==================== data_packetizer
==> data_packetizer/logic_types.png <==
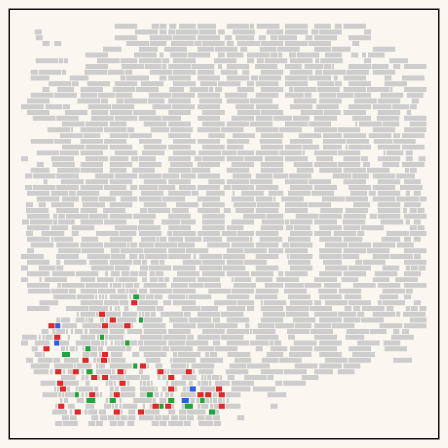

### src/rtl/data_packetizer.sv
// data_packetizer: first-word-fall-through FIFO between a free-running word
// source and an AXI4-Stream consumer, cutting the output into PKT_LEN-beat
// packets (M_TLAST on the final beat) and counting completed packets.
//
// Handshake contract: the input side has no backpressure, so a word is
// accepted on any edge where S_VALID=1 and there is room (or a beat leaves in
// the same cycle); otherwise it is dropped and OVERFLOW latches. On the output
// side a beat transfers on a rising edge exactly when M_TVALID=1 and
// M_TREADY=1; M_TVALID never depends on M_TREADY, and M_TDATA/M_TLAST hold
// while a beat waits.
module data_packetizer #(
    parameter int DEPTH   = 16,
    parameter int PKT_LEN = 8
) (
    input  logic                     ACLK,
    input  logic                     RST,
    input  logic [31:0]              S_TDATA,
    input  logic                     S_VALID,
    output logic [31:0]              M_TDATA,
    output logic                     M_TVALID,
    input  logic                     M_TREADY,
    output logic                     M_TLAST,
    output logic [$clog2(DEPTH):0]   LEVEL,
    output logic                     OVERFLOW,
    output logic [15:0]              PKT_CNT,
    output logic [15:0]              BEAT
);

    localparam int AW = $clog2(DEPTH);
    localparam logic [AW:0]   FULL_LEVEL = (AW + 1)'(DEPTH);
    localparam logic [AW:0]   LEVEL_ONE  = (AW + 1)'(1);
    localparam logic [AW-1:0] PTR_ONE    = AW'(1);
    localparam logic [15:0]   LAST_BEAT  = 16'(PKT_LEN - 1);

    logic [31:0]   mem [DEPTH];
    logic [AW-1:0] wr_ptr;
    logic [AW-1:0] rd_ptr;
    logic [AW:0]   level_q;
    logic          overflow_q;
    logic [15:0]   pkt_cnt_q;
    logic [15:0]   beat_q;

    logic          xfer;
    logic          wr_en;
    logic          drop;

    // Output decode and accept/drop decision, all from registered state plus
    // the current-cycle strobes; a full FIFO may still accept when a beat
    // leaves on the same edge.
    always_comb begin
        M_TVALID = (level_q != '0);
        M_TDATA  = M_TVALID ? mem[rd_ptr] : 32'd0;
        M_TLAST  = M_TVALID && (beat_q == LAST_BEAT);
        xfer     = M_TVALID && M_TREADY;
        wr_en    = S_VALID && ((level_q != FULL_LEVEL) || xfer);
        drop     = S_VALID && !wr_en;
    end

    // Storage array: contents are don't-care until written, so no reset.
    always_ff @(posedge ACLK) begin
        if (wr_en && !RST) begin
            mem[wr_ptr] <= S_TDATA;
        end
    end

    // Control state: pointers, occupancy, sticky drop flag, beat and packet
    // counters. Reset wins over any simultaneous write or transfer.
    always_ff @(posedge ACLK) begin
        if (RST) begin
            wr_ptr     <= '0;
            rd_ptr     <= '0;
            level_q    <= '0;
            overflow_q <= 1'b0;
            pkt_cnt_q  <= '0;
            beat_q     <= '0;
        end else begin
            if (wr_en) begin
                wr_ptr <= wr_ptr + PTR_ONE;
            end
            if (xfer) begin
                rd_ptr <= rd_ptr + PTR_ONE;
            end
            case ({wr_en, xfer})
                2'b10:   level_q <= level_q + LEVEL_ONE;
                2'b01:   level_q <= level_q - LEVEL_ONE;
                default: level_q <= level_q;
            endcase
            if (drop) begin
                overflow_q <= 1'b1;
            end
            if (xfer) begin
                beat_q <= (beat_q == LAST_BEAT) ? 16'd0 : beat_q + 16'd1;
                if (M_TLAST) begin
                    pkt_cnt_q <= pkt_cnt_q + 16'd1;
                end
            end
        end
    end

    assign LEVEL    = level_q;
    assign OVERFLOW = overflow_q;
    assign PKT_CNT  = pkt_cnt_q;
    assign BEAT     = beat_q;

endmodule

### config.mk
export PLATFORM = sky130hd
export DESIGN_NAME = data_packetizer
export DESIGN_NICKNAME = d
export VERILOG_FILES = /design/src/rtl/data_packetizer.sv
export SDC_FILE = /design/constraint.sdc
export NUM_CORES = 1
export LEC_CHECK = 0
export CORE_MARGIN = 5
export CORE_UTILIZATION = 59
export CTS_CLUSTER_DIAMETER = 40
export CTS_CLUSTER_SIZE = 10
export DETAILED_ROUTE_END_ITERATION = 8
export PLACE_DENSITY = 0.78
export SKIP_LAST_GASP = 1
export SYNTH_ARGS = -nofsm -noshare
export SYNTH_HDL_FRONTEND = slang
export SYNTH_SLANG_ARGS = --single-unit
export TNS_END_PERCENT = 10
### constraint.sdc
create_clock -name ACLK -period 4.75 [get_ports ACLK]
set_clock_uncertainty 0.05 [all_clocks]
set_input_delay 0.95 -clock ACLK [delete_from_list [all_inputs] [get_ports ACLK]]
set_output_delay 0.95 -clock ACLK [all_outputs]
set_load 0.01 [all_outputs]
==================== fifo_wr_arbiter
### config.mk
export PLATFORM = sky130hd
export DESIGN_NAME = fifo_wr_arbiter
export DESIGN_NICKNAME = d
export VERILOG_FILES = /design/src/rtl/fifo_wr_arbiter.sv
export SDC_FILE = /design/constraint.sdc
export NUM_CORES = 1
export LEC_CHECK = 0
export CAP_MARGIN = 25
export CORE_AREA = 2 2 39 41
export DETAILED_ROUTE_END_ITERATION = 8
export DIE_AREA = 0 0 41 43
export DONT_BUFFER_PORTS = 1
export GPL_ROUTABILITY_DRIVEN = 0
export REMOVE_ABC_BUFFERS = 1
export SLEW_MARGIN = 20
export SYNTH_ARGS = -nofsm -noshare
export SYNTH_HDL_FRONTEND = slang
export SYNTH_SLANG_ARGS = --single-unit
### constraint.sdc
create_clock -name clk -period 4.1 [get_ports clk]
set_clock_uncertainty 0.15 [all_clocks]
set_input_delay 0.82 -clock clk [delete_from_list [all_inputs] [get_ports clk]]
set_output_delay 0.82 -clock clk [all_outputs]
set_load 0.1 [all_outputs]
### src/rtl/fifo_wr_arbiter.sv
// Round-robin arbiter that shares one FIFO write port among NUM_REQ producers.
// Define FIFO_ARB_BURST_EN to let a winner hold the grant for up to BURST_LEN beats.
module fifo_wr_arbiter #(
  parameter int NUM_REQ    = 4,
  parameter int DATA_WIDTH = 8,
  parameter int BURST_LEN  = 4
) (
  input  logic                          clk,
  input  logic                          rst,
  input  logic [NUM_REQ-1:0]            req_valid,
  input  logic [NUM_REQ*DATA_WIDTH-1:0] req_data,
  output logic [NUM_REQ-1:0]            req_ready,
  output logic                          fifo_wr_en,
  output logic [DATA_WIDTH-1:0]         fifo_din,
  input  logic                          fifo_full,
  output logic [$clog2(NUM_REQ)-1:0]    grant_id
);

  localparam int GW = $clog2(NUM_REQ);

  if (NUM_REQ < 2 || NUM_REQ > 8 || BURST_LEN < 1 || BURST_LEN > 16) begin : g_bad_params
    $error("fifo_wr_arbiter: NUM_REQ or BURST_LEN out of range");
  end

  logic [GW-1:0] last_grant_q, last_grant_d;
  logic [GW-1:0] winner;
  logic          hold_lock;

`ifdef FIFO_ARB_BURST_EN
  localparam int CW = $clog2(BURST_LEN + 1);

  logic          lock_q, lock_d;
  logic [CW-1:0] burst_cnt_q, burst_cnt_d;

  // The locked requester keeps the grant only while it still presents a beat.
  assign hold_lock = lock_q && req_valid[last_grant_q];
`else
  assign hold_lock = 1'b0;
`endif

  // rst gates the strobe directly so the reset cycle itself never writes.
  assign fifo_wr_en = (|req_valid) && !fifo_full && !rst;

  // Walk the offsets from farthest to nearest so the nearest valid requester wins.
  always_comb begin
    winner = last_grant_q;
    if (!hold_lock) begin
      for (int k = NUM_REQ; k >= 1; k--) begin
        if (req_valid[GW'((int'(last_grant_q) + k) % NUM_REQ)]) begin
          winner = GW'((int'(last_grant_q) + k) % NUM_REQ);
        end
      end
    end
  end

  // NOTE: every output of a combinational block gets a default first, so no path
  // through the block leaves a value unassigned and no latch is inferred.
  always_comb begin
    req_ready = '0;
    fifo_din  = '0;
    grant_id  = '0;
    if (fifo_wr_en) begin
      grant_id = winner;
      for (int i = 0; i < NUM_REQ; i++) begin
        if (winner == GW'(i)) begin
          req_ready[i] = 1'b1;
          fifo_din     = req_data[i*DATA_WIDTH +: DATA_WIDTH];
        end
      end
    end
  end

  always_comb begin
    last_grant_d = last_grant_q;
`ifdef FIFO_ARB_BURST_EN
    lock_d      = lock_q;
    burst_cnt_d = burst_cnt_q;
`endif
    if (fifo_wr_en) begin
      last_grant_d = winner;
`ifdef FIFO_ARB_BURST_EN
      if (hold_lock) begin
        if (burst_cnt_q == CW'(BURST_LEN - 1)) begin
          lock_d      = 1'b0;
          burst_cnt_d = '0;
        end else begin
          burst_cnt_d = burst_cnt_q + CW'(1);
        end
      end else if (BURST_LEN > 1) begin
        lock_d      = 1'b1;
        burst_cnt_d = CW'(1);
      end else begin
        lock_d      = 1'b0;
        burst_cnt_d = '0;
      end
    end else if (!fifo_full && lock_q && !req_valid[last_grant_q]) begin
      // Locked requester went idle without a full stall: give up the burst.
      lock_d      = 1'b0;
      burst_cnt_d = '0;
`endif
    end
  end

  // NOTE: state registers use non-blocking assignments so every flop samples the
  // pre-edge values; reset is synchronous, so rst is only seen on a clk edge.
  always_ff @(posedge clk) begin
    if (rst) begin
      last_grant_q <= GW'(NUM_REQ - 1);
`ifdef FIFO_ARB_BURST_EN
      lock_q       <= 1'b0;
      burst_cnt_q  <= '0;
`endif
    end else begin
      last_grant_q <= last_grant_d;
`ifdef FIFO_ARB_BURST_EN
      lock_q       <= lock_d;
      burst_cnt_q  <= burst_cnt_d;
`endif
    end
  end

endmodule

==================== fmul_arbiter
<file path="config.mk">
export PLATFORM = sky130hd
export DESIGN_NAME = fmul_arbiter
export DESIGN_NICKNAME = d
export VERILOG_FILES = /design/src/rtl/fmul_arbiter.sv
export SDC_FILE = /design/constraint.sdc
export NUM_CORES = 1
export LEC_CHECK = 0
export ABC_AREA = 0
export CAP_MARGIN = 20
export CORE_MARGIN = 4
export CORE_UTILIZATION = 30
export DETAILED_ROUTE_END_ITERATION = 10
export MAX_ROUTING_LAYER = met4
export PLACE_DENSITY = 0.84
export SYNTH_ARGS = -nofsm -noshare
export SYNTH_HDL_FRONTEND = slang
export SYNTH_SLANG_ARGS = --single-unit
</file>
<file path="constraint.sdc">
create_clock -name clk -period 1.26 [get_ports clk]
set_input_delay 0.189 -clock clk [delete_from_list [all_inputs] [get_ports clk]]
set_output_delay 0.189 -clock clk [all_outputs]
set_load 0.01 [all_outputs]
</file>
<file path="src/rtl/fmul_arbiter.sv">
// fmul_arbiter: shares a single fmul unit between NUM_REQ requesters.
// The winner's operands are latched and held stable to the unit until its
// done pulse, which is then routed back to the winner together with fu_rd.
// Build option: FMUL_ARB_FIXED_PRIORITY_EN selects lowest-index-wins
// arbitration instead of the default round-robin.
//
// Handshake (both sides): order is held high with operands stable until the
// cycle in which accepted is seen high; that cycle transfers the order. done
// is a single-cycle pulse and the result is only meaningful in that cycle.
module fmul_arbiter #(
    parameter  int NUM_REQ = 2,
    localparam int GRANT_W = $clog2(NUM_REQ)
) (
    input  logic                  clk,
    input  logic                  rstn,
    input  logic [NUM_REQ-1:0]    req_order,
    output logic [NUM_REQ-1:0]    req_accepted,
    output logic [NUM_REQ-1:0]    req_done,
    input  logic [NUM_REQ*32-1:0] req_rs1,
    input  logic [NUM_REQ*32-1:0] req_rs2,
    output logic [31:0]           req_rd,
    output logic                  fu_order,
    input  logic                  fu_accepted,
    input  logic                  fu_done,
    output logic [31:0]           fu_rs1,
    output logic [31:0]           fu_rs2,
    input  logic [31:0]           fu_rd,
    output logic                  busy,
    output logic [GRANT_W-1:0]    grant_id,
    output logic [1:0]            dbg_state
);

    typedef enum logic [1:0] {
        IDLE  = 2'd0,
        ISSUE = 2'd1,
        WAIT  = 2'd2
    } state_t;

    state_t             state;
    state_t             state_nxt;
    logic [GRANT_W-1:0] last_grant;
    logic [31:0]        op1;
    logic [31:0]        op2;
    logic [GRANT_W-1:0] pick;
    logic               pick_valid;
    logic               do_accept;

    // Winner selection among the currently asserted orders.
    always_comb begin
        pick       = '0;
        pick_valid = 1'b0;
`ifdef FMUL_ARB_FIXED_PRIORITY_EN
        // Lowest index wins; last_grant plays no part in selection.
        for (int k = NUM_REQ - 1; k >= 0; k--) begin
            if (req_order[k]) begin
                pick_valid = 1'b1;
                pick       = GRANT_W'(k);
            end
        end
`else
        // Round-robin: first set bit searching upward from last_grant+1, wrapping.
        for (int k = 1; k <= NUM_REQ; k++) begin
            if (!pick_valid && req_order[(int'(last_grant) + k) % NUM_REQ]) begin
                pick_valid = 1'b1;
                pick       = GRANT_W'((int'(last_grant) + k) % NUM_REQ);
            end
        end
`endif
    end

    // State register plus operand/grant capture on acceptance.
    always_ff @(posedge clk) begin
        if (!rstn) begin
            state      <= IDLE;
            op1        <= '0;
            op2        <= '0;
            grant_id   <= '0;
            last_grant <= GRANT_W'(NUM_REQ - 1);
        end else begin
            state <= state_nxt;
            if (do_accept) begin
                op1        <= req_rs1[int'(pick) * 32 +: 32];
                op2        <= req_rs2[int'(pick) * 32 +: 32];
                grant_id   <= pick;
                last_grant <= pick;
            end
        end
    end

    // Next-state and handshake outputs; one operation in flight at a time.
    always_comb begin
        state_nxt    = state;
        req_accepted = '0;
        req_done     = '0;
        fu_order     = 1'b0;
        do_accept    = 1'b0;
        case (state)
            IDLE: begin
                // Accept only outside reset so nothing appears taken that is not latched.
                if (pick_valid && rstn) begin
                    do_accept          = 1'b1;
                    req_accepted[pick] = 1'b1;
                    state_nxt          = ISSUE;
                end
            end
            ISSUE: begin
                fu_order = 1'b1;
                if (fu_accepted) begin
                    state_nxt = WAIT;
                end
            end
            WAIT: begin
                // fu_done in any other state is a stray pulse and is dropped.
                if (fu_done) begin
                    req_done[grant_id] = 1'b1;
                    state_nxt          = IDLE;
                end
            end
            default: state_nxt = IDLE;
        endcase
    end

    // Operands stay on the unit bus after issue: the fmul stage samples every cycle.
    assign fu_rs1    = op1;
    assign fu_rs2    = op2;
    assign req_rd    = fu_rd;
    assign busy      = (state != IDLE);
    assign dbg_state = state;

endmodule

</file>

==> screenshots <==
Local utilization.
image #1
The die is cut into 11 by 11 equal tiles; white is low, dark blue is high, 0 to 100% covered.
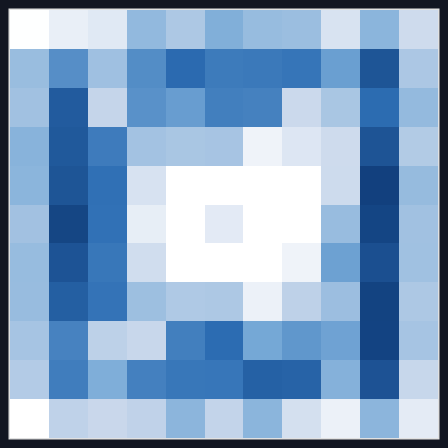
image #2
The die is cut into 20 by 20 equal tiles; white is low, dark blue is high, 0 to 100% covered.
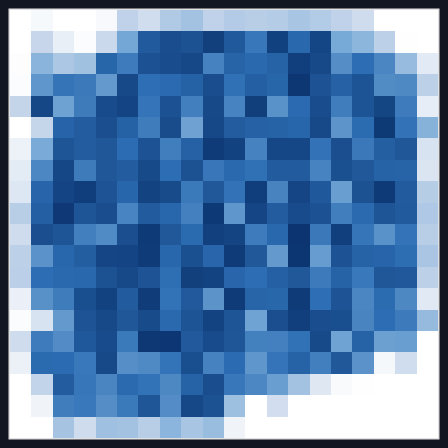
image #3
The die is cut into 8 by 9 equal tiles; white is low, dark blue is high, 0 to 100% covered.
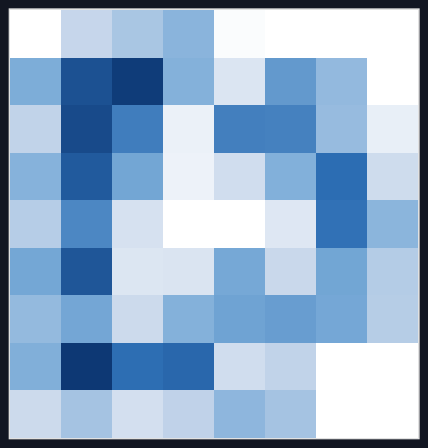
Image #1 is fmul_arbiter.
Image #2 is data_packetizer.
Image #3 is fifo_wr_arbiter.

==> data_packetizer/layer_met2.png <==
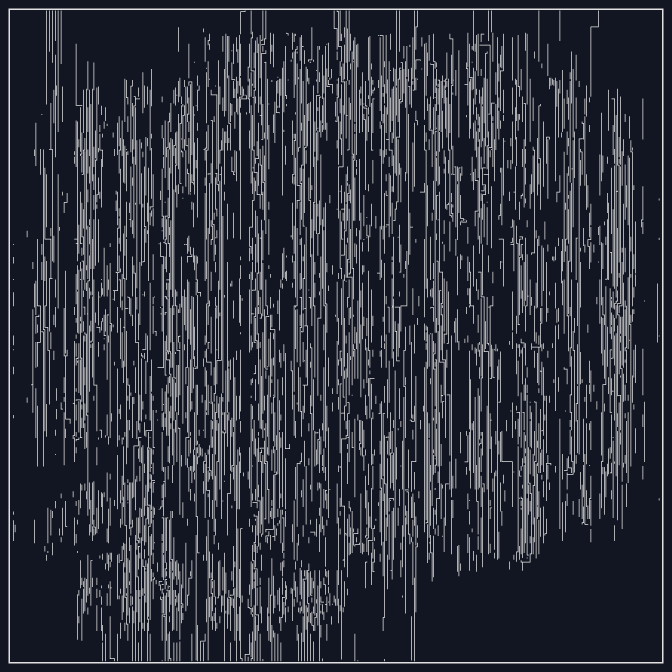
nets with wire on the layer	1157
main direction	vertical
share of all routed wire	51%
longest straight run	97.7 um
Vias: 11.0k
grt met2 use: 0.393
WL final: 47400 um

## Picture notes: data_packetizer/logic_types.png
family	color	cells
AND and OR gates	green	17
AND-OR and OR-AND gates	blue	4
XOR/XNOR gates	red	37

==> changes_impl.md, data_packetizer <==
## Flow update

- Seq/Total Area, Yosys: 0.752
- Register area: 16400 sq um
- Hold_ws: 0.430 ns
- Crit. End Element: primary output
- Initial antenna violation count: 2
- Filler Cell Count: 2075
- Antenna cells: 1
- Largest register FFs: 512
- Worst path arrival time: 3.40 ns
- Synth warn: 0
- Crit-path max FO: 32
- Crit path to: M_TDATA[14]
- Clk slew on worst S/H paths: 0.05 ns
- Yosys simple share: 0.0341
- DP Wirelength: 26100 um
- Syn Area/Cell: 20.3 sq um
- Post-Synth AOI/OAI Area: 0.0159
- Pleak: 7.89 nW
- Layout cells sized above 1: 0.217
- RSZ-0062 raised after global routing: false
- Status: finished, final reports clean
- Final hold viol count: 0
- Worst-Skew Late Latency: 0.56 ns
- Non-clock buffer count in the final layout: 138
- Clock Tree Root: clkbuf_16
- Max cap viols: 0
- IO Pins: 108
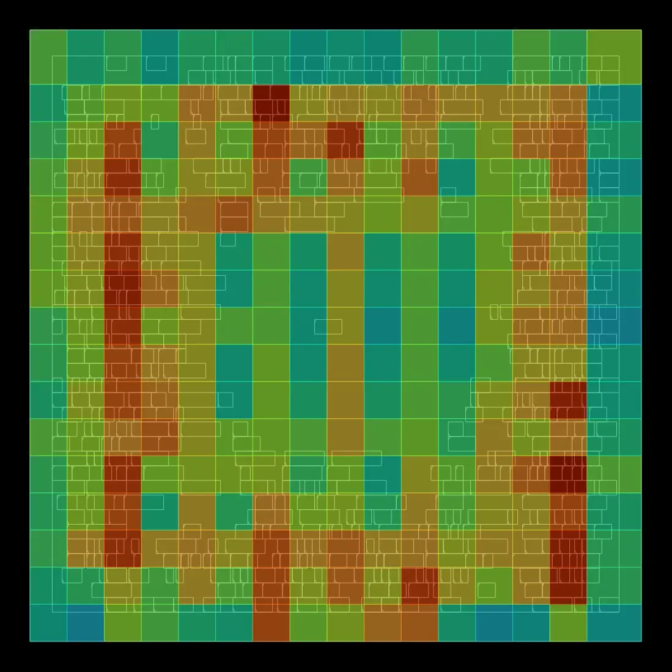
(fmul_arbiter/congestion.png)
grt met2 use: 0.310
M1 GR Usage: 0.219
Finished Core Util: 0.529

==> changes_impl.md, fmul_arbiter <==
## Flow update

- Net Sw Power: 0.00194 W
- # setup viols final: 70
- Delay of the slowest critical-path stage: 0.37 ns
- Die area: 12900 sq um
- DR WL/cell: 18.1 um
- Status: finished with violations
- R2R cell count: 5
- Placed cell areas: 5370 sq um
- Placement Setup Slack: -0.703 ns
- Clock Sinks: 68
- Clock buffer count: 10
- # port buffers: 206
- Fraction of area in registers: 0.238
- Clk slew on worst S/H paths: 0.07 ns
- Final setup margin: -0.247 ns
- CP Cell Sequence: buf_4, buf_6, or2_4, buf_6
- Least-Margin Pin Slew: 0.410 ns
- Layout cells sized above 1: 0.132
- Starting Density: 0.307
- Clock group share of total power: 0.264
- Violated checks: setup timing
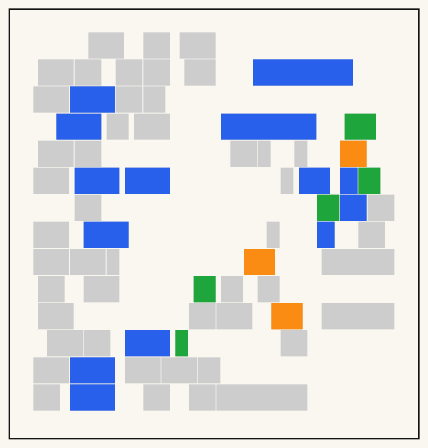
(fifo_wr_arbiter/logic_types.png)
family	color	cells	most used
inverting AOI/OAI gates	blue	14	o22ai_2
AND-OR and OR-AND gates	orange	3	a211o_1
NAND gates	green	5	nand2b_1
non-filler cells, final: 86
Comb/total area: 0.670
most numerous logic cell after layout: mux2i_1

==> changes_impl.md, fifo_wr_arbiter <==
## Flow update

- Post-Synth AOI/OAI Area: 0.366
- Final hold viol count: 0
- Final setup margin: 0.682 ns
- Placed cell areas: 656 sq um
- Reg2reg setup slack: 2.31 ns
- Cell Int Power: 0.000103 W
- Syn Inst Count: 55
- Placement Setup Slack: 0.677 ns
- Power, Total: 0.000233 W
- Worst-Skew Late Latency: 0.22 ns
- Top cells by count, synth: 16 x mux2i_1, 5 x nor2_1, 4 x o22ai_1, 4 x o22ai_2, 3 x nand2b_1
- Status: finished, final reports clean
- Buf/Inv on CP: 2
- Crit path to: fifo_din[5]
- Top Consumer: combinational logic
- Largest regs: last_grant_q (2)
- Filler Cell Count: 135

==================== word_fetch_flat
==> word_fetch_flat/wires.png <==
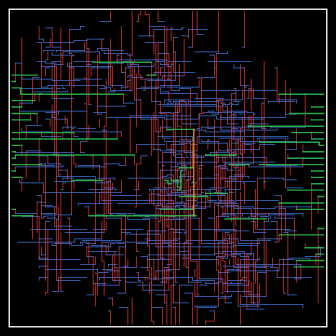

$ cat src/rtl/cpu6502_pkg.sv
// Shared 6502 definitions: word-fetch FSM states, interrupt vector addresses and bus widths.
package cpu6502_pkg;

  localparam int unsigned ADDR_W_DEF = 16;
  localparam int unsigned DATA_W_DEF = 8;

  localparam logic [15:0] NMI_VEC = 16'hFFFA;
  localparam logic [15:0] RST_VEC = 16'hFFFC;
  localparam logic [15:0] IRQ_VEC = 16'hFFFE;

  typedef enum logic [1:0] {
    IDLE     = 2'd0,
    FETCH_LO = 2'd1,
    FETCH_HI = 2'd2,
    DONE     = 2'd3
  } fetch_state_e;

endpackage

$ cat src/rtl/word_fetch_if.sv
// Control handshake plus memory bus of the word fetcher; slave = fetcher, master = its environment.
interface word_fetch_if #(
  parameter int unsigned ADDR_W = 16,
  parameter int unsigned DATA_W = 8
) ();

  logic                  start;
  logic [ADDR_W-1:0]     addr;
  logic                  busy;
  logic                  done;
  logic [2*DATA_W-1:0]   word;
  logic [ADDR_W-1:0]     bus_addr;
  logic                  bus_rd;
  logic [DATA_W-1:0]     bus_data;
  logic                  bus_rdy;

  modport slave (
    input  start, addr, bus_data, bus_rdy,
    output busy, done, word, bus_addr, bus_rd
  );

  modport master (
    output start, addr, bus_data, bus_rdy,
    input  busy, done, word, bus_addr, bus_rd
  );

endinterface

$ cat src/rtl/word_fetch.sv
// Assembles a 16-bit little-endian word from two consecutive byte reads.
// WORD_FETCH_PAGE_WRAP_EN: high-byte address wraps inside the page (NMOS JMP ($xxFF) bug).
module word_fetch
  import cpu6502_pkg::*;
#(
  parameter int unsigned ADDR_W = ADDR_W_DEF,
  parameter int unsigned DATA_W = DATA_W_DEF
) (
  input logic         clk,
  input logic         rst_n,
  word_fetch_if.slave fetch
);

  fetch_state_e        r_state;
  fetch_state_e        w_state_nxt;
  logic [ADDR_W-1:0]   r_addr;
  logic [ADDR_W-1:0]   w_addr_hi;
  logic [DATA_W-1:0]   r_lo;
  logic [2*DATA_W-1:0] r_word;

  // r_addr is the live bus address: base in FETCH_LO, high-byte address from FETCH_HI onward.
`ifdef WORD_FETCH_PAGE_WRAP_EN
  assign w_addr_hi = {r_addr[ADDR_W-1:8], r_addr[7:0] + 8'd1};
`else
  assign w_addr_hi = r_addr + ADDR_W'(1);
`endif

  always_comb begin
    w_state_nxt = r_state;
    unique case (r_state)
      IDLE:     if (fetch.start)   w_state_nxt = FETCH_LO;
      FETCH_LO: if (fetch.bus_rdy) w_state_nxt = FETCH_HI;
      FETCH_HI: if (fetch.bus_rdy) w_state_nxt = DONE;
      DONE:                        w_state_nxt = IDLE;
    endcase
  end

  always_ff @(posedge clk or negedge rst_n) begin
    if (!rst_n) begin
      r_state <= IDLE;
    end else begin
      r_state <= w_state_nxt;
    end
  end

  always_ff @(posedge clk or negedge rst_n) begin
    if (!rst_n) begin
      r_addr <= '0;
      r_lo   <= '0;
      r_word <= '0;
    end else begin
      if (r_state == IDLE && fetch.start) begin
        r_addr <= fetch.addr;
      end
      if (r_state == FETCH_LO && fetch.bus_rdy) begin
        r_lo   <= fetch.bus_data;
        r_addr <= w_addr_hi;
      end
      if (r_state == FETCH_HI && fetch.bus_rdy) begin
        r_word <= {fetch.bus_data, r_lo};
      end
    end
  end

  assign fetch.busy     = (r_state != IDLE);
  assign fetch.done     = (r_state == DONE);
  assign fetch.bus_rd   = (r_state == FETCH_LO) || (r_state == FETCH_HI);
  assign fetch.bus_addr = r_addr;
  assign fetch.word     = r_word;

endmodule

$ cat src/flat_wrapper.sv
// flat-port wrapper written by rule: the top's interface ports become plain ports
module word_fetch_flat import cpu6502_pkg::*;
#(
  parameter int unsigned ADDR_W = ADDR_W_DEF,
  parameter int unsigned DATA_W = DATA_W_DEF
)
  (clk, rst_n, fetch_start, fetch_addr, fetch_bus_data, fetch_bus_rdy, fetch_busy, fetch_done, fetch_word, fetch_bus_addr, fetch_bus_rd);
  word_fetch_if #(.ADDR_W(ADDR_W), .DATA_W(DATA_W)) fetch_i ();
  input logic clk;
  input logic rst_n;
  input wire logic [$bits(fetch_i.start)-1:0] fetch_start;
  input wire logic [$bits(fetch_i.addr)-1:0] fetch_addr;
  input wire logic [$bits(fetch_i.bus_data)-1:0] fetch_bus_data;
  input wire logic [$bits(fetch_i.bus_rdy)-1:0] fetch_bus_rdy;
  output wire logic [$bits(fetch_i.busy)-1:0] fetch_busy;
  output wire logic [$bits(fetch_i.done)-1:0] fetch_done;
  output wire logic [$bits(fetch_i.word)-1:0] fetch_word;
  output wire logic [$bits(fetch_i.bus_addr)-1:0] fetch_bus_addr;
  output wire logic [$bits(fetch_i.bus_rd)-1:0] fetch_bus_rd;
  assign fetch_i.start = fetch_start;
  assign fetch_i.addr = fetch_addr;
  assign fetch_i.bus_data = fetch_bus_data;
  assign fetch_i.bus_rdy = fetch_bus_rdy;
  assign fetch_busy = fetch_i.busy;
  assign fetch_done = fetch_i.done;
  assign fetch_word = fetch_i.word;
  assign fetch_bus_addr = fetch_i.bus_addr;
  assign fetch_bus_rd = fetch_i.bus_rd;
  word_fetch #(.ADDR_W(ADDR_W), .DATA_W(DATA_W)) u_core (.clk(clk), .rst_n(rst_n), .fetch(fetch_i));
endmodule
$ cat config.mk
export PLATFORM = sky130hd
export DESIGN_NAME = word_fetch_flat
export DESIGN_NICKNAME = d
export VERILOG_FILES = /design/src/rtl/cpu6502_pkg.sv /design/src/rtl/word_fetch_if.sv /design/src/rtl/word_fetch.sv /design/src/flat_wrapper.sv
export SDC_FILE = /design/constraint.sdc
export NUM_CORES = 1
export LEC_CHECK = 0
export CORE_UTILIZATION = 46
export DETAILED_ROUTE_END_ITERATION = 10
export PLACE_DENSITY = 0.8
export SYNTH_ARGS = -nofsm -noshare
export SYNTH_HDL_FRONTEND = slang
export SYNTH_SLANG_ARGS = --single-unit
export TNS_END_PERCENT = 20
$ cat constraint.sdc
create_clock -name clk -period 1.75 [get_ports clk]
set_input_delay 0.2625 -clock clk [delete_from_list [all_inputs] [get_ports clk]]
set_output_delay 0.2625 -clock clk [all_outputs]
set_load 0.005 [all_outputs]
==================== msdap_alu_scheduler_flat
[config.mk]
export PLATFORM = sky130hd
export DESIGN_NAME = msdap_alu_scheduler_flat
export DESIGN_NICKNAME = d
export VERILOG_FILES = /design/src/rtl/msdap_pkg.sv /design/src/rtl/msdap_alu_scheduler_if.sv /design/src/rtl/zero_run_detector.sv /design/src/rtl/msdap_alu_scheduler.sv /design/src/flat_wrapper.sv
export SDC_FILE = /design/constraint.sdc
export NUM_CORES = 1
export LEC_CHECK = 0
export CAP_MARGIN = 20
export CORE_ASPECT_RATIO = 0.5
export CORE_MARGIN = 4
export CORE_UTILIZATION = 40
export CTS_CLUSTER_DIAMETER = 80
export CTS_CLUSTER_SIZE = 24
export DETAILED_ROUTE_END_ITERATION = 8
export PLACE_DENSITY = 0.82
export SETUP_SLACK_MARGIN = 0.15
export SYNTH_ARGS = -nofsm -noshare
export SYNTH_HDL_FRONTEND = slang
export SYNTH_SLANG_ARGS = --single-unit
[constraint.sdc]
create_clock -name clk -period 5.65 [get_ports clk]
set_clock_uncertainty 0.1 [all_clocks]
set_input_delay 0.565 -clock clk [delete_from_list [all_inputs] [get_ports clk]]
set_output_delay 0.565 -clock clk [all_outputs]
set_load 0.005 [all_outputs]
[src/rtl/msdap_pkg.sv]
// Shared types and widths for the MSDAP frame scheduler: FSM states, ALU channel
// select, datapath widths.
package msdap_pkg;

    localparam int DATA_W = 16;
    localparam int ACC_W  = 40;
    localparam int ADDR_W = 8;

    typedef enum logic [2:0] {
        IDLE,
        WRITE,
        CLR_L,
        RUN_L,
        CLR_R,
        RUN_R,
        PUSH,
        SLEEP
    } state_t;

    typedef enum logic {
        CH_L = 1'b0,
        CH_R = 1'b1
    } chan_t;

    function automatic logic is_zero_pair(input logic [DATA_W-1:0] l,
                                          input logic [DATA_W-1:0] r);
        return (l == '0) && (r == '0);
    endfunction

endpackage

[src/rtl/msdap_alu_scheduler_if.sv]
// Bus bundle between the frame scheduler and its surroundings: sample intake,
// data-memory write port, ALU control and the result output port.
interface msdap_alu_scheduler_if;
    import msdap_pkg::*;

    logic              sample_valid;
    logic [DATA_W-1:0] sample_l;
    logic [DATA_W-1:0] sample_r;

    logic [1:0]        dmem_we;
    logic [ADDR_W-1:0] dmem_waddr;
    logic [DATA_W-1:0] dmem_wdata_l;
    logic [DATA_W-1:0] dmem_wdata_r;

    logic              alu_clear;
    logic              alu_enable;
    chan_t             alu_chan;
    logic [ADDR_W-1:0] alu_cur_addr;
    logic              alu_output_en;
    logic [ACC_W-1:0]  alu_result;

    // out_valid/out_ready: the pair transfers on a rising edge where both are 1;
    // out_l/out_r hold steady while out_valid waits for out_ready.
    logic              out_valid;
    logic              out_ready;
    logic [ACC_W-1:0]  out_l;
    logic [ACC_W-1:0]  out_r;

    logic              overrun;
    logic              timeout_err;
    logic              sleep;

    modport master (
        input  sample_valid, sample_l, sample_r, alu_output_en, alu_result, out_ready,
        output dmem_we, dmem_waddr, dmem_wdata_l, dmem_wdata_r,
               alu_clear, alu_enable, alu_chan, alu_cur_addr,
               out_valid, out_l, out_r, overrun, timeout_err, sleep
    );

    modport slave (
        output sample_valid, sample_l, sample_r, alu_output_en, alu_result, out_ready,
        input  dmem_we, dmem_waddr, dmem_wdata_l, dmem_wdata_r,
               alu_clear, alu_enable, alu_chan, alu_cur_addr,
               out_valid, out_l, out_r, overrun, timeout_err, sleep
    );

endinterface

[src/rtl/zero_run_detector.sv]
// Saturating count of consecutive all-zero frames; flags when the count after
// this update equals ZERO_RUN.
module zero_run_detector #(
    parameter int ZERO_RUN = 800
) (
    input  logic clk,
    input  logic clear,
    input  logic en,
    input  logic is_zero,
    output logic reached_next
);

    localparam int CW = $clog2(ZERO_RUN + 1);

    logic [CW-1:0] cnt;
    logic [CW-1:0] cnt_next;

    always_comb begin
        cnt_next = cnt;
        if (en) begin
            if (!is_zero)
                cnt_next = '0;
            else if (cnt != CW'(ZERO_RUN))
                cnt_next = cnt + 1'b1;
        end
    end

    assign reached_next = (cnt_next == CW'(ZERO_RUN));

    always_ff @(posedge clk or posedge clear) begin
        if (clear)
            cnt <= '0;
        else
            cnt <= cnt_next;
    end

endmodule

[src/rtl/msdap_alu_scheduler.sv]
// Frame controller for the shared filter ALU: writes each stereo pair, runs the
// left then right channel, and offers the result pair on a valid/ready port.
module msdap_alu_scheduler
    import msdap_pkg::*;
#(
    parameter int ZERO_RUN = 800,
    parameter int TIMEOUT  = 4095
) (
    input  logic                  clk,
    input  logic                  clear,
    msdap_alu_scheduler_if.master bus,
    output state_t                state_dbg,
    output logic [ADDR_W-1:0]     wr_ptr_dbg
);

    localparam int TW = $clog2(TIMEOUT + 1);

    state_t            state, state_next;
    logic [ADDR_W-1:0] wr_ptr, cur_addr;
    logic              pending, sleep_q, overrun_q, timeout_q;
    logic [DATA_W-1:0] pend_l, pend_r, cur_l, cur_r;
    logic [ACC_W-1:0]  out_l_q, out_r_q;
    logic [TW-1:0]     wait_cnt;
    logic              intake, zero_pair, timed_out, run_done, zero_reached;

    assign intake    = (state == IDLE) || (state == SLEEP);
    assign zero_pair = is_zero_pair(cur_l, cur_r);
    assign timed_out = (wait_cnt == TW'(TIMEOUT - 1));
    assign run_done  = bus.alu_output_en || timed_out;

    zero_run_detector #(.ZERO_RUN(ZERO_RUN)) u_zero (
        .clk          (clk),
        .clear        (clear),
        .en           (state == WRITE),
        .is_zero      (zero_pair),
        .reached_next (zero_reached)
    );

    always_comb begin
        state_next       = state;
        bus.dmem_we      = 2'b00;
        bus.dmem_waddr   = '0;
        bus.dmem_wdata_l = '0;
        bus.dmem_wdata_r = '0;
        bus.alu_clear    = 1'b0;
        bus.alu_enable   = 1'b0;
        bus.alu_chan     = CH_L;
        bus.out_valid    = 1'b0;
        case (state)
            IDLE, SLEEP: if (pending || bus.sample_valid) state_next = WRITE;
            WRITE: begin
                bus.dmem_we      = 2'b11;
                bus.dmem_waddr   = wr_ptr;
                bus.dmem_wdata_l = cur_l;
                bus.dmem_wdata_r = cur_r;
                // In sleep a zero frame bypasses the ALU and pushes 0/0.
                if (sleep_q)
                    state_next = zero_pair ? PUSH : CLR_L;
                else
                    state_next = zero_reached ? SLEEP : CLR_L;
            end
            CLR_L: begin
                bus.alu_clear = 1'b1;
                state_next    = RUN_L;
            end
            RUN_L: begin
                bus.alu_enable = 1'b1;
                if (run_done) state_next = CLR_R;
            end
            CLR_R: begin
                bus.alu_clear = 1'b1;
                bus.alu_chan  = CH_R;
                state_next    = RUN_R;
            end
            RUN_R: begin
                bus.alu_enable = 1'b1;
                bus.alu_chan   = CH_R;
                if (run_done) state_next = PUSH;
            end
            PUSH: begin
                bus.out_valid = 1'b1;
                if (bus.out_ready) state_next = sleep_q ? SLEEP : IDLE;
            end
            default: state_next = IDLE;
        endcase
    end

    always_ff @(posedge clk or posedge clear) begin
        if (clear)
            state <= IDLE;
        else
            state <= state_next;
    end

    always_ff @(posedge clk or posedge clear) begin
        if (clear) begin
            wr_ptr    <= '0;
            cur_addr  <= '0;
            pending   <= 1'b0;
            pend_l    <= '0;
            pend_r    <= '0;
            cur_l     <= '0;
            cur_r     <= '0;
            out_l_q   <= '0;
            out_r_q   <= '0;
            wait_cnt  <= '0;
            sleep_q   <= 1'b0;
            overrun_q <= 1'b0;
            timeout_q <= 1'b0;
        end else begin
            overrun_q <= 1'b0;
            // A pending pair is older than any new arrival, so it is consumed first.
            if (intake) begin
                if (pending) begin
                    cur_l   <= pend_l;
                    cur_r   <= pend_r;
                    pending <= bus.sample_valid;
                    if (bus.sample_valid) begin
                        pend_l <= bus.sample_l;
                        pend_r <= bus.sample_r;
                    end
                end else if (bus.sample_valid) begin
                    cur_l <= bus.sample_l;
                    cur_r <= bus.sample_r;
                end
            end else if (bus.sample_valid) begin
                if (!pending) begin
                    pending <= 1'b1;
                    pend_l  <= bus.sample_l;
                    pend_r  <= bus.sample_r;
                end else begin
                    overrun_q <= 1'b1;
                end
            end

            case (state)
                WRITE: begin
                    cur_addr <= wr_ptr;
                    wr_ptr   <= wr_ptr + 1'b1;
                    if (sleep_q) begin
                        if (zero_pair) begin
                            out_l_q <= '0;
                            out_r_q <= '0;
                        end else begin
                            sleep_q <= 1'b0;
                        end
                    end else if (zero_reached) begin
                        sleep_q <= 1'b1;
                    end
                end
                CLR_L, CLR_R: wait_cnt <= '0;
                RUN_L, RUN_R: begin
                    if (bus.alu_output_en) begin
                        if (state == RUN_L) out_l_q <= bus.alu_result;
                        else                out_r_q <= bus.alu_result;
                    end else if (timed_out) begin
                        if (state == RUN_L) out_l_q <= '0;
                        else                out_r_q <= '0;
                        timeout_q <= 1'b1;
                    end else begin
                        wait_cnt <= wait_cnt + 1'b1;
                    end
                end
                default: ;
            endcase
        end
    end

    assign bus.alu_cur_addr = cur_addr;
    assign bus.out_l        = out_l_q;
    assign bus.out_r        = out_r_q;
    assign bus.overrun      = overrun_q;
    assign bus.timeout_err  = timeout_q;
    assign bus.sleep        = sleep_q;
    assign state_dbg        = state;
    assign wr_ptr_dbg       = wr_ptr;

endmodule

[src/flat_wrapper.sv]
// flat-port wrapper written by rule: the top's interface ports become plain ports
module msdap_alu_scheduler_flat import msdap_pkg::*;
#(
    parameter int ZERO_RUN = 800,
    parameter int TIMEOUT  = 4095
)
  (clk, clear, state_dbg, wr_ptr_dbg, bus_sample_valid, bus_sample_l, bus_sample_r, bus_alu_output_en, bus_alu_result, bus_out_ready, bus_dmem_we, bus_dmem_waddr, bus_dmem_wdata_l, bus_dmem_wdata_r, bus_alu_clear, bus_alu_enable, bus_alu_chan, bus_alu_cur_addr, bus_out_valid, bus_out_l, bus_out_r, bus_overrun, bus_timeout_err, bus_sleep);
  msdap_alu_scheduler_if bus_i ();
  input  logic clk;
  input  logic clear;
  output state_t state_dbg;
  output logic [ADDR_W-1:0] wr_ptr_dbg;
  input wire logic [$bits(bus_i.sample_valid)-1:0] bus_sample_valid;
  input wire logic [$bits(bus_i.sample_l)-1:0] bus_sample_l;
  input wire logic [$bits(bus_i.sample_r)-1:0] bus_sample_r;
  input wire logic [$bits(bus_i.alu_output_en)-1:0] bus_alu_output_en;
  input wire logic [$bits(bus_i.alu_result)-1:0] bus_alu_result;
  input wire logic [$bits(bus_i.out_ready)-1:0] bus_out_ready;
  output wire logic [$bits(bus_i.dmem_we)-1:0] bus_dmem_we;
  output wire logic [$bits(bus_i.dmem_waddr)-1:0] bus_dmem_waddr;
  output wire logic [$bits(bus_i.dmem_wdata_l)-1:0] bus_dmem_wdata_l;
  output wire logic [$bits(bus_i.dmem_wdata_r)-1:0] bus_dmem_wdata_r;
  output wire logic [$bits(bus_i.alu_clear)-1:0] bus_alu_clear;
  output wire logic [$bits(bus_i.alu_enable)-1:0] bus_alu_enable;
  output wire logic [$bits(bus_i.alu_chan)-1:0] bus_alu_chan;
  output wire logic [$bits(bus_i.alu_cur_addr)-1:0] bus_alu_cur_addr;
  output wire logic [$bits(bus_i.out_valid)-1:0] bus_out_valid;
  output wire logic [$bits(bus_i.out_l)-1:0] bus_out_l;
  output wire logic [$bits(bus_i.out_r)-1:0] bus_out_r;
  output wire logic [$bits(bus_i.overrun)-1:0] bus_overrun;
  output wire logic [$bits(bus_i.timeout_err)-1:0] bus_timeout_err;
  output wire logic [$bits(bus_i.sleep)-1:0] bus_sleep;
  assign bus_i.sample_valid = bus_sample_valid;
  assign bus_i.sample_l = bus_sample_l;
  assign bus_i.sample_r = bus_sample_r;
  assign bus_i.alu_output_en = bus_alu_output_en;
  assign bus_i.alu_result = bus_alu_result;
  assign bus_i.out_ready = bus_out_ready;
  assign bus_dmem_we = bus_i.dmem_we;
  assign bus_dmem_waddr = bus_i.dmem_waddr;
  assign bus_dmem_wdata_l = bus_i.dmem_wdata_l;
  assign bus_dmem_wdata_r = bus_i.dmem_wdata_r;
  assign bus_alu_clear = bus_i.alu_clear;
  assign bus_alu_enable = bus_i.alu_enable;
  assign bus_alu_chan = bus_i.alu_chan;
  assign bus_alu_cur_addr = bus_i.alu_cur_addr;
  assign bus_out_valid = bus_i.out_valid;
  assign bus_out_l = bus_i.out_l;
  assign bus_out_r = bus_i.out_r;
  assign bus_overrun = bus_i.overrun;
  assign bus_timeout_err = bus_i.timeout_err;
  assign bus_sleep = bus_i.sleep;
  msdap_alu_scheduler #(.ZERO_RUN(ZERO_RUN), .TIMEOUT(TIMEOUT)) u_core (.clk(clk), .clear(clear), .bus(bus_i), .state_dbg(state_dbg), .wr_ptr_dbg(wr_ptr_dbg));
endmodule
==================== cnt_bank
==> config.mk <==
export PLATFORM = sky130hd
export DESIGN_NAME = cnt_bank
export DESIGN_NICKNAME = d
export VERILOG_FILES = /design/src/rtl/cnt_bank_pkg.sv /design/src/rtl/cnt_bank_ch.sv /design/src/rtl/cnt_bank.sv
export SDC_FILE = /design/constraint.sdc
export NUM_CORES = 1
export LEC_CHECK = 0
export ABC_AREA = 1
export ABC_CLOCK_PERIOD_IN_PS = 2180
export CAP_MARGIN = 10
export CORE_ASPECT_RATIO = 1.2
export CORE_MARGIN = 8
export CORE_UTILIZATION = 45
export CTS_CLUSTER_SIZE = 12
export DETAILED_ROUTE_END_ITERATION = 16
export GPL_TIMING_DRIVEN = 0
export PLACE_DENSITY_LB_ADDON = 0.15
export RECOVER_POWER = 100
export SETUP_SLACK_MARGIN = 0.15
export SLEW_MARGIN = 20
export SYNTH_ARGS = -nofsm -noshare
export SYNTH_HDL_FRONTEND = slang
export SYNTH_SLANG_ARGS = --single-unit
==> constraint.sdc <==
create_clock -name clk -period 2.18 [get_ports clk]
set_clock_uncertainty 0.15 [all_clocks]
set_input_delay 0.545 -clock clk [delete_from_list [all_inputs] [get_ports clk]]
set_output_delay 0.545 -clock clk [all_outputs]
set_load 0.05 [all_outputs]
==> src/rtl/cnt_bank_pkg.sv <==
// Shared constants, op-select encoding and helpers for the cnt_bank counter bank.
// Optional threshold compare is enabled with `define CNT_BANK_THRESH_EN.
package cnt_bank_pkg;

  localparam int MODE_WRAP = 0;
  localparam int MODE_SAT  = 1;

  typedef enum logic [2:0] {
    OP_HOLD = 3'd0,
    OP_CLR  = 3'd1,
    OP_LOAD = 3'd2,
    OP_INC  = 3'd3,
    OP_DEC  = 3'd4
  } op_e;

  // All-ones value for a w-bit channel. Callers truncate the result to their own width.
  function automatic logic [63:0] all_ones(input int w);
    return (w >= 64) ? {64{1'b1}} : ((64'd1 << w) - 64'd1);
  endfunction

endpackage

==> src/rtl/cnt_bank_ch.sv <==
// One counter channel: priority decode, next-state, boundary/event flags.
// With CNT_BANK_THRESH_EN defined it adds a registered (next q >= thr) compare.
module cnt_bank_ch
  import cnt_bank_pkg::*;
#(
  parameter int               WIDTH    = 8,
  parameter int               SAT_MODE = MODE_WRAP,
  parameter logic [WIDTH-1:0] RST_VAL  = '0
) (
  input  logic             clk,
  input  logic             reset,
  input  logic             clr,
  input  logic             we,
  input  logic [WIDTH-1:0] d,
  input  logic             inc,
  input  logic             dec,
  input  logic             ovf_clr,
`ifdef CNT_BANK_THRESH_EN
  input  logic [WIDTH-1:0] thr,
  output logic             hit,
`endif
  output logic [WIDTH-1:0] q,
  output logic             at_zero,
  output logic             at_max,
  output logic             wrap,
  output logic             ovf
);

  localparam logic [WIDTH-1:0] MAXV = WIDTH'(all_ones(WIDTH));
  localparam bit               SAT  = (SAT_MODE == MODE_SAT);

  op_e              op;
  logic [WIDTH-1:0] q_nxt;
  logic             evt;

  always_comb begin
    op = OP_HOLD;
    if (clr)              op = OP_CLR;
    else if (we)          op = OP_LOAD;
    else if (inc && !dec) op = OP_INC;
    else if (dec && !inc) op = OP_DEC;
  end

  always_comb begin
    q_nxt = q;
    evt   = 1'b0;
    case (op)
      OP_CLR:  q_nxt = RST_VAL;
      OP_LOAD: q_nxt = d;
      OP_INC: begin
        evt   = (q == MAXV);
        q_nxt = (evt && SAT) ? q : q + 1'b1;
      end
      OP_DEC: begin
        evt   = (q == '0);
        q_nxt = (evt && SAT) ? q : q - 1'b1;
      end
      default: ;
    endcase
  end

  // Hold is by omission: the register is only written for a real op.
  always_ff @(posedge clk or negedge reset) begin
    if (!reset)              q <= RST_VAL;
    else if (op != OP_HOLD)  q <= q_nxt;
  end

  always_ff @(posedge clk or negedge reset) begin
    if (!reset) begin
      wrap <= 1'b0;
      ovf  <= 1'b0;
    end else begin
      wrap <= evt;
      if (evt)                 ovf <= 1'b1;
      else if (ovf_clr || clr) ovf <= 1'b0;
    end
  end

`ifdef CNT_BANK_THRESH_EN
  always_ff @(posedge clk or negedge reset) begin
    if (!reset) hit <= 1'b0;
    else        hit <= (q_nxt >= thr);
  end
`endif

  assign at_zero = (q == '0);
  assign at_max  = (q == MAXV);

endmodule

==> src/rtl/cnt_bank.sv <==
// Bank of NCH independent wrap/saturate counters with load, clear and sticky overflow.
// Defining CNT_BANK_THRESH_EN adds ch_thr/ch_hit threshold ports.
module cnt_bank
  import cnt_bank_pkg::*;
#(
  parameter int               WIDTH    = 8,
  parameter int               NCH      = 4,
  parameter int               SAT_MODE = MODE_WRAP,
  parameter logic [WIDTH-1:0] RST_VAL  = '0
) (
  input  logic                 clk,
  input  logic                 reset,
  input  logic [NCH-1:0]       ch_clr,
  input  logic [NCH-1:0]       ch_we,
  input  logic [NCH*WIDTH-1:0] ch_d,
  input  logic [NCH-1:0]       ch_inc,
  input  logic [NCH-1:0]       ch_dec,
  input  logic [NCH-1:0]       ovf_clr,
`ifdef CNT_BANK_THRESH_EN
  input  logic [NCH*WIDTH-1:0] ch_thr,
  output logic [NCH-1:0]       ch_hit,
`endif
  output logic [NCH*WIDTH-1:0] ch_q,
  output logic [NCH-1:0]       ch_zero,
  output logic [NCH-1:0]       ch_max,
  output logic [NCH-1:0]       ch_wrap,
  output logic [NCH-1:0]       ch_ovf
);

  for (genvar i = 0; i < NCH; i++) begin : g_ch
    cnt_bank_ch #(
      .WIDTH    (WIDTH),
      .SAT_MODE (SAT_MODE),
      .RST_VAL  (RST_VAL)
    ) u_ch (
      .clk     (clk),
      .reset   (reset),
      .clr     (ch_clr[i]),
      .we      (ch_we[i]),
      .d       (ch_d[i*WIDTH +: WIDTH]),
      .inc     (ch_inc[i]),
      .dec     (ch_dec[i]),
      .ovf_clr (ovf_clr[i]),
`ifdef CNT_BANK_THRESH_EN
      .thr     (ch_thr[i*WIDTH +: WIDTH]),
      .hit     (ch_hit[i]),
`endif
      .q       (ch_q[i*WIDTH +: WIDTH]),
      .at_zero (ch_zero[i]),
      .at_max  (ch_max[i]),
      .wrap    (ch_wrap[i]),
      .ovf     (ch_ovf[i])
    );
  end

endmodule

==================== load_store_unit
`config.mk`:
```
export PLATFORM = sky130hd
export DESIGN_NAME = load_store_unit
export DESIGN_NICKNAME = d
export VERILOG_FILES = /design/src/rtl/load_store_unit.sv
export SDC_FILE = /design/constraint.sdc
export NUM_CORES = 1
export LEC_CHECK = 0
export CORE_MARGIN = 2
export CORE_UTILIZATION = 35
export DETAILED_ROUTE_END_ITERATION = 7
export PLACE_DENSITY_LB_ADDON = 0.12
export SLEW_MARGIN = 20
export SYNTH_ARGS = -nofsm -noshare
export SYNTH_HDL_FRONTEND = slang
export SYNTH_SLANG_ARGS = --single-unit
export TNS_END_PERCENT = 50
```
`constraint.sdc`:
```
create_clock -name clk -period 2.7 [get_ports clk]
set_clock_uncertainty 0.2 [all_clocks]
set_input_delay 0.27 -clock clk [delete_from_list [all_inputs] [get_ports clk]]
set_output_delay 0.27 -clock clk [all_outputs]
set_load 0.02 [all_outputs]
```
`src/rtl/load_store_unit.sv`:
```
// Multicycle RV32I/RV64I load/store unit: effective-address generation, alignment
// check, request/grant memory port and byte-lane aligned, extended load results.
module load_store_unit #(
    parameter int unsigned XLEN   = 64,
    parameter int unsigned ADDR_W = 32
) (
    input  logic                clk,
    input  logic                rst,
    input  logic                start,
    input  logic                is_store,
    input  logic [2:0]          funct3,
    input  logic [XLEN-1:0]     base,
    input  logic [11:0]         offset,
    input  logic [XLEN-1:0]     store_data,
    output logic                busy,
    output logic                done,
    output logic                misaligned,
    output logic [XLEN-1:0]     load_data,
    output logic                mem_req,
    output logic                mem_we,
    output logic [ADDR_W-1:0]   mem_addr,
    output logic [XLEN-1:0]     mem_wdata,
    output logic [XLEN/8-1:0]   mem_wstrb,
    input  logic                mem_gnt,
    input  logic                mem_rvalid,
    input  logic [XLEN-1:0]     mem_rdata
);
    localparam int unsigned STRB_W = XLEN / 8;
    localparam int unsigned LANE_W = $clog2(STRB_W);

    typedef enum logic [2:0] {IDLE, ADDR, REQ, WAIT, DONE} state_t;
    state_t state, state_n;

    logic              is_store_q;
    logic [2:0]        funct3_q;
    logic [XLEN-1:0]   base_q, store_data_q;
    logic [11:0]       offset_q;

    logic              busy_n, done_n, misaligned_n, mem_req_n, mem_we_n;
    logic [ADDR_W-1:0] mem_addr_n;
    logic [XLEN-1:0]   mem_wdata_n, load_data_n;
    logic [STRB_W-1:0] mem_wstrb_n;

    logic [XLEN-1:0]   ea_full, rshift;
    logic [ADDR_W-1:0] ea;
    logic [LANE_W-1:0] lane;
    logic [3:0]        size_m1;
    logic [7:0]        mask8;
    logic [63:0]       rshift64, ext64;
    logic              illegal, reject, sext;

    // Address, legality and lane datapath; all operands come from the latched request.
    always_comb begin
        ea_full  = base_q + {{(XLEN-12){offset_q[11]}}, offset_q};
        ea       = ADDR_W'(ea_full);
        lane     = ea[LANE_W-1:0];
        size_m1  = (4'd1 << funct3_q[1:0]) - 4'd1;
        illegal  = (funct3_q == 3'b111) || (is_store_q && funct3_q[2]) ||
                   ((XLEN == 32) && (funct3_q == 3'b011 || funct3_q == 3'b110));
        reject   = illegal || (|(ea[2:0] & size_m1[2:0]));
        sext     = ~funct3_q[2];
        rshift   = mem_rdata >> {lane, 3'b000};
        rshift64 = 64'(rshift);
        case (funct3_q[1:0])
            2'b00:   begin mask8 = 8'h01; ext64 = {{56{sext & rshift64[7]}},  rshift64[7:0]};  end
            2'b01:   begin mask8 = 8'h03; ext64 = {{48{sext & rshift64[15]}}, rshift64[15:0]}; end
            2'b10:   begin mask8 = 8'h0f; ext64 = {{32{sext & rshift64[31]}}, rshift64[31:0]}; end
            default: begin mask8 = 8'hff; ext64 = rshift64;                                    end
        endcase
    end

    always_comb begin
        state_n      = state;
        busy_n       = busy;
        done_n       = 1'b0;
        misaligned_n = 1'b0;
        mem_req_n    = mem_req;
        mem_we_n     = mem_we;
        mem_addr_n   = mem_addr;
        mem_wdata_n  = mem_wdata;
        mem_wstrb_n  = mem_wstrb;
        load_data_n  = load_data;
        case (state)
            IDLE: if (start) begin
                state_n = ADDR;
                busy_n  = 1'b1;
            end
            ADDR: if (reject) begin
                state_n      = DONE;
                busy_n       = 1'b0;
                done_n       = 1'b1;
                misaligned_n = 1'b1;
                if (!is_store_q) load_data_n = '0;
            end else begin
                state_n     = REQ;
                mem_req_n   = 1'b1;
                mem_we_n    = is_store_q;
                mem_addr_n  = {ea[ADDR_W-1:LANE_W], {LANE_W{1'b0}}};
                mem_wdata_n = is_store_q ? (store_data_q << {lane, 3'b000}) : '0;
                mem_wstrb_n = is_store_q ? (STRB_W'(mask8) << lane) : '0;
            end
            REQ: if (mem_gnt) begin
                mem_req_n   = 1'b0;
                mem_we_n    = 1'b0;
                mem_wstrb_n = '0;
                if (is_store_q) begin
                    state_n = DONE;
                    busy_n  = 1'b0;
                    done_n  = 1'b1;
                end else begin
                    state_n = WAIT;
                end
            end
            WAIT: if (mem_rvalid) begin
                load_data_n = ext64[XLEN-1:0];
                state_n     = DONE;
                busy_n      = 1'b0;
                done_n      = 1'b1;
            end
            DONE:    state_n = IDLE;
            default: state_n = IDLE;
        endcase
    end

    always_ff @(posedge clk) begin
        if (rst) begin
            state        <= IDLE;
            busy         <= 1'b0;
            done         <= 1'b0;
            misaligned   <= 1'b0;
            mem_req      <= 1'b0;
            mem_we       <= 1'b0;
            mem_addr     <= '0;
            mem_wdata    <= '0;
            mem_wstrb    <= '0;
            load_data    <= '0;
            is_store_q   <= 1'b0;
            funct3_q     <= '0;
            base_q       <= '0;
            offset_q     <= '0;
            store_data_q <= '0;
        end else begin
            state      <= state_n;
            busy       <= busy_n;
            done       <= done_n;
            misaligned <= misaligned_n;
            mem_req    <= mem_req_n;
            mem_we     <= mem_we_n;
            mem_addr   <= mem_addr_n;
            mem_wdata  <= mem_wdata_n;
            mem_wstrb  <= mem_wstrb_n;
            load_data  <= load_data_n;
            if (state == IDLE && start) begin
                is_store_q   <= is_store;
                funct3_q     <= funct3;
                base_q       <= base;
                offset_q     <= offset;
                store_data_q <= store_data;
            end
        end
    end
endmodule

```
==> cnt_bank/layer_met2.png <==
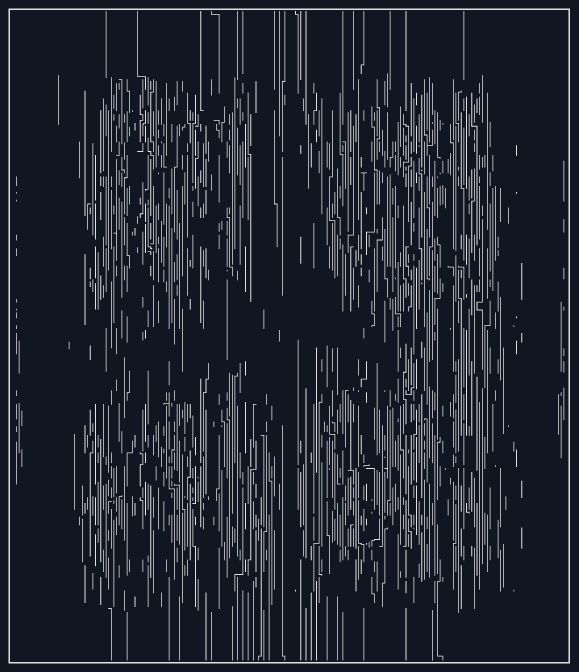
nets with wire on the layer	682
longest straight run	40.3 um
wire length on this layer	6320 um
WL final: 12300 um
grt met2 use: 0.362
Vias: 4384

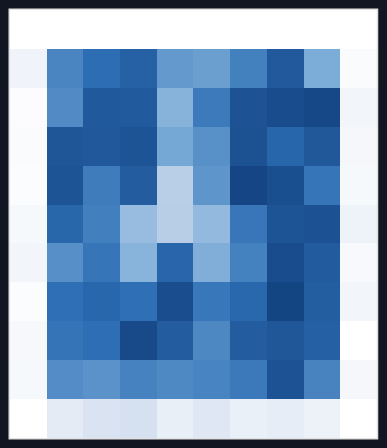
(cnt_bank/cell_density.png)
The die is cut into 10 by 11 equal tiles; white is low, dark blue is high, 0 to 100% covered.
mean over tiles	49%
fullest tile	92%
tiles over 75% full	33%
Starting Density: 0.467
Finished Core Util: 0.719
core area: 7710 sq um

==> changes_impl.md, cnt_bank <==
## Flow update

- Top cells excl fill/tap: 176 x nand2_1, 77 x buf_4, 74 x nand3_1
- Worst hold path type: input port to asynchronous set/reset pin
- # port buffers: 101
- Max cap viols: 0
- Final setup margin: -0.0611 ns
- GR peak layer: met2
- Net Sw Power: 0.00107 W
- Violated checks: setup timing
- Initial antenna violation count: 0
- Pins Over Slew Limit: 0
- Hold_ws: 0.258 ns
- Rows: 35
- Global route overflow: 0
- # setup viols final: 3
- Clock group share of total power: 0.255
- Mapped Nets: 622
- Cts hold-fix bufs: 0
- Top sig layer: met4
- WL met3: 733 um
- Worst-Skew Late Latency: 0.29 ns
- Status: finished with violations
- Reg with most FFs: g_ch.u_ch.q
- Top Consumer: combinational logic
- Power per cell area: 494 nW/um^2
- Initial DRC count: 163
- Final RePlAce weighted congestion: 0.921
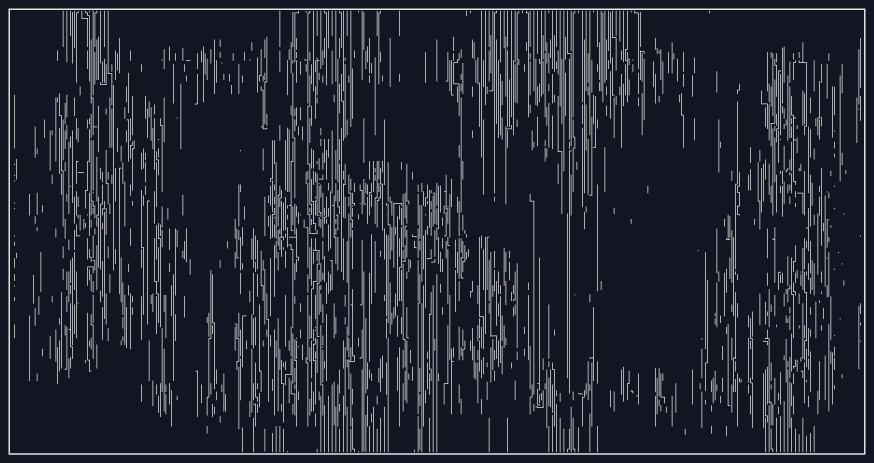
(msdap_alu_scheduler_flat/layer_met2.png)
nets with wire on the layer	891
wire length on this layer	10600 um

==> changes_impl.md, msdap_alu_scheduler_flat <==
## Flow update

- Status: finished, final reports clean
- Most frequent CP cell: inv_1
- WP depth: 6
- Buf/Inv on CP: 4
- Final min period: 3.97 ns
- # setup viols final: 0
- Rows: 36
- Vias: 6356
- Signal buf overhead: 0.207
- M3 GR Usage: 0.0405
- Number of enable flip-flop cells: 0
- WL met3: 1180 um
- CP max-delay cell: or3b_1
- Seq group: 0.00239 W
- Crit path to: bus_dmem_waddr[6]
- Register area: 4730 sq um
- MUX area fraction: 0.0845
- Post-CTS setup buffers: 0
- Setup tns final: 0 ns
- Via density: 5.37
- Core area: 19800 sq um
- CP top delay family: buffers and inverters
- Top Consumer: combinational logic
- CP startpoint kind: register
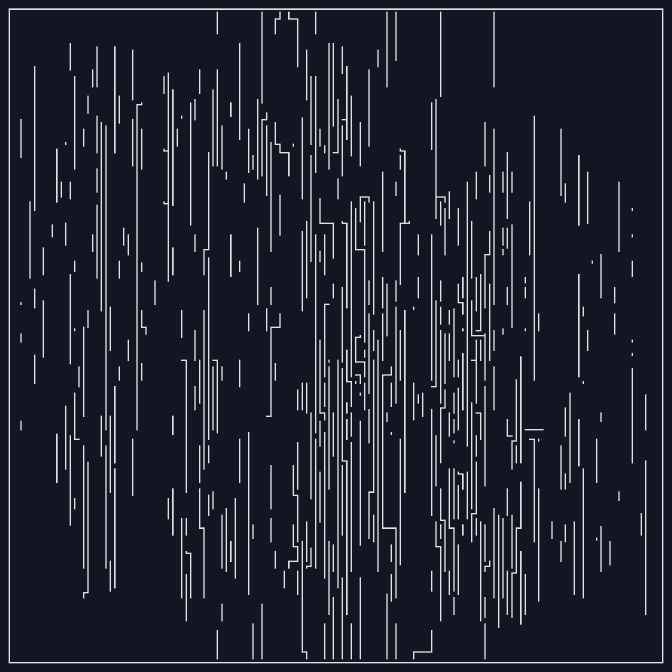
(word_fetch_flat/layer_met2.png)
longest straight run	33.5 um
nets with wire on the layer	259
wire length on this layer	2200 um

Notes on word_fetch_flat/wires.png above:
layer	color	wire length
metal 3	green	370 um
metal 4	orange	18.4 um
metal 1	blue	2020 um
metal 2	red	2200 um
DR WL/cell: 14.6 um
Tot GR Track Use: 0.229
WL final: 4600 um
Vias: 1729

==> changes_impl.md, word_fetch_flat <==
## Flow update

- Non-clock buffer count in the final layout: 79
- Global route overflow: 0
- Finished Core Util: 0.723
- Cell Int Power: 0.00319 W
- Worst-Skew Late Latency: 0.29 ns
- Crit Path Class: register to register
- Via density: 5.47
- Unique cell types: 31
- Seq/Total Area, Yosys: 0.537
- Dpl cells: 305
- Starting Density: 0.486
- Least-Margin Pin Slew: 0.452 ns
- GR peak layer: met2
- Worst hold path type: input port to asynchronous set/reset pin
- Delay of the slowest critical-path stage: 0.39 ns
- Antenna cells: 0
- Vias in the first global route: 1646
- WL met3: 370 um
- Peak VDD IR: 878 uV
- Status: finished, final reports clean
- Core area: 4030 sq um
- Clk slew on worst S/H paths: 0.08 ns
- Die width: 67.2 um
- Area growth, synth to finish: 48.8%
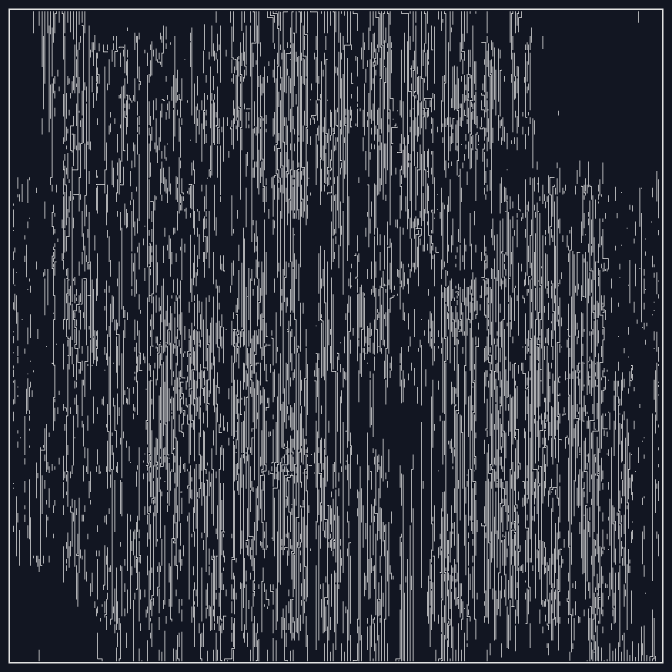
(load_store_unit/layer_met2.png)
nets with wire on the layer	2258
wire length on this layer	28.7 mm
longest straight run	93.8 um
Vias: 16.0k
WL final: 60700 um
grt met2 use: 0.432

==> changes_impl.md, load_store_unit <==
## Flow update

- Antenna Nets Post-Route: 0
- Global route overflow: 0
- Via density: 5.30
- Delay of the slowest critical-path stage: 0.80 ns
- Post-Synth AOI/OAI Area: 0.210
- Number of enable flip-flop cells: 0
- Violated checks: setup timing
- Residual DRC: 0
- Status: finished with violations
- Largest cell class by area: multi-input combinational cells
- Clk slew on worst S/H paths: 0.06 ns
- Yosys simple share: 0.211
- Sw frac: 0.407
- N_taps: 539
- Final setup margin: -0.427 ns
- # setup viols final: 171
- Hold endpoint: store_data_q[52]

==================== keyboard_entry_ctrl
==> keyboard_entry_ctrl/layer_met2.png <==
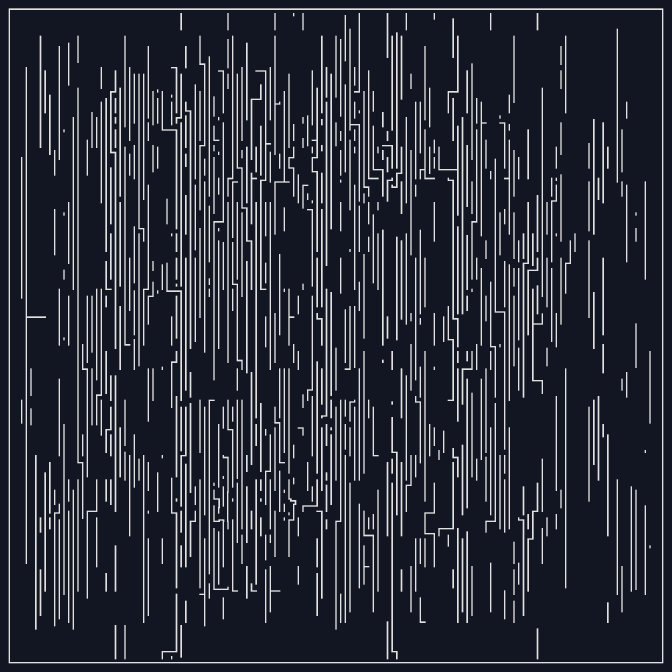

### config.mk
export PLATFORM = sky130hd
export DESIGN_NAME = keyboard_entry_ctrl
export DESIGN_NICKNAME = d
export VERILOG_FILES = /design/src/rtl/keyboard_entry_ctrl.sv
export SDC_FILE = /design/constraint.sdc
export NUM_CORES = 1
export LEC_CHECK = 0
export ABC_AREA = 1
export CAP_MARGIN = 10
export CORE_UTILIZATION = 57
export DETAILED_ROUTE_END_ITERATION = 7
export GPL_ROUTABILITY_DRIVEN = 0
export HOLD_SLACK_MARGIN = 0.02
export PLACE_DENSITY_LB_ADDON = 0.05
export SKIP_LAST_GASP = 1
export SYNTH_ARGS = -nofsm -noshare
export SYNTH_HDL_FRONTEND = slang
export SYNTH_SLANG_ARGS = --single-unit
### constraint.sdc
create_clock -name clock -period 2.6 [get_ports clock]
set_clock_uncertainty 0.1 [all_clocks]
set_input_delay 0.78 -clock clock [delete_from_list [all_inputs] [get_ports clock]]
set_output_delay 0.78 -clock clock [all_outputs]
set_load 0.005 [all_outputs]
### src/rtl/keyboard_entry_ctrl.sv
// keyboard_entry_ctrl: PS/2 scan-code decoder feeding a BCD cook-time entry.
// One clock domain; every output is registered one cycle after key_valid.
module keyboard_entry_ctrl #(
    parameter int NUM_DIGITS        = 4,
    parameter bit ENTER_NEEDS_DIGIT = 1'b1
) (
    input  logic                    clock,
    input  logic                    reset,
    input  logic                    key_valid,
    input  logic [7:0]              key_code,
    input  logic [1:0]              mode,
    input  logic                    clear,
    output logic [4*NUM_DIGITS-1:0] digits,
    output logic [3:0]              digit_count,
    output logic                    enter_pulse,
    output logic [2:0]              auto_mode,
    output logic                    auto_valid,
    output logic                    key_error
);

    localparam int         W        = 4 * NUM_DIGITS;
    localparam logic [3:0] MaxCount = 4'(NUM_DIGITS);

    typedef enum logic [1:0] {
        IDLE,
        EXT,
        BREAK,
        EXT_BREAK
    } decState_t;

    decState_t         decState;
    decState_t         decStateNext;
    logic              isMake;
    logic              isExt;
    logic              keyNormal;
    logic [4:0]        digitHit;
    logic [3:0]        autoHit;
    logic [W-1:0]      digitsNext;
    logic [3:0]        countNext;
    logic              enterNext;
    logic              errorNext;
    logic [2:0]        autoModeNext;
    logic              autoValidNext;

    // Bit 4 flags a digit key; keypad and top row map to the same value.
    function automatic logic [4:0] decodeDigit(input logic [7:0] code);
        case (code)
            8'h70, 8'h45: decodeDigit = 5'h10;
            8'h69, 8'h16: decodeDigit = 5'h11;
            8'h72, 8'h1E: decodeDigit = 5'h12;
            8'h7A, 8'h26: decodeDigit = 5'h13;
            8'h6B, 8'h25: decodeDigit = 5'h14;
            8'h73, 8'h2E: decodeDigit = 5'h15;
            8'h74, 8'h36: decodeDigit = 5'h16;
            8'h6C, 8'h3D: decodeDigit = 5'h17;
            8'h75, 8'h3E: decodeDigit = 5'h18;
            8'h7D, 8'h46: decodeDigit = 5'h19;
            default:      decodeDigit = 5'h00;
        endcase
    endfunction

    function automatic logic [3:0] decodeAuto(input logic [7:0] code);
        case (code)
            8'h4D:   decodeAuto = 4'h8;
            8'h44:   decodeAuto = 4'h9;
            8'h3A:   decodeAuto = 4'hA;
            8'h2A:   decodeAuto = 4'hB;
            8'h32:   decodeAuto = 4'hC;
            8'h2D:   decodeAuto = 4'hD;
            8'h23:   decodeAuto = 4'hE;
            8'h1C:   decodeAuto = 4'hF;
            default: decodeAuto = 4'h0;
        endcase
    endfunction

    assign digitHit  = decodeDigit(key_code);
    assign autoHit   = decodeAuto(key_code);
    assign keyNormal = isMake & ~isExt;

    always_comb begin
        decStateNext = decState;
        isMake       = 1'b0;
        isExt        = 1'b0;
        if (key_valid) begin
            unique case (decState)
                IDLE: begin
                    if (key_code == 8'hE0)      decStateNext = EXT;
                    else if (key_code == 8'hF0) decStateNext = BREAK;
                    else                        isMake = 1'b1;
                end
                EXT: begin
                    if (key_code == 8'hF0) begin
                        decStateNext = EXT_BREAK;
                    end else begin
                        isMake       = 1'b1;
                        isExt        = 1'b1;
                        decStateNext = IDLE;
                    end
                end
                default: decStateNext = IDLE;
            endcase
        end
    end

    always_comb begin
        digitsNext    = digits;
        countNext     = digit_count;
        enterNext     = 1'b0;
        errorNext     = 1'b0;
        autoModeNext  = auto_mode;
        autoValidNext = auto_valid & (mode == 2'b10);
        if (isMake) begin
            unique case (mode)
                2'b01: begin
                    if (keyNormal && digitHit[4]) begin
                        // A simultaneous clear swallows the digit silently.
                        if (!clear) begin
                            if (digit_count == MaxCount) begin
                                errorNext = 1'b1;
                            end else begin
                                digitsNext = (digits << 4) | W'(digitHit[3:0]);
                                countNext  = digit_count + 4'd1;
                            end
                        end
                    end else if (keyNormal && key_code == 8'h66) begin
                        if (digit_count != 4'd0) begin
                            digitsNext = digits >> 4;
                            countNext  = digit_count - 4'd1;
                        end
                    end else if (keyNormal && key_code == 8'h76) begin
                        digitsNext = '0;
                        countNext  = 4'd0;
                    end else if (key_code == 8'h5A) begin
                        if (ENTER_NEEDS_DIGIT && digit_count == 4'd0)
                            errorNext = 1'b1;
                        else
                            enterNext = 1'b1;
                    end else begin
                        errorNext = 1'b1;
                    end
                end
                2'b10: begin
                    if (keyNormal && autoHit[3]) begin
                        autoModeNext  = autoHit[2:0];
                        autoValidNext = 1'b1;
                    end else begin
                        errorNext     = 1'b1;
                        autoModeNext  = 3'b000;
                        autoValidNext = 1'b0;
                    end
                end
                2'b11: enterNext = (key_code == 8'h5A);
                default: ;
            endcase
        end
        if (clear) begin
            digitsNext = '0;
            countNext  = 4'd0;
        end
    end

    always_ff @(posedge clock or negedge reset) begin
        if (!reset) begin
            decState    <= IDLE;
            digits      <= '0;
            digit_count <= 4'd0;
            enter_pulse <= 1'b0;
            key_error   <= 1'b0;
            auto_mode   <= 3'b000;
            auto_valid  <= 1'b0;
        end else begin
            decState    <= decStateNext;
            digits      <= digitsNext;
            digit_count <= countNext;
            enter_pulse <= enterNext;
            key_error   <= errorNext;
            auto_mode   <= autoModeNext;
            auto_valid  <= autoValidNext;
        end
    end

endmodule

==================== uart_rx_ctrl
`src/rtl/uart_rx_pkg.sv`:
```
// Shared encodings and constants for the UART RX control/buffer block.
package uart_rx_pkg;

  typedef enum logic {
    CFG_IDLE = 1'b0,
    CFG_PEND = 1'b1
  } cfg_state_t;

  localparam int PRESC_DEFAULT = 8;

  localparam logic EVEN = 1'b0;
  localparam logic ODD  = 1'b1;

endpackage

```
`src/rtl/uart_rx_fifo.sv`:
```
// Synchronous first-word-fall-through FIFO; head reads as zero while empty.
module uart_rx_fifo #(
  parameter int DATA_WIDTH = 8,
  parameter int DEPTH      = 4,
  localparam int AW        = $clog2(DEPTH)
) (
  input  logic                  clk,
  input  logic                  rst,
  input  logic                  push,
  input  logic                  pop,
  input  logic [DATA_WIDTH-1:0] din,
  output logic [DATA_WIDTH-1:0] dout,
  output logic                  full,
  output logic                  empty,
  output logic [AW:0]           count
);

  logic [DATA_WIDTH-1:0] mem [DEPTH];
  logic [AW-1:0]         wr_ptr;
  logic [AW-1:0]         rd_ptr;
  logic                  do_push;
  logic                  do_pop;

  assign full  = (count == (AW + 1)'(DEPTH));
  assign empty = (count == '0);
  assign dout  = empty ? '0 : mem[rd_ptr];

  // NOTE: every signal gets a default before the conditional, so no path infers a latch.
  always_comb begin
    do_pop  = pop & ~empty;
    do_push = push;
    if (full && !do_pop) do_push = 1'b0;
  end

  // NOTE: non-blocking assignments so all registers update from pre-edge values.
  always_ff @(posedge clk or posedge rst) begin
    if (rst) begin
      wr_ptr <= '0;
      rd_ptr <= '0;
      count  <= '0;
    end else begin
      if (do_push) wr_ptr <= wr_ptr + 1'b1;
      if (do_pop)  rd_ptr <= rd_ptr + 1'b1;
      case ({do_push, do_pop})
        2'b10:   count <= count + 1'b1;
        2'b01:   count <= count - 1'b1;
        default: count <= count;
      endcase
    end
  end

  // NOTE: storage is not reset; pointers and count alone define which entries are valid.
  always_ff @(posedge clk) begin
    if (do_push) mem[wr_ptr] <= din;
  end

endmodule

```
`src/rtl/uart_rx_ctrl.sv`:
```
// UART RX control/buffer: deferred config apply, receive FIFO, sticky
// overrun flag and saturating parity/stop error counters.
module uart_rx_ctrl
  import uart_rx_pkg::*;
#(
  parameter int DATA_WIDTH = 8,
  parameter int FIFO_DEPTH = 4,
  parameter int PRESC_W    = 6,
  parameter int CNT_W      = 8
) (
  input  logic                          CLK,
  input  logic                          RST,
  input  logic                          Cfg_Wr,
  input  logic                          Cfg_PAR_EN,
  input  logic                          Cfg_PAR_TYP,
  input  logic [PRESC_W-1:0]            Cfg_Prescale,
  input  logic                          RX_Busy,
  input  logic                          Data_Valid,
  input  logic [DATA_WIDTH-1:0]         P_DATA,
  input  logic                          Parity_ERR,
  input  logic                          Stop_ERR,
  input  logic                          Stat_Clr,
  input  logic                          RD_Ready,
  output logic                          PAR_EN,
  output logic                          PAR_TYP,
  output logic [PRESC_W-1:0]            Prescale,
  output logic                          Cfg_Pending,
  output logic [DATA_WIDTH-1:0]         RD_Data,
  output logic                          RD_Valid,
  output logic [$clog2(FIFO_DEPTH):0]   FIFO_Count,
  output logic                          Overrun,
  output logic [CNT_W-1:0]              Par_Err_Cnt,
  output logic [CNT_W-1:0]              Stp_Err_Cnt
);

  cfg_state_t           state;
  logic                 sh_par_en;
  logic                 sh_par_typ;
  logic [PRESC_W-1:0]   sh_prescale;
  logic                 dv_q;
  logic                 perr_q;
  logic                 serr_q;
  logic                 push;
  logic                 pop;
  logic                 full;
  logic                 empty;
  logic                 overflow;
  logic                 perr_rise;
  logic                 serr_rise;

  // The RX core flags may stay high for several cycles; only the rising edge counts.
  assign push      = Data_Valid & ~dv_q;
  assign perr_rise = Parity_ERR & ~perr_q;
  assign serr_rise = Stop_ERR & ~serr_q;

  assign RD_Valid    = ~empty;
  assign pop         = RD_Valid & RD_Ready;
  assign overflow    = push & full & ~pop;
  assign Cfg_Pending = (state == CFG_PEND);

  uart_rx_fifo #(
    .DATA_WIDTH (DATA_WIDTH),
    .DEPTH      (FIFO_DEPTH)
  ) u_fifo (
    .clk   (CLK),
    .rst   (RST),
    .push  (push),
    .pop   (pop),
    .din   (P_DATA),
    .dout  (RD_Data),
    .full  (full),
    .empty (empty),
    .count (FIFO_Count)
  );

  always_ff @(posedge CLK or posedge RST) begin
    if (RST) begin
      dv_q   <= 1'b0;
      perr_q <= 1'b0;
      serr_q <= 1'b0;
    end else begin
      dv_q   <= Data_Valid;
      perr_q <= Parity_ERR;
      serr_q <= Stop_ERR;
    end
  end

  // Clear has priority over any same-cycle increment or overrun.
  always_ff @(posedge CLK or posedge RST) begin
    if (RST) begin
      Overrun     <= 1'b0;
      Par_Err_Cnt <= '0;
      Stp_Err_Cnt <= '0;
    end else if (Stat_Clr) begin
      Overrun     <= 1'b0;
      Par_Err_Cnt <= '0;
      Stp_Err_Cnt <= '0;
    end else begin
      if (overflow) Overrun <= 1'b1;
      if (perr_rise && Par_Err_Cnt != {CNT_W{1'b1}}) Par_Err_Cnt <= Par_Err_Cnt + 1'b1;
      if (serr_rise && Stp_Err_Cnt != {CNT_W{1'b1}}) Stp_Err_Cnt <= Stp_Err_Cnt + 1'b1;
    end
  end

  // Config writes land in a shadow and reach the RX core only while it is idle,
  // so the active settings never change under a frame in progress.
  always_ff @(posedge CLK or posedge RST) begin
    if (RST) begin
      state       <= CFG_IDLE;
      sh_par_en   <= 1'b0;
      sh_par_typ  <= EVEN;
      sh_prescale <= PRESC_W'(PRESC_DEFAULT);
      PAR_EN      <= 1'b0;
      PAR_TYP     <= EVEN;
      Prescale    <= PRESC_W'(PRESC_DEFAULT);
    end else begin
      case (state)
        CFG_IDLE: begin
          if (Cfg_Wr) begin
            sh_par_en   <= Cfg_PAR_EN;
            sh_par_typ  <= Cfg_PAR_TYP;
            sh_prescale <= Cfg_Prescale;
            state       <= CFG_PEND;
          end
        end
        CFG_PEND: begin
          if (!RX_Busy) begin
            PAR_EN   <= sh_par_en;
            PAR_TYP  <= sh_par_typ;
            Prescale <= sh_prescale;
            if (!Cfg_Wr) state <= CFG_IDLE;
          end
          if (Cfg_Wr) begin
            sh_par_en   <= Cfg_PAR_EN;
            sh_par_typ  <= Cfg_PAR_TYP;
            sh_prescale <= Cfg_Prescale;
          end
        end
        default: state <= CFG_IDLE;
      endcase
    end
  end

endmodule
```
`config.mk`:
```
export PLATFORM = sky130hd
export DESIGN_NAME = uart_rx_ctrl
export DESIGN_NICKNAME = d
export VERILOG_FILES = /design/src/rtl/uart_rx_pkg.sv /design/src/rtl/uart_rx_fifo.sv /design/src/rtl/uart_rx_ctrl.sv
export SDC_FILE = /design/constraint.sdc
export NUM_CORES = 1
export LEC_CHECK = 0
export CELL_PAD_IN_SITES_DETAIL_PLACEMENT = 1
export CELL_PAD_IN_SITES_GLOBAL_PLACEMENT = 1
export CORE_ASPECT_RATIO = 1.25
export CORE_MARGIN = 1.5
export CORE_UTILIZATION = 45
export DETAILED_ROUTE_END_ITERATION = 8
export DONT_BUFFER_PORTS = 1
export GPL_TIMING_DRIVEN = 0
export PLACE_DENSITY_LB_ADDON = 0.1
export SKIP_LAST_GASP = 1
export SYNTH_ARGS = -nofsm -noshare
export SYNTH_HDL_FRONTEND = slang
export SYNTH_HIERARCHICAL = 1
export SYNTH_SLANG_ARGS = --single-unit
```
`constraint.sdc`:
```
create_clock -name CLK -period 7.57 [get_ports CLK]
set_clock_uncertainty 0.15 [all_clocks]
set_input_delay 0.757 -clock CLK [delete_from_list [all_inputs] [get_ports CLK]]
set_output_delay 0.757 -clock CLK [all_outputs]
set_load 0.02 [all_outputs]
```
==> uart_rx_ctrl/congestion.png <==
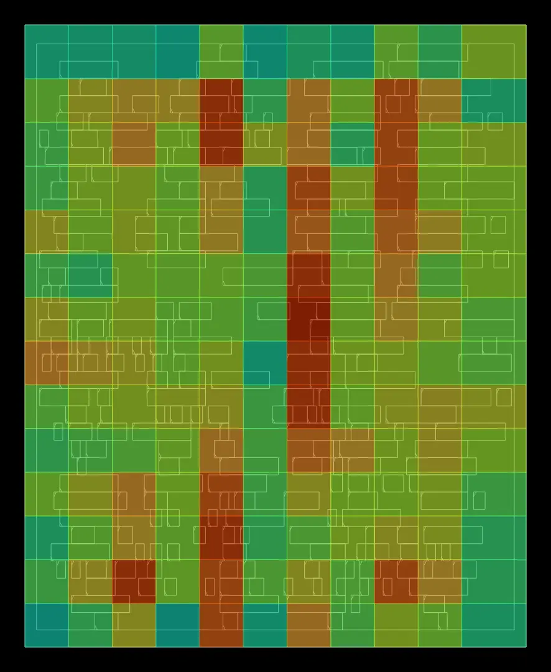
Tot GR Track Use: 0.184
GR peak layer: met2
M3 GR Usage: 0.0561
DR WL/cell: 19.5 um

==> changes_impl.md, uart_rx_ctrl <==
## Flow update

- Most frequent CP cell: inv_1
- Clock Sinks: 76
- Power, Total: 0.00114 W
- Clock group share of total power: 0.278
- Clock buffer count: 9
- Clock Tree Root: clkbuf_8
- MUX area fraction: 0.130
- Setup tns final: 0 ns
- Clk slew on worst S/H paths: 0.08 ns
- Signal buf overhead: 0.00768
- Yosys Instances: 222
- Peak VDD IR: 154 uV
- Grt met2 use: 0.343
- Inverters: 14
- Die area: 7770 sq um
- Status: finished, final reports clean
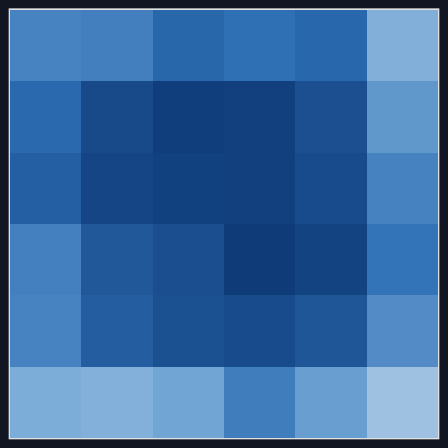
(keyboard_entry_ctrl/cell_density.png)
The die is cut into 6 by 6 equal tiles; white is low, dark blue is high, 0 to 100% covered.
fullest tile	96%
mean over tiles	75%
densest ninth of the die	center
tiles over 75% full	56%
Starting Density: 0.598
Finished Core Util: 0.856
core area: 3660 sq um

About keyboard_entry_ctrl/layer_met2.png:
share of all routed wire	48%
wire length on this layer	3400 um
nets with wire on the layer	376

==> changes_impl.md, keyboard_entry_ctrl <==
## Flow update

- Non-clock buffer count in the final layout: 80
- Vias: 2698
- Seq_cells: 28
- Mi-comb count: 286
- Final min period: 2.54 ns
- Status: finished, final reports clean
- Worst hold path type: register to register
- Global route overflow: 0
- Power, Total: 0.00122 W
- Synth warn: 0
- Largest cell class by area: multi-input combinational cells
- Final hold viol count: 0
- Filler Cell Count: 235
- Hold_ws: 0.420 ns
- Die width: 64.0 um
- Top cells by count, synth: 161 x nand2_1, 43 x nor2_1, 28 x dfrtp_1

==> gallery <==
Gate families picked out.
shot_01.png
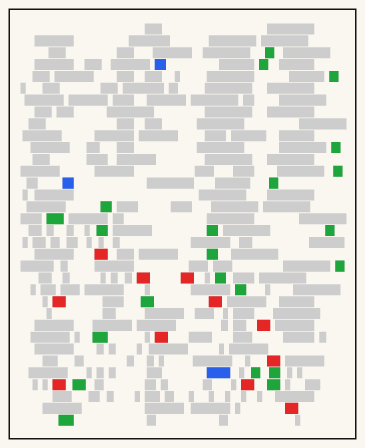
shot_02.png
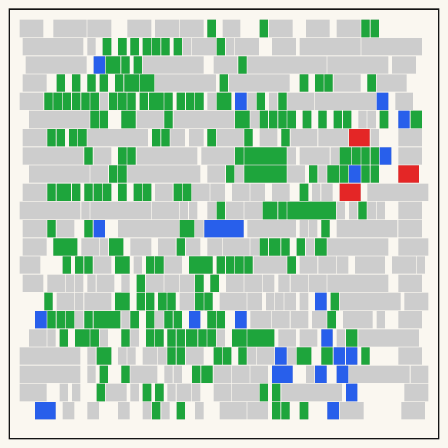
shot_02.png -> keyboard_entry_ctrl
shot_01.png -> uart_rx_ctrl
The one with the most cells is shot_02.png.

Key to shot_01.png:
family	color	cells
AND-OR and OR-AND gates	blue	3
AND and OR gates	green	22
XOR/XNOR gates	red	11


==================== data_break_ctrl
==> data_break_ctrl/cell_density.png <==
The die is cut into 10 by 10 equal tiles; white is low, dark blue is high, 0 to 100% covered.
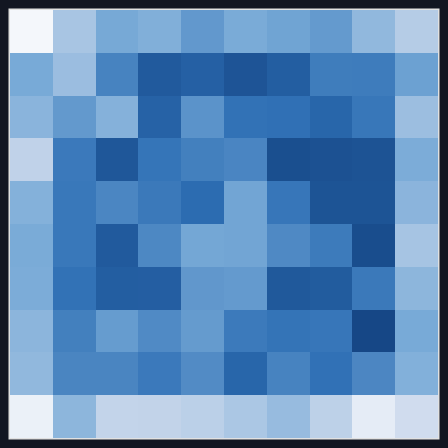

[config.mk]
export PLATFORM = sky130hd
export DESIGN_NAME = data_break_ctrl
export DESIGN_NICKNAME = d
export VERILOG_FILES = /design/src/rtl/data_break_ctrl_pkg.sv /design/src/rtl/data_break_ctrl_counters.sv /design/src/rtl/data_break_ctrl.sv
export SDC_FILE = /design/constraint.sdc
export NUM_CORES = 1
export LEC_CHECK = 0
export ABC_AREA = 1
export CORE_MARGIN = 3
export CORE_UTILIZATION = 50
export CTS_BUF_LIST = sky130_fd_sc_hd__clkbuf_8
export DETAILED_ROUTE_END_ITERATION = 10
export HOLD_SLACK_MARGIN = 0.05
export PLACE_DENSITY_LB_ADDON = 0.1
export SLEW_MARGIN = 40
export SYNTH_ARGS = -nofsm -noshare
export SYNTH_HDL_FRONTEND = slang
export SYNTH_HIERARCHICAL = 1
export SYNTH_SLANG_ARGS = --single-unit
export TNS_END_PERCENT = 20
[constraint.sdc]
create_clock -name clk -period 3.27 [get_ports clk]
set_input_delay 0.981 -clock clk [delete_from_list [all_inputs] [get_ports clk]]
set_output_delay 0.981 -clock clk [all_outputs]
set_load 0.02 [all_outputs]
[src/rtl/data_break_ctrl_pkg.sv]
// Shared definitions for the RK8E-class data-break channel: processor
// major-state codes, word/address widths and the CA increment helper.
package data_break_ctrl_pkg;

  localparam int WORD_W = 12;
  localparam int ADDR_W = 15;
  localparam int MS_W   = 5;

  // Processor major-state codes as presented on the state bus.
  localparam logic [MS_W-1:0] MS_FETCH = 5'b00001;
  localparam logic [MS_W-1:0] MS_DB0   = 5'b01000;
  localparam logic [MS_W-1:0] MS_DB1   = 5'b10000;

  typedef enum logic [2:0] {
    S_IDLE  = 3'd0,
    S_FILL  = 3'd1,
    S_REQ   = 3'd2,
    S_BRK0  = 3'd3,
    S_BRK1  = 3'd4,
    S_DRAIN = 3'd5,
    S_FIN   = 3'd6
  } dbc_state_e;

  // Advance a {field, addr} pair; with field_inc the carry out of the word
  // bits ripples into the field, otherwise only the low 12 bits wrap.
  function automatic logic [ADDR_W-1:0] ca_incr(input logic [ADDR_W-1:0] ca,
                                                input logic field_inc);
    logic [ADDR_W-1:0] r;
    if (field_inc) begin
      r = ca + 15'd1;
    end else begin
      r = {ca[14:12], ca[11:0] + 12'd1};
    end
    return r;
  endfunction

endpackage

[src/rtl/data_break_ctrl_counters.sv]
// Current-address / word-count pair for the data-break channel.
module dbc_counters
  import data_break_ctrl_pkg::*;
#(
  parameter bit FIELD_INC = 1'b1
) (
  input  logic              clk,
  input  logic              reset,
  input  logic              load,
  input  logic              inc,
  input  logic [ADDR_W-1:0] ca_in,
  input  logic [WORD_W-1:0] wc_in,
  output logic [ADDR_W-1:0] ca,
  output logic [WORD_W-1:0] wc,
  output logic              wc_zero,
  output logic              wc_last
);

  logic [ADDR_W-1:0] ca_q, ca_d;
  logic [WORD_W-1:0] wc_q, wc_d;

  // Load takes priority; an increment advances both counters together.
  always_comb begin
    ca_d = ca_q;
    wc_d = wc_q;
    if (load) begin
      ca_d = ca_in;
      wc_d = wc_in;
    end else if (inc) begin
      ca_d = ca_incr(ca_q, FIELD_INC);
      wc_d = wc_q + 12'd1;
    end
  end

  // Counter registers.
  always_ff @(posedge clk) begin
    if (reset) begin
      ca_q <= '0;
      wc_q <= '0;
    end else begin
      ca_q <= ca_d;
      wc_q <= wc_d;
    end
  end

  assign ca      = ca_q;
  assign wc      = wc_q;
  assign wc_zero = (wc_q == '0);
  // Set while the word in flight is the final one of the block.
  assign wc_last = (wc_q == '1);

endmodule

[src/rtl/data_break_ctrl.sv]
// Single-cycle data-break channel: buffers one word, requests DB0/DB1
// break cycles and moves that word between memory and the disk device.
module data_break_ctrl
  import data_break_ctrl_pkg::*;
#(
  parameter bit FIELD_INC = 1'b1
) (
  input  logic              clk,
  input  logic              reset,
  input  logic              start,
  input  logic              dir_to_disk,
  input  logic [ADDR_W-1:0] ca_in,
  input  logic [WORD_W-1:0] wc_in,
  input  logic              abort,
  input  logic [WORD_W-1:0] dev_wdata,
  input  logic              dev_wvalid,
  output logic              dev_wready,
  output logic [WORD_W-1:0] dev_rdata,
  output logic              dev_rvalid,
  input  logic              dev_rready,
  input  logic [MS_W-1:0]   state,
  input  logic              break_in_prog,
  input  logic [WORD_W-1:0] mem_rdata,
  output logic              data_break,
  output logic              to_disk,
  output logic [ADDR_W-1:0] db_addr,
  output logic [WORD_W-1:0] db_wdata,
  output logic              db_we,
  output logic              busy,
  output logic              done,
  output logic [ADDR_W-1:0] ca_out,
  output logic [WORD_W-1:0] wc_out
);

  dbc_state_e        fsm_q, fsm_d;
  logic              dir_q, dir_d;
  logic [WORD_W-1:0] buf_q, buf_d;
  logic              pend_q, pend_d;
  logic              load, inc;
  logic [ADDR_W-1:0] ca;
  logic [WORD_W-1:0] wc;
  logic              wc_zero, wc_last;

  logic              data_break_q, data_break_d;
  logic              to_disk_q, to_disk_d;
  logic [ADDR_W-1:0] db_addr_q, db_addr_d;
  logic [WORD_W-1:0] db_wdata_q, db_wdata_d;
  logic              db_we_q, db_we_d;
  logic              busy_q, busy_d;
  logic              done_q, done_d;
  logic              dev_wready_q, dev_wready_d;
  logic              dev_rvalid_q, dev_rvalid_d;
  logic [WORD_W-1:0] dev_rdata_q, dev_rdata_d;

  dbc_counters #(.FIELD_INC(FIELD_INC)) u_counters (
    .clk     (clk),
    .reset   (reset),
    .load    (load),
    .inc     (inc),
    .ca_in   (ca_in),
    .wc_in   (wc_in),
    .ca      (ca),
    .wc      (wc),
    .wc_zero (wc_zero),
    .wc_last (wc_last)
  );

  // Next-state, buffer and output decode; outputs are computed from the
  // next state so the registered copies line up with the state they describe.
  always_comb begin
    fsm_d  = fsm_q;
    dir_d  = dir_q;
    buf_d  = buf_q;
    pend_d = pend_q;
    load   = 1'b0;
    inc    = 1'b0;
    case (fsm_q)
      S_IDLE: begin
        if (start) begin
          load   = 1'b1;
          dir_d  = dir_to_disk;
          pend_d = 1'b0;
          fsm_d  = dir_to_disk ? S_REQ : S_FILL;
        end
      end
      S_FILL: begin
        if (abort) begin
          fsm_d = S_FIN;
        end else if (dev_wvalid) begin
          buf_d = dev_wdata;
          fsm_d = S_REQ;
        end
      end
      S_REQ: begin
        // Only a DB0 answering our own raised request starts a break.
        if (abort) begin
          fsm_d = S_FIN;
        end else if (data_break_q && (state == MS_DB0) && break_in_prog) begin
          fsm_d = S_BRK0;
        end
      end
      S_BRK0: begin
        pend_d = pend_q | abort;
        fsm_d  = S_BRK1;
      end
      S_BRK1: begin
        inc    = 1'b1;
        pend_d = pend_q | abort;
        if (dir_q) begin
          buf_d = mem_rdata;
          fsm_d = pend_d ? S_FIN : S_DRAIN;
        end else begin
          fsm_d = (pend_d || wc_last) ? S_FIN : S_FILL;
        end
      end
      S_DRAIN: begin
        if (abort) begin
          fsm_d = S_FIN;
        end else if (dev_rready) begin
          fsm_d = wc_zero ? S_FIN : S_REQ;
        end
      end
      S_FIN:   fsm_d = S_IDLE;
      default: fsm_d = S_IDLE;
    endcase

    busy_d       = (fsm_d != S_IDLE) && (fsm_d != S_FIN);
    done_d       = (fsm_d == S_FIN);
    to_disk_d    = busy_d ? dir_d : 1'b0;
    // Request is raised one cycle after REQ is entered and drops on BRK0.
    data_break_d = (fsm_q == S_REQ) && (fsm_d == S_REQ);
    db_we_d      = (fsm_d == S_BRK0) && !dir_q;
    db_wdata_d   = db_we_d ? buf_q : '0;
    db_addr_d    = (fsm_d == S_BRK0) ? ca : '0;
    dev_wready_d = (fsm_d == S_FILL);
    dev_rvalid_d = (fsm_d == S_DRAIN);
    dev_rdata_d  = dev_rvalid_d ? buf_d : '0;
  end

  // State, buffer and registered outputs.
  always_ff @(posedge clk) begin
    if (reset) begin
      fsm_q        <= S_IDLE;
      dir_q        <= 1'b0;
      buf_q        <= '0;
      pend_q       <= 1'b0;
      data_break_q <= 1'b0;
      to_disk_q    <= 1'b0;
      db_addr_q    <= '0;
      db_wdata_q   <= '0;
      db_we_q      <= 1'b0;
      busy_q       <= 1'b0;
      done_q       <= 1'b0;
      dev_wready_q <= 1'b0;
      dev_rvalid_q <= 1'b0;
      dev_rdata_q  <= '0;
    end else begin
      fsm_q        <= fsm_d;
      dir_q        <= dir_d;
      buf_q        <= buf_d;
      pend_q       <= pend_d;
      data_break_q <= data_break_d;
      to_disk_q    <= to_disk_d;
      db_addr_q    <= db_addr_d;
      db_wdata_q   <= db_wdata_d;
      db_we_q      <= db_we_d;
      busy_q       <= busy_d;
      done_q       <= done_d;
      dev_wready_q <= dev_wready_d;
      dev_rvalid_q <= dev_rvalid_d;
      dev_rdata_q  <= dev_rdata_d;
    end
  end

  assign data_break = data_break_q;
  assign to_disk    = to_disk_q;
  assign db_addr    = db_addr_q;
  assign db_wdata   = db_wdata_q;
  assign db_we      = db_we_q;
  assign busy       = busy_q;
  assign done       = done_q;
  assign dev_wready = dev_wready_q;
  assign dev_rvalid = dev_rvalid_q;
  assign dev_rdata  = dev_rdata_q;
  assign ca_out     = ca;
  assign wc_out     = wc;

endmodule

==================== button_conditioner
==> config.mk <==
export PLATFORM = sky130hd
export DESIGN_NAME = button_conditioner
export DESIGN_NICKNAME = d
export VERILOG_FILES = /design/src/rtl/button_conditioner.sv
export SDC_FILE = /design/constraint.sdc
export NUM_CORES = 1
export LEC_CHECK = 0
export ABC_AREA = 1
export CORE_MARGIN = 1.5
export CORE_UTILIZATION = 56
export DETAILED_ROUTE_END_ITERATION = 10
export PLACE_DENSITY_LB_ADDON = 0.3
export SLEW_MARGIN = 0
export SYNTH_ARGS = -nofsm -noshare
export SYNTH_HDL_FRONTEND = slang
export SYNTH_SLANG_ARGS = --single-unit
==> constraint.sdc <==
create_clock -name clk -period 3.5 [get_ports clk]
set_clock_uncertainty 0.05 [all_clocks]
set_input_delay 0.35 -clock clk [delete_from_list [all_inputs] [get_ports clk]]
set_output_delay 0.35 -clock clk [all_outputs]
set_load 0.01 [all_outputs]
==> src/rtl/button_conditioner.sv <==
// Push-button conditioner: sync, debounce, press/release pulses, auto-repeat.
// In: clk, rst (async active-low), btn_raw. Out: btn_level, btn_press, btn_release, btn_held.
module button_conditioner #(
  parameter int DEBOUNCE_CYCLES = 16,
  parameter int REPEAT_EN       = 1,
  parameter int REPEAT_DELAY    = 500,
  parameter int REPEAT_PERIOD   = 100,
  parameter int CNT_W           = 16
) (
  input  logic clk,
  input  logic rst,
  input  logic btn_raw,
  output logic btn_level,
  output logic btn_press,
  output logic btn_release,
  output logic btn_held
);

  typedef enum logic [1:0] {
    IDLE   = 2'd0,
    DELAY  = 2'd1,
    REPEAT = 2'd2
  } state_t;

  localparam logic [CNT_W-1:0] ONE =
    {{(CNT_W-1){1'b0}}, 1'b1};
  localparam logic [CNT_W-1:0] DB_LAST =
    CNT_W'(DEBOUNCE_CYCLES - 1);
  localparam logic [CNT_W-1:0] RD_LAST =
    CNT_W'(REPEAT_DELAY - 1);
  localparam logic [CNT_W-1:0] RP_LAST =
    CNT_W'(REPEAT_PERIOD - 1);
  localparam logic REP_ON = (REPEAT_EN != 0);

  logic s1, s2;
  logic [CNT_W-1:0] dcnt;
  logic [CNT_W-1:0] rcnt, rcnt_n;
  state_t state, state_n;
  logic flip, rise, fall;
  logic press_n, release_n, held_n;

  always_ff @(posedge clk or negedge rst) begin
    if (!rst) begin
      s1 <= 1'b0;
      s2 <= 1'b0;
    end else begin
      s1 <= btn_raw;
      s2 <= s1;
    end
  end

  // Edges are taken from the debounce update itself so the
  // pulses line up with the btn_level transition.
  assign flip = (s2 != btn_level) && (dcnt == DB_LAST);
  assign rise = flip & s2;
  assign fall = flip & ~s2;

  always_ff @(posedge clk or negedge rst) begin
    if (!rst) begin
      dcnt      <= '0;
      btn_level <= 1'b0;
    end else if (s2 == btn_level) begin
      dcnt <= '0;
    end else if (flip) begin
      dcnt      <= '0;
      btn_level <= s2;
    end else begin
      dcnt <= dcnt + ONE;
    end
  end

  always_ff @(posedge clk or negedge rst) begin
    if (!rst) begin
      state       <= IDLE;
      rcnt        <= '0;
      btn_press   <= 1'b0;
      btn_release <= 1'b0;
      btn_held    <= 1'b0;
    end else begin
      state       <= state_n;
      rcnt        <= rcnt_n;
      btn_press   <= press_n;
      btn_release <= release_n;
      btn_held    <= held_n;
    end
  end

  // A release overrides any timer expiry in the same cycle.
  always_comb begin
    state_n = state;
    rcnt_n  = rcnt;
    if (fall) begin
      state_n = IDLE;
      rcnt_n  = '0;
    end else begin
      unique case (state)
        IDLE: begin
          if (rise) begin
            state_n = DELAY;
            rcnt_n  = '0;
          end
        end
        DELAY: begin
          if (rcnt == RD_LAST) begin
            state_n = REPEAT;
            rcnt_n  = '0;
          end else begin
            rcnt_n = rcnt + ONE;
          end
        end
        REPEAT: begin
          if (rcnt == RP_LAST) rcnt_n = '0;
          else rcnt_n = rcnt + ONE;
        end
        default: begin
          state_n = IDLE;
          rcnt_n  = '0;
        end
      endcase
    end
  end

  always_comb begin
    press_n   = 1'b0;
    release_n = 1'b0;
    held_n    = btn_held;
    if (fall) begin
      release_n = 1'b1;
      held_n    = 1'b0;
    end else begin
      unique case (state)
        IDLE: press_n = rise;
        DELAY: begin
          if (rcnt == RD_LAST) begin
            held_n  = 1'b1;
            press_n = REP_ON;
          end
        end
        REPEAT: begin
          if (rcnt == RP_LAST) press_n = REP_ON;
        end
        default: held_n = 1'b0;
      endcase
    end
  end

endmodule


==> gallery <==
Signal wires by layer.
(a)
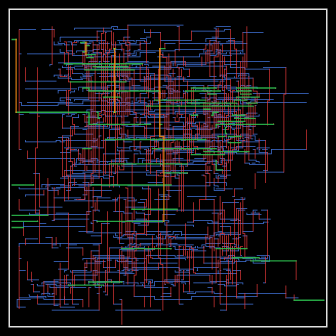
(b)
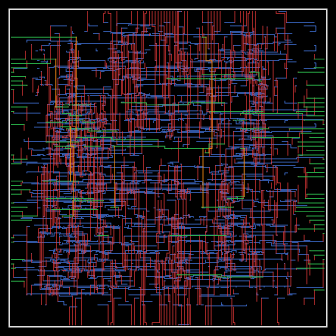
| picture | from |
|---|---|
| (a) | button_conditioner |
| (b) | data_break_ctrl |
The one with the most wire is (b).

Key to (a):
layer	color	wire length
metal 4	orange	73.0 um
metal 1	blue	2680 um
metal 2	red	2350 um
metal 3	green	444 um

==> button_conditioner/cell_density.png <==
The die is cut into 7 by 7 equal tiles; white is low, dark blue is high, 0 to 100% covered.
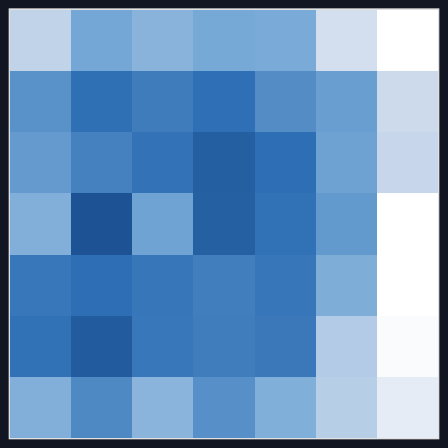
tiles over 75% full	10%
emptiest ninth of the die	lower right
mean over tiles	53%
nearly empty tiles	6.1%
fullest tile	86%
Starting Density: 0.588
Finished Core Util: 0.624

==> changes_impl.md, button_conditioner <==
## Flow update

- Status: finished, final reports clean
- Vias: 2433
- Post-synthesis cell area: 2580 sq um
- Combinational Power Share: 0.312
- Req. time, crit path: 3.68 ns
- Final setup margin: 1.43 ns
- Clock buffer count: 6
- N_taps: 52
- H-tree depth: 2
- Layout cells sized above 1: 0.0474
- Post-CTS setup buffers: 0
- Largest regs: dcnt (16), rcnt (16), state (2)
- Filler Cell Count: 388
- Sequential power share: 0.423
- IO Pins: 7
- Non-filler cells, final: 432
- Comb/total area: 0.499
- Sw frac: 0.392
- RSZ-0062 raised after global routing: false
- Mapped Nets: 384
- Final RePlAce weighted congestion: 0.942
- Count of tool warnings: 30
- M3 GR Usage: 0.0484
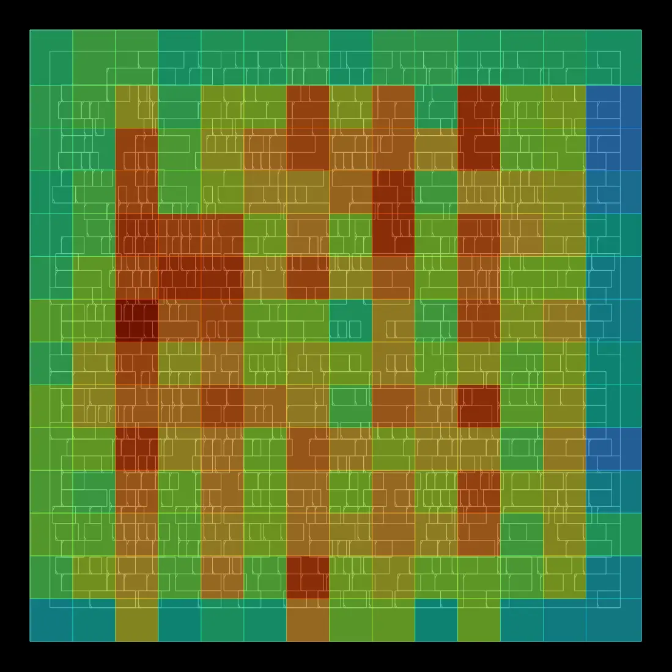
(data_break_ctrl/congestion.png)
M3 GR Usage: 0.0467
DR WL/cell: 14.3 um

About data_break_ctrl/cell_density.png:
tiles over 75% full	21%
fullest tile	91%
mean over tiles	60%

==> changes_impl.md, data_break_ctrl <==
## Flow update

- Grt met2 use: 0.401
- Dpl cells: 782
- Top-area cell share: 0.420
- Layout cells sized above 1: 0.111
- Clock buffer depth: 2
- Status: finished, final reports clean
- Setup tns final: 0 ns
- Cycle use final: 0.820
- Finished Core Util: 0.717
- Post-synthesis cell area: 4290 sq um
- Worst-Skew Late Latency: 0.36 ns
- Synth area leaders: dfxtp_1 42%, nand2_1 7.7%, inv_1 6.7%, nor2_4 6.6%, nand3_1 5.4%
- Least-Margin Pin Slew: 0.758 ns
- Vias in the first global route: 3925
- Final hold viol count: 0
- IO Pins: 137
- Fin area: 5920 sq um
- Met1 wire length: 4950 um
- Vias: 4119
- Mapped Nets: 622
- Largest cell class by area: multi-input combinational cells
- Peak VDD IR: 304 uV
- Slew headroom: 0.493

==================== pipe_dest_tracker
`config.mk`:
```
export PLATFORM = sky130hd
export DESIGN_NAME = pipe_dest_tracker
export DESIGN_NICKNAME = d
export VERILOG_FILES = /design/src/rtl/cpu_pipe_pkg.sv /design/src/rtl/dest_stage_reg.sv /design/src/rtl/pipe_dest_tracker.sv
export SDC_FILE = /design/constraint.sdc
export NUM_CORES = 1
export LEC_CHECK = 0
export CAP_MARGIN = 20
export CORE_ASPECT_RATIO = 0.6
export CORE_MARGIN = 4
export CORE_UTILIZATION = 57
export CTS_BUF_LIST = sky130_fd_sc_hd__clkbuf_8
export DETAILED_ROUTE_END_ITERATION = 8
export GPL_TIMING_DRIVEN = 0
export PLACE_DENSITY = 0.88
export SLEW_MARGIN = 25
export SYNTH_ARGS = -nofsm -noshare
export SYNTH_HDL_FRONTEND = slang
export SYNTH_HIERARCHICAL = 1
export SYNTH_SLANG_ARGS = --single-unit
```
`constraint.sdc`:
```
create_clock -name clk -period 7.05 [get_ports clk]
set_clock_uncertainty 0.15 [all_clocks]
set_input_delay 0.705 -clock clk [delete_from_list [all_inputs] [get_ports clk]]
set_output_delay 0.705 -clock clk [all_outputs]
set_load 0.03 [all_outputs]
```
`src/rtl/cpu_pipe_pkg.sv`:
```
// Shared pipeline control types for destination-register tracking.
// Stage records, bubble constant, memory-wait FSM states and the destination helper.
package cpu_pipe_pkg;

  localparam logic [4:0] REG_ZERO    = 5'h0;
  localparam logic [4:0] REG_SPECIAL = 5'h9;

  typedef struct packed {
    logic       valid;
    logic [4:0] rs;
    logic [4:0] rt;
    logic [4:0] rd;
    logic       isI;
    logic       regwrite;
    logic       memread;
  } stage_ctl_t;

  localparam stage_ctl_t BUBBLE = '0;

  typedef enum logic {
    RUN      = 1'b0,
    MEM_WAIT = 1'b1
  } mem_fsm_e;

  function automatic logic [4:0] eff_dest(input stage_ctl_t s);
    return s.isI ? s.rt : s.rd;
  endfunction

endpackage

```
`src/rtl/dest_stage_reg.sv`:
```
// One pipeline stage of control fields; 1-cycle register.
// Hold wins over bubble, bubble wins over load; no control asserted keeps contents.
module dest_stage_reg
  import cpu_pipe_pkg::*;
(
  input  logic       clk,
  input  logic       rst,
  input  logic       i_hold,
  input  logic       i_bubble,
  input  logic       i_load,
  input  stage_ctl_t i_d,
  output stage_ctl_t o_q
);

  stage_ctl_t r_q;

  always_ff @(posedge clk or posedge rst) begin
    if (rst) begin
      r_q <= BUBBLE;
    end else if (i_hold) begin
      r_q <= r_q;
    end else if (i_bubble) begin
      r_q <= BUBBLE;
    end else if (i_load) begin
      r_q <= i_d;
    end
  end

  assign o_q = r_q;

endmodule

```
`src/rtl/pipe_dest_tracker.sv`:
```
// Carries decode register fields through ID/EX, EX/MEM, MEM/WB; one edge per stage.
// Stalls IF/ID on load-use and on a load waiting in MEM; MEM wait freezes ID/EX and EX/MEM.
module pipe_dest_tracker
  import cpu_pipe_pkg::*;
#(
  parameter int CNT_W = 16
) (
  input  logic             clk,
  input  logic             rst,
  input  logic             id_valid,
  input  logic [4:0]       id_rs,
  input  logic [4:0]       id_rt,
  input  logic [4:0]       id_rd,
  input  logic             id_isI,
  input  logic             id_regwrite,
  input  logic             id_memread,
  input  logic             ex_flush,
  input  logic             mem_ready,
  output logic [4:0]       ID_EX_Rs,
  output logic [4:0]       ID_EX_Rt,
  output logic             EX_MEM_RegWrite,
  output logic             EX_MEM_isI,
  output logic [4:0]       EX_MEM_Rd,
  output logic [4:0]       EX_MEM_Rt,
  output logic             MEM_WB_RegWrite,
  output logic             MEM_WB_isI,
  output logic [4:0]       MEM_WB_Rd,
  output logic [4:0]       MEM_WB_Rt,
  output logic             stall_if_id,
  output logic             wb_we,
  output logic [4:0]       wb_dest,
  output logic [CNT_W-1:0] stall_count
);

  stage_ctl_t       w_id_ctl;
  stage_ctl_t       w_idex;
  stage_ctl_t       w_exmem;
  stage_ctl_t       w_memwb;
  logic [4:0]       w_id_dest;
  logic [4:0]       w_idex_dest;
  logic             w_load_use;
  logic             w_mem_load;
  logic             w_mem_stall;
  logic             w_idex_bubble;
  logic             w_unused_memwb;
  mem_fsm_e         r_state;
  logic             r_pending_flush;
  logic [CNT_W-1:0] r_stall_count;

  assign w_id_dest = id_isI ? id_rt : id_rd;

  // Reg 0 and the special source reg 9 are never written through the pipeline.
  always_comb begin
    w_id_ctl = BUBBLE;
    if (id_valid) begin
      w_id_ctl.valid    = 1'b1;
      w_id_ctl.rs       = id_rs;
      w_id_ctl.rt       = id_rt;
      w_id_ctl.rd       = id_rd;
      w_id_ctl.isI      = id_isI;
      w_id_ctl.regwrite = id_regwrite && (w_id_dest != REG_ZERO) && (w_id_dest != REG_SPECIAL);
      w_id_ctl.memread  = id_memread;
    end
  end

  assign w_idex_dest = eff_dest(w_idex);
  assign w_load_use  = id_valid && w_idex.valid && w_idex.memread && w_idex.regwrite &&
                       (((id_rs != REG_SPECIAL) && (id_rs == w_idex_dest)) ||
                        ((id_rt != REG_SPECIAL) && (id_rt == w_idex_dest)));

  // mem_ready only matters while a valid load sits in MEM.
  assign w_mem_load  = w_exmem.valid && w_exmem.memread;
  assign w_mem_stall = w_mem_load && !mem_ready;

  assign w_idex_bubble = ex_flush || r_pending_flush || w_load_use;
  assign stall_if_id   = w_mem_stall || w_load_use;

  always_ff @(posedge clk or posedge rst) begin
    if (rst) begin
      r_state         <= RUN;
      r_pending_flush <= 1'b0;
    end else begin
      case (r_state)
        RUN:      if (w_mem_stall) r_state <= MEM_WAIT;
        MEM_WAIT: if (mem_ready)   r_state <= RUN;
        default:  r_state <= RUN;
      endcase
      // A flush seen while frozen is remembered until the advancing edge consumes it.
      if (w_mem_stall) begin
        if (ex_flush) r_pending_flush <= 1'b1;
      end else begin
        r_pending_flush <= 1'b0;
      end
    end
  end

  always_ff @(posedge clk or posedge rst) begin
    if (rst) begin
      r_stall_count <= '0;
    end else if (stall_if_id && (r_stall_count != {CNT_W{1'b1}})) begin
      r_stall_count <= r_stall_count + CNT_W'(1);
    end
  end

  dest_stage_reg u_id_ex (
    .clk      (clk),
    .rst      (rst),
    .i_hold   (w_mem_stall),
    .i_bubble (w_idex_bubble),
    .i_load   (1'b1),
    .i_d      (w_id_ctl),
    .o_q      (w_idex)
  );

  dest_stage_reg u_ex_mem (
    .clk      (clk),
    .rst      (rst),
    .i_hold   (w_mem_stall),
    .i_bubble (1'b0),
    .i_load   (1'b1),
    .i_d      (w_idex),
    .o_q      (w_exmem)
  );

  dest_stage_reg u_mem_wb (
    .clk      (clk),
    .rst      (rst),
    .i_hold   (1'b0),
    .i_bubble (w_mem_stall),
    .i_load   (1'b1),
    .i_d      (w_exmem),
    .o_q      (w_memwb)
  );

  assign w_unused_memwb = ^{w_memwb.rs, w_memwb.memread};

  assign ID_EX_Rs        = w_idex.rs;
  assign ID_EX_Rt        = w_idex.rt;
  assign EX_MEM_RegWrite = w_exmem.regwrite;
  assign EX_MEM_isI      = w_exmem.isI;
  assign EX_MEM_Rd       = w_exmem.rd;
  assign EX_MEM_Rt       = w_exmem.rt;
  assign MEM_WB_RegWrite = w_memwb.regwrite;
  assign MEM_WB_isI      = w_memwb.isI;
  assign MEM_WB_Rd       = w_memwb.rd;
  assign MEM_WB_Rt       = w_memwb.rt;
  assign wb_we           = w_memwb.valid && w_memwb.regwrite;
  assign wb_dest         = eff_dest(w_memwb);
  assign stall_count     = r_stall_count;

endmodule

```
==================== instruction_fetch_unit_flat
## config.mk

```make
export PLATFORM = sky130hd
export DESIGN_NAME = instruction_fetch_unit_flat
export DESIGN_NICKNAME = d
export VERILOG_FILES = /design/src/rtl/riscv_fetch_pkg.sv /design/src/rtl/instruction_fetch_unit_if.sv /design/src/rtl/fetch_fifo.sv /design/src/rtl/instruction_fetch_unit.sv /design/src/flat_wrapper.sv
export SDC_FILE = /design/constraint.sdc
export NUM_CORES = 1
export LEC_CHECK = 0
export CAP_MARGIN = 20
export CORE_MARGIN = 5
export CORE_UTILIZATION = 52
export DETAILED_ROUTE_END_ITERATION = 12
export PLACE_DENSITY_LB_ADDON = 0.05
export SLEW_MARGIN = 10
export SYNTH_ARGS = -nofsm -noshare
export SYNTH_HDL_FRONTEND = slang
export SYNTH_SLANG_ARGS = --single-unit
```

## constraint.sdc

```tcl
create_clock -name clk -period 8 [get_ports clk]
set_input_delay 1.2 -clock clk [delete_from_list [all_inputs] [get_ports clk]]
set_output_delay 1.2 -clock clk [all_outputs]
set_load 0.1 [all_outputs]
```

## src/rtl/riscv_fetch_pkg.sv

```systemverilog
// Shared fetch-path definitions.
//   XLEN / ILEN      : address and instruction widths.
//   PC_STEP_DEFAULT  : byte increment between sequential fetches.
//   fetch_entry_t    : one prefetched instruction together with its PC.
package riscv_fetch_pkg;

  localparam int XLEN            = 64;
  localparam int ILEN            = 32;
  localparam int PC_STEP_DEFAULT = 4;

  typedef struct packed {
    logic [XLEN-1:0] pc;
    logic [ILEN-1:0] inst;
  } fetch_entry_t;

endpackage

```

## src/rtl/instruction_fetch_unit_if.sv

```systemverilog
// Fetch-side bus: instruction-memory read port, redirect request and the
// decode handshake.
//   master : the fetch unit (drives Inst_Address, inst_valid/pc/data).
//   slave  : the environment (memory, redirect source, decode).
//
// Decode handshake: an entry transfers on a rising clk edge where
// inst_valid and inst_ready are both high. inst_valid never depends on
// inst_ready, and while inst_valid is high and inst_ready low the
// inst_pc/inst_data payload is held stable.
interface instruction_fetch_unit_if;
  import riscv_fetch_pkg::*;

  logic [XLEN-1:0] Inst_Address;
  logic [ILEN-1:0] Instruction;
  logic            redirect_valid;
  logic [XLEN-1:0] redirect_pc;
  logic            inst_valid;
  logic            inst_ready;
  logic [XLEN-1:0] inst_pc;
  logic [ILEN-1:0] inst_data;

  modport master (
    output Inst_Address,
    input  Instruction,
    input  redirect_valid,
    input  redirect_pc,
    output inst_valid,
    input  inst_ready,
    output inst_pc,
    output inst_data
  );

  modport slave (
    input  Inst_Address,
    output Instruction,
    output redirect_valid,
    output redirect_pc,
    input  inst_valid,
    output inst_ready,
    input  inst_pc,
    input  inst_data
  );

endinterface

```

## src/rtl/fetch_fifo.sv

```systemverilog
// Synchronous prefetch FIFO of fetch_entry_t.
//   clk, reset : clock, asynchronous active-high reset
//   push/wr_entry : write an entry (caller guarantees ~full or pop)
//   pop        : drop the head entry (caller guarantees ~empty)
//   flush      : empty the FIFO; overrides push and pop
//   rd_entry   : head entry (raw storage contents, qualify with empty)
//   full, empty, count : occupancy
module fetch_fifo
  import riscv_fetch_pkg::*;
#(
  parameter int DEPTH = 4
) (
  input  logic               clk,
  input  logic               reset,
  input  logic               push,
  input  logic               pop,
  input  logic               flush,
  input  fetch_entry_t       wr_entry,
  output fetch_entry_t       rd_entry,
  output logic               full,
  output logic               empty,
  output logic [$clog2(DEPTH):0] count
);

  localparam int AW = $clog2(DEPTH);
  localparam logic [AW:0] DEPTH_CNT = (AW+1)'(DEPTH);

  fetch_entry_t      mem [DEPTH];
  logic [AW-1:0]     wr_ptr;
  logic [AW-1:0]     rd_ptr;

  // Storage has no reset; readers gate it with empty.
  always_ff @(posedge clk) begin
    if (push && !flush) begin
      mem[wr_ptr] <= wr_entry;
    end
  end

  // Pointers are AW bits wide, so they wrap modulo DEPTH for free.
  always_ff @(posedge clk or posedge reset) begin
    if (reset) begin
      wr_ptr <= '0;
      rd_ptr <= '0;
      count  <= '0;
    end else if (flush) begin
      wr_ptr <= '0;
      rd_ptr <= '0;
      count  <= '0;
    end else begin
      if (push) wr_ptr <= wr_ptr + 1'b1;
      if (pop)  rd_ptr <= rd_ptr + 1'b1;
      case ({push, pop})
        2'b10:   count <= count + 1'b1;
        2'b01:   count <= count - 1'b1;
        default: count <= count;
      endcase
    end
  end

  assign rd_entry = mem[rd_ptr];
  assign full     = (count == DEPTH_CNT);
  assign empty    = (count == '0);

endmodule

```

## src/rtl/instruction_fetch_unit.sv

```systemverilog
// Instruction fetch unit: owns the fetch PC, reads the zero-latency
// instruction memory, buffers {pc, instruction} in a prefetch FIFO and
// presents the head to decode. A redirect flushes the FIFO and restarts
// fetch at the (word-aligned) redirect target.
//   clk, reset : clock, asynchronous active-high reset
//   bus        : instruction_fetch_unit_if.master (memory, redirect, decode)
module instruction_fetch_unit
  import riscv_fetch_pkg::*;
#(
  parameter int              FIFO_DEPTH = 4,
  parameter logic [XLEN-1:0] RESET_PC   = 64'h0,
  parameter int              PC_STEP    = PC_STEP_DEFAULT
) (
  input  logic                      clk,
  input  logic                      reset,
  instruction_fetch_unit_if.master  bus
);

  localparam int CW = $clog2(FIFO_DEPTH) + 1;

  logic [XLEN-1:0] fetch_pc;
  logic            push;
  logic            pop;
  logic            full;
  logic            empty;
  logic [CW-1:0]   count;
  fetch_entry_t    wr_entry;
  fetch_entry_t    head;

  // Redirect masks valid, so no handshake can complete on a redirect edge.
  assign bus.inst_valid = (count != '0) && !bus.redirect_valid;
  assign pop            = bus.inst_valid && bus.inst_ready;
  // A full FIFO still accepts a push when the head leaves on the same edge.
  assign push           = !bus.redirect_valid && (!full || pop);

  assign wr_entry.pc    = fetch_pc;
  assign wr_entry.inst  = bus.Instruction;

  assign bus.Inst_Address = fetch_pc;
  assign bus.inst_pc      = empty ? '0 : head.pc;
  assign bus.inst_data    = empty ? '0 : head.inst;

  always_ff @(posedge clk or posedge reset) begin
    if (reset) begin
      fetch_pc <= RESET_PC;
    end else if (bus.redirect_valid) begin
      fetch_pc <= {bus.redirect_pc[XLEN-1:2], 2'b00};
    end else if (push) begin
      fetch_pc <= fetch_pc + XLEN'(PC_STEP);
    end
  end

  fetch_fifo #(
    .DEPTH (FIFO_DEPTH)
  ) u_fifo (
    .clk      (clk),
    .reset    (reset),
    .push     (push),
    .pop      (pop),
    .flush    (bus.redirect_valid),
    .wr_entry (wr_entry),
    .rd_entry (head),
    .full     (full),
    .empty    (empty),
    .count    (count)
  );

endmodule

```

## src/flat_wrapper.sv

```systemverilog
// flat-port wrapper written by rule: the top's interface ports become plain ports
module instruction_fetch_unit_flat import riscv_fetch_pkg::*;
#(
  parameter int              FIFO_DEPTH = 4,
  parameter logic [XLEN-1:0] RESET_PC   = 64'h0,
  parameter int              PC_STEP    = PC_STEP_DEFAULT
)
  (clk, reset, bus_Inst_Address, bus_Instruction, bus_redirect_valid, bus_redirect_pc, bus_inst_valid, bus_inst_ready, bus_inst_pc, bus_inst_data);
  instruction_fetch_unit_if bus_i ();
  input  logic clk;
  input  logic reset;
  output wire logic [$bits(bus_i.Inst_Address)-1:0] bus_Inst_Address;
  input wire logic [$bits(bus_i.Instruction)-1:0] bus_Instruction;
  input wire logic [$bits(bus_i.redirect_valid)-1:0] bus_redirect_valid;
  input wire logic [$bits(bus_i.redirect_pc)-1:0] bus_redirect_pc;
  output wire logic [$bits(bus_i.inst_valid)-1:0] bus_inst_valid;
  input wire logic [$bits(bus_i.inst_ready)-1:0] bus_inst_ready;
  output wire logic [$bits(bus_i.inst_pc)-1:0] bus_inst_pc;
  output wire logic [$bits(bus_i.inst_data)-1:0] bus_inst_data;
  assign bus_Inst_Address = bus_i.Inst_Address;
  assign bus_i.Instruction = bus_Instruction;
  assign bus_i.redirect_valid = bus_redirect_valid;
  assign bus_i.redirect_pc = bus_redirect_pc;
  assign bus_inst_valid = bus_i.inst_valid;
  assign bus_i.inst_ready = bus_inst_ready;
  assign bus_inst_pc = bus_i.inst_pc;
  assign bus_inst_data = bus_i.inst_data;
  instruction_fetch_unit #(.FIFO_DEPTH(FIFO_DEPTH), .RESET_PC(RESET_PC), .PC_STEP(PC_STEP)) u_core (.clk(clk), .reset(reset), .bus(bus_i));
endmodule
```

==================== mem_port_arbiter
## src/rtl/mem_port_arbiter.sv

```systemverilog
// Shares one single-port memory between an instruction-fetch requester (I,
// read-only) and a data requester (D, read/write). One transaction in flight,
// fixed memory read latency, D has priority with a starvation guard for I.
module mem_port_arbiter #(
  parameter int unsigned AW         = 32,
  parameter int unsigned DW         = 32,
  parameter int unsigned MEM_LAT    = 1,
  parameter int unsigned STARVE_MAX = 4
) (
  input  logic            clk,
  input  logic            rst,

  input  logic            i_req,
  input  logic [AW-1:0]   i_addr,
  output logic            i_gnt,
  output logic            i_rvalid,
  output logic [DW-1:0]   i_rdata,

  input  logic            d_req,
  input  logic            d_we,
  input  logic [DW/8-1:0] d_be,
  input  logic [AW-1:0]   d_addr,
  input  logic [DW-1:0]   d_wdata,
  output logic            d_gnt,
  output logic            d_rvalid,
  output logic [DW-1:0]   d_rdata,

  output logic            m_req,
  output logic            m_we,
  output logic [DW/8-1:0] m_be,
  output logic [AW-1:0]   m_addr,
  output logic [DW-1:0]   m_wdata,
  input  logic [DW-1:0]   m_rdata,

  output logic            busy
);

  localparam int unsigned BW = DW / 8;
  localparam int unsigned CW = $clog2(STARVE_MAX + 1);
  localparam int unsigned LW = $clog2(MEM_LAT + 1);

  typedef enum logic {
    S_IDLE = 1'b0,
    S_WAIT = 1'b1
  } state_t;

  state_t          r_state;
  logic [LW-1:0]   r_lat_cnt;
  logic [CW-1:0]   r_starve_cnt;
  logic            r_owner_d;
  logic            r_owner_we;
  logic            r_i_rvalid;
  logic            r_d_rvalid;
  logic [DW-1:0]   r_i_rdata;
  logic [DW-1:0]   r_d_rdata;

  logic            w_idle;
  logic            w_force_i;
  logic            w_d_gnt;
  logic            w_i_gnt;
  logic            w_last_wait;
  logic [CW-1:0]   w_starve_inc;

  // Grant arbitration: only while idle and out of reset, D first unless I is starved
  always_comb begin
    w_idle       = rst && (r_state == S_IDLE);
    w_force_i    = i_req && (r_starve_cnt == CW'(STARVE_MAX));
    w_d_gnt      = w_idle && d_req && !w_force_i;
    w_i_gnt      = w_idle && i_req && !w_d_gnt;
    w_last_wait  = (r_state == S_WAIT) && (r_lat_cnt == LW'(1));
    w_starve_inc = (r_starve_cnt == CW'(STARVE_MAX)) ? r_starve_cnt
                                                     : r_starve_cnt + CW'(1);
  end

  // Memory strobe and payload mux, driven only during a grant cycle
  always_comb begin
    m_req   = w_d_gnt || w_i_gnt;
    m_we    = 1'b0;
    m_be    = '0;
    m_addr  = '0;
    m_wdata = '0;
    if (w_d_gnt) begin
      m_we    = d_we;
      m_be    = d_be;
      m_addr  = d_addr;
      m_wdata = d_wdata;
    end else if (w_i_gnt) begin
      m_be    = {BW{1'b1}};
      m_addr  = i_addr;
    end
  end

  // Transaction FSM: accept in IDLE, count down latency in WAIT, capture and pulse rvalid
  always_ff @(posedge clk or negedge rst) begin
    if (!rst) begin
      r_state      <= S_IDLE;
      r_lat_cnt    <= '0;
      r_owner_d    <= 1'b0;
      r_owner_we   <= 1'b0;
      r_i_rvalid   <= 1'b0;
      r_d_rvalid   <= 1'b0;
      r_i_rdata    <= '0;
      r_d_rdata    <= '0;
    end else begin
      r_i_rvalid <= 1'b0;
      r_d_rvalid <= 1'b0;
      if (r_state == S_IDLE) begin
        if (w_d_gnt || w_i_gnt) begin
          r_state    <= S_WAIT;
          r_lat_cnt  <= LW'(MEM_LAT);
          r_owner_d  <= w_d_gnt;
          r_owner_we <= w_d_gnt && d_we;
        end
      end else begin
        r_lat_cnt <= r_lat_cnt - LW'(1);
        if (w_last_wait) begin
          r_state <= S_IDLE;
          if (r_owner_d) begin
            r_d_rvalid <= 1'b1;
            if (!r_owner_we) begin
              r_d_rdata <= m_rdata;
            end
          end else begin
            r_i_rvalid <= 1'b1;
            r_i_rdata  <= m_rdata;
          end
        end
      end
    end
  end

  // Starvation counter: counts D wins over a waiting I, cleared otherwise at accept
  always_ff @(posedge clk or negedge rst) begin
    if (!rst) begin
      r_starve_cnt <= '0;
    end else if (w_d_gnt) begin
      r_starve_cnt <= i_req ? w_starve_inc : '0;
    end else if (w_i_gnt) begin
      r_starve_cnt <= '0;
    end
  end

  assign i_gnt    = w_i_gnt;
  assign d_gnt    = w_d_gnt;
  assign i_rvalid = r_i_rvalid;
  assign d_rvalid = r_d_rvalid;
  assign i_rdata  = r_i_rdata;
  assign d_rdata  = r_d_rdata;
  assign busy     = (r_state == S_WAIT);

endmodule
```

## config.mk

```make
export PLATFORM = sky130hd
export DESIGN_NAME = mem_port_arbiter
export DESIGN_NICKNAME = d
export VERILOG_FILES = /design/src/rtl/mem_port_arbiter.sv
export SDC_FILE = /design/constraint.sdc
export NUM_CORES = 1
export LEC_CHECK = 0
export ABC_AREA = 1
export CAP_MARGIN = 5
export CORE_AREA = 3 3 106 108
export CTS_BUF_LIST = sky130_fd_sc_hd__clkbuf_8
export CTS_CLUSTER_DIAMETER = 100
export DETAILED_ROUTE_END_ITERATION = 16
export DIE_AREA = 0 0 109 111
export PLACE_DENSITY = 0.82
export SLEW_MARGIN = 20
export SYNTH_ARGS = -nofsm -noshare
export SYNTH_HDL_FRONTEND = slang
export SYNTH_SLANG_ARGS = --single-unit
```

## constraint.sdc

```tcl
create_clock -name clk -period 3.3 [get_ports clk]
set_clock_uncertainty 0.15 [all_clocks]
set_input_delay 0.66 -clock clk [delete_from_list [all_inputs] [get_ports clk]]
set_output_delay 0.66 -clock clk [all_outputs]
set_load 0.03 [all_outputs]
```

==================== branch_resolver
===== src/rtl/branch_resolver.sv =====
// ---------------------------------------------------------------------------
// branch_resolver
//   Resolves conditional branches from the comparator's BrEq/BrLT results,
//   flags mispredicts and illegal funct3 encodings, and maintains a
//   PC-indexed table of 2-bit saturating direction counters plus branch and
//   mispredict statistics.
//
// Parameters
//   ENTRIES  number of prediction counters (power of two, >= 2)
//   CNT_W    width of each statistics counter
//
// Ports
//   clk, rst          clock, synchronous active-high reset
//   pred_pc           lookup PC           -> pred_taken (combinational)
//   res_valid         a branch resolves this cycle
//   res_pc            PC of resolving branch (selects counter to update)
//   res_funct3        branch funct3
//   res_pred_taken    direction that was predicted for this branch
//   BrEq, BrLT        comparator results
//   BrUn              comparator unsigned mode
//   res_taken         actual outcome
//   mispredict        legal branch whose outcome differs from prediction
//   illegal_br        funct3 010/011 while res_valid
//   branch_count      legal branches resolved (wraps)
//   mispredict_count  mispredicted branches (wraps)
// ---------------------------------------------------------------------------
module branch_resolver #(
    parameter int ENTRIES = 16,
    parameter int CNT_W   = 16
) (
    input  logic             clk,
    input  logic             rst,
    input  logic [31:0]      pred_pc,
    output logic             pred_taken,
    input  logic             res_valid,
    input  logic [31:0]      res_pc,
    input  logic [2:0]       res_funct3,
    input  logic             res_pred_taken,
    input  logic             BrEq,
    input  logic             BrLT,
    output logic             BrUn,
    output logic             res_taken,
    output logic             mispredict,
    output logic             illegal_br,
    output logic [CNT_W-1:0] branch_count,
    output logic [CNT_W-1:0] mispredict_count
);

    localparam int IDX_W = $clog2(ENTRIES);

    logic [1:0]       r_tbl [ENTRIES];
    logic [CNT_W-1:0] r_br_cnt;
    logic [CNT_W-1:0] r_mp_cnt;

    logic [IDX_W-1:0] w_pidx;
    logic [IDX_W-1:0] w_ridx;
    logic             w_legal;
    logic             w_dec;
    logic             w_taken;
    logic             w_misp;
    logic             w_upd;
    logic [1:0]       w_cur;
    logic             w_unused;

    // Word-aligned index; upper PC bits are dropped so distant PCs alias.
    assign w_pidx = pred_pc[IDX_W+1:2];
    assign w_ridx = res_pc[IDX_W+1:2];
    assign w_unused = ^{pred_pc[31:IDX_W+2], pred_pc[1:0],
                        res_pc[31:IDX_W+2], res_pc[1:0]};

    // Lookup reads the registered table: an update in this cycle is not
    // visible until the next one.
    assign pred_taken = r_tbl[w_pidx][1];

    // Unsigned compare only for BLTU/BGEU.
    assign BrUn = res_funct3[2] & res_funct3[1];

    always_comb begin
        w_legal = 1'b1;
        w_dec   = 1'b0;
        case (res_funct3)
            3'b000:  w_dec = BrEq;
            3'b001:  w_dec = ~BrEq;
            3'b100:  w_dec = BrLT;
            3'b101:  w_dec = ~BrLT;
            3'b110:  w_dec = BrLT;
            3'b111:  w_dec = ~BrLT;
            default: w_legal = 1'b0;
        endcase
    end

    assign w_upd      = res_valid & w_legal;
    assign w_taken    = w_upd & w_dec;
    assign w_misp     = w_upd & (w_dec != res_pred_taken);
    assign res_taken  = w_taken;
    assign mispredict = w_misp;
    assign illegal_br = res_valid & ~w_legal;

    assign w_cur = r_tbl[w_ridx];

    always_ff @(posedge clk) begin
        if (rst) begin
            for (int i = 0; i < ENTRIES; i++)
                r_tbl[i] <= 2'b01;
            r_br_cnt <= '0;
            r_mp_cnt <= '0;
        end else if (w_upd) begin
            // Saturating 2-bit counter step.
            if (w_dec) begin
                if (w_cur != 2'b11)
                    r_tbl[w_ridx] <= w_cur + 2'b01;
            end else begin
                if (w_cur != 2'b00)
                    r_tbl[w_ridx] <= w_cur - 2'b01;
            end
            r_br_cnt <= r_br_cnt + CNT_W'(1);
            if (w_misp)
                r_mp_cnt <= r_mp_cnt + CNT_W'(1);
        end
    end

    assign branch_count     = r_br_cnt;
    assign mispredict_count = r_mp_cnt;

endmodule


===== config.mk =====
export PLATFORM = sky130hd
export DESIGN_NAME = branch_resolver
export DESIGN_NICKNAME = d
export VERILOG_FILES = /design/src/rtl/branch_resolver.sv
export SDC_FILE = /design/constraint.sdc
export NUM_CORES = 1
export LEC_CHECK = 0
export CAP_MARGIN = 20
export CORE_UTILIZATION = 30
export CTS_BUF_LIST = sky130_fd_sc_hd__clkbuf_8
export DETAILED_ROUTE_END_ITERATION = 7
export GPL_ROUTABILITY_DRIVEN = 0
export PLACE_DENSITY_LB_ADDON = 0.05
export SETUP_SLACK_MARGIN = 0.5
export SLEW_MARGIN = 20
export SYNTH_ARGS = -nofsm -noshare
export SYNTH_HDL_FRONTEND = slang
export SYNTH_SLANG_ARGS = --single-unit

===== constraint.sdc =====
create_clock -name clk -period 4.72 [get_ports clk]
set_clock_uncertainty 0.2 [all_clocks]
set_input_delay 1.416 -clock clk [delete_from_list [all_inputs] [get_ports clk]]
set_output_delay 1.416 -clock clk [all_outputs]
set_load 0.01 [all_outputs]

==> branch_resolver/congestion.png <==
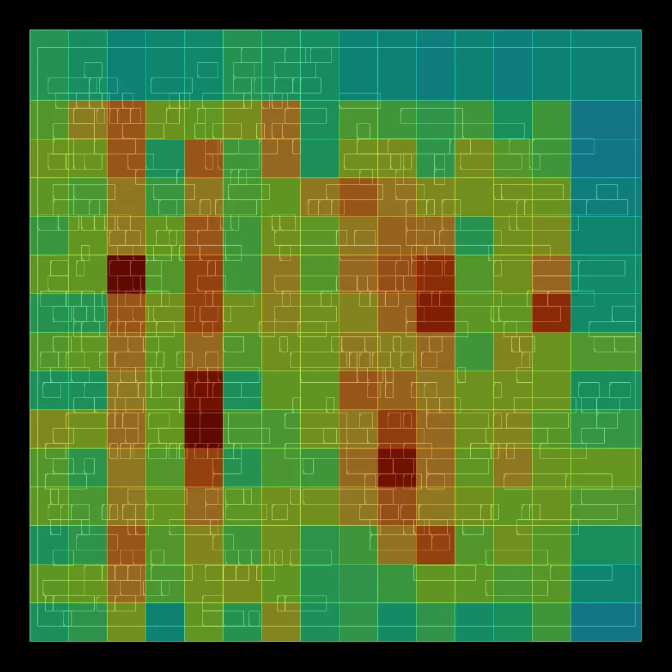
GR peak layer: met2
M1 GR Usage: 0.217
DR WL/cell: 16.1 um
Tot GR Track Use: 0.165

==> changes_impl.md, branch_resolver <==
## Flow update

- Xor+xnor area frac: 0.0737
- Post-synth ARST share: 0
- Status: finished, final reports clean
- CTS tree: yes
- Rows: 38
- Clock Tree Root: clkbuf_8
- Layout cells sized above 1: 0.176
- Synth logic family: simple AND/OR/NAND/NOR gates
- Slew headroom: 0.542
- Reg2reg setup slack: 2.05 ns
- Gate Area: 1780 sq um
- Placement Setup Slack: -0.394 ns
- Placed cell areas: 4210 sq um
- WP depth: 5
- Mapped Nets: 412
- Comb/total area: 0.386
- Dpl cells: 529
- Clock buffer depth: 2
- Register area: 1600 sq um
- Seq_cells: 64
- IO Pins: 110
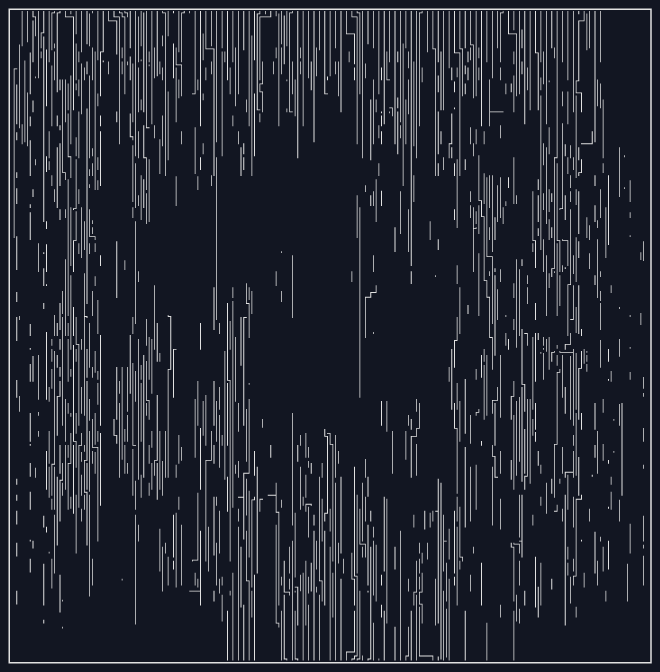
(mem_port_arbiter/layer_met2.png)
main direction	vertical
longest straight run	43.3 um
share of all routed wire	51%
nets with wire on the layer	740
Vias: 4055
WL final: 12800 um
grt met2 use: 0.369

==> changes_impl.md, mem_port_arbiter <==
## Flow update

- Cycle use final: 0.962
- Syn Area/Cell: 7.49 sq um
- Pins Over Slew Limit: 0
- Yosys top cell by area: dfrtp_1
- Status: finished, final reports clean
- Count of tool warnings: 27
- Reg2reg setup slack: 1.36 ns
- Fmax: 315 MHz
- DR WL/cell: 14.6 um
- Yosys simple share: 0.256
- Clock Tree Root: clkbuf_8
- Rows: 37
- CP top delay family: buffers and inverters
- Most frequent cell after synthesis: nand2_1
- Sw frac: 0.459
- Tot GR Track Use: 0.210
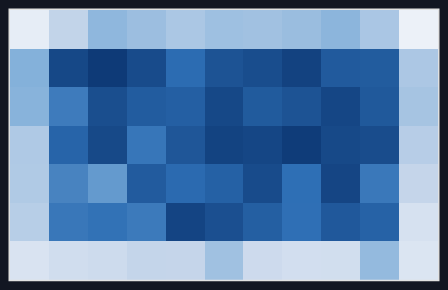
(pipe_dest_tracker/cell_density.png)
The die is cut into 11 by 7 equal tiles; white is low, dark blue is high, 0 to 100% covered.
fullest tile	96%
tiles over 75% full	46%
mean over tiles	61%
densest ninth of the die	center
Starting Density: 0.593
Finished Core Util: 0.794

==> changes_impl.md, pipe_dest_tracker <==
## Flow update

- Status: finished, final reports clean
- R2R cell count: 9
- Vias in the first global route: 2787
- Setup tns final: 0 ns
- Delay of the slowest critical-path stage: 0.60 ns
- Clock buffer depth: 2
- Clock Sinks: 63
- CP startpoint kind: input port
- Fraction of area in registers: 0.355
- Crit-path max FO: 4
- Initial DRC count: 188
- Largest net degree at the start of global routing: 20
- M1 GR Usage: 0.339
- Largest cell class by area: registers
- CP max-delay cell: clkdlybuf4s50_1
- Fin area: 4450 sq um
- Peak VDD IR: 105 uV
- Tot GR Track Use: 0.245
- Global route overflow: 0
- Worst setup path startpoint: id_rs[0]
- Cts bufs inserted: 9
- Die Ht: 67.1 um
- # port buffers: 79
- IO Pins: 80
- Hold_ws: 0.338 ns
- Power Clock: 0.000310 W
- Power per cell area: 187 nW/um^2
- Seq group: 0.000390 W
- Combinational Power Share: 0.157
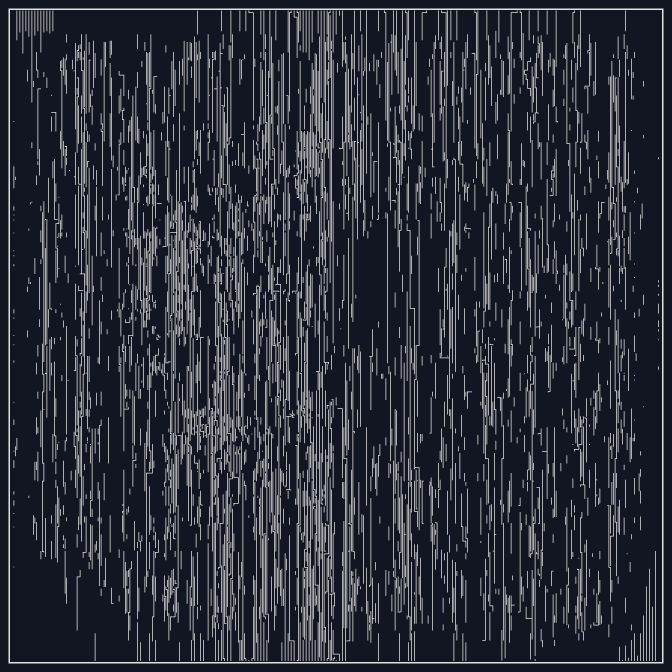
(instruction_fetch_unit_flat/layer_met2.png)
longest straight run	86.7 um
nets with wire on the layer	1302

==> changes_impl.md, instruction_fetch_unit_flat <==
## Flow update

- Syn Inst Count: 1138
- Least-Margin Pin Slew: 1.09 ns
- CTS tree: yes
- CP Cell Sequence: buf_4, mux4_2, and2_1, clkdlybuf4s50_1
- Residual DRC: 0
- Buf/Inv on CP: 2
- Non-clock buffer count in the final layout: 268
- IO Pins: 261
- Fin area: 23000 sq um
- Die area: 39600 sq um
- Status: finished, final reports clean
- Register area: 13000 sq um
- Post-synthesis cell area: 18600 sq um
- Clock network share of area: 0.0609
- Signal buf overhead: 0.115
- DP Wirelength: 27700 um


==> notes/layouts.md <==
Pictures saved along the way, in no particular order.

Signal wires by layer.
Plate I
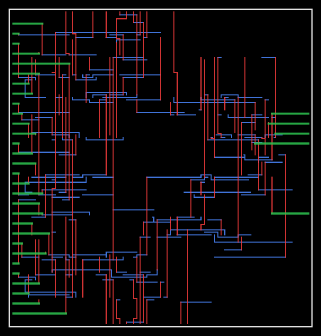
Plate II
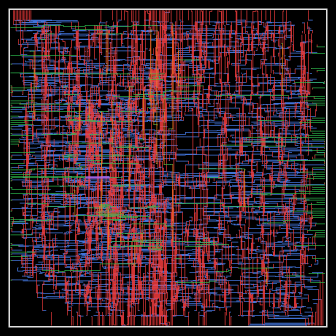
Plate III
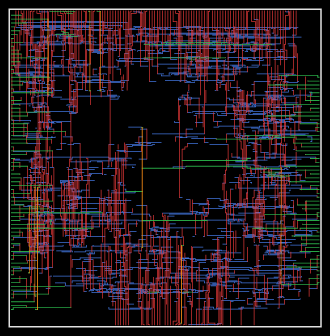
Plate IV
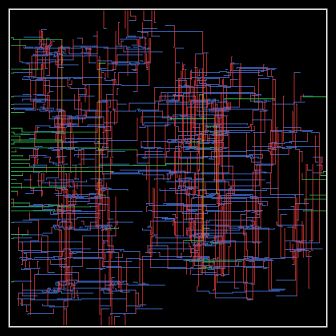
Plate V
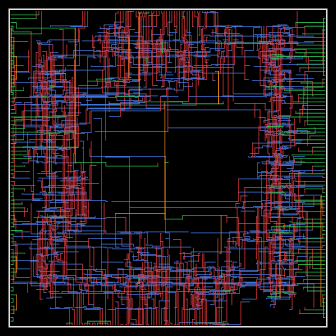
Plate VI
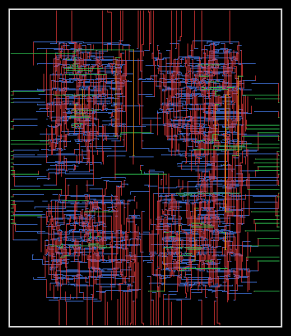
For fifo_wr_arbiter, see Plate I.
For branch_resolver, see Plate IV.
For fmul_arbiter, see Plate V.
For cnt_bank, see Plate VI.
For instruction_fetch_unit_flat, see Plate II.
For mem_port_arbiter, see Plate III.


==> screenshots <==
Local utilization.
picture 1
The die is cut into 7 by 7 equal tiles; white is low, dark blue is high, 0 to 100% covered.
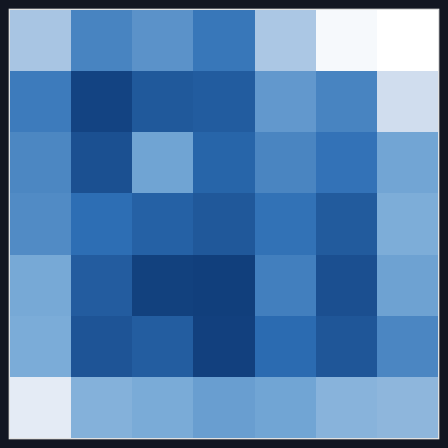
picture 2
The die is cut into 11 by 11 equal tiles; white is low, dark blue is high, 0 to 100% covered.
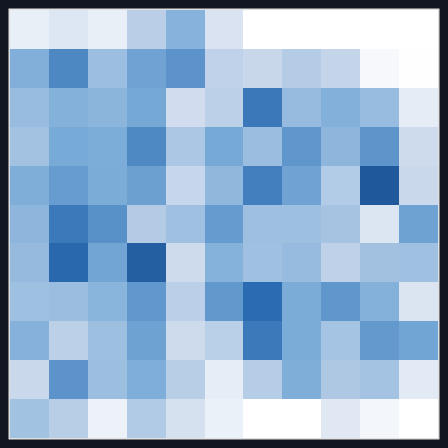
picture 3
The die is cut into 21 by 11 equal tiles; white is low, dark blue is high, 0 to 100% covered.
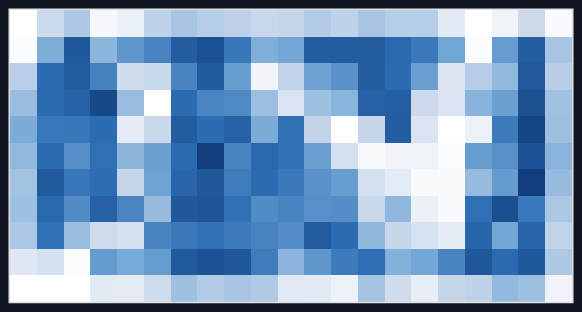
picture 4
The die is cut into 20 by 20 equal tiles; white is low, dark blue is high, 0 to 100% covered.
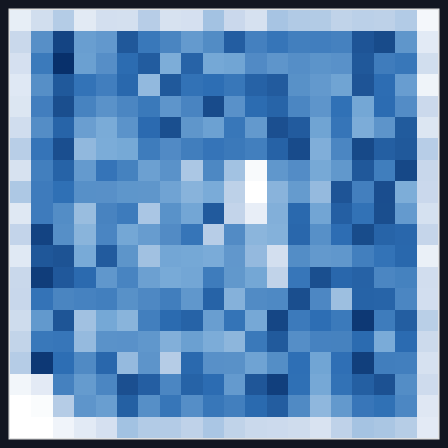
picture 5
The die is cut into 21 by 21 equal tiles; white is low, dark blue is high, 0 to 100% covered.
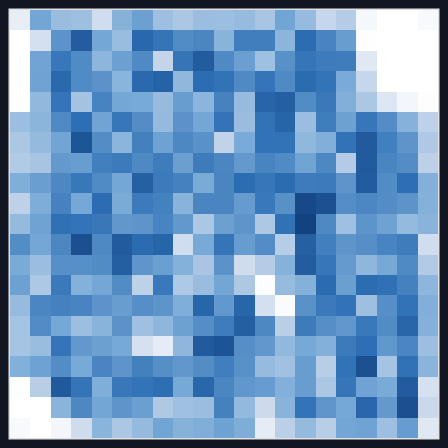
picture 6
The die is cut into 8 by 10 equal tiles; white is low, dark blue is high, 0 to 100% covered.
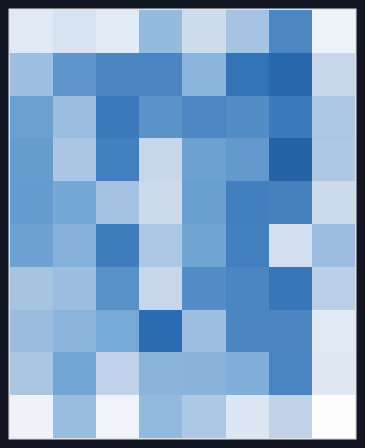
- picture 1 = word_fetch_flat
- picture 3 = msdap_alu_scheduler_flat
- picture 4 = instruction_fetch_unit_flat
- picture 5 = load_store_unit
- picture 2 = branch_resolver
- picture 6 = uart_rx_ctrl
- lowest utilization: picture 2

Key to picture 6:
nearly empty tiles	1.3%
mean over tiles	45%
tiles over 75% full	3.7%

Power and IR drop assume default switching activity.
